==================== block 1
Figure 1. Routing congestion map (block 1).
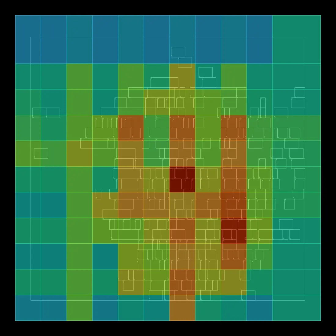

### config.mk
export PLATFORM = sky130hd
export DESIGN_NAME = control_unit
export DESIGN_NICKNAME = d
export VERILOG_FILES = /design/src/rtl/cpu_ctrl_pkg.sv /design/src/rtl/control_unit_if.sv /design/src/rtl/ctrl_decode.sv /design/src/rtl/control_unit.sv
export SDC_FILE = /design/constraint.sdc
export NUM_CORES = 1
export LEC_CHECK = 0
export CORE_MARGIN = 4
export CORE_UTILIZATION = 25
export DETAILED_ROUTE_END_ITERATION = 12
export MAX_ROUTING_LAYER = met4
export PLACE_DENSITY = 0.67
export SLEW_MARGIN = 5
export SYNTH_ARGS = -nofsm -noshare
export SYNTH_HDL_FRONTEND = slang
export SYNTH_SLANG_ARGS = --single-unit
### constraint.sdc
create_clock -name clock -period 5.9 [get_ports clock]
set_clock_uncertainty 0.1 [all_clocks]
set_input_delay 1.18 -clock clock [delete_from_list [all_inputs] [get_ports clock]]
set_output_delay 1.18 -clock clock [all_outputs]
set_load 0.1 [all_outputs]
### src/rtl/cpu_ctrl_pkg.sv
// Shared definitions for the CPU control unit and the DataPath ALU:
// opcodes, ALU operation codes, FSM states and the control-vector layout.
package cpu_ctrl_pkg;

  // Instruction opcodes, IR[31:27]
  localparam logic [4:0] OP_LD   = 5'b00000;
  localparam logic [4:0] OP_LDI  = 5'b00001;
  localparam logic [4:0] OP_ST   = 5'b00010;
  localparam logic [4:0] OP_ADD  = 5'b00011;
  localparam logic [4:0] OP_SUB  = 5'b00100;
  localparam logic [4:0] OP_AND  = 5'b00101;
  localparam logic [4:0] OP_OR   = 5'b00110;
  localparam logic [4:0] OP_SHR  = 5'b00111;
  localparam logic [4:0] OP_SHRA = 5'b01000;
  localparam logic [4:0] OP_SHL  = 5'b01001;
  localparam logic [4:0] OP_ROR  = 5'b01010;
  localparam logic [4:0] OP_ROL  = 5'b01011;
  localparam logic [4:0] OP_ADDI = 5'b01100;
  localparam logic [4:0] OP_ANDI = 5'b01101;
  localparam logic [4:0] OP_ORI  = 5'b01110;
  localparam logic [4:0] OP_MUL  = 5'b01111;
  localparam logic [4:0] OP_DIV  = 5'b10000;
  localparam logic [4:0] OP_BR   = 5'b10011;
  localparam logic [4:0] OP_NOP  = 5'b11010;
  localparam logic [4:0] OP_HALT = 5'b11011;

  // ALU operation codes driven on the opcode output (same encoding as ALU-R)
  localparam logic [4:0] ALU_NONE = 5'b00000;
  localparam logic [4:0] ALU_ADD  = 5'b00011;
  localparam logic [4:0] ALU_SUB  = 5'b00100;
  localparam logic [4:0] ALU_AND  = 5'b00101;
  localparam logic [4:0] ALU_OR   = 5'b00110;
  localparam logic [4:0] ALU_MUL  = 5'b01111;
  localparam logic [4:0] ALU_DIV  = 5'b10000;

  typedef enum logic [3:0] {
    RST, T0, T1, T2, T3, T4, T5, T6, T7, HALTED
  } cu_state_e;

  typedef enum logic [3:0] {
    CLS_LD, CLS_LDI, CLS_ST, CLS_ALUR, CLS_ALUI,
    CLS_MULDIV, CLS_BR, CLS_NOP, CLS_HALT, CLS_ILL
  } instr_class_e;

  typedef struct packed {
    logic       PCout;
    logic       Zhighout;
    logic       Zlowout;
    logic       MDRout;
    logic       Cout;
    logic       Rout;
    logic       BAout;
    logic       MARin;
    logic       PCin;
    logic       MDRin;
    logic       IRin;
    logic       Yin;
    logic       ZHighIn;
    logic       ZLowIn;
    logic       HIin;
    logic       LOin;
    logic       Rin;
    logic       CONin;
    logic       Gra;
    logic       Grb;
    logic       Grc;
    logic       IncPC;
    logic       Read;
    logic       Write;
    logic [4:0] opcode;
    logic       run;
    logic       illegal;
  } ctrl_t;

  function automatic instr_class_e classify(input logic [4:0] op);
    instr_class_e cls;
    if (op == OP_LD)                          cls = CLS_LD;
    else if (op == OP_LDI)                    cls = CLS_LDI;
    else if (op == OP_ST)                     cls = CLS_ST;
    else if (op >= OP_ADD && op <= OP_ROL)    cls = CLS_ALUR;
    else if (op >= OP_ADDI && op <= OP_ORI)   cls = CLS_ALUI;
    else if (op == OP_MUL || op == OP_DIV)    cls = CLS_MULDIV;
    else if (op == OP_BR)                     cls = CLS_BR;
    else if (op == OP_NOP)                    cls = CLS_NOP;
    else if (op == OP_HALT)                   cls = CLS_HALT;
    else                                      cls = CLS_ILL;
    return cls;
  endfunction

  // Immediate forms reuse the register-form ALU operation
  function automatic logic [4:0] alu_imm_op(input logic [4:0] op);
    logic [4:0] alu;
    case (op)
      OP_ANDI: alu = ALU_AND;
      OP_ORI:  alu = ALU_OR;
      default: alu = ALU_ADD;
    endcase
    return alu;
  endfunction

endpackage

### src/rtl/control_unit_if.sv
// Link between the control-unit FSM and its output decoder: FSM state and
// decode inputs in one direction, the decoded control vector in the other.
interface control_unit_if;
  import cpu_ctrl_pkg::*;

  cu_state_e  state;
  logic [4:0] ir_op;
  logic [4:0] op_q;
  logic       con_ff;
  logic       last_wait;
  ctrl_t      ctrl;

  modport master (input state, ir_op, op_q, con_ff, last_wait, output ctrl);
  modport slave  (output state, ir_op, op_q, con_ff, last_wait, input ctrl);
endinterface

### src/rtl/ctrl_decode.sv
// Moore output decoder: control vector from FSM state and latched opcode.
// The live IR is looked at only in T3 and CON_FF only in T6.
module ctrl_decode
  import cpu_ctrl_pkg::*;
(
  control_unit_if.master bus
);

  logic [4:0]   op;
  instr_class_e cls;
  ctrl_t        c;

  // In T3 the latched opcode is still the previous instruction's
  assign op  = (bus.state == T3) ? bus.ir_op : bus.op_q;
  assign cls = classify(op);

  always_comb begin
    c = '0;
    c.run = (bus.state != RST) && (bus.state != HALTED);
    case (bus.state)
      T0: begin
        c.PCout  = 1'b1;
        c.MARin  = 1'b1;
        c.IncPC  = 1'b1;
        c.ZLowIn = 1'b1;
      end
      T1: begin
        c.Read  = 1'b1;
        c.MDRin = 1'b1;
        if (bus.last_wait) begin
          c.Zlowout = 1'b1;
          c.PCin    = 1'b1;
        end
      end
      T2: begin
        c.MDRout = 1'b1;
        c.IRin   = 1'b1;
      end
      T3: begin
        case (cls)
          CLS_LD, CLS_LDI, CLS_ST: begin
            c.Grb = 1'b1; c.BAout = 1'b1; c.Yin = 1'b1;
          end
          CLS_ALUR, CLS_ALUI: begin
            c.Grb = 1'b1; c.Rout = 1'b1; c.Yin = 1'b1;
          end
          CLS_MULDIV: begin
            c.Gra = 1'b1; c.Rout = 1'b1; c.Yin = 1'b1;
          end
          CLS_BR: begin
            c.Gra = 1'b1; c.Rout = 1'b1; c.CONin = 1'b1;
          end
          CLS_ILL: c.illegal = 1'b1;
          default: ;
        endcase
      end
      T4: begin
        case (cls)
          CLS_LD, CLS_LDI, CLS_ST: begin
            c.Cout = 1'b1; c.opcode = ALU_ADD; c.ZLowIn = 1'b1;
          end
          CLS_ALUR: begin
            c.Grc = 1'b1; c.Rout = 1'b1; c.opcode = op; c.ZLowIn = 1'b1;
          end
          CLS_ALUI: begin
            c.Cout = 1'b1; c.opcode = alu_imm_op(op); c.ZLowIn = 1'b1;
          end
          CLS_MULDIV: begin
            c.Grb = 1'b1; c.Rout = 1'b1; c.opcode = op;
            c.ZLowIn = 1'b1; c.ZHighIn = 1'b1;
          end
          CLS_BR: begin
            c.PCout = 1'b1; c.Yin = 1'b1;
          end
          default: ;
        endcase
      end
      T5: begin
        case (cls)
          CLS_LD, CLS_ST: begin
            c.Zlowout = 1'b1; c.MARin = 1'b1;
          end
          CLS_LDI, CLS_ALUR, CLS_ALUI: begin
            c.Zlowout = 1'b1; c.Gra = 1'b1; c.Rin = 1'b1;
          end
          CLS_MULDIV: begin
            c.Zlowout = 1'b1; c.LOin = 1'b1;
          end
          CLS_BR: begin
            c.Cout = 1'b1; c.opcode = ALU_ADD; c.ZLowIn = 1'b1;
          end
          default: ;
        endcase
      end
      T6: begin
        case (cls)
          CLS_LD: begin
            c.Read = 1'b1; c.MDRin = 1'b1;
          end
          CLS_ST: begin
            c.Gra = 1'b1; c.Rout = 1'b1; c.MDRin = 1'b1;
          end
          CLS_MULDIV: begin
            c.Zhighout = 1'b1; c.HIin = 1'b1;
          end
          CLS_BR: begin
            if (bus.con_ff) begin
              c.Zlowout = 1'b1; c.PCin = 1'b1;
            end
          end
          default: ;
        endcase
      end
      T7: begin
        case (cls)
          CLS_LD: begin
            c.MDRout = 1'b1; c.Gra = 1'b1; c.Rin = 1'b1;
          end
          CLS_ST: c.Write = 1'b1;
          default: ;
        endcase
      end
      default: ;
    endcase
  end

  assign bus.ctrl = c;

endmodule

### src/rtl/control_unit.sv
// Hardwired control unit: fetch/execute Moore FSM with a memory-read wait
// counter; the output decode lives in ctrl_decode.
module control_unit
  import cpu_ctrl_pkg::*;
#(
  parameter int READ_WAIT = 0
) (
  input  logic        clock,
  input  logic        clear,
  input  logic [31:0] IR,
  input  logic        CON_FF,
  output logic        PCout,
  output logic        Zhighout,
  output logic        Zlowout,
  output logic        MDRout,
  output logic        Cout,
  output logic        Rout,
  output logic        BAout,
  output logic        MARin,
  output logic        PCin,
  output logic        MDRin,
  output logic        IRin,
  output logic        Yin,
  output logic        ZHighIn,
  output logic        ZLowIn,
  output logic        HIin,
  output logic        LOin,
  output logic        Rin,
  output logic        CONin,
  output logic        Gra,
  output logic        Grb,
  output logic        Grc,
  output logic        IncPC,
  output logic        Read,
  output logic        Write,
  output logic [4:0]  opcode,
  output logic        run,
  output logic        illegal,
  output cu_state_e   dbg_state
);

  cu_state_e    state_q, state_d;
  logic [2:0]   wait_q, wait_d;
  logic [4:0]   op_q, op_d;
  logic         wait_done;
  instr_class_e cls_live, cls_q;
  logic         unused_ir;

  control_unit_if u_if ();

  assign wait_done = (wait_q == 3'(READ_WAIT));
  assign cls_live  = classify(IR[31:27]);
  assign cls_q     = classify(op_q);
  assign unused_ir = ^IR[26:0];

  always_ff @(posedge clock) begin
    if (!clear) begin
      state_q <= RST;
      wait_q  <= '0;
      op_q    <= OP_NOP;
    end else begin
      state_q <= state_d;
      wait_q  <= wait_d;
      op_q    <= op_d;
    end
  end

  // The wait counter only runs while a memory-read state is being stretched
  always_comb begin
    state_d = state_q;
    wait_d  = '0;
    op_d    = op_q;
    case (state_q)
      RST: state_d = T0;
      T0:  state_d = T1;
      T1: begin
        if (wait_done) state_d = T2;
        else           wait_d  = wait_q + 3'd1;
      end
      T2:  state_d = T3;
      T3: begin
        op_d = IR[31:27];
        case (cls_live)
          CLS_HALT:         state_d = HALTED;
          CLS_NOP, CLS_ILL: state_d = T0;
          default:          state_d = T4;
        endcase
      end
      T4:  state_d = T5;
      T5: begin
        case (cls_q)
          CLS_LD, CLS_ST, CLS_MULDIV, CLS_BR: state_d = T6;
          default:                            state_d = T0;
        endcase
      end
      T6: begin
        if (cls_q == CLS_LD && !wait_done)           wait_d  = wait_q + 3'd1;
        else if (cls_q == CLS_LD || cls_q == CLS_ST) state_d = T7;
        else                                         state_d = T0;
      end
      T7:      state_d = T0;
      HALTED:  state_d = HALTED;
      default: state_d = RST;
    endcase
  end

  assign u_if.state     = state_q;
  assign u_if.ir_op     = IR[31:27];
  assign u_if.op_q      = op_q;
  assign u_if.con_ff    = CON_FF;
  assign u_if.last_wait = wait_done;

  ctrl_decode u_decode (.bus(u_if.master));

  assign PCout     = u_if.ctrl.PCout;
  assign Zhighout  = u_if.ctrl.Zhighout;
  assign Zlowout   = u_if.ctrl.Zlowout;
  assign MDRout    = u_if.ctrl.MDRout;
  assign Cout      = u_if.ctrl.Cout;
  assign Rout      = u_if.ctrl.Rout;
  assign BAout     = u_if.ctrl.BAout;
  assign MARin     = u_if.ctrl.MARin;
  assign PCin      = u_if.ctrl.PCin;
  assign MDRin     = u_if.ctrl.MDRin;
  assign IRin      = u_if.ctrl.IRin;
  assign Yin       = u_if.ctrl.Yin;
  assign ZHighIn   = u_if.ctrl.ZHighIn;
  assign ZLowIn    = u_if.ctrl.ZLowIn;
  assign HIin      = u_if.ctrl.HIin;
  assign LOin      = u_if.ctrl.LOin;
  assign Rin       = u_if.ctrl.Rin;
  assign CONin     = u_if.ctrl.CONin;
  assign Gra       = u_if.ctrl.Gra;
  assign Grb       = u_if.ctrl.Grb;
  assign Grc       = u_if.ctrl.Grc;
  assign IncPC     = u_if.ctrl.IncPC;
  assign Read      = u_if.ctrl.Read;
  assign Write     = u_if.ctrl.Write;
  assign opcode    = u_if.ctrl.opcode;
  assign run       = u_if.ctrl.run;
  assign illegal   = u_if.ctrl.illegal;
  assign dbg_state = state_q;

endmodule
==================== block 2
**src/rtl/array_alu_pl_pkg.sv**
```systemverilog
// Shared definitions for the pipelined cache-line ALU: op encoding,
// lane-count derivation and lane-range limit helpers.
package array_alu_pl_pkg;

  typedef enum logic [1:0] {
    OP_ADD = 2'b00,
    OP_SUB = 2'b01,
    OP_MIN = 2'b10,
    OP_MAX = 2'b11
  } op_e;

  // Number of independent lanes in one cache line.
  function automatic int calc_lanes(input int cache_width, input int data_width);
    return cache_width / data_width;
  endfunction

  // Largest representable lane value, zero-extended to 64 bits.
  function automatic logic [63:0] lane_hi(input int data_width, input bit is_signed);
    logic [63:0] all_ones;
    all_ones = '1;
    if (is_signed) return all_ones >> (65 - data_width);
    return all_ones >> (64 - data_width);
  endfunction

  // Smallest representable lane value; only the low data_width bits matter.
  function automatic logic [63:0] lane_lo(input int data_width, input bit is_signed);
    if (is_signed) return 64'd1 << (data_width - 1);
    return 64'd0;
  endfunction

endpackage

```
**src/rtl/array_alu_pl_lane.sv**
```systemverilog
// One lane of the cache-line ALU: add/sub with overflow detection and
// optional clamping, plus min/max. Purely combinational.
module array_alu_lane
  import array_alu_pl_pkg::*;
#(
  parameter int DATA_WIDTH = 32,
  parameter bit SIGNED     = 1'b0,
  parameter bit SATURATE   = 1'b0
) (
  input  op_e                   op,
  input  logic [DATA_WIDTH-1:0] a,
  input  logic [DATA_WIDTH-1:0] b,
  output logic [DATA_WIDTH-1:0] res,
  output logic                  ovf
);

  localparam int              W    = DATA_WIDTH;
  localparam logic [63:0]     HI64 = lane_hi(W, SIGNED);
  localparam logic [63:0]     LO64 = lane_lo(W, SIGNED);
  localparam logic [W-1:0]    HI   = HI64[W-1:0];
  localparam logic [W-1:0]    LO   = LO64[W-1:0];

  logic [W:0] sum;
  logic [W:0] diff;
  logic       add_ovf;
  logic       sub_ovf;
  logic       a_lt_b;
  logic       b_lt_a;

  // One extra bit holds the unsigned carry/borrow.
  assign sum  = {1'b0, a} + {1'b0, b};
  assign diff = {1'b0, a} - {1'b0, b};

  // Signed overflow: result sign disagrees with what the operand signs allow.
  assign add_ovf = SIGNED ? ((a[W-1] == b[W-1]) && (sum[W-1]  != a[W-1])) : sum[W];
  assign sub_ovf = SIGNED ? ((a[W-1] != b[W-1]) && (diff[W-1] != a[W-1])) : diff[W];

  assign a_lt_b = SIGNED ? ($signed(a) < $signed(b)) : (a < b);
  assign b_lt_a = SIGNED ? ($signed(b) < $signed(a)) : (b < a);

  // Select the op result; on signed overflow the clamp direction follows a's sign.
  always_comb begin
    // NOTE: every output gets a default first so no path can infer a latch.
    res = a;
    ovf = 1'b0;
    unique case (op)
      OP_ADD: begin
        ovf = add_ovf;
        res = sum[W-1:0];
        if (SATURATE && add_ovf) res = (SIGNED && a[W-1]) ? LO : HI;
      end
      OP_SUB: begin
        ovf = sub_ovf;
        res = diff[W-1:0];
        if (SATURATE && sub_ovf) res = (!SIGNED || a[W-1]) ? LO : HI;
      end
      OP_MIN: res = b_lt_a ? b : a;
      OP_MAX: res = a_lt_b ? b : a;
      default: res = a;
    endcase
  end

endmodule

```
**src/rtl/array_alu_pl.sv**
```systemverilog
// Pipelined element-wise ALU over two cache lines with valid/ready flow
// control. Stage 0 computes, later stages delay; empty stages are refilled
// even while downstream is stalled.
module array_alu_pl
  import array_alu_pl_pkg::*;
#(
  parameter int CACHE_WIDTH = 512,
  parameter int DATA_WIDTH  = 32,
  parameter int PIPE_STAGES = 2,
  parameter bit SIGNED      = 1'b0,
  parameter bit SATURATE    = 1'b0,
  localparam int LANES      = calc_lanes(CACHE_WIDTH, DATA_WIDTH)
) (
  input  logic                   clk,
  input  logic                   rst,
  input  logic                   in_valid,
  output logic                   in_ready,
  input  logic [1:0]             in_op,
  input  logic [CACHE_WIDTH-1:0] in_a,
  input  logic [CACHE_WIDTH-1:0] in_b,
  output logic                   out_valid,
  input  logic                   out_ready,
  output logic [CACHE_WIDTH-1:0] out_res,
  output logic [LANES-1:0]       out_ovf,
  output logic [31:0]            beat_cnt
);

  logic [PIPE_STAGES-1:0] vld;
  logic [PIPE_STAGES-1:0] load;
  logic [CACHE_WIDTH-1:0] res_q [PIPE_STAGES];
  logic [LANES-1:0]       ovf_q [PIPE_STAGES];
  logic [CACHE_WIDTH-1:0] lane_res;
  logic [LANES-1:0]       lane_ovf;
  logic                   ready_q;
  logic                   full_from;
  logic                   accept;

  // Stage-0 compute: one independent lane ALU per DATA_WIDTH slice.
  for (genvar i = 0; i < LANES; i++) begin : g_lane
    array_alu_lane #(
      .DATA_WIDTH(DATA_WIDTH),
      .SIGNED    (SIGNED),
      .SATURATE  (SATURATE)
    ) u_lane (
      .op (op_e'(in_op)),
      .a  (in_a[i*DATA_WIDTH +: DATA_WIDTH]),
      .b  (in_b[i*DATA_WIDTH +: DATA_WIDTH]),
      .res(lane_res[i*DATA_WIDTH +: DATA_WIDTH]),
      .ovf(lane_ovf[i])
    );
  end

  // Hold off input for the first cycle after reset release.
  always_ff @(posedge clk or negedge rst) begin
    // NOTE: sequential state uses non-blocking assignments so all registers update together.
    if (!rst) ready_q <= 1'b0;
    else      ready_q <= 1'b1;
  end

  // Stage k may load unless it and every stage after it is full while the
  // output is stalled; written in closed form to avoid a combinational chain
  // on one vector.
  always_comb begin
    load      = '0;
    full_from = 1'b1;
    for (int k = 0; k < PIPE_STAGES; k++) begin
      full_from = 1'b1;
      for (int j = k; j < PIPE_STAGES; j++) full_from = full_from & vld[j];
      load[k] = out_ready | ~full_from;
    end
  end

  assign in_ready = ready_q & load[0];
  assign accept   = in_valid & in_ready;

  // Pipeline registers: valid bits move with their data; a stage whose
  // upstream neighbour is empty becomes a bubble when it loads.
  always_ff @(posedge clk or negedge rst) begin
    if (!rst) begin
      vld <= '0;
      // NOTE: data registers are cleared too, so a reset leaves out_res/out_ovf at zero.
      for (int k = 0; k < PIPE_STAGES; k++) begin
        res_q[k] <= '0;
        ovf_q[k] <= '0;
      end
    end else begin
      if (load[0]) begin
        vld[0] <= accept;
        if (accept) begin
          res_q[0] <= lane_res;
          ovf_q[0] <= lane_ovf;
        end
      end
      for (int k = 1; k < PIPE_STAGES; k++) begin
        if (load[k]) begin
          vld[k] <= vld[k-1];
          if (vld[k-1]) begin
            res_q[k] <= res_q[k-1];
            ovf_q[k] <= ovf_q[k-1];
          end
        end
      end
    end
  end

  // Count completed output transfers, wrapping naturally at 2^32.
  always_ff @(posedge clk or negedge rst) begin
    if (!rst)                        beat_cnt <= '0;
    else if (out_valid && out_ready) beat_cnt <= beat_cnt + 32'd1;
  end

  assign out_valid = vld[PIPE_STAGES-1];
  assign out_res   = res_q[PIPE_STAGES-1];
  assign out_ovf   = ovf_q[PIPE_STAGES-1];

endmodule

```
**config.mk**
```make
export PLATFORM = sky130hd
export DESIGN_NAME = array_alu_pl
export DESIGN_NICKNAME = d
export VERILOG_FILES = /design/src/rtl/array_alu_pl_pkg.sv /design/src/rtl/array_alu_pl_lane.sv /design/src/rtl/array_alu_pl.sv
export SDC_FILE = /design/constraint.sdc
export NUM_CORES = 2
export LEC_CHECK = 0
export CAP_MARGIN = 20
export CORE_AREA = 2 2 617 619
export CTS_CLUSTER_DIAMETER = 50
export DETAILED_ROUTE_END_ITERATION = 7
export DIE_AREA = 0 0 619 621
export SYNTH_ARGS = -nofsm -noshare
export SYNTH_HDL_FRONTEND = slang
export SYNTH_SLANG_ARGS = --single-unit
```
**constraint.sdc**
```tcl
create_clock -name clk -period 4.45 [get_ports clk]
set_clock_uncertainty 0.1 [all_clocks]
set_input_delay 0.6675 -clock clk [delete_from_list [all_inputs] [get_ports clk]]
set_output_delay 0.6675 -clock clk [all_outputs]
set_load 0.005 [all_outputs]
```
Figure 2. Metal 3 (block 1).
Bar = 20 um. Cells faint in the background.
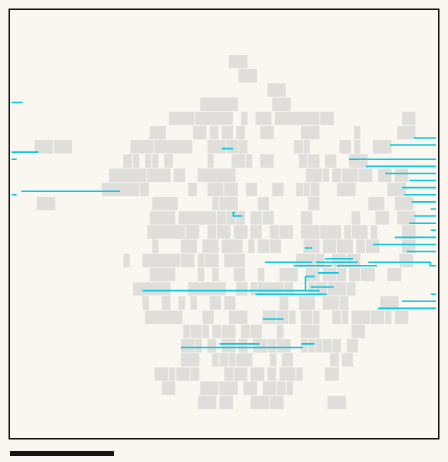
longest straight run	33.6 um
share of all routed wire	7.2%
wire length on this layer	301 um

Figure 3. M2 wires (block 1).
Bar = 20 um. Cells faint in the background.
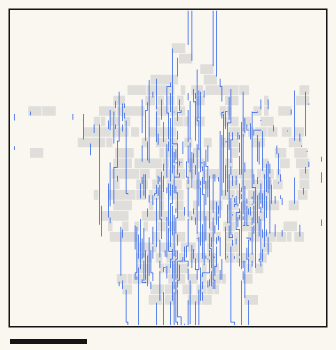
main direction	vertical
wire length on this layer	1,920 um
share of all routed wire	46%
longest straight run	25.8 um
Vias: 1,551
met2 GRT Util: 19.5%
Detailed Route WL: 4.20 mm

About Figure 1:
layer with the highest usage: met2
drt wl/cell: 14.0 um
Tot GR Track Use: 12.9%
met3 Track Usage GR: 2.19%

==> results_dict.tcl, block 1 <==
# place-and-route summary
set metrics [dict create \
    routed.top_layer "met4" \
    pg_clk_uw 87.1 \
    top_cell "nand2_1" \
    grt_pass1_wl_mm 6.70 \
    logic_gates 161 \
    p_comb_share_pct 41.4 \
    rsz0062_at_grt "false" \
    regToRegSetupSlack_ns 3.68 \
    worst_path_max_delay_cell "clkdlybuf4s50_1" \
    layout.nonclk_buf_share_pct 21.0 \
    inv_count 8 \
    vias_per_cell 5.19 \
    cts_resized 0 \
    clock_buffers 4 \
    final_nets 267 \
    holdPathEnd "wait_q[0]" \
    worstPathArrival_ns 3.32 \
    synth_area_leader_cell "dfxtp_1" \
    status "completed" \
    floorplan.nets 235 \
    yosysCellCount 198 \
    io_buffers 42 \
    cts.clk_slew.worst_paths_ns 0.05 \
    pg_seq_uw 92.2 \
    fill_cells 576 \
]
Figure 4. Met4 routing (block 2).
Bar = 200 um.
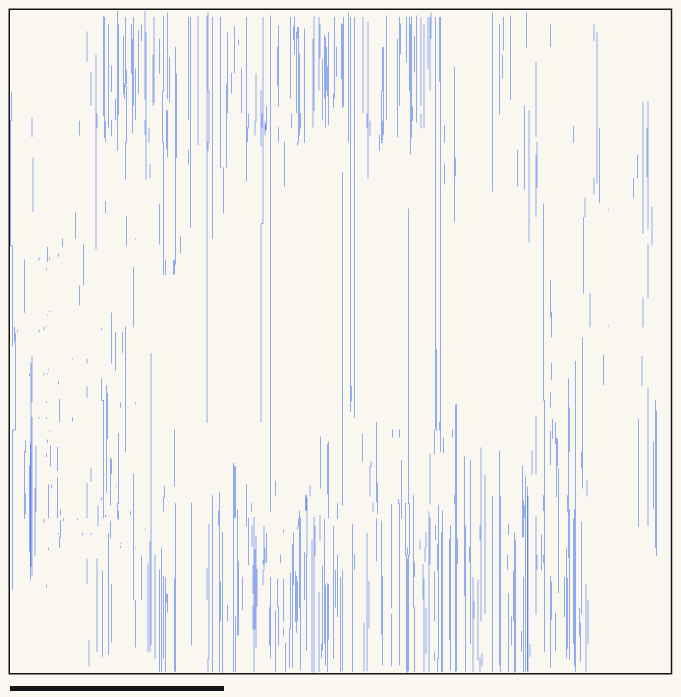
longest straight run	464 um
nets with wire on the layer	390

==> results_dict.tcl, block 2 <==
# place-and-route summary
set metrics [dict create \
    setup_viol_count_final 0 \
    whs_ns 0.243 \
    die_h_um 621 \
    clock_buffers 230 \
    ant_nets 0 \
    min_path_type "input pin to asynchronous set/reset pin" \
    clock.fmax_ghz 0.244 \
    final_layout_size_suffix_gt1_share_pct 17.8 \
    cp_common_cell "buf_4" \
    tool_warnings 556 \
    sh_seq_area_pct 18.9 \
    place_area_sq_um 137000 \
    rsz0062_at_grt "false" \
    maxSlewViolCount 0 \
    edf_count 0 \
    clk_share_pct 4.82 \
    worst_path_max_delay_cell "o41ai_1" \
    nWellTaps 5016 \
    grt_pass1_vias 106000 \
    antenna_cells 159 \
    crit_fanout 3 \
    buffers 3232 \
    fin_crit_ns 4.10 \
    path_depth 19 \
    final_cells 20700 \
    final.setup.tns_ns 0 \
    lay_top_count "clkdlybuf4s50_1" \
    yosys_warnings 0 \
    core_area_sq_um 378000 \
    finalClockPeriodUsage_pct 92.1 \
    power_leader "combinational cells" \
    inv_count 995 \
    yosysSeqAreaShare_pct 25.2 \
    rows 226 \
    hold_viol 0 \
    setup_ws_ns 0.351 \
    cp_num_buf_inv 5 \
    dieArea_sq_um 384000 \
    grt_pass1_wl_mm 758 \
    final_nets 17500 \
    ys_top_cells_by_count "a21oi_1 (1,333), dfrtp_1 (1,091), nor2_1 (1,084), ha_1 (1,025), inv_1 (990)" \
    synth-main-ff-cell "dfrtp_1" \
    use_met2_pct 43.2 \
    synth_area_leader_cell "dfrtp_1" \
    io_buffers 1591 \
    fp.dieW_um 619 \
    peakVddDrop_v 0.000306 \
    status "completed" \
    netlist_area_sq_um 108000 \
    slowest_delay_ns 0.54 \
    fill_cells 38800 \
    endpoint "res_q[894]" \
    xor_share_pct 4.52 \
    area.growth.synth_to_final_pct 33.4 \
    clk_latency_ns 0.93 \
]

==> screenshots <==
Signal wires on met1.
image #1
Bar = 20 um. Cells faint in the background.
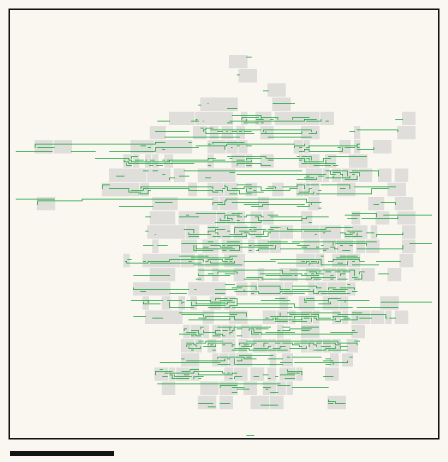
image #2
Bar = 200 um. Cells faint in the background.
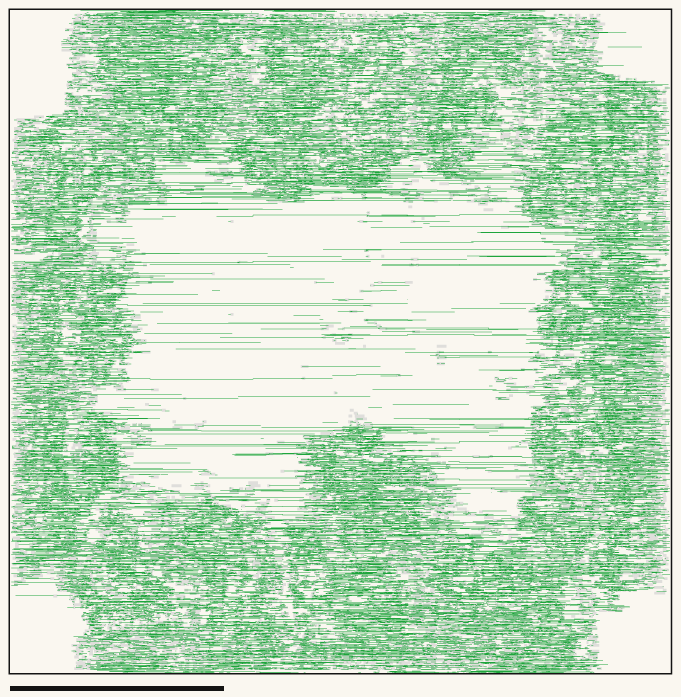
block 2: image #2
block 1: image #1
- largest die: image #2


==================== block 3
Figure 5. M2 wires (block 3).
Bar = 50 um. Cells faint in the background.
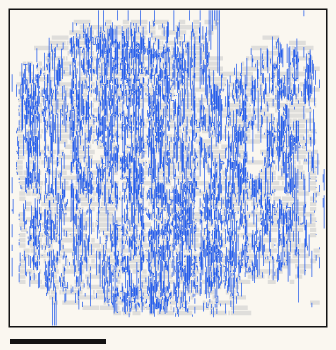

`src/rtl/vu_level_detector_pkg.sv`:
```
// Shared defaults and types for the VU meter level detector.
// Sample width, meter width and hold length live here so that both channels and the top agree.
package vu_pkg;

    localparam int VU_SAMPLE_W     = 24;
    localparam int VU_LEVEL_W      = 8;
    localparam int VU_HOLD_SAMPLES = 9600;

    typedef logic [VU_SAMPLE_W-2:0]                 mag_t;
    typedef logic [$clog2(VU_HOLD_SAMPLES)-1:0]     hold_cnt_t;

endpackage

```
`src/rtl/vu_level_detector_channel.sv`:
```
// One meter channel: rectify, attack/release envelope, peak hold and stretched clip.
// Carries its own valid pipeline so the two channels stay in lock-step without sharing state.
module vu_envelope_channel
    import vu_pkg::*;
#(
    parameter int                  SAMPLE_W      = VU_SAMPLE_W,
    parameter int                  LEVEL_W       = VU_LEVEL_W,
    parameter int                  RELEASE_SHIFT = 10,
    parameter int                  HOLD_SAMPLES  = VU_HOLD_SAMPLES,
    parameter logic [SAMPLE_W-1:0] CLIP_THRESH   = SAMPLE_W'(24'h7FFF00)
) (
    input  logic                clk,
    input  logic                reset_n,
    input  logic                sample_vld,
    input  logic                audio_enable,
    input  logic [SAMPLE_W-1:0] sample,
    output logic [LEVEL_W-1:0]  level,
    output logic [LEVEL_W-1:0]  peak,
    output logic                clip,
    output logic                level_vld
);

    localparam int               MAG_W     = SAMPLE_W - 1;
    localparam int               CNT_W     = $clog2(HOLD_SAMPLES);
    localparam logic [CNT_W-1:0] HOLD_LOAD = CNT_W'(HOLD_SAMPLES - 1);

    function automatic logic [MAG_W-1:0] sat_abs(input logic signed [SAMPLE_W-1:0] s);
        logic signed [SAMPLE_W-1:0] a;
        a = (s < 0) ? -s : s;
        // Only the most-negative input still has its sign bit set after negation
        return a[SAMPLE_W-1] ? {MAG_W{1'b1}} : a[MAG_W-1:0];
    endfunction

    function automatic logic [MAG_W-1:0] release_step(input logic [MAG_W-1:0] e);
        logic [MAG_W-1:0] d;
        d = e >> RELEASE_SHIFT;
        if (d == '0 && e != '0)
            d = MAG_W'(1);
        return e - d;
    endfunction

    logic signed [SAMPLE_W-1:0] sample_s;
    logic [MAG_W-1:0]           mag_p0;
    logic                       vld_p0;
    logic [MAG_W-1:0]           env_p1;
    logic [MAG_W-1:0]           peak_p1;
    logic [CNT_W-1:0]           hold_cnt_p1;
    logic [CNT_W-1:0]           clip_cnt_p1;
    logic                       clip_p1;
    logic                       vld_p1;
    logic [MAG_W-1:0]           env_nxt;
    logic                       clip_hit;

    assign sample_s = sample;

    // Stage 0: rectified magnitude capture
    always_ff @(posedge clk or negedge reset_n) begin
        if (!reset_n) begin
            mag_p0 <= '0;
            vld_p0 <= 1'b0;
        end else begin
            vld_p0 <= sample_vld;
            if (sample_vld)
                mag_p0 <= audio_enable ? sat_abs(sample_s) : '0;
        end
    end

    assign env_nxt  = (mag_p0 > env_p1) ? mag_p0 : release_step(env_p1);
    assign clip_hit = ({1'b0, mag_p0} >= CLIP_THRESH);

    // Stage 1: envelope, peak hold and clip stretch, advanced once per strobe
    always_ff @(posedge clk or negedge reset_n) begin
        if (!reset_n) begin
            env_p1      <= '0;
            peak_p1     <= '0;
            hold_cnt_p1 <= '0;
            clip_cnt_p1 <= '0;
            clip_p1     <= 1'b0;
            vld_p1      <= 1'b0;
        end else begin
            vld_p1 <= vld_p0;
            if (vld_p0) begin
                env_p1 <= env_nxt;
                if (mag_p0 >= peak_p1) begin
                    peak_p1     <= mag_p0;
                    hold_cnt_p1 <= HOLD_LOAD;
                end else if (hold_cnt_p1 != '0) begin
                    hold_cnt_p1 <= hold_cnt_p1 - 1'b1;
                end else begin
                    peak_p1 <= env_nxt;
                end
                if (clip_hit) begin
                    clip_cnt_p1 <= HOLD_LOAD;
                    clip_p1     <= 1'b1;
                end else if (clip_cnt_p1 != '0) begin
                    clip_cnt_p1 <= clip_cnt_p1 - 1'b1;
                end else begin
                    clip_p1 <= 1'b0;
                end
            end
        end
    end

    // Stage 2: meter outputs, held between updates
    always_ff @(posedge clk or negedge reset_n) begin
        if (!reset_n) begin
            level     <= '0;
            peak      <= '0;
            clip      <= 1'b0;
            level_vld <= 1'b0;
        end else begin
            level_vld <= vld_p1;
            if (vld_p1) begin
                level <= env_p1[MAG_W-1 -: LEVEL_W];
                peak  <= peak_p1[MAG_W-1 -: LEVEL_W];
                clip  <= clip_p1;
            end
        end
    end

endmodule

```
`src/rtl/vu_level_detector.sv`:
```
// Stereo VU level detector feeding the front-panel meter driver.
// Both channels run the same pipeline on the same strobe; the left one supplies level_valid.
module vu_level_detector
    import vu_pkg::*;
#(
    parameter int                  SAMPLE_W      = VU_SAMPLE_W,
    parameter int                  LEVEL_W       = VU_LEVEL_W,
    parameter int                  RELEASE_SHIFT = 10,
    parameter int                  HOLD_SAMPLES  = VU_HOLD_SAMPLES,
    parameter logic [SAMPLE_W-1:0] CLIP_THRESH   = SAMPLE_W'(24'h7FFF00)
) (
    input  logic                clk,
    input  logic                reset_n,
    input  logic                audio_clk_enable,
    input  logic                audio_enable,
    input  logic [SAMPLE_W-1:0] l_sample,
    input  logic [SAMPLE_W-1:0] r_sample,
    output logic [LEVEL_W-1:0]  l_level,
    output logic [LEVEL_W-1:0]  r_level,
    output logic [LEVEL_W-1:0]  l_peak,
    output logic [LEVEL_W-1:0]  r_peak,
    output logic                l_clip,
    output logic                r_clip,
    output logic                level_valid
);

    logic r_vld_unused;

    vu_envelope_channel #(
        .SAMPLE_W      (SAMPLE_W),
        .LEVEL_W       (LEVEL_W),
        .RELEASE_SHIFT (RELEASE_SHIFT),
        .HOLD_SAMPLES  (HOLD_SAMPLES),
        .CLIP_THRESH   (CLIP_THRESH)
    ) u_left (
        .clk          (clk),
        .reset_n      (reset_n),
        .sample_vld   (audio_clk_enable),
        .audio_enable (audio_enable),
        .sample       (l_sample),
        .level        (l_level),
        .peak         (l_peak),
        .clip         (l_clip),
        .level_vld    (level_valid)
    );

    vu_envelope_channel #(
        .SAMPLE_W      (SAMPLE_W),
        .LEVEL_W       (LEVEL_W),
        .RELEASE_SHIFT (RELEASE_SHIFT),
        .HOLD_SAMPLES  (HOLD_SAMPLES),
        .CLIP_THRESH   (CLIP_THRESH)
    ) u_right (
        .clk          (clk),
        .reset_n      (reset_n),
        .sample_vld   (audio_clk_enable),
        .audio_enable (audio_enable),
        .sample       (r_sample),
        .level        (r_level),
        .peak         (r_peak),
        .clip         (r_clip),
        .level_vld    (r_vld_unused)
    );

endmodule

```
`config.mk`:
```
export PLATFORM = sky130hd
export DESIGN_NAME = vu_level_detector
export DESIGN_NICKNAME = d
export VERILOG_FILES = /design/src/rtl/vu_level_detector_pkg.sv /design/src/rtl/vu_level_detector_channel.sv /design/src/rtl/vu_level_detector.sv
export SDC_FILE = /design/constraint.sdc
export NUM_CORES = 1
export LEC_CHECK = 0
export CORE_MARGIN = 3
export CORE_UTILIZATION = 60
export DETAILED_ROUTE_END_ITERATION = 8
export PLACE_DENSITY = 0.84
export SETUP_SLACK_MARGIN = 0.3
export SKIP_LAST_GASP = 1
export SLEW_MARGIN = 25
export SYNTH_ARGS = -nofsm -noshare
export SYNTH_HDL_FRONTEND = slang
export SYNTH_SLANG_ARGS = --single-unit
```
`constraint.sdc`:
```
create_clock -name clk -period 5.5 [get_ports clk]
set_input_delay 1.1 -clock clk [delete_from_list [all_inputs] [get_ports clk]]
set_output_delay 1.1 -clock clk [all_outputs]
set_load 0.05 [all_outputs]
```
==================== block 4
[src/rtl/axi4_lite_master_bridge.sv]
// Single-outstanding request/response port to AXI4-Lite master bridge.
// Optional abort of stalled AXI waits: define AXI4L_TIMEOUT_EN.
module axi4_lite_master_bridge #(
    parameter int ADDR_WIDTH     = 32,
    parameter int TIMEOUT_CYCLES = 256
) (
    input  logic                  ACLK_i,
    input  logic                  ARESETN_i,
    input  logic                  req_valid_i,
    output logic                  req_ready_o,
    input  logic                  req_write_i,
    input  logic [ADDR_WIDTH-1:0] req_addr_i,
    input  logic [31:0]           req_wdata_i,
    input  logic [3:0]            req_wstrb_i,
    output logic                  resp_valid_o,
    input  logic                  resp_ready_i,
    output logic [31:0]           resp_rdata_o,
    output logic [1:0]            resp_resp_o,
    output logic                  resp_err_o,
    output logic                  resp_timeout_o,
    output logic [31:0]           ARADDR_o,
    output logic                  ARVALID_o,
    input  logic                  ARREADY_i,
    input  logic [31:0]           RDATA_i,
    input  logic [1:0]            RRESP_i,
    input  logic                  RVALID_i,
    output logic                  RREADY_o,
    output logic [31:0]           AWADDR_o,
    output logic                  AWVALID_o,
    input  logic                  AWREADY_i,
    output logic [31:0]           WDATA_o,
    output logic [3:0]            WSTRB_o,
    output logic                  WVALID_o,
    input  logic                  WREADY_i,
    input  logic [1:0]            BRESP_i,
    input  logic                  BVALID_i,
    output logic                  BREADY_o,
    output logic [2:0]            dbg_state_o
);
    // Handshake rule on every channel: a transfer happens on the rising edge where
    // VALID and READY are both high; VALID, once raised, holds until that edge.
    typedef enum logic [2:0] {
        IDLE    = 3'd0,
        RD_ADDR = 3'd1,
        RD_DATA = 3'd2,
        WR_REQ  = 3'd3,
        WR_RESP = 3'd4,
        RESP    = 3'd5
    } state_e;

    state_e      state_q, state_d;
    logic [31:0] araddr_q, araddr_d, awaddr_q, awaddr_d, wdata_q, wdata_d;
    logic [3:0]  wstrb_q, wstrb_d;
    logic        arvalid_q, arvalid_d, rready_q, rready_d;
    logic        awvalid_q, awvalid_d, wvalid_q, wvalid_d, bready_q, bready_d;
    logic        aw_done_q, aw_done_d, w_done_q, w_done_d;
    logic        resp_valid_q, resp_valid_d, resp_err_q, resp_err_d;
    logic [31:0] resp_rdata_q, resp_rdata_d;
    logic [1:0]  resp_resp_q, resp_resp_d;
    logic        aw_done_n, w_done_n;

    // TIMEOUT_CYCLES below 1 is not a supported configuration.
    if (TIMEOUT_CYCLES < 1) begin : g_timeout_cycles_unsupported
    end

`ifdef AXI4L_TIMEOUT_EN
    logic [31:0] cnt_q, cnt_d;
    logic        resp_timeout_q, resp_timeout_d;
`endif

    always_comb begin
        state_d      = state_q;
        araddr_d     = araddr_q;
        awaddr_d     = awaddr_q;
        wdata_d      = wdata_q;
        wstrb_d      = wstrb_q;
        arvalid_d    = arvalid_q;
        rready_d     = rready_q;
        awvalid_d    = awvalid_q;
        wvalid_d     = wvalid_q;
        bready_d     = bready_q;
        aw_done_d    = aw_done_q;
        w_done_d     = w_done_q;
        resp_valid_d = resp_valid_q;
        resp_err_d   = resp_err_q;
        resp_rdata_d = resp_rdata_q;
        resp_resp_d  = resp_resp_q;
        aw_done_n    = aw_done_q | (awvalid_q & AWREADY_i);
        w_done_n     = w_done_q | (wvalid_q & WREADY_i);
`ifdef AXI4L_TIMEOUT_EN
        cnt_d          = cnt_q;
        resp_timeout_d = resp_timeout_q;
`endif
        case (state_q)
            IDLE: begin
                if (req_valid_i) begin
                    if (req_write_i) begin
                        awaddr_d  = 32'(req_addr_i);
                        wdata_d   = req_wdata_i;
                        wstrb_d   = req_wstrb_i;
                        awvalid_d = 1'b1;
                        wvalid_d  = 1'b1;
                        aw_done_d = 1'b0;
                        w_done_d  = 1'b0;
                        state_d   = WR_REQ;
                    end else begin
                        araddr_d  = 32'(req_addr_i);
                        arvalid_d = 1'b1;
                        state_d   = RD_ADDR;
                    end
                end
            end
            RD_ADDR: begin
                if (ARREADY_i) begin
                    arvalid_d = 1'b0;
                    rready_d  = 1'b1;
                    state_d   = RD_DATA;
                end
            end
            RD_DATA: begin
                if (RVALID_i) begin
                    rready_d     = 1'b0;
                    resp_rdata_d = RDATA_i;
                    resp_resp_d  = RRESP_i;
                    resp_err_d   = RRESP_i[1];
                    resp_valid_d = 1'b1;
                    state_d      = RESP;
`ifdef AXI4L_TIMEOUT_EN
                    resp_timeout_d = 1'b0;
`endif
                end
            end
            WR_REQ: begin
                // AW and W complete independently; each VALID drops after its own transfer.
                awvalid_d = awvalid_q & ~AWREADY_i;
                wvalid_d  = wvalid_q & ~WREADY_i;
                aw_done_d = aw_done_n;
                w_done_d  = w_done_n;
                if (aw_done_n && w_done_n) begin
                    bready_d = 1'b1;
                    state_d  = WR_RESP;
                end
            end
            WR_RESP: begin
                if (BVALID_i) begin
                    bready_d     = 1'b0;
                    resp_rdata_d = 32'h0;
                    resp_resp_d  = BRESP_i;
                    resp_err_d   = BRESP_i[1];
                    resp_valid_d = 1'b1;
                    state_d      = RESP;
`ifdef AXI4L_TIMEOUT_EN
                    resp_timeout_d = 1'b0;
`endif
                end
            end
            RESP: begin
                if (resp_ready_i) begin
                    resp_valid_d = 1'b0;
                    state_d      = IDLE;
                end
            end
            default: state_d = IDLE;
        endcase
`ifdef AXI4L_TIMEOUT_EN
        // The counter restarts on every state change, so partial AW/W progress does not extend it.
        if (state_d != state_q) begin
            cnt_d = 32'h0;
        end else if (state_q == RD_ADDR || state_q == RD_DATA ||
                     state_q == WR_REQ || state_q == WR_RESP) begin
            if (cnt_q == 32'(TIMEOUT_CYCLES - 1)) begin
                arvalid_d      = 1'b0;
                rready_d       = 1'b0;
                awvalid_d      = 1'b0;
                wvalid_d       = 1'b0;
                bready_d       = 1'b0;
                resp_rdata_d   = 32'h0;
                resp_resp_d    = 2'b10;
                resp_err_d     = 1'b1;
                resp_timeout_d = 1'b1;
                resp_valid_d   = 1'b1;
                state_d        = RESP;
                cnt_d          = 32'h0;
            end else begin
                cnt_d = cnt_q + 32'h1;
            end
        end
`endif
    end

    always_ff @(posedge ACLK_i or negedge ARESETN_i) begin
        if (!ARESETN_i) begin
            state_q      <= IDLE;
            araddr_q     <= 32'h0;
            awaddr_q     <= 32'h0;
            wdata_q      <= 32'h0;
            wstrb_q      <= 4'h0;
            arvalid_q    <= 1'b0;
            rready_q     <= 1'b0;
            awvalid_q    <= 1'b0;
            wvalid_q     <= 1'b0;
            bready_q     <= 1'b0;
            aw_done_q    <= 1'b0;
            w_done_q     <= 1'b0;
            resp_valid_q <= 1'b0;
            resp_err_q   <= 1'b0;
            resp_rdata_q <= 32'h0;
            resp_resp_q  <= 2'b00;
`ifdef AXI4L_TIMEOUT_EN
            cnt_q          <= 32'h0;
            resp_timeout_q <= 1'b0;
`endif
        end else begin
            state_q      <= state_d;
            araddr_q     <= araddr_d;
            awaddr_q     <= awaddr_d;
            wdata_q      <= wdata_d;
            wstrb_q      <= wstrb_d;
            arvalid_q    <= arvalid_d;
            rready_q     <= rready_d;
            awvalid_q    <= awvalid_d;
            wvalid_q     <= wvalid_d;
            bready_q     <= bready_d;
            aw_done_q    <= aw_done_d;
            w_done_q     <= w_done_d;
            resp_valid_q <= resp_valid_d;
            resp_err_q   <= resp_err_d;
            resp_rdata_q <= resp_rdata_d;
            resp_resp_q  <= resp_resp_d;
`ifdef AXI4L_TIMEOUT_EN
            cnt_q          <= cnt_d;
            resp_timeout_q <= resp_timeout_d;
`endif
        end
    end

    assign req_ready_o  = (state_q == IDLE);
    assign dbg_state_o  = state_q;
    assign ARADDR_o     = araddr_q;
    assign ARVALID_o    = arvalid_q;
    assign RREADY_o     = rready_q;
    assign AWADDR_o     = awaddr_q;
    assign AWVALID_o    = awvalid_q;
    assign WDATA_o      = wdata_q;
    assign WSTRB_o      = wstrb_q;
    assign WVALID_o     = wvalid_q;
    assign BREADY_o     = bready_q;
    assign resp_valid_o = resp_valid_q;
    assign resp_rdata_o = resp_rdata_q;
    assign resp_resp_o  = resp_resp_q;
`ifdef AXI4L_TIMEOUT_EN
    assign resp_err_o     = resp_err_q | resp_timeout_q;
    assign resp_timeout_o = resp_timeout_q;
`else
    assign resp_err_o     = resp_err_q;
    assign resp_timeout_o = 1'b0;
`endif
endmodule

[config.mk]
export PLATFORM = sky130hd
export DESIGN_NAME = axi4_lite_master_bridge
export DESIGN_NICKNAME = d
export VERILOG_FILES = /design/src/rtl/axi4_lite_master_bridge.sv
export SDC_FILE = /design/constraint.sdc
export NUM_CORES = 1
export LEC_CHECK = 0
export ABC_CLOCK_PERIOD_IN_PS = 4100
export CAP_MARGIN = 20
export CORE_MARGIN = 2
export CORE_UTILIZATION = 47
export CTS_BUF_LIST = sky130_fd_sc_hd__clkbuf_8
export DETAILED_ROUTE_END_ITERATION = 8
export GPL_TIMING_DRIVEN = 0
export PLACE_DENSITY = 0.89
export SKIP_LAST_GASP = 1
export SLEW_MARGIN = 20
export SYNTH_ARGS = -nofsm -noshare
export SYNTH_HDL_FRONTEND = slang
export SYNTH_SLANG_ARGS = --single-unit
export TNS_END_PERCENT = 100
[constraint.sdc]
create_clock -name ACLK_i -period 4.1 [get_ports ACLK_i]
set_input_delay 1.23 -clock ACLK_i [delete_from_list [all_inputs] [get_ports ACLK_i]]
set_output_delay 1.23 -clock ACLK_i [all_outputs]
set_load 0.05 [all_outputs]
==================== block 5
**src/rtl/fft_pkg.sv**
```systemverilog
// Shared definitions for the 8-point real-input FFT datapath: frame geometry,
// loader state encoding and float32 classification.
package fft_pkg;

    localparam int FFT_NPTS = 8;
    localparam int FLOAT_W  = 32;
    localparam int FRAME_W  = FFT_NPTS * FLOAT_W;

    typedef enum logic {
        FILL = 1'b0,
        PEND = 1'b1
    } loader_state_t;

    // Exponent all ones with a non-zero mantissa; infinities are not NaN.
    function automatic logic is_nan(input logic [31:0] x);
        return (x[30:23] == 8'hFF) && (x[22:0] != 23'd0);
    endfunction

endpackage

```
**src/rtl/fft_frame_loader.sv**
```systemverilog
// Packs eight float32 samples into a 256-bit frame for the FFT core, with a
// fill buffer and a hold buffer so the next frame can stream in during hand-off.
module fft_frame_loader
    import fft_pkg::*;
#(
    parameter int NPTS = FFT_NPTS,
    parameter int DW   = FLOAT_W
) (
    input  logic                 clk,
    input  logic                 rst_n,
    input  logic                 s_valid,
    output logic                 s_ready,
    input  logic [DW-1:0]        s_data,
    input  logic                 flush,
    output logic [NPTS*DW-1:0]   frame,
    output logic                 frame_valid,
    input  logic                 frame_ready,
    output logic                 nan_seen,
    output logic [15:0]          frames_out
);

    localparam int                IDX_W    = $clog2(NPTS);
    localparam logic [IDX_W-1:0]  LAST_IDX = IDX_W'(NPTS - 1);

    loader_state_t          state_reg, state_next;
    logic [IDX_W-1:0]       idx_reg, idx_next;
    logic [DW-1:0]          fill_reg [NPTS];
    logic [NPTS*DW-1:0]     fill_packed;
    logic [NPTS*DW-1:0]     hold_reg;
    logic                   frame_valid_reg;
    logic                   alive_reg;
    logic                   nan_seen_reg;
    logic [15:0]            frames_out_reg;

    logic                   accept;
    logic                   handoff;
    logic                   last;
    logic                   hold_free;
    logic                   load_hold;

    // alive_reg keeps s_ready low while reset is held and until the first edge after release.
    assign s_ready     = alive_reg && (state_reg == FILL) && !flush;
    assign accept      = s_valid && s_ready;
    assign handoff     = frame_valid_reg && frame_ready;
    assign last        = (idx_reg == LAST_IDX);
    assign hold_free   = !frame_valid_reg || handoff;

    assign frame       = hold_reg;
    assign frame_valid = frame_valid_reg;
    assign nan_seen    = nan_seen_reg;
    assign frames_out  = frames_out_reg;

    // The packed view substitutes the sample being accepted into its slot, so
    // the eighth sample lands in hold on the same edge it is accepted.
    generate
        for (genvar gi = 0; gi < NPTS; gi++) begin : g_fill
            assign fill_packed[NPTS*DW-1-DW*gi -: DW] =
                (accept && (idx_reg == IDX_W'(gi))) ? s_data : fill_reg[gi];

            always_ff @(posedge clk or negedge rst_n) begin
                if (!rst_n) begin
                    fill_reg[gi] <= '0;
                end else if (accept && (idx_reg == IDX_W'(gi))) begin
                    fill_reg[gi] <= s_data;
                end
            end
        end
    endgenerate

    always_comb begin
        state_next = state_reg;
        idx_next   = idx_reg;
        load_hold  = 1'b0;
        case (state_reg)
            FILL: begin
                if (flush) begin
                    idx_next = '0;
                end else if (accept) begin
                    idx_next = last ? '0 : idx_reg + 1'b1;
                    if (last) begin
                        if (hold_free) begin
                            load_hold = 1'b1;
                        end else begin
                            state_next = PEND;
                        end
                    end
                end
            end
            PEND: begin
                idx_next = '0;
                if (flush) begin
                    state_next = FILL;
                end else if (handoff) begin
                    load_hold  = 1'b1;
                    state_next = FILL;
                end
            end
            default: begin
                state_next = FILL;
                idx_next   = '0;
            end
        endcase
    end

    always_ff @(posedge clk or negedge rst_n) begin
        if (!rst_n) begin
            state_reg <= FILL;
            idx_reg   <= '0;
        end else begin
            state_reg <= state_next;
            idx_reg   <= idx_next;
        end
    end

    always_ff @(posedge clk or negedge rst_n) begin
        if (!rst_n) begin
            hold_reg        <= '0;
            frame_valid_reg <= 1'b0;
            alive_reg       <= 1'b0;
            nan_seen_reg    <= 1'b0;
            frames_out_reg  <= '0;
        end else begin
            alive_reg <= 1'b1;
            if (load_hold) begin
                hold_reg <= fill_packed;
            end
            // A reload on the hand-off edge keeps frame_valid high with no gap.
            if (load_hold) begin
                frame_valid_reg <= 1'b1;
            end else if (handoff) begin
                frame_valid_reg <= 1'b0;
            end
            if (handoff) begin
                frames_out_reg <= frames_out_reg + 16'd1;
            end
            if (accept && is_nan(s_data)) begin
                nan_seen_reg <= 1'b1;
            end
        end
    end

endmodule
```
**config.mk**
```make
export PLATFORM = sky130hd
export DESIGN_NAME = fft_frame_loader
export DESIGN_NICKNAME = d
export VERILOG_FILES = /design/src/rtl/fft_pkg.sv /design/src/rtl/fft_frame_loader.sv
export SDC_FILE = /design/constraint.sdc
export NUM_CORES = 1
export LEC_CHECK = 0
export CAP_MARGIN = 10
export CORE_MARGIN = 5
export CORE_UTILIZATION = 45
export DETAILED_ROUTE_END_ITERATION = 8
export HOLD_SLACK_MARGIN = 0.03
export PLACE_DENSITY = 0.69
export SKIP_LAST_GASP = 1
export SLEW_MARGIN = 40
export SYNTH_ARGS = -nofsm -noshare
export SYNTH_HDL_FRONTEND = slang
export SYNTH_SLANG_ARGS = --single-unit
```
**constraint.sdc**
```tcl
create_clock -name clk -period 3 [get_ports clk]
set_clock_uncertainty 0.15 [all_clocks]
set_input_delay 0.45 -clock clk [delete_from_list [all_inputs] [get_ports clk]]
set_output_delay 0.45 -clock clk [all_outputs]
set_load 0.01 [all_outputs]
```
Figure 6. Signal wires on met1 (block 3).
Bar = 50 um. Cells faint in the background.
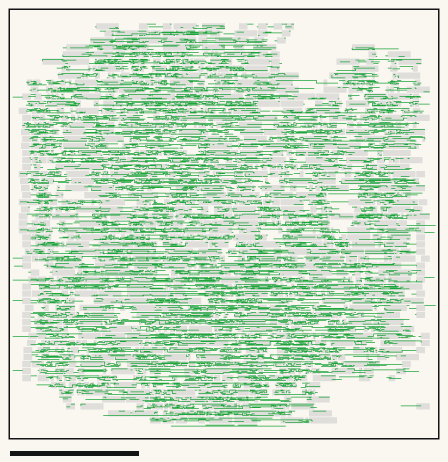
wire length on this layer	17,300 um
nets with wire on the layer	1,832

Figure 7. Met4 routing (block 3).
Bar = 50 um.
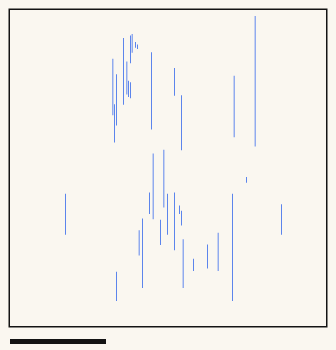
share of all routed wire	1.8%
main direction	vertical
nets with wire on the layer	27
longest straight run	68.0 um
wire length on this layer	728 um
Detailed Route WL: 39.5 mm
Vias: 13,300

Notes on Figure 5 above:
wire length on this layer	18,000 um
longest straight run	48.3 um
nets with wire on the layer	1,674
main direction	vertical
share of all routed wire	46%
met2 GRT Util: 46.3%

==> results_dict.tcl, block 3 <==
# place-and-route summary
set metrics [dict create \
    status "completed" \
    grt_max_degree 112 \
    wl_met1_mm 17.3 \
    synth-main-ff-cell "dfrtp_1" \
    end_kind "flop" \
    min_path_type "flop to flop" \
    yosysCellCount 1730 \
    numCtsBuffers 27 \
    inv_count 182 \
    rows 57 \
    pre_cts_ws_ns 1.16 \
    ant_nets 0 \
    xor_share_pct 6.26 \
    finClkSkew_ns 0.0142 \
    path_class "flop to flop" \
    worst_path_max_delay_cell "a2111oi_0" \
    logic_gates 1244 \
    hp-start "u_right.peak_p1[2]" \
    setup_viol_count_final 0 \
    top_cell "dfrtp_1" \
    dr_wl_met2_mm 18.0 \
    cts.clk_slew.worst_paths_ns 0.06 \
    ys_ff 233 \
    globalplace.congestion 0.984 \
    area.growth.synth_to_final_pct 13.3 \
    utilization_pct 70.0 \
    grt_busiest_layer "met2" \
]
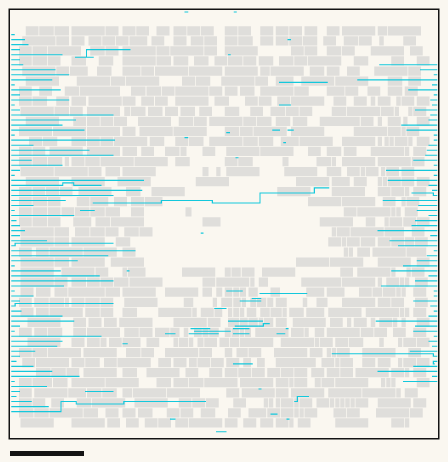
Figure 8: block 4, metal 3.
Bar = 20 um. Cells faint in the background.
main direction	horizontal
wire length on this layer	1,500 um
longest straight run	35.6 um
share of all routed wire	9.6%

==> results_dict.tcl, block 4 <==
# place-and-route summary
set metrics [dict create \
    ios 260 \
    synth.cellmix.adderShare_pct 0 \
    async_reset_ff_share_pct 100 \
    top_cell "dfrtp_1" \
    post-dp-hpwl_mm 11.7 \
    postCtsHoldBufs 0 \
    crit_family "buffers and inverters" \
    crit_path_start_kind "flop" \
    setup.worst_path.start "dbg_state_o[2]" \
    slowest_delay_ns 0.86 \
    numCtsBuffers 17 \
    wl_per_cell_um 17.8 \
    tool_warnings 26 \
    area_leaders "dfrtp_1 (62%), mux2_2 (20%), mux2i_1 (5.5%)" \
    status "completed" \
    vias 4332 \
    ys_ff 145 \
    ant_nets 0 \
    clock_sinks 145 \
    final_layout_size_suffix_gt1_share_pct 21.7 \
    hold_viol 0 \
    overflow 0 \
    postLayoutCellArea_sq_um 9120 \
    area.growth.synth_to_final_pct 55.3 \
    wl_met3_mm 1.50 \
    yosys.area.top_type_share_pct 61.8 \
    logic_gates 217 \
    io_buffers 258 \
    synth-main-ff-cell "dfrtp_1" \
    path_depth 3 \
    met3_usage_pct 10.3 \
    ys_top_cells_by_count "dfrtp_1 (145), mux2_2 (102), inv_1 (36), nand2_1 (35), mux2i_1 (32)" \
    vias_per_cell 4.92 \
    ys_top_logic_family "multiplexers" \
    cts_tree "yes" \
    met1_usage_pct 25.0 \
]
Figure 9. Met4 routing (block 5).
Bar = 50 um.
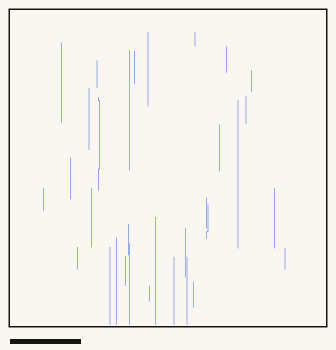
longest straight run	104 um
main direction	vertical
share of all routed wire	2.5%
nets with wire on the layer	16
Vias: 11,400
Detailed Route WL: 48.8 mm

Figure 10. M2 wires (block 5).
Bar = 50 um. Cells faint in the background.
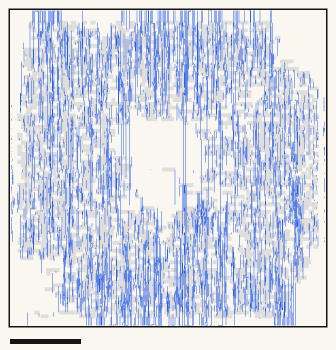
longest straight run	105 um
nets with wire on the layer	1,563
main direction	vertical
share of all routed wire	48%
met2 GRT Util: 31.6%

==> results_dict.tcl, block 5 <==
# place-and-route summary
set metrics [dict create \
    cts_resized 0 \
    clk_latency_ns 0.59 \
    utilization_pct 59.4 \
    fp.dieW_um 222 \
    die_h_um 222 \
    ys_area_sq_um 20300 \
    inv_count 4 \
    seq_area_sq_um 13400 \
    status "completed" \
    r2r_cells 5 \
    yosysCellCount 1194 \
    yosys.area.top_type_share_pct 65.9 \
    worstPathArrival_ns 2.20 \
    place_area_sq_um 24600 \
    ys_ff 535 \
    crit_fanout 9 \
    wl_per_cell_um 22.2 \
    rsz0062_at_grt "false" \
    area.growth.synth_to_final_pct 29.8 \
    endpoint "s_ready" \
    crit_path_start_kind "flop" \
    top_cell "dfrtp_1" \
    tool_warnings 32 \
    fill_cells 3422 \
    drc 0 \
    globalplace.congestion 0.773 \
    cts_tree "yes" \
    vias_per_cell 5.16 \
    numCtsBuffers 54 \
    cts.clk_slew.worst_paths_ns 0.06 \
]

==================== block 6
$ cat src/rtl/operand_fetch_unit.sv
// Operand fetch: reads two sources from the 8x16 regfile, presents them to execute, and
// stalls on RAW hazards. OFU_WB_WAKEUP_EN lets a same-cycle writeback clear a source hazard.
module operand_fetch_unit #(
  parameter int unsigned DW = 16,
  parameter int unsigned AW = 3
) (
  input  logic          clk,
  input  logic          rst_n,
  input  logic          iss_valid,
  output logic          iss_ready,
  input  logic [AW-1:0] iss_src_a,
  input  logic [AW-1:0] iss_src_b,
  input  logic [AW-1:0] iss_dst,
  input  logic          iss_has_dst,
  output logic          op_valid,
  input  logic          op_ready,
  output logic [DW-1:0] op_a,
  output logic [DW-1:0] op_b,
  output logic [AW-1:0] op_dst,
  input  logic          wb_valid,
  input  logic [AW-1:0] wb_dst,
  input  logic [DW-1:0] wb_data,
  output logic [AW-1:0] rf_addr_a,
  output logic [AW-1:0] rf_addr_b,
  output logic          rf_we,
  output logic [DW-1:0] rf_wdata,
  input  logic [DW-1:0] rf_data_a,
  input  logic [DW-1:0] rf_data_b,
  output logic          busy
);

  localparam int unsigned NREG = 2**AW;

  typedef enum logic [1:0] {IDLE, READ, WAIT, VALID} state_t;

  state_t          state_q, state_d;
  logic [NREG-1:0] pending_q, pending_d;
  logic [AW-1:0]   src_a_q, src_a_d;
  logic [AW-1:0]   src_b_q, src_b_d;
  logic [AW-1:0]   dst_q, dst_d;
  logic            op_valid_d;
  logic [DW-1:0]   op_a_d, op_b_d;
  logic [AW-1:0]   op_dst_d;
  logic            hazard_a, hazard_b;
  logic            accept;
  logic            read_grant;

`ifdef OFU_WB_WAKEUP_EN
  // A source being written back this cycle is ready by the time READ samples it.
  assign hazard_a = pending_q[iss_src_a] & ~(wb_valid & (wb_dst == iss_src_a));
  assign hazard_b = pending_q[iss_src_b] & ~(wb_valid & (wb_dst == iss_src_b));
`else
  assign hazard_a = pending_q[iss_src_a];
  assign hazard_b = pending_q[iss_src_b];
`endif

  assign iss_ready  = (state_q == IDLE) & ~(hazard_a | hazard_b);
  assign accept     = iss_valid & iss_ready;

  // Port A belongs to the writeback except in a READ cycle with no write pending.
  assign read_grant = (state_q == READ) & ~wb_valid;
  assign rf_addr_a  = read_grant ? src_a_q : wb_dst;
  assign rf_addr_b  = src_b_q;
  assign rf_we      = wb_valid & rst_n;
  assign rf_wdata   = wb_data;
  assign busy       = (state_q != IDLE) | (|pending_q);

  // Next-state, scoreboard and operand capture.
  always_comb begin
    state_d    = state_q;
    pending_d  = pending_q;
    src_a_d    = src_a_q;
    src_b_d    = src_b_q;
    dst_d      = dst_q;
    op_valid_d = op_valid;
    op_a_d     = op_a;
    op_b_d     = op_b;
    op_dst_d   = op_dst;

    // Clear before set so a same-edge issue to the written register keeps it pending.
    if (wb_valid) pending_d[wb_dst] = 1'b0;

    case (state_q)
      IDLE: begin
        if (accept) begin
          src_a_d = iss_src_a;
          src_b_d = iss_src_b;
          dst_d   = iss_dst;
          if (iss_has_dst) pending_d[iss_dst] = 1'b1;
          state_d = READ;
        end
      end
      READ: begin
        if (!wb_valid) state_d = WAIT;
      end
      WAIT: begin
        op_a_d     = rf_data_a;
        op_b_d     = rf_data_b;
        op_dst_d   = dst_q;
        op_valid_d = 1'b1;
        state_d    = VALID;
      end
      VALID: begin
        if (op_ready) begin
          op_valid_d = 1'b0;
          state_d    = IDLE;
        end
      end
      default: state_d = IDLE;
    endcase
  end

  // State and registered outputs.
  always_ff @(posedge clk or negedge rst_n) begin
    if (!rst_n) begin
      state_q   <= IDLE;
      pending_q <= '0;
      src_a_q   <= '0;
      src_b_q   <= '0;
      dst_q     <= '0;
      op_valid  <= 1'b0;
      op_a      <= '0;
      op_b      <= '0;
      op_dst    <= '0;
    end else begin
      state_q   <= state_d;
      pending_q <= pending_d;
      src_a_q   <= src_a_d;
      src_b_q   <= src_b_d;
      dst_q     <= dst_d;
      op_valid  <= op_valid_d;
      op_a      <= op_a_d;
      op_b      <= op_b_d;
      op_dst    <= op_dst_d;
    end
  end

endmodule
$ cat config.mk
export PLATFORM = sky130hd
export DESIGN_NAME = operand_fetch_unit
export DESIGN_NICKNAME = d
export VERILOG_FILES = /design/src/rtl/operand_fetch_unit.sv
export SDC_FILE = /design/constraint.sdc
export NUM_CORES = 1
export LEC_CHECK = 0
export CAP_MARGIN = 10
export CORE_ASPECT_RATIO = 1.1
export CORE_MARGIN = 2
export CORE_UTILIZATION = 35
export DETAILED_ROUTE_END_ITERATION = 10
export HOLD_SLACK_MARGIN = 0.1
export PLACE_DENSITY = 0.81
export SETUP_SLACK_MARGIN = 0.5
export SLEW_MARGIN = 20
export SYNTH_ARGS = -nofsm -noshare
export SYNTH_HDL_FRONTEND = slang
export SYNTH_SLANG_ARGS = --single-unit
$ cat constraint.sdc
create_clock -name clk -period 2.6 [get_ports clk]
set_input_delay 0.52 -clock clk [delete_from_list [all_inputs] [get_ports clk]]
set_output_delay 0.52 -clock clk [all_outputs]
set_load 0.02 [all_outputs]
==================== block 7
## config.mk

```make
export PLATFORM = sky130hd
export DESIGN_NAME = pipeline_flow_controller
export DESIGN_NICKNAME = d
export VERILOG_FILES = /design/src/rtl/pipeline_flow_controller.sv
export SDC_FILE = /design/constraint.sdc
export NUM_CORES = 1
export LEC_CHECK = 0
export CORE_MARGIN = 4
export CORE_UTILIZATION = 35
export CTS_CLUSTER_SIZE = 25
export DETAILED_ROUTE_END_ITERATION = 12
export GPL_TIMING_DRIVEN = 1
export PLACE_DENSITY = 0.72
export SLEW_MARGIN = 40
export SYNTH_ARGS = -nofsm -noshare
export SYNTH_HDL_FRONTEND = slang
export SYNTH_SLANG_ARGS = --single-unit
```

## constraint.sdc

```tcl
create_clock -name clk -period 5.6 [get_ports clk]
set_clock_uncertainty 0.2 [all_clocks]
set_input_delay 0.56 -clock clk [delete_from_list [all_inputs] [get_ports clk]]
set_output_delay 0.56 -clock clk [all_outputs]
set_load 0.02 [all_outputs]
```

## src/rtl/pipeline_flow_controller.sv

```systemverilog
// rtl/pipeline_flow_controller.sv - branch redirect, load-use stall and drain control for a 5-stage pipeline
//
// Purpose: decides every cycle whether the PC and IF/ID registers load, whether
// IF/ID and ID/EX receive bubbles, and whether the PC is redirected to the
// EX-stage jump target. After a redirect the FSM drains FLUSH_DEPTH extra
// wrong-path fetches. Memory busywait freezes the whole pipeline.
//
// Ports:
//   clk, reset           clock, asynchronous active-low reset
//   taken, target_addr   EX-stage redirect request and target
//   load_use_hazard      ID instruction needs the load currently in EX
//   imem_busywait,
//   dmem_busywait        memory stalls (freeze)
//   pc_sel, pc_target    next-PC select and redirect address
//   pc_write_en,
//   ifid_write_en        register load enables
//   ifid_flush,
//   idex_flush           bubble insertion on the next edge
//   draining             high while discarding wrong-path fetches
//   redirect_count,
//   stall_count          saturating statistics counters

module pipeline_flow_controller #(
  parameter int unsigned FLUSH_DEPTH = 1
) (
  input  logic        clk,
  input  logic        reset,
  input  logic        taken,
  input  logic [31:0] target_addr,
  input  logic        load_use_hazard,
  input  logic        imem_busywait,
  input  logic        dmem_busywait,
  output logic        pc_sel,
  output logic [31:0] pc_target,
  output logic        pc_write_en,
  output logic        ifid_write_en,
  output logic        ifid_flush,
  output logic        idex_flush,
  output logic        draining,
  output logic [15:0] redirect_count,
  output logic [15:0] stall_count
);

  localparam logic [2:0] DEPTH = FLUSH_DEPTH[2:0];

  typedef enum logic {IDLE, DRAIN} state_t;

  state_t     state, state_nxt;
  logic [2:0] dcnt, dcnt_nxt;
  logic       redirect_inc;
  logic       stall_inc;
  logic       freeze;

  assign freeze = imem_busywait | dmem_busywait;

  always_ff @(posedge clk or negedge reset) begin
    if (!reset) begin
      state          <= IDLE;
      dcnt           <= 3'd0;
      redirect_count <= 16'd0;
      stall_count    <= 16'd0;
    end else begin
      state <= state_nxt;
      dcnt  <= dcnt_nxt;
      if (redirect_inc && redirect_count != 16'hFFFF)
        redirect_count <= redirect_count + 16'd1;
      if (stall_inc && stall_count != 16'hFFFF)
        stall_count <= stall_count + 16'd1;
    end
  end

  always_comb begin
    state_nxt     = state;
    dcnt_nxt      = dcnt;
    redirect_inc  = 1'b0;
    stall_inc     = 1'b0;
    pc_sel        = 1'b0;
    pc_target     = 32'd0;
    pc_write_en   = 1'b0;
    ifid_write_en = 1'b0;
    ifid_flush    = 1'b0;
    idex_flush    = 1'b0;
    draining      = 1'b0;

    if (!reset) begin
      // Both pipeline registers are held as bubbles while in reset.
      ifid_flush = 1'b1;
      idex_flush = 1'b1;
    end else begin
      case (state)
        IDLE: begin
          if (taken) begin
            // Redirect wins; a simultaneous hazard belongs to a squashed instruction.
            pc_sel        = 1'b1;
            pc_target     = target_addr;
            pc_write_en   = 1'b1;
            ifid_write_en = 1'b1;
            ifid_flush    = 1'b1;
            idex_flush    = 1'b1;
            redirect_inc  = 1'b1;
            if (DEPTH != 3'd0) begin
              state_nxt = DRAIN;
              dcnt_nxt  = DEPTH;
            end
          end else if (load_use_hazard) begin
            idex_flush = 1'b1;
            stall_inc  = 1'b1;
          end else begin
            pc_write_en   = 1'b1;
            ifid_write_en = 1'b1;
          end
        end
        DRAIN: begin
          // taken/load_use_hazard come from wrong-path instructions here.
          draining      = 1'b1;
          pc_write_en   = 1'b1;
          ifid_write_en = 1'b1;
          ifid_flush    = 1'b1;
          if (dcnt <= 3'd1) begin
            state_nxt = IDLE;
            dcnt_nxt  = 3'd0;
          end else begin
            dcnt_nxt = dcnt - 3'd1;
          end
        end
        default: begin
          state_nxt = IDLE;
          dcnt_nxt  = 3'd0;
        end
      endcase

      // Freeze holds everything; pc_sel/pc_target/draining keep their values.
      if (freeze) begin
        state_nxt     = state;
        dcnt_nxt      = dcnt;
        redirect_inc  = 1'b0;
        stall_inc     = 1'b0;
        pc_write_en   = 1'b0;
        ifid_write_en = 1'b0;
        ifid_flush    = 1'b0;
        idex_flush    = 1'b0;
      end
    end
  end

endmodule

```

Figure 11. Signal wires on met1 (block 7).
Bar = 20 um. Cells faint in the background.
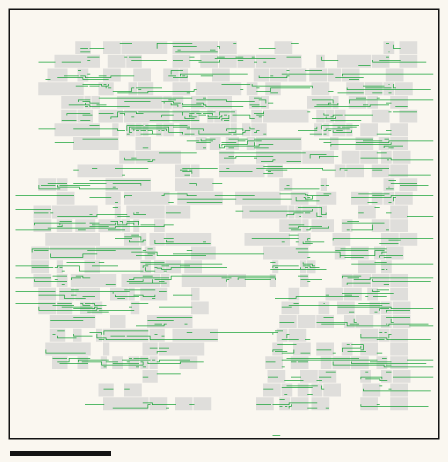
wire length on this layer	2,490 um
share of all routed wire	44%
Vias: 1,922
met1 GRT Util: 20.2%

==> results_dict.tcl, block 7 <==
# place-and-route summary
set metrics [dict create \
    nWellTaps 72 \
    worst_path_max_delay_cell "clkdlybuf4s50_1" \
    status "completed" \
    finalClockPeriodUsage_pct 58.1 \
    yosysCellCount 203 \
    grt_pass1_vias 1939 \
    sh_seq_area_pct 27.2 \
    setup_viol_count_final 0 \
    flops 36 \
    r2r_cells 5 \
    rsz0062_at_grt "false" \
    edf_count 0 \
    power_density_nw_per_um2 262 \
    cp_num_buf_inv 2 \
    utilization_pct 58.7 \
    crit_fanout 35 \
    cp_common_cell "clkdlybuf4s50_1" \
    synth-main-ff-cell "dfrtp_1" \
    post-dp-hpwl_mm 4.31 \
    mi_logic_area_sq_um 1120 \
    worstMarginPinSlew_ns 0.683 \
    wl_met3_um 383 \
    postLayoutCellArea_sq_um 3310 \
    wl_per_cell_um 14.8 \
    path_class "input pin to primary output" \
    hold_viol 0 \
    largest_class "combinational gates" \
]
Figure 12. Metal 3 (block 6).
Bar = 20 um. Cells faint in the background.
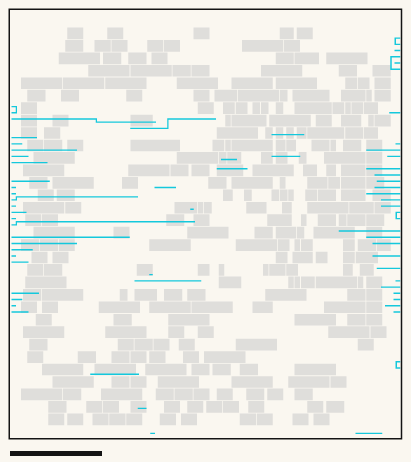
main direction	horizontal
wire length on this layer	405 um
nets with wire on the layer	59
longest straight run	38.9 um
share of all routed wire	7.4%
Detailed Route WL: 5.50 mm
met3 Track Usage GR: 5.03%
Vias: 1,806

==> results_dict.tcl, block 6 <==
# place-and-route summary
set metrics [dict create \
    power_density_nw_per_um2 1170 \
    power_leader "combinational cells" \
    ys_ff 55 \
    synth.cellmix.adderShare_pct 2.45 \
    core_area_sq_um 7050 \
    clock_buffers 6 \
    place_inst 355 \
    wl_met3_um 404 \
    die_h_um 93.5 \
    path_depth 4 \
    p_switching_uw 1510 \
    path_cells "clkdlybuf4s50_1 -> or3_1 -> and4_1 -> buf_6" \
    top_regs "op_a x16, op_b x16, pending_q x8" \
    netlist_area_sq_um 2550 \
    cts_resized 40 \
    async_reset_ff_share_pct 100 \
    final_layout_size_suffix_gt1_share_pct 33.1 \
    floorplan.nets 258 \
    setup_viol_count_final 0 \
    dr_wl_met2_mm 2.67 \
    syn_avg_cell_area_sq_um 13.6 \
    wl_met1_mm 2.33 \
    clkPwrFrac_pct 12.5 \
    status "completed" \
    fin_total_pwr_uw 4360 \
    fp.dieW_um 85.4 \
    lay_top_cells "clkdlybuf4s50_1 (82), dfrtp_1 (55), mux2_2 (43), buf_4 (14), o21ai_0 (9)" \
    postLayoutCellArea_sq_um 3740 \
    vias_per_cell 4.89 \
    synth.cellmix.compoundShare_pct 6.77 \
    inv_count 9 \
    endpoint "iss_ready" \
    rsz0062_at_grt "true" \
    synthSimpleGateAreaFrac_pct 5.10 \
    h-tree-depth 2 \
    sh_seq_area_pct 36.8 \
    p_comb_uw 2330 \
    wl_per_cell_um 14.9 \
]

==> screenshots <==
M2 wires.
Bar = 20 um. Cells faint in the background.
panel A
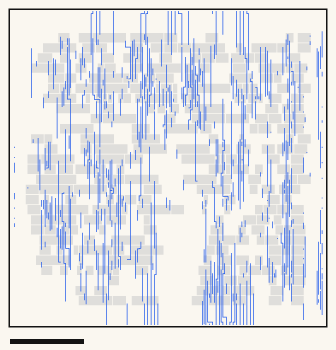
panel B
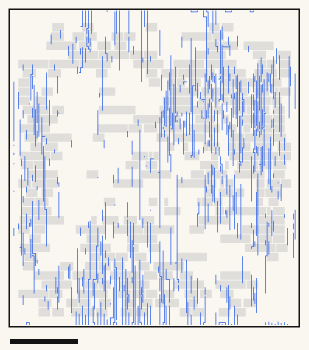
- block 7 = panel A
- block 6 = panel B


==================== block 8
Figure 13. Routing congestion map (block 8).
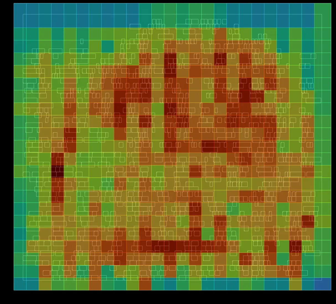

[src/rtl/bus_source_arbiter_if.sv]
// Bus-drive request/grant bundle shared by the source arbiter and its requesters.
// The arbiter uses the slave modport; requesters or a testbench use master.
interface bus_source_arbiter_if #(
    parameter int N_SRC = 32,
    parameter int PTR_W = 5
);
    logic [N_SRC-1:0] req_in;
    logic [N_SRC-1:0] grant_out;
    logic [PTR_W-1:0] grant_idx;
    logic             grant_valid;
    logic             hold_expired;

    modport master (
        output req_in,
        input  grant_out,
        input  grant_idx,
        input  grant_valid,
        input  hold_expired
    );

    modport slave (
        input  req_in,
        output grant_out,
        output grant_idx,
        output grant_valid,
        output hold_expired
    );
endinterface

[src/rtl/bus_source_arbiter.sv]
// Round-robin arbiter feeding the 32-to-5 bus encoder. It issues a registered one-hot
// grant and limits each source's tenure to MAX_HOLD cycles while other sources wait.
module bus_source_arbiter #(
    parameter int N_SRC    = 32,
    parameter int PTR_W    = 5,
    parameter int MAX_HOLD = 4
) (
    input logic                 clk,
    input logic                 clr,
    bus_source_arbiter_if.slave bus
);
    localparam int HOLD_W = $clog2(MAX_HOLD + 1);
    localparam logic [HOLD_W-1:0] HOLD_MAX = HOLD_W'(MAX_HOLD);
    localparam logic [HOLD_W-1:0] HOLD_ONE = HOLD_W'(1);

    localparam logic [0:0] IDLE  = 1'b0;
    localparam logic [0:0] GRANT = 1'b1;

    logic [0:0]        state_q,    state_d;
    logic [N_SRC-1:0]  grant_q,    grant_d;
    logic [PTR_W-1:0]  idx_q,      idx_d;
    logic [PTR_W-1:0]  last_ptr_q, last_ptr_d;
    logic [HOLD_W-1:0] hold_cnt_q, hold_cnt_d;
    logic              expired_q,  expired_d;

    logic [N_SRC-1:0]  others;
    logic              found;
    logic [PTR_W-1:0]  win_idx;
    logic [PTR_W-1:0]  cand;
    logic              holder_req;

    // The holder is always last_ptr, so masking it out and scanning from last_ptr+1
    // leaves the holder as the final candidate in the round-robin order.
    always_comb begin
        others  = bus.req_in & ~grant_q;
        found   = 1'b0;
        win_idx = '0;
        cand    = '0;
        for (int unsigned i = 1; i <= N_SRC; i++) begin
            cand = PTR_W'((32'(last_ptr_q) + i) % 32'(N_SRC));
            if (!found && others[cand]) begin
                found   = 1'b1;
                win_idx = cand;
            end
        end
    end

    assign holder_req = |(bus.req_in & grant_q);

    always_comb begin
        state_d    = state_q;
        grant_d    = grant_q;
        idx_d      = idx_q;
        last_ptr_d = last_ptr_q;
        hold_cnt_d = hold_cnt_q;
        expired_d  = 1'b0;
        if (state_q == IDLE || !holder_req || hold_cnt_q == HOLD_MAX) begin
            if (found) begin
                state_d    = GRANT;
                grant_d    = N_SRC'(1) << win_idx;
                idx_d      = win_idx;
                last_ptr_d = win_idx;
                hold_cnt_d = HOLD_ONE;
                expired_d  = (state_q == GRANT) && holder_req;
            end else if (state_q == GRANT && holder_req) begin
                hold_cnt_d = HOLD_ONE;
            end else begin
                state_d    = IDLE;
                grant_d    = '0;
                idx_d      = '0;
                hold_cnt_d = '0;
            end
        end else begin
            hold_cnt_d = hold_cnt_q + HOLD_ONE;
        end
    end

    always_ff @(posedge clk) begin
        if (clr) begin
            state_q    <= IDLE;
            grant_q    <= '0;
            idx_q      <= '0;
            last_ptr_q <= PTR_W'(N_SRC - 1);
            hold_cnt_q <= '0;
            expired_q  <= 1'b0;
        end else begin
            state_q    <= state_d;
            grant_q    <= grant_d;
            idx_q      <= idx_d;
            last_ptr_q <= last_ptr_d;
            hold_cnt_q <= hold_cnt_d;
            expired_q  <= expired_d;
        end
    end

    assign bus.grant_out    = grant_q;
    assign bus.grant_idx    = idx_q;
    assign bus.grant_valid  = |grant_q;
    assign bus.hold_expired = expired_q;
endmodule

[src/flat_wrapper.sv]
// flat-port wrapper written by rule: the top's interface ports become plain ports
module bus_source_arbiter_flat 
#(
    parameter int N_SRC    = 32,
    parameter int PTR_W    = 5,
    parameter int MAX_HOLD = 4
)
  (clk, clr, bus_req_in, bus_grant_out, bus_grant_idx, bus_grant_valid, bus_hold_expired);
  bus_source_arbiter_if #(.N_SRC(N_SRC), .PTR_W(PTR_W)) bus_i ();
  input logic clk;
  input logic clr;
  input wire logic [$bits(bus_i.req_in)-1:0] bus_req_in;
  output wire logic [$bits(bus_i.grant_out)-1:0] bus_grant_out;
  output wire logic [$bits(bus_i.grant_idx)-1:0] bus_grant_idx;
  output wire logic [$bits(bus_i.grant_valid)-1:0] bus_grant_valid;
  output wire logic [$bits(bus_i.hold_expired)-1:0] bus_hold_expired;
  assign bus_i.req_in = bus_req_in;
  assign bus_grant_out = bus_i.grant_out;
  assign bus_grant_idx = bus_i.grant_idx;
  assign bus_grant_valid = bus_i.grant_valid;
  assign bus_hold_expired = bus_i.hold_expired;
  bus_source_arbiter #(.N_SRC(N_SRC), .PTR_W(PTR_W), .MAX_HOLD(MAX_HOLD)) u_core (.clk(clk), .clr(clr), .bus(bus_i));
endmodule
[config.mk]
export PLATFORM = sky130hd
export DESIGN_NAME = bus_source_arbiter_flat
export DESIGN_NICKNAME = d
export VERILOG_FILES = /design/src/rtl/bus_source_arbiter_if.sv /design/src/rtl/bus_source_arbiter.sv /design/src/flat_wrapper.sv
export SDC_FILE = /design/constraint.sdc
export NUM_CORES = 1
export LEC_CHECK = 0
export CAP_MARGIN = 20
export CORE_ASPECT_RATIO = 0.9
export CORE_MARGIN = 5
export CORE_UTILIZATION = 35
export CTS_CLUSTER_SIZE = 25
export DETAILED_ROUTE_END_ITERATION = 8
export PLACE_DENSITY_LB_ADDON = 0.05
export REMOVE_ABC_BUFFERS = 1
export SYNTH_ARGS = -nofsm -noshare
export SYNTH_HDL_FRONTEND = slang
export SYNTH_SLANG_ARGS = --single-unit
[constraint.sdc]
create_clock -name clk -period 10.6 [get_ports clk]
set_input_delay 1.06 -clock clk [delete_from_list [all_inputs] [get_ports clk]]
set_output_delay 1.06 -clock clk [all_outputs]
set_load 0.05 [all_outputs]
==================== block 9
### src/rtl/lcd_screen_ctrl.sv
// lcd_screen_ctrl
// Screen sequencer above the 4-bit LCD communication block. It keeps a
// 32-character shadow buffer for a 2x16 HD44780-style display. After the
// communication block finishes power-on, it sends the controller init
// commands. It then redraws the whole screen whenever the buffer has changed
// or a refresh is requested.
//
// Ports:
//   CLK, RST              clock, synchronous active-high reset
//   buf_we/addr/wdata     host character write (0-15 line 1, 16-31 line 2)
//   refresh               force a full redraw
//   ready                 high while idle
//   frame_done            one-cycle pulse when a redraw completes
//   lcd_start/data/write/system, lcd_busy   byte handshake to the comm block
module lcd_screen_ctrl (
    input  logic       CLK,
    input  logic       RST,
    input  logic       buf_we,
    input  logic [4:0] buf_addr,
    input  logic [7:0] buf_wdata,
    input  logic       refresh,
    output logic       ready,
    output logic       frame_done,
    output logic       lcd_start,
    output logic [7:0] lcd_data,
    output logic       lcd_write,
    output logic       lcd_system,
    input  logic       lcd_busy
);

    localparam logic [7:0] DISP_CTRL  = 8'h0C;
    localparam logic [7:0] ENTRY_MODE = 8'h06;
    localparam logic [7:0] FUNC_SET   = 8'h28;
    localparam logic [7:0] CLEAR      = 8'h01;
    localparam logic [7:0] SPACE      = 8'h20;

    typedef enum logic [2:0] {
        S_BOOT, S_INIT, S_IDLE, S_ADDR, S_CHAR, S_WAIT
    } state_t;

    state_t          state, state_nx, ret, ret_nx;
    logic [1:0]      idx, idx_nx;
    logic            line, line_nx;
    logic [3:0]      col, col_nx;
    logic [31:0][7:0] buffer;
    logic            dirty;

    logic            issue, issue_sys, clr_dirty, frame_end;
    logic [7:0]      issue_data, init_cmd;

    assign lcd_write = 1'b1;

    always_comb begin
        case (idx)
            2'd0:    init_cmd = FUNC_SET;
            2'd1:    init_cmd = DISP_CTRL;
            2'd2:    init_cmd = ENTRY_MODE;
            default: init_cmd = CLEAR;
        endcase
    end

    always_comb begin
        state_nx   = state;
        ret_nx     = ret;
        idx_nx     = idx;
        line_nx    = line;
        col_nx     = col;
        issue      = 1'b0;
        issue_data = 8'h00;
        issue_sys  = 1'b1;
        clr_dirty  = 1'b0;
        frame_end  = 1'b0;
        case (state)
            S_BOOT: begin
                if (!lcd_busy) begin
                    state_nx = S_INIT;
                    idx_nx   = 2'd0;
                end
            end
            S_INIT: begin
                issue      = 1'b1;
                issue_data = init_cmd;
                state_nx   = S_WAIT;
                ret_nx     = (idx == 2'd3) ? S_IDLE : S_INIT;
                idx_nx     = idx + 2'd1;
            end
            S_IDLE: begin
                if (dirty) begin
                    state_nx  = S_ADDR;
                    line_nx   = 1'b0;
                    col_nx    = 4'd0;
                    clr_dirty = 1'b1;
                end
            end
            S_ADDR: begin
                issue      = 1'b1;
                issue_data = line ? 8'hC0 : 8'h80;
                state_nx   = S_WAIT;
                ret_nx     = S_CHAR;
            end
            S_CHAR: begin
                issue      = 1'b1;
                issue_data = buffer[{line, col}];
                issue_sys  = 1'b0;
                state_nx   = S_WAIT;
                // Position advances at issue time; the next read happens at
                // the next issue, so the current byte is unaffected.
                if (col != 4'd15) begin
                    col_nx = col + 4'd1;
                    ret_nx = S_CHAR;
                end else if (!line) begin
                    line_nx = 1'b1;
                    col_nx  = 4'd0;
                    ret_nx  = S_ADDR;
                end else begin
                    ret_nx = S_IDLE;
                end
            end
            S_WAIT: begin
                // lcd_start is high exactly in the first wait cycle, when
                // busy is only an echo of our own strobe.
                if (!lcd_start && !lcd_busy) begin
                    state_nx = ret;
                    // line stays 1 only after the final character of a frame;
                    // init returns to idle with line = 0.
                    frame_end = (ret == S_IDLE) && line;
                end
            end
            default: state_nx = S_BOOT;
        endcase
    end

    always_ff @(posedge CLK) begin
        if (RST) begin
            state      <= S_BOOT;
            ret        <= S_IDLE;
            idx        <= 2'd0;
            line       <= 1'b0;
            col        <= 4'd0;
            buffer     <= {32{SPACE}};
            dirty      <= 1'b1;
            lcd_start  <= 1'b0;
            lcd_data   <= 8'h00;
            lcd_system <= 1'b1;
            ready      <= 1'b0;
            frame_done <= 1'b0;
        end else begin
            state      <= state_nx;
            ret        <= ret_nx;
            idx        <= idx_nx;
            line       <= line_nx;
            col        <= col_nx;
            lcd_start  <= issue;
            ready      <= (state_nx == S_IDLE);
            frame_done <= frame_end;
            if (issue) begin
                lcd_data   <= issue_data;
                lcd_system <= issue_sys;
            end
            if (buf_we)
                buffer[buf_addr] <= buf_wdata;
            // A new write or refresh beats the clear on redraw start.
            if (buf_we || refresh)
                dirty <= 1'b1;
            else if (clr_dirty)
                dirty <= 1'b0;
        end
    end

endmodule
### config.mk
export PLATFORM = sky130hd
export DESIGN_NAME = lcd_screen_ctrl
export DESIGN_NICKNAME = d
export VERILOG_FILES = /design/src/rtl/lcd_screen_ctrl.sv
export SDC_FILE = /design/constraint.sdc
export NUM_CORES = 1
export LEC_CHECK = 0
export CAP_MARGIN = 25
export CELL_PAD_IN_SITES_DETAIL_PLACEMENT = 1
export CELL_PAD_IN_SITES_GLOBAL_PLACEMENT = 1
export CORE_AREA = 5 5 165 167
export CTS_CLUSTER_SIZE = 20
export DETAILED_ROUTE_END_ITERATION = 8
export DIE_AREA = 0 0 170 172
export PLACE_DENSITY_LB_ADDON = 0.12
export SYNTH_ARGS = -nofsm -noshare
export SYNTH_HDL_FRONTEND = slang
export SYNTH_SLANG_ARGS = --single-unit
### constraint.sdc
create_clock -name CLK -period 3.3 [get_ports CLK]
set_input_delay 0.495 -clock CLK [delete_from_list [all_inputs] [get_ports CLK]]
set_output_delay 0.495 -clock CLK [all_outputs]
set_load 0.05 [all_outputs]
Figure 14. Met4 routing (block 8).
Bar = 50 um.
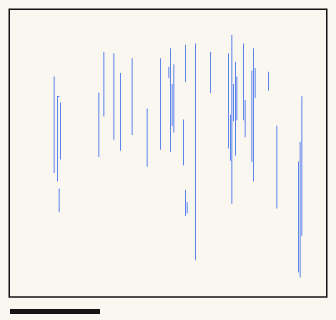
nets with wire on the layer	36
main direction	vertical
longest straight run	120 um
wire length on this layer	1,500 um
share of all routed wire	3.5%
Vias: 10,100
Detailed Route WL: 43.1 mm

Notes on Figure 13 above:
met3 Track Usage GR: 6.91%
post-layout util: 39.9%
met1 GRT Util: 42.2%
layer with the highest usage: met2

==> results_dict.tcl, block 8 <==
# place-and-route summary
set metrics [dict create \
    sh_seq_area_pct 9.80 \
    yosysCellCount 1097 \
    worstPathArrival_ns 8.29 \
    worst_path_max_delay_cell "clkinv_1" \
    setup.worst_path.start "u_core.last_ptr_q[2]" \
    core_area_sq_um 24200 \
    cts_resized 0 \
    lay_top_count "nor2_1" \
    fp.dieW_um 175 \
    area_leaders "dfxtp_1 (11%), mux4_2 (11%), nor4_1 (4.9%)" \
    lay_top_cells "nor2_1 (92), nand2_1 (83), clkdlybuf4s50_1 (72), nor4_1 (67), dfxtp_1 (45)" \
    io_buffers 72 \
    crit_fanout 30 \
    netlist_area_sq_um 8560 \
    area.growth.synth_to_final_pct 12.7 \
    clock.fmax_ghz 0.124 \
    path_cells "buf_4 -> clkinv_1 -> ha_1 -> buf_4 -> nor2_1 -> o211a_1 -> or4_1 -> a22o_1 -> nor2_1 -> nand4bb_1 -> or4_1 -> nor3_1 -> nor4_1 -> a22oi_2 -> nor2_1 -> and2_1 -> a32o_1" \
    h-tree-depth 2 \
    use_met2_pct 46.8 \
    numCtsBuffers 5 \
    fill_cells 2576 \
    ys_sh_mux_pct 14.4 \
    endpoint "u_core.bus.grant_out[8]" \
    status "completed" \
    place_inst 1423 \
    routed.top_layer "met4" \
    mi_logic_area_sq_um 7230 \
    synth.cellmix.adderShare_pct 2.05 \
    synth_cells 1097 \
    dr.pass1.iters 5 \
    hp-start "u_core.bus.grant_idx[0]" \
    tool_warnings 37 \
    layout.nonclk_buf_share_pct 8.94 \
    synth-main-ff-cell "dfxtp_1" \
    final_layout_size_suffix_gt1_share_pct 10.9 \
    wl_met1_mm 18.7 \
    clk_share_pct 1.53 \
    drt-initial-drc-count 1378 \
    ys_top_logic_family "simple AND/OR/NAND/NOR gates" \
    r2r-end "u_core.bus.grant_out[8]" \
    drc 0 \
    comb_area_share_pct 75.0 \
    slew_headroom_pct 25.3 \
]
Figure 15. Routing congestion map (block 9).
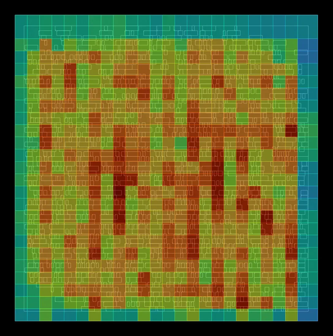
layer with the highest usage: met2
met3 Track Usage GR: 4.73%
met2 GRT Util: 49.0%

Figure 16. Signal wires on met1 (block 9).
Bar = 50 um. Cells faint in the background.
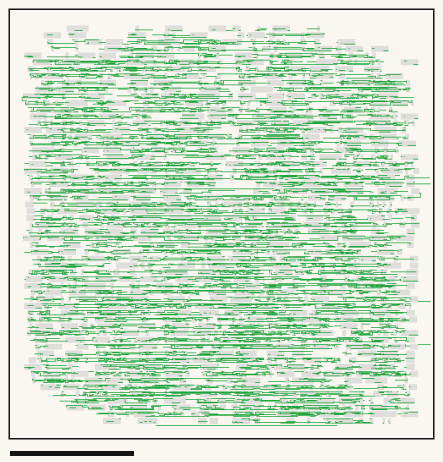
share of all routed wire	43%
nets with wire on the layer	1,375
main direction	horizontal

==> results_dict.tcl, block 9 <==
# place-and-route summary
set metrics [dict create \
    status "completed" \
    vias_per_cell 6.29 \
    final_nets 1479 \
    setup_viol_count_final 0 \
    tool_warnings 31 \
    vias 11400 \
    path_cells "buf_12 -> mux4_2 -> mux2i_1 -> a211o_1 -> o32ai_1" \
    regToRegSetupSlack_ns 0.81 \
    crit_path_start_kind "flop" \
    die_h_um 172 \
    synth.cellmix.adderShare_pct 0.489 \
    synthSimpleGateAreaFrac_pct 19.7 \
    seq_area_sq_um 5650 \
    ys_top_logic_family "simple AND/OR/NAND/NOR gates" \
    netlist_area_sq_um 12800 \
    initCoreUtil_pct 50.0 \
    ys_area_sq_um 12800 \
    worstPathArrival_ns 2.90 \
    dieArea_sq_um 29200 \
    floorplan.nets 1508 \
    cts_setup_buffers 0 \
    buffers 82 \
    area.growth.synth_to_final_pct 11.7 \
    cts_tree "yes" \
    wl_met3_mm 2.57 \
    hp-start "buffer[82]" \
    cts-root-buf "clkbuf_16" \
    flops 282 \
    async_reset_ff_share_pct 0 \
    setup_ws_ns 0.809 \
    wl_per_cell_um 23.7 \
    r2r-end "lcd_data[2]" \
    rows 59 \
    syn_avg_cell_area_sq_um 8.62 \
    yosys_warnings 0 \
    ant_nets 0 \
    grt_use_total_pct 28.9 \
    place_inst 1758 \
    max_flop_register "buffer" \
    holdPathEnd "buffer[82]" \
    pre_cts_ws_ns 0.549 \
    yosysSeqAreaShare_pct 44.1 \
    lay_top_count "dfxtp_1" \
    sh_seq_area_pct 39.5 \
    dr_wl_met2_mm 20.5 \
    final.setup.tns_ns 0 \
    crit_fanout 28 \
    nWellTaps 335 \
    yosys.area.top_type_share_pct 44.1 \
    fp.dieW_um 170 \
    synth-main-ff-cell "dfxtp_1" \
    dr.pass1.iters 5 \
    hold_viol 0 \
    yosysCellCount 1485 \
    edf_count 0 \
    clock.fmax_ghz 0.401 \
    rsz0062_at_grt "false" \
    synth_cells 1485 \
    h-tree-depth 1 \
    antenna_found_initial 0 \
    grt_pass1_vias 11600 \
    finClkSkew_ns 0.00873 \
    xor_share_pct 0.0684 \
    endpoint "lcd_data[2]" \
]

==================== block 10
Figure 17. Met4 routing (block 10).
Bar = 50 um.
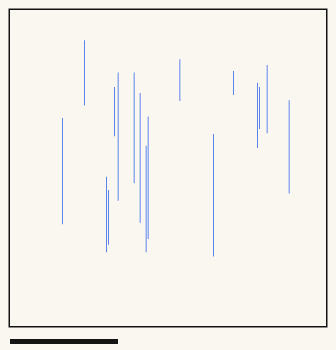

===== config.mk =====
export PLATFORM = sky130hd
export DESIGN_NAME = alu_ctrl
export DESIGN_NICKNAME = d
export VERILOG_FILES = /design/src/rtl/alu_pkg.sv /design/src/rtl/alu_ctrl_alu.sv /design/src/rtl/alu_ctrl.sv
export SDC_FILE = /design/constraint.sdc
export NUM_CORES = 1
export LEC_CHECK = 0
export ABC_AREA = 1
export CELL_PAD_IN_SITES_DETAIL_PLACEMENT = 1
export CELL_PAD_IN_SITES_GLOBAL_PLACEMENT = 2
export CORE_UTILIZATION = 32
export DETAILED_ROUTE_END_ITERATION = 6
export PLACE_DENSITY = 0.93
export SLEW_MARGIN = 10
export SYNTH_ARGS = -nofsm -noshare
export SYNTH_HDL_FRONTEND = slang
export SYNTH_SLANG_ARGS = --single-unit

===== constraint.sdc =====
create_clock -name clk -period 5.5 [get_ports clk]
set_input_delay 0.825 -clock clk [delete_from_list [all_inputs] [get_ports clk]]
set_output_delay 0.825 -clock clk [all_outputs]
set_load 0.01 [all_outputs]

===== src/rtl/alu_pkg.sv =====
// Shared types and constants for the ALU controller.
// Holds the opcode and FSM state enums, the ALU control word and the per-opcode control table.
package alu_pkg;

  typedef enum logic [3:0] {
    OP_ADD = 4'd0,
    OP_SUB = 4'd1,
    OP_XOR = 4'd2,
    OP_OR  = 4'd3,
    OP_AND = 4'd4,
    OP_INC = 4'd5,
    OP_DEC = 4'd6,
    OP_NOT = 4'd7,
    OP_NEG = 4'd8,
    OP_SHL = 4'd9,
    OP_SHR = 4'd10,
    OP_SRA = 4'd11,
    OP_MUL = 4'd12
  } op_e;

  typedef enum logic [1:0] {
    ST_IDLE = 2'd0,
    ST_EXEC = 2'd1,
    ST_MUL  = 2'd2,
    ST_DONE = 2'd3
  } state_e;

  typedef struct packed {
    logic ci;
    logic nb;
    logic ic;
    logic na;
    logic xo;
    logic no;
    logic sr;
    logic ss;
  } ctrl_t;

  typedef enum logic [1:0] {
    B_REG  = 2'd0,
    B_ZERO = 2'd1,
    B_A    = 2'd2
  } bsel_e;

  localparam ctrl_t CTRL_ADD = 8'b0000_0000;

  // Bit order: ci nb ic na xo no sr ss. Opcodes 13-15 map to all-zero.
  localparam ctrl_t CTRL_TABLE [16] = '{
    8'b0000_0000,  // ADD
    8'b1100_0000,  // SUB
    8'b0010_0000,  // XOR
    8'b0010_1000,  // OR
    8'b0111_1100,  // AND
    8'b1000_0000,  // INC
    8'b0100_0000,  // DEC
    8'b0110_0000,  // NOT
    8'b1001_0000,  // NEG
    8'b0000_0000,  // SHL
    8'b0000_0010,  // SHR
    8'b0000_0011,  // SRA
    8'b0000_0000,  // MUL
    8'b0000_0000,
    8'b0000_0000,
    8'b0000_0000
  };

  function automatic logic op_legal(input logic [3:0] op);
    return (op <= 4'd12);
  endfunction

  function automatic bsel_e op_bsel(input logic [3:0] op);
    bsel_e sel;
    case (op)
      OP_INC, OP_DEC, OP_NOT, OP_NEG, OP_SHR, OP_SRA: sel = B_ZERO;
      OP_SHL:                                         sel = B_A;
      default:                                        sel = B_REG;
    endcase
    return sel;
  endfunction

endpackage


===== src/rtl/alu_ctrl_alu.sv =====
// Combinational 16-bit ALU steered by an 8-bit control word {ci,nb,ic,na,xo,no,sr,ss}.
// Shift-right forms report the bit shifted out as carry; logic forms report zero carry.
module alu_ctrl_alu
  import alu_pkg::*;
(
  input  logic [15:0] a,
  input  logic [15:0] b,
  input  logic [7:0]  ctrl_word,
  output logic [15:0] y,
  output logic        co
);

  ctrl_t       c_s;
  logic [15:0] a_s;
  logic [15:0] b_s;
  logic [16:0] sum_s;
  logic [15:0] base_s;

  assign c_s = ctrl_t'(ctrl_word);

  // Operand inversion, then shift, logic or add path, then optional output inversion.
  always_comb begin
    a_s    = c_s.na ? ~a : a;
    b_s    = c_s.nb ? ~b : b;
    sum_s  = {1'b0, a_s} + {1'b0, b_s} + {16'd0, c_s.ci};
    base_s = 16'd0;
    co     = 1'b0;
    if (c_s.sr) begin
      base_s = {c_s.ss & a_s[15], a_s[15:1]};
      co     = a_s[0];
    end else if (c_s.ic) begin
      base_s = c_s.xo ? (a_s | b_s) : (a_s ^ b_s);
      co     = 1'b0;
    end else begin
      base_s = sum_s[15:0];
      co     = sum_s[16];
    end
    y = c_s.no ? ~base_s : base_s;
  end

endmodule


===== src/rtl/alu_ctrl.sv =====
// Request/response controller around the ALU: single-pass ops in EXEC,
// shift-add multiply in MUL, result held in DONE until the consumer takes it.
module alu_ctrl
  import alu_pkg::*;
(
  input  logic        clk,
  input  logic        rst,
  input  logic        req_valid,
  output logic        req_ready,
  input  logic [3:0]  req_op,
  input  logic [15:0] req_a,
  input  logic [15:0] req_b,
  output logic        resp_valid,
  input  logic        resp_ready,
  output logic [15:0] resp_data,
  output logic        resp_co,
  output logic        resp_err,
  output logic        busy
);

  state_e      state_q, state_d;
  logic [3:0]  op_q, op_d;
  logic [15:0] opa_q, opa_d;
  logic [15:0] opb_q, opb_d;
  logic [15:0] acc_q, acc_d;
  logic [3:0]  count_q, count_d;
  logic        mul_ovf_q, mul_ovf_d;
  logic        resp_valid_q, resp_valid_d;
  logic [15:0] resp_data_q, resp_data_d;
  logic        resp_co_q, resp_co_d;
  logic        resp_err_q, resp_err_d;
  logic        req_ready_q, req_ready_d;
  logic        busy_q, busy_d;

  logic [15:0] alu_a_s;
  logic [15:0] alu_b_s;
  ctrl_t       alu_ctrl_s;
  logic [15:0] alu_y_s;
  logic        alu_co_s;

  alu_ctrl_alu u_alu (
    .a         (alu_a_s),
    .b         (alu_b_s),
    .ctrl_word (alu_ctrl_s),
    .y         (alu_y_s),
    .co        (alu_co_s)
  );

  // ALU operand and control selection: accumulate during MUL, opcode-driven otherwise.
  always_comb begin
    alu_a_s    = opa_q;
    alu_b_s    = opb_q;
    alu_ctrl_s = CTRL_TABLE[op_q];
    case (state_q)
      ST_MUL: begin
        alu_a_s    = acc_q;
        alu_b_s    = opa_q;
        alu_ctrl_s = CTRL_ADD;
      end
      ST_EXEC: begin
        case (op_bsel(op_q))
          B_ZERO:  alu_b_s = 16'd0;
          B_A:     alu_b_s = opa_q;
          default: alu_b_s = opb_q;
        endcase
      end
      default: begin
        alu_a_s = opa_q;
      end
    endcase
  end

  // Next-state and next-output logic for the controller FSM.
  always_comb begin
    state_d      = state_q;
    op_d         = op_q;
    opa_d        = opa_q;
    opb_d        = opb_q;
    acc_d        = acc_q;
    count_d      = count_q;
    mul_ovf_d    = mul_ovf_q;
    resp_valid_d = resp_valid_q;
    resp_data_d  = resp_data_q;
    resp_co_d    = resp_co_q;
    resp_err_d   = resp_err_q;
    case (state_q)
      ST_IDLE: begin
        if (req_valid) begin
          op_d       = req_op;
          opa_d      = req_a;
          opb_d      = req_b;
          acc_d      = 16'd0;
          count_d    = 4'd0;
          mul_ovf_d  = 1'b0;
          resp_co_d  = 1'b0;
          resp_err_d = 1'b0;
          state_d    = (req_op == OP_MUL) ? ST_MUL : ST_EXEC;
        end else begin
          state_d = ST_IDLE;
        end
      end
      ST_EXEC: begin
        if (op_legal(op_q)) begin
          resp_data_d = alu_y_s;
          resp_co_d   = alu_co_s;
          resp_err_d  = 1'b0;
        end else begin
          resp_data_d = 16'd0;
          resp_co_d   = 1'b0;
          resp_err_d  = 1'b1;
        end
        resp_valid_d = 1'b1;
        state_d      = ST_DONE;
      end
      ST_MUL: begin
        // Bits already shifted out of the multiplicand make this addend wrap, so they count as carry.
        if (opb_q[0]) begin
          acc_d     = alu_y_s;
          resp_co_d = resp_co_q | alu_co_s | mul_ovf_q;
        end else begin
          acc_d = acc_q;
        end
        mul_ovf_d = mul_ovf_q | opa_q[15];
        opa_d     = {opa_q[14:0], 1'b0};
        opb_d     = {1'b0, opb_q[15:1]};
        count_d   = count_q + 4'd1;
        if ((opb_q[15:1] == 15'd0) || (count_q == 4'd15)) begin
          resp_data_d  = acc_d;
          resp_err_d   = 1'b0;
          resp_valid_d = 1'b1;
          state_d      = ST_DONE;
        end else begin
          state_d = ST_MUL;
        end
      end
      ST_DONE: begin
        if (resp_ready) begin
          resp_valid_d = 1'b0;
          state_d      = ST_IDLE;
        end else begin
          state_d = ST_DONE;
        end
      end
      default: begin
        state_d = ST_IDLE;
      end
    endcase
    req_ready_d = (state_d == ST_IDLE);
    busy_d      = (state_d != ST_IDLE);
  end

  // State and registered outputs, with synchronous reset.
  always_ff @(posedge clk) begin
    if (rst) begin
      state_q      <= ST_IDLE;
      op_q         <= 4'd0;
      opa_q        <= 16'd0;
      opb_q        <= 16'd0;
      acc_q        <= 16'd0;
      count_q      <= 4'd0;
      mul_ovf_q    <= 1'b0;
      resp_valid_q <= 1'b0;
      resp_data_q  <= 16'd0;
      resp_co_q    <= 1'b0;
      resp_err_q   <= 1'b0;
      req_ready_q  <= 1'b1;
      busy_q       <= 1'b0;
    end else begin
      state_q      <= state_d;
      op_q         <= op_d;
      opa_q        <= opa_d;
      opb_q        <= opb_d;
      acc_q        <= acc_d;
      count_q      <= count_d;
      mul_ovf_q    <= mul_ovf_d;
      resp_valid_q <= resp_valid_d;
      resp_data_q  <= resp_data_d;
      resp_co_q    <= resp_co_d;
      resp_err_q   <= resp_err_d;
      req_ready_q  <= req_ready_d;
      busy_q       <= busy_d;
    end
  end

  assign req_ready  = req_ready_q;
  assign busy       = busy_q;
  assign resp_valid = resp_valid_q;
  assign resp_data  = resp_data_q;
  assign resp_co    = resp_co_q;
  assign resp_err   = resp_err_q;

endmodule


==================== block 11
## config.mk

```make
export PLATFORM = sky130hd
export DESIGN_NAME = accum_alu_flat
export DESIGN_NICKNAME = d
export VERILOG_FILES = /design/src/rtl/accum_alu_if.sv /design/src/rtl/accum_alu.sv /design/src/flat_wrapper.sv
export SDC_FILE = /design/constraint.sdc
export NUM_CORES = 1
export LEC_CHECK = 0
export ABC_AREA = 1
export CAP_MARGIN = 25
export CORE_ASPECT_RATIO = 0.8
export CORE_UTILIZATION = 65
export CTS_CLUSTER_SIZE = 16
export DETAILED_ROUTE_END_ITERATION = 12
export PLACE_DENSITY_LB_ADDON = 0.12
export SYNTH_ARGS = -nofsm -noshare
export SYNTH_HDL_FRONTEND = slang
export SYNTH_SLANG_ARGS = --single-unit
```

## constraint.sdc

```tcl
create_clock -name clk -period 3.58 [get_ports clk]
set_input_delay 0.537 -clock clk [delete_from_list [all_inputs] [get_ports clk]]
set_output_delay 0.537 -clock clk [all_outputs]
set_load 0.01 [all_outputs]
```

## src/rtl/accum_alu_if.sv

```systemverilog
// Operation request / result bundle for accum_alu.
// The sequencer uses the master side; the ALU uses the slave side.
interface accum_alu_if #(
  parameter int DATALEN  = 8,
  parameter int MODELEN  = 4,
  parameter int ERRORLEN = 2
);
  logic [DATALEN-1:0]  in_a;
  logic [DATALEN-1:0]  in_b;
  logic [MODELEN-1:0]  mode;
  logic                op_valid;
  logic                op_ready;
  logic [DATALEN-1:0]  out;
  logic [ERRORLEN-1:0] error;
  logic                done;

  modport master (
    output in_a, in_b, mode, op_valid,
    input  op_ready, out, error, done
  );

  modport slave (
    input  in_a, in_b, mode, op_valid,
    output op_ready, out, error, done
  );
endinterface

```

## src/rtl/accum_alu.sv

```systemverilog
// Handshaked accumulator ALU: logic/arith ops finish at the accept edge, shifts take min(in_b,DATALEN) cycles, multiply DATALEN.
// op_ready is low while a shift or multiply iterates; clear drops any in-flight op and refuses that cycle's request.
module accum_alu #(
  parameter int DATALEN  = 8,
  parameter int MODELEN  = 4,
  parameter int ERRORLEN = 2
) (
  input  logic         clk,
  input  logic         reset,
  input  logic         clear,
  accum_alu_if.slave   bus
);
  localparam int CW = $clog2(DATALEN + 1);

  localparam logic [MODELEN-1:0] OP_NOP = MODELEN'(0);
  localparam logic [MODELEN-1:0] OP_NOT = MODELEN'(1);
  localparam logic [MODELEN-1:0] OP_SHL = MODELEN'(2);
  localparam logic [MODELEN-1:0] OP_SHR = MODELEN'(3);
  localparam logic [MODELEN-1:0] OP_LD  = MODELEN'(4);
  localparam logic [MODELEN-1:0] OP_AND = MODELEN'(5);
  localparam logic [MODELEN-1:0] OP_OR  = MODELEN'(6);
  localparam logic [MODELEN-1:0] OP_XOR = MODELEN'(7);
  localparam logic [MODELEN-1:0] OP_ADD = MODELEN'(8);
  localparam logic [MODELEN-1:0] OP_SUB = MODELEN'(9);
  localparam logic [MODELEN-1:0] OP_MUL = MODELEN'(10);

  localparam logic [ERRORLEN-1:0] E_OK  = ERRORLEN'(0);
  localparam logic [ERRORLEN-1:0] E_OVF = ERRORLEN'(1);
  localparam logic [ERRORLEN-1:0] E_UNF = ERRORLEN'(2);
  localparam logic [ERRORLEN-1:0] E_ILL = ERRORLEN'(3);

  localparam logic [DATALEN-1:0] DLEN_V = DATALEN'(DATALEN);

  typedef enum logic [1:0] {IDLE, SHIFT, MUL} state_t;

  state_t                state;
  logic [DATALEN-1:0]    acc;
  logic [ERRORLEN-1:0]   err;
  logic                  done_r;
  logic [DATALEN-1:0]    work;
  logic [DATALEN-1:0]    mplier;
  logic [2*DATALEN-1:0]  mcand;
  logic [2*DATALEN-1:0]  prod;
  logic [CW-1:0]         cnt;
  logic                  sticky;
  logic                  shl;

  logic                  accept;
  logic [DATALEN:0]      sum;
  logic [DATALEN:0]      diff;
  logic [DATALEN-1:0]    sc_acc;
  logic [ERRORLEN-1:0]   sc_err;
  logic                  go_shift;
  logic                  go_mul;
  logic [CW-1:0]         sh_cnt;
  logic                  sh_out;
  logic                  sticky_n;
  logic [DATALEN-1:0]    sh_next;
  logic [2*DATALEN-1:0]  prod_n;

  assign bus.op_ready = (state == IDLE);
  assign bus.out      = acc;
  assign bus.error    = err;
  assign bus.done     = done_r;

  assign accept = bus.op_valid && (state == IDLE) && !clear;

  always_comb begin
    sum      = {1'b0, bus.in_a} + {1'b0, bus.in_b};
    diff     = {1'b0, bus.in_a} - {1'b0, bus.in_b};
    sc_acc   = acc;
    sc_err   = E_OK;
    go_shift = 1'b0;
    go_mul   = 1'b0;
    case (bus.mode)
      OP_NOP: sc_acc = acc;
      OP_NOT: sc_acc = ~bus.in_a;
      OP_SHL, OP_SHR: go_shift = (bus.in_b != '0);
      OP_LD:  sc_acc = bus.in_a;
      OP_AND: sc_acc = bus.in_a & bus.in_b;
      OP_OR:  sc_acc = bus.in_a | bus.in_b;
      OP_XOR: sc_acc = bus.in_a ^ bus.in_b;
      OP_ADD: begin
        sc_acc = sum[DATALEN-1:0];
        sc_err = sum[DATALEN] ? E_OVF : E_OK;
      end
      OP_SUB: begin
        sc_acc = diff[DATALEN-1:0];
        sc_err = diff[DATALEN] ? E_UNF : E_OK;
      end
      OP_MUL: go_mul = 1'b1;
      default: sc_err = E_ILL;
    endcase

    // Shifting past the word width can only ever yield zero, so cap the count.
    sh_cnt   = (bus.in_b >= DLEN_V) ? CW'(DATALEN) : CW'(bus.in_b);
    sh_out   = shl ? work[DATALEN-1] : work[0];
    sh_next  = shl ? (work << 1) : (work >> 1);
    sticky_n = sticky | sh_out;
    prod_n   = mplier[0] ? (prod + mcand) : prod;
  end

  always_ff @(posedge clk or negedge reset) begin
    if (!reset) begin
      state  <= IDLE;
      acc    <= '0;
      err    <= E_OK;
      done_r <= 1'b0;
      work   <= '0;
      mplier <= '0;
      mcand  <= '0;
      prod   <= '0;
      cnt    <= '0;
      sticky <= 1'b0;
      shl    <= 1'b0;
    end else if (clear) begin
      state  <= IDLE;
      acc    <= '0;
      err    <= E_OK;
      done_r <= 1'b0;
      cnt    <= '0;
      sticky <= 1'b0;
    end else begin
      done_r <= 1'b0;
      case (state)
        IDLE: begin
          if (accept) begin
            if (go_shift) begin
              work   <= acc;
              cnt    <= sh_cnt;
              sticky <= 1'b0;
              shl    <= (bus.mode == OP_SHL);
              state  <= SHIFT;
            end else if (go_mul) begin
              prod   <= '0;
              mcand  <= {{DATALEN{1'b0}}, bus.in_a};
              mplier <= bus.in_b;
              cnt    <= CW'(DATALEN);
              state  <= MUL;
            end else begin
              acc    <= sc_acc;
              err    <= sc_err;
              done_r <= 1'b1;
            end
          end
        end
        SHIFT: begin
          work   <= sh_next;
          sticky <= sticky_n;
          cnt    <= cnt - CW'(1);
          if (cnt == CW'(1)) begin
            acc    <= sh_next;
            err    <= sticky_n ? (shl ? E_OVF : E_UNF) : E_OK;
            done_r <= 1'b1;
            state  <= IDLE;
          end
        end
        MUL: begin
          prod   <= prod_n;
          mcand  <= mcand << 1;
          mplier <= mplier >> 1;
          cnt    <= cnt - CW'(1);
          if (cnt == CW'(1)) begin
            acc    <= prod_n[DATALEN-1:0];
            err    <= (prod_n[2*DATALEN-1:DATALEN] != '0) ? E_OVF : E_OK;
            done_r <= 1'b1;
            state  <= IDLE;
          end
        end
        default: state <= IDLE;
      endcase
    end
  end
endmodule
```

## src/flat_wrapper.sv

```systemverilog
// flat-port wrapper written by rule: the top's interface ports become plain ports
module accum_alu_flat 
#(
  parameter int DATALEN  = 8,
  parameter int MODELEN  = 4,
  parameter int ERRORLEN = 2
)
  (clk, reset, clear, bus_in_a, bus_in_b, bus_mode, bus_op_valid, bus_op_ready, bus_out, bus_error, bus_done);
  accum_alu_if #(.DATALEN(DATALEN), .MODELEN(MODELEN), .ERRORLEN(ERRORLEN)) bus_i ();
  input  logic clk;
  input  logic reset;
  input  logic clear;
  input wire logic [$bits(bus_i.in_a)-1:0] bus_in_a;
  input wire logic [$bits(bus_i.in_b)-1:0] bus_in_b;
  input wire logic [$bits(bus_i.mode)-1:0] bus_mode;
  input wire logic [$bits(bus_i.op_valid)-1:0] bus_op_valid;
  output wire logic [$bits(bus_i.op_ready)-1:0] bus_op_ready;
  output wire logic [$bits(bus_i.out)-1:0] bus_out;
  output wire logic [$bits(bus_i.error)-1:0] bus_error;
  output wire logic [$bits(bus_i.done)-1:0] bus_done;
  assign bus_i.in_a = bus_in_a;
  assign bus_i.in_b = bus_in_b;
  assign bus_i.mode = bus_mode;
  assign bus_i.op_valid = bus_op_valid;
  assign bus_op_ready = bus_i.op_ready;
  assign bus_out = bus_i.out;
  assign bus_error = bus_i.error;
  assign bus_done = bus_i.done;
  accum_alu #(.DATALEN(DATALEN), .MODELEN(MODELEN), .ERRORLEN(ERRORLEN)) u_core (.clk(clk), .reset(reset), .clear(clear), .bus(bus_i));
endmodule
```

==================== block 12
### src/rtl/arith_pkg.sv
// Shared arithmetic-datapath types and helpers.
package arith_pkg;

  typedef enum logic [1:0] {
    IDLE = 2'd0,
    RUN  = 2'd1,
    DONE = 2'd2
  } state_t;

  // Counter width for x states: max(1, clog2(x)).
  function automatic int unsigned cnt_width(input int unsigned x);
    return (x <= 32'd1) ? 32'd1 : 32'($clog2(x));
  endfunction

endpackage

### src/rtl/full_adder.sv
// Single-bit full adder composed of two half adders.
module full_adder (
  input  logic x,
  input  logic y,
  input  logic ci,
  output logic s,
  output logic co
);

  logic s0;
  logic c0;
  logic c1;

  half_adder u_ha0 (.x(x),  .y(y),  .s(s0), .c(c0));
  half_adder u_ha1 (.x(s0), .y(ci), .s(s),  .c(c1));

  assign co = c0 | c1;

endmodule

### src/rtl/half_adder.sv
// Single-bit half adder cell.
module half_adder (
  input  logic x,
  input  logic y,
  output logic s,
  output logic c
);

  assign s = x ^ y;
  assign c = x & y;

endmodule

### src/rtl/slice_adder.sv
// Combinational W-bit ripple-carry adder built from full adders.
module slice_adder #(
  parameter int unsigned W = 2
) (
  input  logic [W-1:0] x,
  input  logic [W-1:0] y,
  input  logic         ci,
  output logic [W-1:0] s,
  output logic         co
);

  logic [W:0] carry;

  assign carry[0] = ci;

  for (genvar i = 0; i < W; i++) begin : g_bit
    full_adder u_fa (
      .x  (x[i]),
      .y  (y[i]),
      .ci (carry[i]),
      .s  (s[i]),
      .co (carry[i+1])
    );
  end

  assign co = carry[W];

endmodule

### src/rtl/seq_nbit_adder.sv
// Multi-cycle N-bit adder: adds W bits per clock, LSB slice first.
module seq_nbit_adder
  import arith_pkg::*;
#(
  parameter int unsigned N = 8,
  parameter int unsigned W = 2
) (
  input  logic         clk,
  input  logic         rst_n,
  input  logic         start,
  input  logic [N-1:0] a,
  input  logic [N-1:0] b,
  input  logic         cin,
  output logic         busy,
  output logic         done,
  output logic [N-1:0] sum,
  output logic         cout
);

  localparam int unsigned CYCLES = N / W;
  localparam int unsigned CNT_W  = cnt_width(CYCLES);

  if (W < 1 || W > N || (N % W) != 0) begin : g_bad_param
    $error("seq_nbit_adder: W must divide N and satisfy 1 <= W <= N");
  end

  state_t             state_q, state_d;
  logic [CNT_W-1:0]   cnt_q, cnt_d;
  logic               carry_q, carry_d;
  logic [N-1:0]       op_a_q, op_a_d;
  logic [N-1:0]       op_b_q, op_b_d;
  logic [N-1:0]       sum_d;
  logic               cout_d;
  logic [W-1:0]       slice_x;
  logic [W-1:0]       slice_y;
  logic [W-1:0]       slice_s;
  logic               slice_co;
  logic               last_c;

  assign last_c = (cnt_q == CNT_W'(CYCLES - 1));

  // Select the operand slice addressed by the counter.
  always_comb begin
    slice_x = '0;
    slice_y = '0;
    for (int unsigned i = 0; i < CYCLES; i++) begin
      if (cnt_q == CNT_W'(i)) begin
        slice_x = op_a_q[i*W +: W];
        slice_y = op_b_q[i*W +: W];
      end
    end
  end

  slice_adder #(.W(W)) u_slice (
    .x  (slice_x),
    .y  (slice_y),
    .ci (carry_q),
    .s  (slice_s),
    .co (slice_co)
  );

  // Next-state and datapath updates; start is honoured only from IDLE or DONE.
  always_comb begin
    state_d = state_q;
    cnt_d   = cnt_q;
    carry_d = carry_q;
    op_a_d  = op_a_q;
    op_b_d  = op_b_q;
    sum_d   = sum;
    cout_d  = cout;
    case (state_q)
      IDLE, DONE: begin
        state_d = IDLE;
        if (start) begin
          op_a_d  = a;
          op_b_d  = b;
          carry_d = cin;
          cnt_d   = '0;
          state_d = RUN;
        end
      end
      RUN: begin
        for (int unsigned i = 0; i < CYCLES; i++) begin
          if (cnt_q == CNT_W'(i)) begin
            sum_d[i*W +: W] = slice_s;
          end
        end
        carry_d = slice_co;
        if (last_c) begin
          cout_d  = slice_co;
          state_d = DONE;
        end else begin
          cnt_d = cnt_q + CNT_W'(1);
        end
      end
      default: state_d = IDLE;
    endcase
  end

  // State, datapath and registered status outputs; reset wins over everything.
  always_ff @(posedge clk) begin
    if (!rst_n) begin
      state_q <= IDLE;
      cnt_q   <= '0;
      carry_q <= 1'b0;
      op_a_q  <= '0;
      op_b_q  <= '0;
      sum     <= '0;
      cout    <= 1'b0;
      busy    <= 1'b0;
      done    <= 1'b0;
    end else begin
      state_q <= state_d;
      cnt_q   <= cnt_d;
      carry_q <= carry_d;
      op_a_q  <= op_a_d;
      op_b_q  <= op_b_d;
      sum     <= sum_d;
      cout    <= cout_d;
      busy    <= (state_d == RUN);
      done    <= (state_d == DONE);
    end
  end

endmodule

### config.mk
export PLATFORM = sky130hd
export DESIGN_NAME = seq_nbit_adder
export DESIGN_NICKNAME = d
export VERILOG_FILES = /design/src/rtl/arith_pkg.sv /design/src/rtl/full_adder.sv /design/src/rtl/half_adder.sv /design/src/rtl/slice_adder.sv /design/src/rtl/seq_nbit_adder.sv
export SDC_FILE = /design/constraint.sdc
export NUM_CORES = 1
export LEC_CHECK = 0
export CAP_MARGIN = 10
export CORE_ASPECT_RATIO = 1.2
export CORE_MARGIN = 2
export CORE_UTILIZATION = 40
export DETAILED_ROUTE_END_ITERATION = 7
export MAX_ROUTING_LAYER = met4
export PLACE_DENSITY_LB_ADDON = 0.05
export SYNTH_ARGS = -nofsm -noshare
export SYNTH_HDL_FRONTEND = slang
export SYNTH_SLANG_ARGS = --single-unit
export TNS_END_PERCENT = 5
### constraint.sdc
create_clock -name clk -period 6.7 [get_ports clk]
set_clock_uncertainty 0.05 [all_clocks]
set_input_delay 0.67 -clock clk [delete_from_list [all_inputs] [get_ports clk]]
set_output_delay 0.67 -clock clk [all_outputs]
set_load 0.02 [all_outputs]
==================== block 13
==> src/rtl/riscv_pkg.sv <==
// Shared RISC-V encoding constants used by the instruction encoder and the data generator.
// Holds the opcodes, the format enum and the 12-bit immediate range check.
package riscv_pkg;

   localparam logic [6:0] OP_LOAD   = 7'b0000011;
   localparam logic [6:0] OP_STORE  = 7'b0100011;
   localparam logic [6:0] OP_BRANCH = 7'b1100011;
   localparam logic [6:0] OP_RTYPE  = 7'b0110011;

   typedef enum logic [1:0] {
      FMT_I  = 2'd0,
      FMT_S  = 2'd1,
      FMT_SB = 2'd2,
      FMT_R  = 2'd3
   } fmt_e;

   // A 64-bit sign-extended value fits a 12-bit signed field when bits 63:11 all agree.
   function automatic logic imm_fits12(input logic [63:0] imm);
      return (imm[63:11] == '0) || (imm[63:11] == '1);
   endfunction

endpackage

==> src/rtl/instr_encoder_if.sv <==
// Field-bundle input and memory-write output channels of the instruction encoder.
// slave is the encoder's view, master is the producer/memory side.
interface instr_encoder_if;

   logic        in_valid;
   logic        in_ready;
   logic [1:0]  fmt;
   logic [4:0]  rd;
   logic [4:0]  rs1;
   logic [4:0]  rs2;
   logic [2:0]  funct3;
   logic [6:0]  funct7;
   logic [63:0] imm;

   logic        out_valid;
   logic        out_ready;
   logic [63:0] out_addr;
   logic [31:0] out_data;

   modport slave (
      input  in_valid, fmt, rd, rs1, rs2, funct3, funct7, imm, out_ready,
      output in_ready, out_valid, out_addr, out_data
   );

   modport master (
      output in_valid, fmt, rd, rs1, rs2, funct3, funct7, imm, out_ready,
      input  in_ready, out_valid, out_addr, out_data
   );

endinterface

==> src/rtl/instr_pack.sv <==
// Purely combinational packing of decoded fields into a 32-bit instruction word.
// Also flags immediates that do not fit the 12-bit field of the I/S/SB formats.
module instr_pack
   import riscv_pkg::*;
(
   input  fmt_e        fmt,
   input  logic [4:0]  rd,
   input  logic [4:0]  rs1,
   input  logic [4:0]  rs2,
   input  logic [2:0]  funct3,
   input  logic [6:0]  funct7,
   input  logic [63:0] imm,
   output logic [31:0] word,
   output logic        range_err
);

   // Branch immediates arrive in halfword units, so imm[11] is the top bit of the offset.
   always_comb begin
      word      = '0;
      range_err = 1'b0;
      case (fmt)
         FMT_I: begin
            word      = {imm[11:0], rs1, funct3, rd, OP_LOAD};
            range_err = !imm_fits12(imm);
         end
         FMT_S: begin
            word      = {imm[11:5], rs2, rs1, funct3, imm[4:0], OP_STORE};
            range_err = !imm_fits12(imm);
         end
         FMT_SB: begin
            word      = {imm[11], imm[9:4], rs2, rs1, funct3, imm[3:0], imm[10], OP_BRANCH};
            range_err = !imm_fits12(imm);
         end
         FMT_R: begin
            word      = {funct7, rs2, rs1, funct3, rd, OP_RTYPE};
         end
         default: begin
            word      = '0;
         end
      endcase
   end

endmodule

==> src/rtl/instr_encoder.sv <==
// Streaming instruction encoder: packs field bundles and writes them to consecutive addresses.
// One-entry output register with full-rate valid/ready handshakes on both sides.
module instr_encoder
   import riscv_pkg::*;
#(
   parameter logic [63:0] BASE_ADDR = 64'h0
) (
   input  logic              clk,
   input  logic              reset,
   input  logic              clear,
   instr_encoder_if.slave    bus,
   output logic              err,
   output logic [7:0]        err_count,
   output logic [15:0]       word_count
);

   logic        restart;
   logic        accept;
   logic        fire;
   logic [31:0] packed_word;
   logic        range_err;
   logic [63:0] next_addr;

   instr_pack u_pack (
      .fmt       (fmt_e'(bus.fmt)),
      .rd        (bus.rd),
      .rs1       (bus.rs1),
      .rs2       (bus.rs2),
      .funct3    (bus.funct3),
      .funct7    (bus.funct7),
      .imm       (bus.imm),
      .word      (packed_word),
      .range_err (range_err)
   );

   // The output slot is free when empty or being drained this cycle; restart blocks intake.
   assign restart      = reset || clear;
   assign bus.in_ready = !restart && (!bus.out_valid || bus.out_ready);
   assign accept       = bus.in_valid && bus.in_ready;
   assign fire         = bus.out_valid && bus.out_ready;

   // A rejected bundle is consumed but neither loads the slot nor advances the address.
   always_ff @(posedge clk) begin
      if (restart) begin
         bus.out_valid <= 1'b0;
         bus.out_addr  <= BASE_ADDR;
         bus.out_data  <= '0;
         next_addr     <= BASE_ADDR;
         err           <= 1'b0;
         err_count     <= '0;
         word_count    <= '0;
      end else begin
         err <= accept && range_err;
         if (accept && range_err && (err_count != 8'hFF)) begin
            err_count <= err_count + 8'd1;
         end
         if (fire) begin
            word_count <= word_count + 16'd1;
         end
         if (accept && !range_err) begin
            bus.out_valid <= 1'b1;
            bus.out_data  <= packed_word;
            bus.out_addr  <= next_addr;
            next_addr     <= next_addr + 64'd4;
         end else if (fire) begin
            bus.out_valid <= 1'b0;
         end
      end
   end

endmodule

==> src/flat_wrapper.sv <==
// flat-port wrapper written by rule: the top's interface ports become plain ports
module instr_encoder_flat import riscv_pkg::*;
#(
   parameter logic [63:0] BASE_ADDR = 64'h0
)
  (clk, reset, clear, err, err_count, word_count, bus_in_valid, bus_fmt, bus_rd, bus_rs1, bus_rs2, bus_funct3, bus_funct7, bus_imm, bus_out_ready, bus_in_ready, bus_out_valid, bus_out_addr, bus_out_data);
  instr_encoder_if bus_i ();
  input  logic clk;
  input  logic reset;
  input  logic clear;
  output logic err;
  output logic [7:0] err_count;
  output logic [15:0] word_count;
  input wire logic [$bits(bus_i.in_valid)-1:0] bus_in_valid;
  input wire logic [$bits(bus_i.fmt)-1:0] bus_fmt;
  input wire logic [$bits(bus_i.rd)-1:0] bus_rd;
  input wire logic [$bits(bus_i.rs1)-1:0] bus_rs1;
  input wire logic [$bits(bus_i.rs2)-1:0] bus_rs2;
  input wire logic [$bits(bus_i.funct3)-1:0] bus_funct3;
  input wire logic [$bits(bus_i.funct7)-1:0] bus_funct7;
  input wire logic [$bits(bus_i.imm)-1:0] bus_imm;
  input wire logic [$bits(bus_i.out_ready)-1:0] bus_out_ready;
  output wire logic [$bits(bus_i.in_ready)-1:0] bus_in_ready;
  output wire logic [$bits(bus_i.out_valid)-1:0] bus_out_valid;
  output wire logic [$bits(bus_i.out_addr)-1:0] bus_out_addr;
  output wire logic [$bits(bus_i.out_data)-1:0] bus_out_data;
  assign bus_i.in_valid = bus_in_valid;
  assign bus_i.fmt = bus_fmt;
  assign bus_i.rd = bus_rd;
  assign bus_i.rs1 = bus_rs1;
  assign bus_i.rs2 = bus_rs2;
  assign bus_i.funct3 = bus_funct3;
  assign bus_i.funct7 = bus_funct7;
  assign bus_i.imm = bus_imm;
  assign bus_i.out_ready = bus_out_ready;
  assign bus_in_ready = bus_i.in_ready;
  assign bus_out_valid = bus_i.out_valid;
  assign bus_out_addr = bus_i.out_addr;
  assign bus_out_data = bus_i.out_data;
  instr_encoder #(.BASE_ADDR(BASE_ADDR)) u_core (.clk(clk), .reset(reset), .clear(clear), .bus(bus_i), .err(err), .err_count(err_count), .word_count(word_count));
endmodule
==> config.mk <==
export PLATFORM = sky130hd
export DESIGN_NAME = instr_encoder_flat
export DESIGN_NICKNAME = d
export VERILOG_FILES = /design/src/rtl/riscv_pkg.sv /design/src/rtl/instr_encoder_if.sv /design/src/rtl/instr_pack.sv /design/src/rtl/instr_encoder.sv /design/src/flat_wrapper.sv
export SDC_FILE = /design/constraint.sdc
export NUM_CORES = 1
export LEC_CHECK = 0
export ABC_AREA = 1
export CORE_MARGIN = 10
export CORE_UTILIZATION = 28
export CTS_BUF_LIST = sky130_fd_sc_hd__clkbuf_16
export DETAILED_ROUTE_END_ITERATION = 8
export HOLD_SLACK_MARGIN = 0.03
export REMOVE_ABC_BUFFERS = 1
export SYNTH_ARGS = -nofsm -noshare
export SYNTH_HDL_FRONTEND = slang
export SYNTH_HIERARCHICAL = 1
export SYNTH_SLANG_ARGS = --single-unit
==> constraint.sdc <==
create_clock -name clk -period 5.55 [get_ports clk]
set_clock_uncertainty 0.1 [all_clocks]
set_input_delay 1.11 -clock clk [delete_from_list [all_inputs] [get_ports clk]]
set_output_delay 1.11 -clock clk [all_outputs]
set_load 0.02 [all_outputs]
Figure 18. Routing congestion map (block 13).
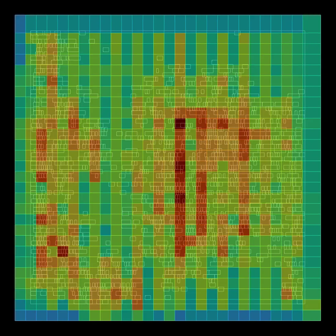
met2 GRT Util: 24.0%
drt wl/cell: 14.8 um
Tot GR Track Use: 14.7%
post-layout util: 37.9%
met1 GRT Util: 17.0%

==> results_dict.tcl, block 13 <==
# place-and-route summary
set metrics [dict create \
    cts-root-buf "clkbuf_16" \
    worst_path_max_delay_cell "clkdlybuf4s50_1" \
    r2r_cells 7 \
    maxCapViolations 0 \
    end_kind "primary output" \
    cts.clk_slew.worst_paths_ns 0.08 \
    p_switching_uw 720 \
    comb_area_share_pct 37.9 \
    endpoint "bus_in_ready" \
    vias_per_cell 4.58 \
    path_cells "clkdlybuf4s50_1 -> nor2_4 -> clkinv_1 -> a21oi_1 -> clkdlybuf4s50_1" \
    grt_max_degree 115 \
    logic_gates 1003 \
    final.setup.tns_ns 0 \
    antenna_found_initial 0 \
    dr_wl_met2_mm 13.1 \
    fin_total_pwr_uw 2730 \
    buffers 226 \
    core_area_sq_um 31400 \
    pg_clk_uw 1220 \
    clk_share_pct 4.91 \
    status "completed" \
    worstMarginPinSlew_ns 1.06 \
    finalClockPeriodUsage_pct 67.4 \
    cp_num_buf_inv 3 \
    met3_usage_pct 6.59 \
    cts_setup_buffers 0 \
    lay_top_count "nor2_1" \
    cp_common_cell "clkdlybuf4s50_1" \
    fill_cells 3393 \
    r2r-end "u_core/next_addr[32]" \
    fin_crit_ns 3.74 \
    final_nets 1641 \
    rsz0062_at_grt "false" \
    grt_pass1_wl_mm 46.0 \
    routed.top_layer "met4" \
    seqPwrFrac_pct 48.1 \
    cp.required_ns 4.34 \
    top_regs "u_core/bus.out_addr x62, u_core/next_addr x62, u_core/bus.out_data x32" \
    ant_nets 0 \
    p_comb_uw 201 \
    peakVddDrop_v 0.000217 \
    nWellTaps 402 \
    ys_sh_mux_pct 0 \
    globalplace.congestion 0.927 \
    postLayoutCellArea_sq_um 11900 \
    dieArea_sq_um 39200 \
    wirelength_mm 28.9 \
    setup_ws_ns 1.81 \
    sw_frac_of_total_pct 26.3 \
    crit_fanout 2 \
    io_buffers 216 \
    drc 0 \
    overflow 0 \
    die_h_um 198 \
    clkPwrFrac_pct 44.5 \
    synth.cellmix.compoundShare_pct 11.8 \
    clock.fmax_ghz 0.267 \
    grt_busiest_layer "met2" \
    regToRegSetupSlack_ns 3.32 \
]
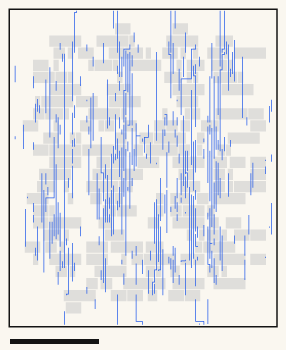
Figure 19: block 12, M2 wires.
Bar = 20 um. Cells faint in the background.
share of all routed wire	48%
wire length on this layer	1,520 um
nets with wire on the layer	175
longest straight run	47.9 um

==> results_dict.tcl, block 12 <==
# place-and-route summary
set metrics [dict create \
    status "completed" \
    cts_tree "yes" \
    fin_total_pwr_uw 426 \
    r2r-end "sum[5]" \
    p_comb_uw 66.6 \
    ios 31 \
    clk_share_pct 4.80 \
    ys_area_sq_um 1490 \
    logic_gates 120 \
    clk_latency_ns 0.28 \
    tool_warnings 29 \
    crit_family "adder cells" \
    power_leader "registers" \
    hold_viol 0 \
    ys_top_cells_by_count "nand2_1 (46), dfxtp_1 (32), a21boi_2 (10), nand3_1 (9), a21boi_0 (8)" \
    setup_viol_count_final 0 \
    final.setup.tns_ns 0 \
    overflow 0 \
    cts_resized 0 \
    regToRegSetupSlack_ns 4.04 \
    ys_top_logic_family "simple AND/OR/NAND/NOR gates" \
    grt_max_degree 34 \
    lay_top_cells "nand2_1 (46), dfxtp_1 (32), clkdlybuf4s50_1 (30), a21boi_2 (10), nand3_1 (9)" \
    holdPathEnd "sum[6]" \
    whs_ns 0.405 \
    synth.cellmix.compoundShare_pct 22.1 \
    synth.cellmix.adderShare_pct 6.04 \
    antenna_cells 0 \
    seqPwrFrac_pct 48.6 \
    path_cells "inv_1 -> ha_1 -> nor2b_1 -> a221oi_1 -> o31ai_1 -> fa_1 -> fa_1 -> nand3_1 -> a21boi_0" \
    ant_nets 0 \
]
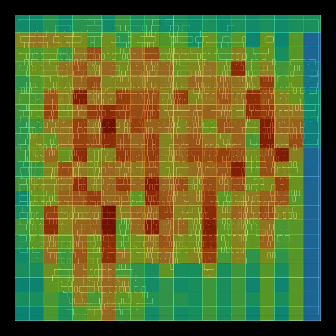
Figure 20: block 10, routing congestion map.
drt wl/cell: 16.5 um
met3 Track Usage GR: 3.31%

Figure 21. M2 wires (block 10).
Bar = 50 um. Cells faint in the background.
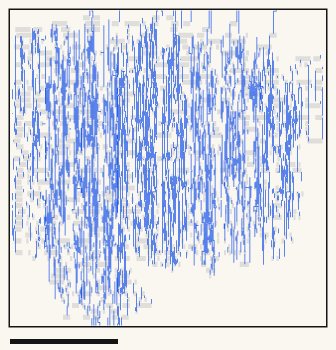
share of all routed wire	48%
main direction	vertical
wire length on this layer	11,000 um
nets with wire on the layer	985
longest straight run	78.2 um
Detailed Route WL: 22.8 mm
met2 GRT Util: 38.2%
Vias: 6,983

## Picture notes: Figure 17
longest straight run	59.8 um
wire length on this layer	646 um
share of all routed wire	2.8%
main direction	vertical

==> results_dict.tcl, block 10 <==
# place-and-route summary
set metrics [dict create \
    status "completed" \
    synth.cellmix.compoundShare_pct 18.7 \
    met1_usage_pct 27.4 \
    yosys_warnings 0 \
    path_class "flop to flop" \
    pg_clk_uw 583 \
    dr_wl_met2_mm 11.0 \
    final_cells 1382 \
    grt_pass1_vias 7153 \
    regToRegStartpoint "op_q[0]" \
    rsz0062_at_grt "false" \
    h-tree-depth 3 \
    comb_area_share_pct 53.9 \
    drc 0 \
    grt_use_total_pct 22.0 \
    lay_top_cells "nand2_1 (280), inv_1 (170), o21ai_0 (95), nand3_1 (88), dfxtp_1 (80)" \
    cts_tree "yes" \
    ant_nets 0 \
    setup_ws_ns 0.517 \
    wl_met3_um 588 \
]
Figure 22. Metal 3 (block 11).
Bar = 20 um. Cells faint in the background.
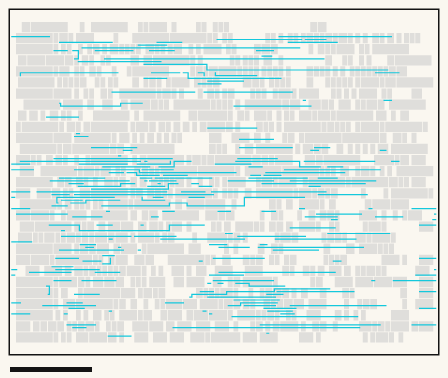
longest straight run	53.8 um
share of all routed wire	12%
wire length on this layer	2,060 um
nets with wire on the layer	147
Vias: 5,879
Detailed Route WL: 17.2 mm

Figure 23. Met4 routing (block 11).
Bar = 20 um.
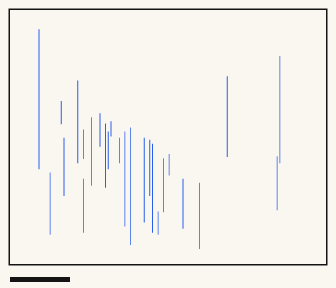
main direction	vertical
wire length on this layer	522 um

==> results_dict.tcl, block 11 <==
# place-and-route summary
set metrics [dict create \
    postCtsHoldBufs 0 \
    wl_met3_mm 2.06 \
    antenna_found_initial 0 \
    core_area_sq_um 8090 \
    ys_sh_mux_pct 0 \
    yosys.area.top_type_share_pct 30.4 \
    crit_family "simple AND/OR/NAND/NOR gates" \
    h-tree-depth 3 \
    buffers 40 \
    finClkSkew_ns 0.0111 \
    dr_wl_met2_mm 7.32 \
    r2r-end "u_core.bus.error[0]" \
    comb_area_share_pct 52.9 \
    met3_usage_pct 9.32 \
    yosysCellCount 810 \
    yosysSeqAreaShare_pct 30.4 \
    finalClockPeriodUsage_pct 80.8 \
    crit_path_start_kind "input pin" \
    path_depth 17 \
    wl_per_cell_um 18.0 \
    grt_max_degree 45 \
    clkPwrFrac_pct 14.4 \
    lay_top_cells "nand2_1 (219), inv_1 (123), dfrtp_1 (67), nor2_1 (66), nand3_1 (60)" \
    synth-main-ff-cell "dfrtp_1" \
    synthSimpleGateAreaFrac_pct 28.9 \
    logic_gates 592 \
    seq_area_sq_um 1680 \
    status "completed" \
    yosys_warnings 0 \
    cts_tree "yes" \
    sw_frac_of_total_pct 49.7 \
    top_regs "u_core.mcand x16, u_core.prod x16" \
    wl_met1_mm 7.31 \
    ys_area_sq_um 5520 \
    netlist_area_sq_um 5520 \
    ios 36 \
    clock.fmax_ghz 0.346 \
    p_leak_uw 0.00311 \
    pre_cts_ws_ns 0.445 \
    rows 29 \
    cp.required_ns 3.84 \
    slew_headroom_pct 40.3 \
    io_buffers 35 \
    power_density_nw_per_um2 753 \
    clk_path_buf_depth 2 \
    p_comb_share_pct 56.1 \
    utilization_pct 76.1 \
    initCoreUtil_pct 68.2 \
    regToRegStartpoint "u_core.mcand[0]" \
    top_cell "nand2_1" \
    antenna_cells 0 \
    layout.nonclk_buf_share_pct 6.22 \
    end_kind "flop" \
    final_layout_size_suffix_gt1_share_pct 6.49 \
    fin_crit_ns 2.89 \
    vias_per_cell 6.15 \
    tool_warnings 46 \
    fp.dieW_um 105 \
    cts_resized 0 \
    power_leader "combinational cells" \
    setup_viol_count_final 0 \
    path_class "input pin to flop" \
    clock_sinks 67 \
    place_area_sq_um 5950 \
]

## Gallery

Signal wires on met1.
(a)
Bar = 20 um. Cells faint in the background.
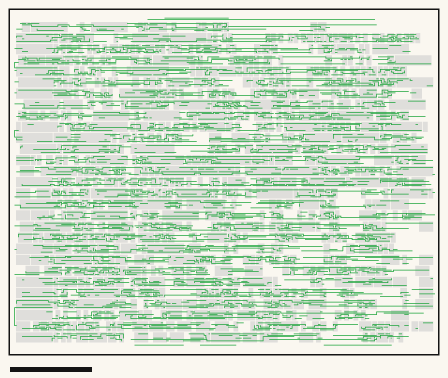
(b)
Bar = 50 um. Cells faint in the background.
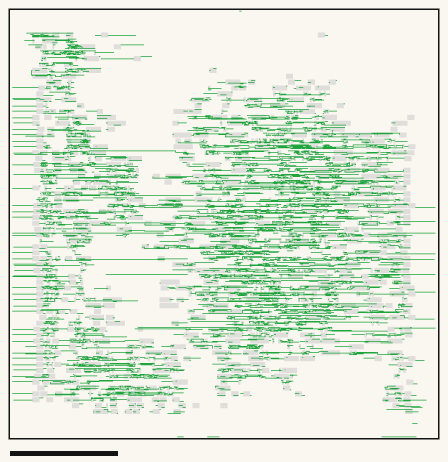
(c)
Bar = 50 um. Cells faint in the background.
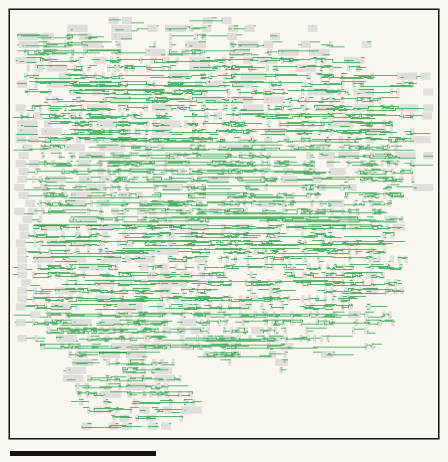
(d)
Bar = 20 um. Cells faint in the background.
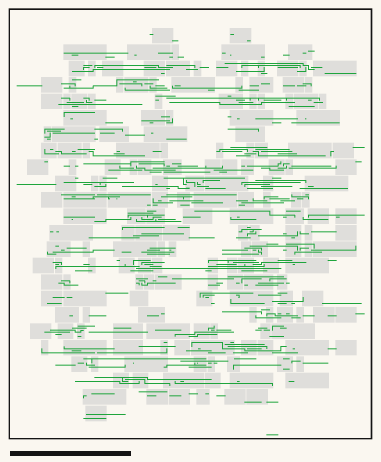
| picture | from |
|---|---|
| (b) | block 13 |
| (c) | block 10 |
| (a) | block 11 |
| (d) | block 12 |
- smallest die: (d)
- largest die: (b)


==================== block 14
`src/rtl/vend_pkg.sv`:
```
// rtl/vend_pkg.sv - coin codes, coin values and payout state type shared with the vending FSM
package vend_pkg;

    typedef enum logic [1:0] {
        COIN_NONE = 2'b00,
        COIN_2RS  = 2'b01,
        COIN_5RS  = 2'b10,
        COIN_10RS = 2'b11
    } coin_e;

    typedef enum logic [2:0] {
        PAY_IDLE,
        PAY_SELECT,
        PAY_FIRE,
        PAY_WAIT_ACK,
        PAY_DONE
    } pay_state_e;

    function automatic logic [3:0] coin_value(input coin_e c);
        case (c)
            COIN_2RS:  return 4'd2;
            COIN_5RS:  return 4'd5;
            COIN_10RS: return 4'd10;
            default:   return 4'd0;
        endcase
    endfunction

endpackage

```
`src/rtl/change_payout_ctrl_if.sv`:
```
// rtl/change_payout_ctrl_if.sv - request and hopper handshake bundle of the payout controller
interface change_payout_ctrl_if #(
    parameter int AMT_W = 8
);
    logic             req_valid;
    logic             req_ready;
    logic [AMT_W-1:0] req_amount;
    logic             hop_fire;
    logic [1:0]       hop_coin;
    logic             hop_ack;

    modport master (
        output req_valid, req_amount, hop_ack,
        input  req_ready, hop_fire, hop_coin
    );

    modport slave (
        input  req_valid, req_amount, hop_ack,
        output req_ready, hop_fire, hop_coin
    );
endinterface

```
`src/rtl/payout_coin_select.sv`:
```
// rtl/payout_coin_select.sv - picks the largest coin that leaves a payable remainder
module payout_coin_select
    import vend_pkg::*;
#(
    parameter int AMT_W = 8,
    parameter int INV_W = 6
) (
    input  logic [AMT_W-1:0] rem,
    input  logic [INV_W-1:0] inv2,
    input  logic [INV_W-1:0] inv5,
    input  logic [INV_W-1:0] inv10,
    output coin_e            coin,
    output logic             none
);
    logic [AMT_W-1:0] left10;
    logic [AMT_W-1:0] left5;
    logic             elig10;
    logic             elig5;
    logic             elig2;

    // A remainder of 1 or 3 can never be paid with 2s, so 10 and 5 must not leave one.
    assign left10 = rem - AMT_W'(10);
    assign left5  = rem - AMT_W'(5);

    assign elig10 = (inv10 != '0) && (rem >= AMT_W'(10)) &&
                    (left10 != AMT_W'(1)) && (left10 != AMT_W'(3));
    assign elig5  = (inv5 != '0) && (rem >= AMT_W'(5)) &&
                    (left5 != AMT_W'(1)) && (left5 != AMT_W'(3));
    assign elig2  = (inv2 != '0) && (rem >= AMT_W'(2));

    // Priority: largest eligible denomination first
    always_comb begin
        coin = COIN_NONE;
        if (elig10)
            coin = COIN_10RS;
        else if (elig5)
            coin = COIN_5RS;
        else if (elig2)
            coin = COIN_2RS;
        none = (coin == COIN_NONE);
    end
endmodule

```
`src/rtl/change_payout_ctrl.sv`:
```
// rtl/change_payout_ctrl.sv - coin hopper payout sequencer with inventory; option INV_LOW_ALARM_EN
module change_payout_ctrl
    import vend_pkg::*;
#(
    parameter int AMT_W       = 8,
    parameter int INV_W       = 6,
    parameter int ACK_TIMEOUT = 15
) (
    input  logic                clk,
    input  logic                reset_n,
    change_payout_ctrl_if.slave bus,
    input  logic                inv_load,
    input  logic [1:0]          inv_coin_sel,
    input  logic [INV_W-1:0]    inv_load_val,
    output logic                done,
    output logic [AMT_W-1:0]    paid_total,
    output logic [AMT_W-1:0]    shortfall,
    output logic                fault,
    output logic [INV_W-1:0]    inv2,
    output logic [INV_W-1:0]    inv5,
    output logic [INV_W-1:0]    inv10
`ifdef INV_LOW_ALARM_EN
    ,
    output logic [2:0]          inv_low
`endif
);
    localparam int              TMR_W   = $clog2(ACK_TIMEOUT + 1);
    localparam logic [TMR_W-1:0] TMR_MAX = TMR_W'(ACK_TIMEOUT);

    pay_state_e       state;
    pay_state_e       state_nxt;
    logic [AMT_W-1:0] rem;
    logic [TMR_W-1:0] timer;
    coin_e            sel_coin;
    coin_e            pick_coin;
    logic             pick_none;
    logic [AMT_W-1:0] coin_amt;
    logic             ack_ok;
    logic             ack_expired;

    assign coin_amt    = AMT_W'(coin_value(sel_coin));
    assign ack_ok      = (state == PAY_WAIT_ACK) && bus.hop_ack;
    // An ack arriving on the last allowed cycle still counts as a paid coin.
    assign ack_expired = (state == PAY_WAIT_ACK) && !bus.hop_ack && (timer == TMR_MAX);

    payout_coin_select #(
        .AMT_W (AMT_W),
        .INV_W (INV_W)
    ) u_select (
        .rem   (rem),
        .inv2  (inv2),
        .inv5  (inv5),
        .inv10 (inv10),
        .coin  (pick_coin),
        .none  (pick_none)
    );

    // State register
    always_ff @(posedge clk or negedge reset_n) begin
        if (!reset_n)
            state <= PAY_IDLE;
        else
            state <= state_nxt;
    end

    // Next state and handshake outputs
    always_comb begin
        state_nxt     = state;
        bus.req_ready = 1'b0;
        bus.hop_fire  = 1'b0;
        bus.hop_coin  = COIN_NONE;
        done          = 1'b0;
        case (state)
            PAY_IDLE: begin
                bus.req_ready = 1'b1;
                if (bus.req_valid)
                    state_nxt = PAY_SELECT;
            end
            PAY_SELECT: begin
                if (pick_none)
                    state_nxt = PAY_DONE;
                else
                    state_nxt = PAY_FIRE;
            end
            PAY_FIRE: begin
                bus.hop_fire = 1'b1;
                bus.hop_coin = sel_coin;
                state_nxt    = PAY_WAIT_ACK;
            end
            PAY_WAIT_ACK: begin
                bus.hop_coin = sel_coin;
                if (ack_ok)
                    state_nxt = PAY_SELECT;
                else if (ack_expired)
                    state_nxt = PAY_DONE;
            end
            PAY_DONE: begin
                done      = 1'b1;
                state_nxt = PAY_IDLE;
            end
            default: state_nxt = PAY_IDLE;
        endcase
    end

    // Remaining amount, ack timer, coin selection and payout results
    always_ff @(posedge clk or negedge reset_n) begin
        if (!reset_n) begin
            rem        <= '0;
            timer      <= '0;
            sel_coin   <= COIN_NONE;
            paid_total <= '0;
            shortfall  <= '0;
            fault      <= 1'b0;
        end else begin
            case (state)
                PAY_IDLE: begin
                    if (bus.req_valid) begin
                        rem        <= bus.req_amount;
                        paid_total <= '0;
                        shortfall  <= '0;
                        fault      <= 1'b0;
                    end
                end
                PAY_SELECT: begin
                    if (pick_none)
                        shortfall <= rem;
                    else
                        sel_coin <= pick_coin;
                end
                PAY_FIRE: timer <= '0;
                PAY_WAIT_ACK: begin
                    if (ack_ok) begin
                        rem        <= rem - coin_amt;
                        paid_total <= paid_total + coin_amt;
                    end else if (ack_expired) begin
                        fault     <= 1'b1;
                        shortfall <= rem;
                    end else begin
                        timer <= timer + 1'b1;
                    end
                end
                default: ;
            endcase
        end
    end

    // Inventory: loads only while idle, one coin removed per confirmed ejection
    always_ff @(posedge clk or negedge reset_n) begin
        if (!reset_n) begin
            inv2  <= '0;
            inv5  <= '0;
            inv10 <= '0;
        end else if ((state == PAY_IDLE) && inv_load) begin
            case (inv_coin_sel)
                2'b01:   inv2  <= inv_load_val;
                2'b10:   inv5  <= inv_load_val;
                2'b11:   inv10 <= inv_load_val;
                default: ;
            endcase
        end else if (ack_ok) begin
            case (sel_coin)
                COIN_2RS:  if (inv2 != '0)  inv2  <= inv2 - 1'b1;
                COIN_5RS:  if (inv5 != '0)  inv5  <= inv5 - 1'b1;
                COIN_10RS: if (inv10 != '0) inv10 <= inv10 - 1'b1;
                default: ;
            endcase
        end
    end

`ifdef INV_LOW_ALARM_EN
    assign inv_low = reset_n ? {(inv10 < INV_W'(4)), (inv5 < INV_W'(4)), (inv2 < INV_W'(4))} : 3'b000;
`else
    // Low-inventory alarm not built in this configuration.
`endif
endmodule

```
`src/flat_wrapper.sv`:
```
// flat-port wrapper written by rule: the top's interface ports become plain ports
module change_payout_ctrl_flat import vend_pkg::*;
#(
    parameter int AMT_W       = 8,
    parameter int INV_W       = 6,
    parameter int ACK_TIMEOUT = 15
)
  (clk, reset_n, inv_load, inv_coin_sel, inv_load_val, done, paid_total, shortfall, fault, inv2, inv5, inv10, bus_req_valid, bus_req_amount, bus_hop_ack, bus_req_ready, bus_hop_fire, bus_hop_coin);
  change_payout_ctrl_if #(.AMT_W(AMT_W)) bus_i ();
  input  logic clk;
  input  logic reset_n;
  input  logic inv_load;
  input  logic [1:0] inv_coin_sel;
  input  logic [INV_W-1:0] inv_load_val;
  output logic done;
  output logic [AMT_W-1:0] paid_total;
  output logic [AMT_W-1:0] shortfall;
  output logic fault;
  output logic [INV_W-1:0] inv2;
  output logic [INV_W-1:0] inv5;
  output logic [INV_W-1:0] inv10;
  input wire logic [$bits(bus_i.req_valid)-1:0] bus_req_valid;
  input wire logic [$bits(bus_i.req_amount)-1:0] bus_req_amount;
  input wire logic [$bits(bus_i.hop_ack)-1:0] bus_hop_ack;
  output wire logic [$bits(bus_i.req_ready)-1:0] bus_req_ready;
  output wire logic [$bits(bus_i.hop_fire)-1:0] bus_hop_fire;
  output wire logic [$bits(bus_i.hop_coin)-1:0] bus_hop_coin;
  assign bus_i.req_valid = bus_req_valid;
  assign bus_i.req_amount = bus_req_amount;
  assign bus_i.hop_ack = bus_hop_ack;
  assign bus_req_ready = bus_i.req_ready;
  assign bus_hop_fire = bus_i.hop_fire;
  assign bus_hop_coin = bus_i.hop_coin;
  change_payout_ctrl #(.AMT_W(AMT_W), .INV_W(INV_W), .ACK_TIMEOUT(ACK_TIMEOUT)) u_core (.clk(clk), .reset_n(reset_n), .bus(bus_i), .inv_load(inv_load), .inv_coin_sel(inv_coin_sel), .inv_load_val(inv_load_val), .done(done), .paid_total(paid_total), .shortfall(shortfall), .fault(fault), .inv2(inv2), .inv5(inv5), .inv10(inv10));
endmodule
```
`config.mk`:
```
export PLATFORM = sky130hd
export DESIGN_NAME = change_payout_ctrl_flat
export DESIGN_NICKNAME = d
export VERILOG_FILES = /design/src/rtl/vend_pkg.sv /design/src/rtl/change_payout_ctrl_if.sv /design/src/rtl/payout_coin_select.sv /design/src/rtl/change_payout_ctrl.sv /design/src/flat_wrapper.sv
export SDC_FILE = /design/constraint.sdc
export NUM_CORES = 1
export LEC_CHECK = 0
export CORE_MARGIN = 2
export CORE_UTILIZATION = 35
export CTS_BUF_LIST = sky130_fd_sc_hd__clkbuf_8 sky130_fd_sc_hd__clkbuf_16
export DETAILED_ROUTE_END_ITERATION = 6
export HOLD_SLACK_MARGIN = 0.15
export PLACE_DENSITY_LB_ADDON = 0.2
export SLEW_MARGIN = 20
export SYNTH_ARGS = -nofsm -noshare
export SYNTH_HDL_FRONTEND = slang
export SYNTH_SLANG_ARGS = --single-unit
```
`constraint.sdc`:
```
create_clock -name clk -period 6.8 [get_ports clk]
set_clock_uncertainty 0.1 [all_clocks]
set_input_delay 1.36 -clock clk [delete_from_list [all_inputs] [get_ports clk]]
set_output_delay 1.36 -clock clk [all_outputs]
set_load 0.02 [all_outputs]
```
==================== block 15
<file path="config.mk">
export PLATFORM = sky130hd
export DESIGN_NAME = lc2k_multicycle_ctrl
export DESIGN_NICKNAME = d
export VERILOG_FILES = /design/src/rtl/lc2k_multicycle_ctrl.sv
export SDC_FILE = /design/constraint.sdc
export NUM_CORES = 1
export LEC_CHECK = 0
export ABC_AREA = 1
export CORE_ASPECT_RATIO = 1.25
export CORE_MARGIN = 2
export CORE_UTILIZATION = 32
export DETAILED_ROUTE_END_ITERATION = 7
export GPL_ROUTABILITY_DRIVEN = 0
export PLACE_DENSITY_LB_ADDON = 0.15
export SKIP_LAST_GASP = 1
export SLEW_MARGIN = 20
export SYNTH_ARGS = -nofsm -noshare
export SYNTH_HDL_FRONTEND = slang
export SYNTH_SLANG_ARGS = --single-unit
</file>
<file path="constraint.sdc">
create_clock -name clk -period 1.6 [get_ports clk]
set_input_delay 0.32 -clock clk [delete_from_list [all_inputs] [get_ports clk]]
set_output_delay 0.32 -clock clk [all_outputs]
set_load 0.02 [all_outputs]
</file>
<file path="src/rtl/lc2k_multicycle_ctrl.sv">
// Multi-cycle control FSM for the LC2K CPU (fetch/decode/exec/mem/wb over one memory port).
// Define LC2K_PERF_CNT_EN to build the cycle and retired-instruction counters.
module lc2k_multicycle_ctrl #(
   parameter int unsigned MAX_WAIT = 16
) (
   input  logic        clk,
   input  logic        rst_n,
   input  logic [31:0] instr,
   input  logic        mem_ready,
   input  logic        alu_zero,
   output logic        pc_write,
   output logic [1:0]  pc_src,
   output logic        ir_write,
   output logic        mem_req,
   output logic        mem_we,
   output logic        mem_addr_sel,
   output logic [1:0]  alu_op,
   output logic        alu_srcb_sel,
   output logic        reg_write,
   output logic        reg_dst_sel,
   output logic [1:0]  wb_src,
   output logic        halted,
   output logic        fault,
   output logic [2:0]  state,
   output logic [31:0] cycle_count,
   output logic [31:0] retired_count
);
   localparam logic [2:0] S_IDLE = 3'd0, S_FETCH = 3'd1, S_DECODE = 3'd2, S_EXEC = 3'd3;
   localparam logic [2:0] S_MEM = 3'd4, S_WB = 3'd5, S_HALT = 3'd6, S_FAULT = 3'd7;
   localparam logic [2:0] OP_ADD = 3'b000, OP_NOR = 3'b001, OP_LW = 3'b010, OP_SW = 3'b011;
   localparam logic [2:0] OP_BEQ = 3'b100, OP_JALR = 3'b101, OP_HALT = 3'b110, OP_NOOP = 3'b111;
   localparam logic [7:0] WAIT_LAST = 8'(MAX_WAIT - 1);

   logic [2:0] state_q, state_d;
   logic [2:0] opcode_q, opcode_d;
   logic [7:0] wait_q, wait_d;
   logic       timeout_s;
   logic       unused_s;

   assign unused_s  = ^{instr[31:25], instr[21:0]};
   assign timeout_s = !mem_ready && (wait_q == WAIT_LAST);
   assign state     = state_q;

   // State, latched opcode and wait counter registers
   always_ff @(posedge clk or negedge rst_n) begin
      if (!rst_n) begin
         state_q  <= S_IDLE;
         opcode_q <= 3'd0;
         wait_q   <= 8'd0;
      end else begin
         state_q  <= state_d;
         opcode_q <= opcode_d;
         wait_q   <= wait_d;
      end
   end

   // Next-state logic; an ack on the last allowed wait cycle beats the timeout
   always_comb begin
      state_d = state_q;
      case (state_q)
         S_IDLE:   state_d = S_FETCH;
         S_FETCH: begin
            if (mem_ready)      state_d = S_DECODE;
            else if (timeout_s) state_d = S_FAULT;
            else                state_d = S_FETCH;
         end
         S_DECODE: begin
            case (instr[24:22])
               OP_HALT: state_d = S_HALT;
               OP_NOOP: state_d = S_FETCH;
               default: state_d = S_EXEC;
            endcase
         end
         S_EXEC: begin
            case (opcode_q)
               OP_ADD, OP_NOR: state_d = S_WB;
               OP_LW, OP_SW:   state_d = S_MEM;
               default:        state_d = S_FETCH;
            endcase
         end
         S_MEM: begin
            if (mem_ready)      state_d = (opcode_q == OP_SW) ? S_FETCH : S_WB;
            else if (timeout_s) state_d = S_FAULT;
            else                state_d = S_MEM;
         end
         S_WB:     state_d = S_FETCH;
         S_HALT:   state_d = S_HALT;
         S_FAULT:  state_d = S_FAULT;
         default:  state_d = S_IDLE;
      endcase
   end

   // Opcode latch in DECODE; wait count only grows while staying in an un-acked request state
   always_comb begin
      opcode_d = opcode_q;
      wait_d   = 8'd0;
      if (state_q == S_DECODE) opcode_d = instr[24:22];
      else                     opcode_d = opcode_q;
      if ((state_q == S_FETCH || state_q == S_MEM) && !mem_ready && (state_d == state_q))
         wait_d = wait_q + 8'd1;
      else
         wait_d = 8'd0;
   end

   // Output decode from state, latched opcode and inputs
   always_comb begin
      pc_write = 1'b0;  pc_src = 2'd0;  ir_write = 1'b0;  mem_req = 1'b0;
      mem_we = 1'b0;    mem_addr_sel = 1'b0;  alu_op = 2'd0;  alu_srcb_sel = 1'b0;
      reg_write = 1'b0; reg_dst_sel = 1'b0;   wb_src = 2'd0;  halted = 1'b0;
      fault = 1'b0;
      case (state_q)
         S_FETCH: begin
            mem_req  = 1'b1;
            ir_write = mem_ready;
            pc_write = mem_ready;
         end
         S_EXEC: begin
            case (opcode_q)
               OP_NOR:       alu_op = 2'd1;
               OP_LW, OP_SW: alu_srcb_sel = 1'b1;
               OP_BEQ: begin
                  alu_op = 2'd2;
                  if (alu_zero) begin
                     pc_write = 1'b1;
                     pc_src   = 2'd1;
                  end else begin
                     pc_write = 1'b0;
                     pc_src   = 2'd0;
                  end
               end
               OP_JALR: begin
                  reg_write   = 1'b1;
                  reg_dst_sel = 1'b1;
                  wb_src      = 2'd2;
                  pc_write    = 1'b1;
                  pc_src      = 2'd2;
               end
               default: alu_op = 2'd0;
            endcase
         end
         S_MEM: begin
            mem_req      = 1'b1;
            mem_addr_sel = 1'b1;
            mem_we       = (opcode_q == OP_SW);
            alu_srcb_sel = 1'b1;
         end
         S_WB: begin
            reg_write = 1'b1;
            if (opcode_q == OP_LW) begin
               reg_dst_sel = 1'b1;
               wb_src      = 2'd1;
            end else begin
               reg_dst_sel = 1'b0;
               wb_src      = 2'd0;
            end
         end
         S_HALT:  halted = 1'b1;
         S_FAULT: fault  = 1'b1;
         default: pc_write = 1'b0;
      endcase
   end

`ifdef LC2K_PERF_CNT_EN
   logic [31:0] cycle_q, retired_q;
   logic        retire_s, active_s;

   assign active_s = (state_q != S_IDLE) && (state_q != S_HALT) && (state_q != S_FAULT);
   assign retire_s = ((state_q == S_DECODE) && (instr[24:23] == 2'b11)) ||
                     ((state_q == S_EXEC) && (opcode_q == OP_BEQ || opcode_q == OP_JALR)) ||
                     ((state_q == S_MEM) && mem_ready && (opcode_q == OP_SW)) ||
                     (state_q == S_WB);

   // Performance counters; both freeze once the FSM parks in HALT or FAULT
   always_ff @(posedge clk or negedge rst_n) begin
      if (!rst_n) begin
         cycle_q   <= 32'd0;
         retired_q <= 32'd0;
      end else begin
         if (active_s) cycle_q <= cycle_q + 32'd1;
         if (retire_s) retired_q <= retired_q + 32'd1;
      end
   end

   assign cycle_count   = cycle_q;
   assign retired_count = retired_q;
`else
   assign cycle_count   = 32'd0;
   assign retired_count = 32'd0;
`endif

endmodule

</file>
Figure 24. Signal wires on met1 (block 14).
Bar = 20 um. Cells faint in the background.
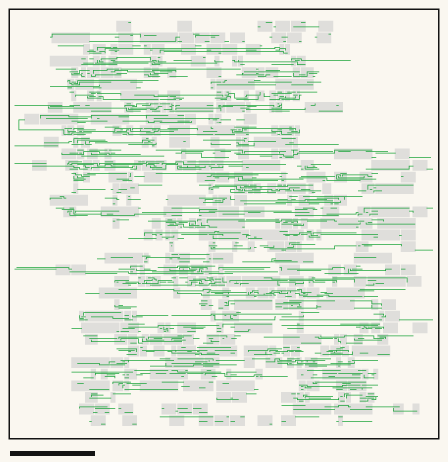
nets with wire on the layer	400
share of all routed wire	49%

==> results_dict.tcl, block 14 <==
# place-and-route summary
set metrics [dict create \
    status "completed" \
    postLayoutCellArea_sq_um 3970 \
    hold_viol 0 \
    holdPathEnd "u_core.fault" \
    numCtsBuffers 5 \
    postCtsHoldBufs 0 \
    wl_met3_um 262 \
    sw_frac_of_total_pct 46.9 \
    grt_pass1_vias 2736 \
    cp.required_ns 5.34 \
    synth_area_leader_cell "dfrtp_1" \
    edf_count 0 \
    path_cells "nand2b_1 -> nor2_1 -> clkdlybuf4s50_1" \
    cts_setup_buffers 0 \
    power_leader "combinational cells" \
    syn_avg_cell_area_sq_um 9.26 \
    path_class "flop to primary output" \
    area_leaders "dfrtp_1 (40%), ha_1 (6.2%), a21oi_1 (4.3%)" \
    wl_met1_mm 4.07 \
    finalClockPeriodUsage_pct 51.7 \
    synth_cells 351 \
    clk_path_buf_depth 2 \
]
Figure 25. Signal wires on met1 (block 15).
Bar = 20 um. Cells faint in the background.
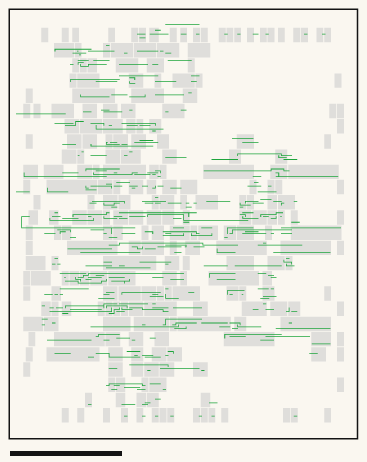
nets with wire on the layer	198
share of all routed wire	36%
main direction	horizontal

Figure 26. Routing congestion map (block 15).
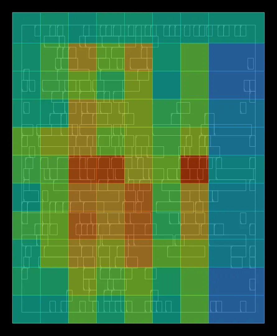
post-layout util: 46.4%
Tot GR Track Use: 11.6%
drt wl/cell: 8.93 um
met2 GRT Util: 20.9%

==> results_dict.tcl, block 15 <==
# place-and-route summary
set metrics [dict create \
    area_leaders "buf_4 (36%), dfrtp_1 (26%), nor2_1 (5.6%)" \
    regToRegStartpoint "state[1]" \
    nWellTaps 56 \
    cts_setup_buffers 7 \
    ys_sh_mux_pct 0 \
    rows 26 \
    crit_fanout 4 \
    numCtsBuffers 3 \
    setup_ws_ns -0.0963 \
    path_depth 5 \
    fin_crit_ns 1.70 \
    routed.top_layer "met4" \
    violations "setup timing" \
    ios 119 \
    pg_clk_uw 347 \
    r2r-end "wait_q[5]" \
    worst_path_max_delay_cell "dfrtp_2" \
    status "complete, but fails checks" \
    cp_num_buf_inv 3 \
    final_layout_size_suffix_gt1_share_pct 42.2 \
    xor_share_pct 3.90 \
    wl_met3_um 152 \
    largest_reg_flops 8 \
    crit_path_start_kind "flop" \
    internal-power_uw 593 \
    comb_area_share_pct 41.3 \
    pre_cts_ws_ns -0.454 \
    area.growth.synth_to_final_pct 39.9 \
    synth_area_leader_cell "buf_4" \
    cts_tree "yes" \
    core_area_sq_um 4070 \
    edf_count 0 \
    regToRegSetupSlack_ns 0.08 \
    grt_pass1_wl_mm 4.17 \
    setup_viol_count_final 11 \
    fp.dieW_um 62.0 \
    place_area_sq_um 1720 \
]


==> gallery <==
Pin placement.
Bar = 20 um. Pins as bars across the die edge, other pins in grey.
shot_01.png
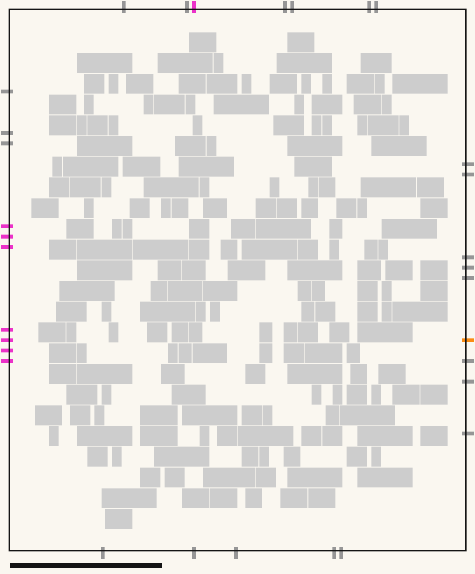
shot_02.png
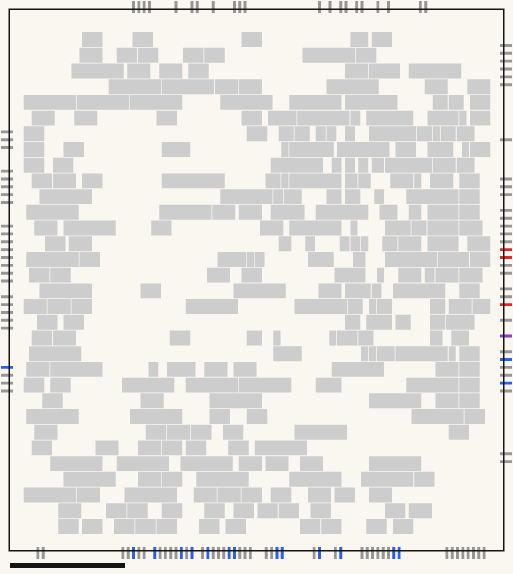
shot_03.png
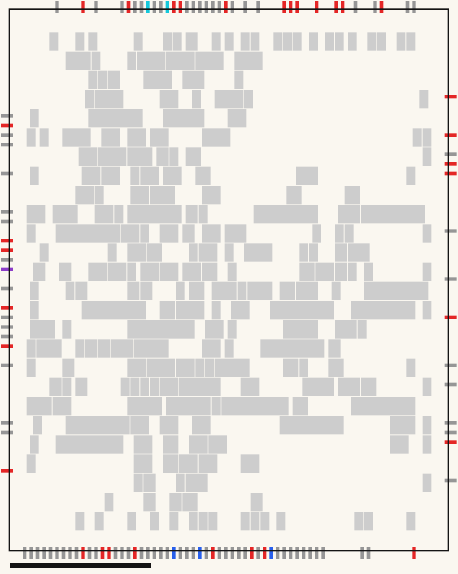
shot_04.png
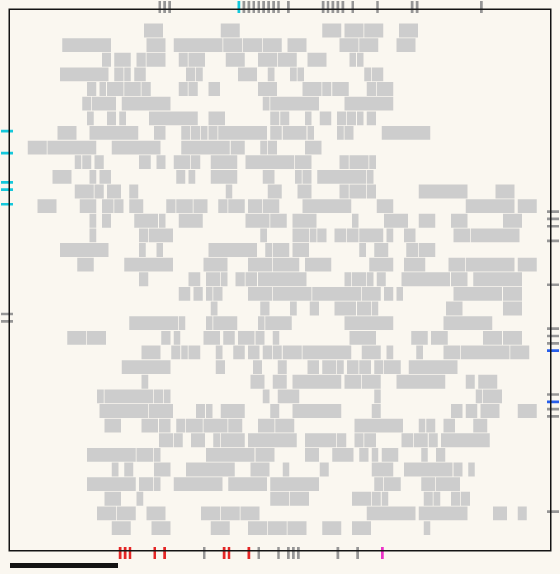
shot_05.png
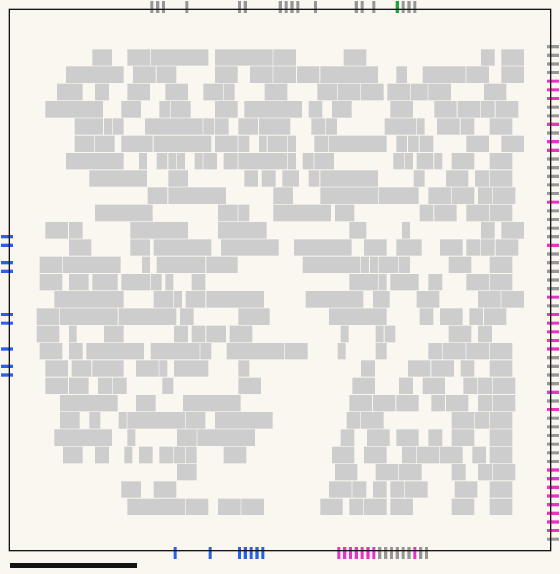
shot_06.png
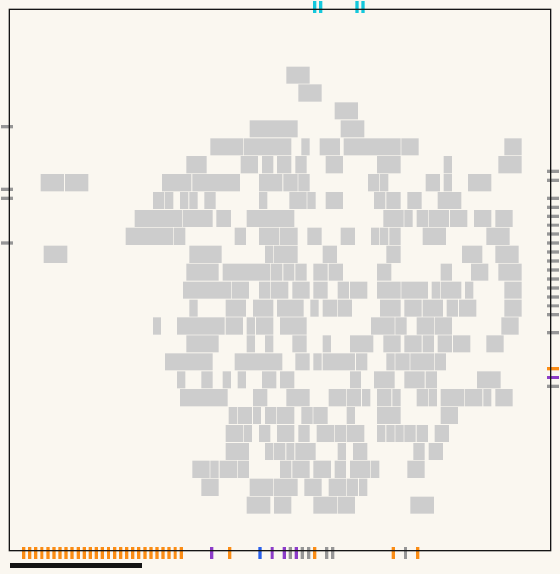
- fewest pins: shot_01.png
- largest die: shot_04.png
shot_02.png: block 6
shot_06.png: block 1
shot_05.png: block 7
shot_03.png: block 15
shot_01.png: block 12
shot_04.png: block 14

Key to shot_06.png:
port	colour	pins	direction	edge
opcode	purple	5	output	4 bottom, 1 right
IR	orange	32	input	31 bottom, 1 right
Grc	blue	1	output	bottom
dbg_state	cyan	4	output	top
all pins by edge	42 bottom, 20 right, 4 left, 4 top


## Gallery

Metal 3.
picture 1
Bar = 50 um. Cells faint in the background.
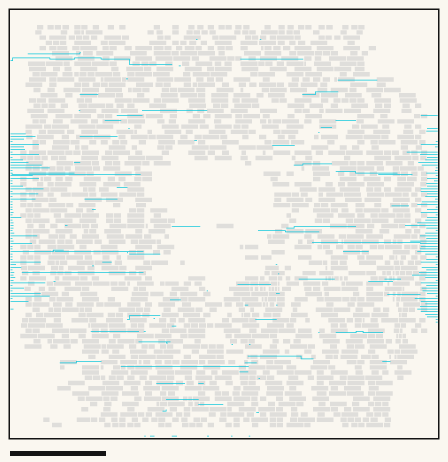
picture 2
Bar = 20 um. Cells faint in the background.
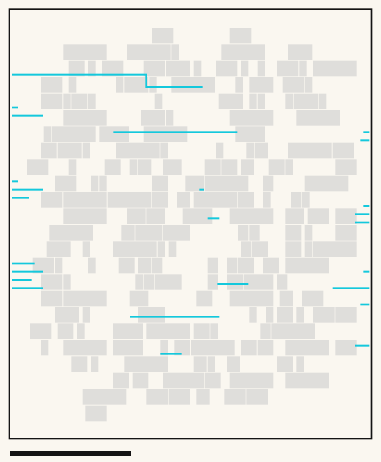
picture 3
Bar = 20 um. Cells faint in the background.
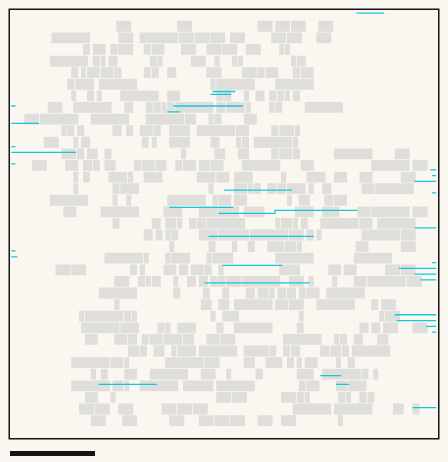
picture 4
Bar = 50 um. Cells faint in the background.
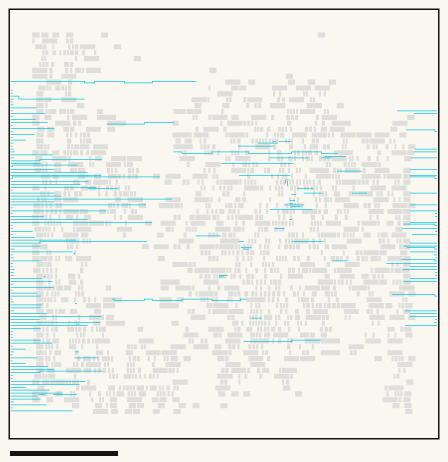
picture 5
Bar = 50 um. Cells faint in the background.
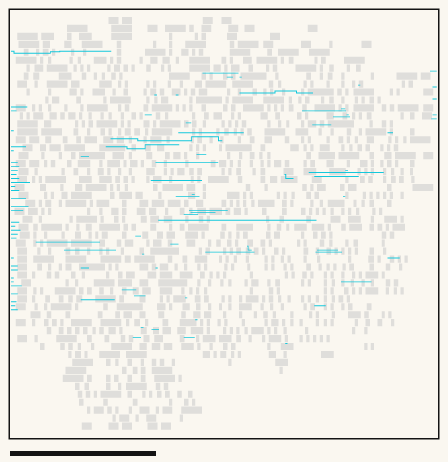
picture 6
Bar = 20 um. Cells faint in the background.
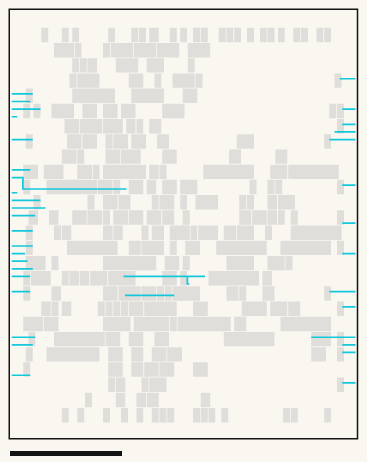
| from | picture |
|---|---|
| block 13 | picture 4 |
| block 10 | picture 5 |
| block 12 | picture 2 |
| block 5 | picture 1 |
| block 14 | picture 3 |
| block 15 | picture 6 |

Key to picture 4:
wire length on this layer	2,700 um
main direction	horizontal
share of all routed wire	9.3%

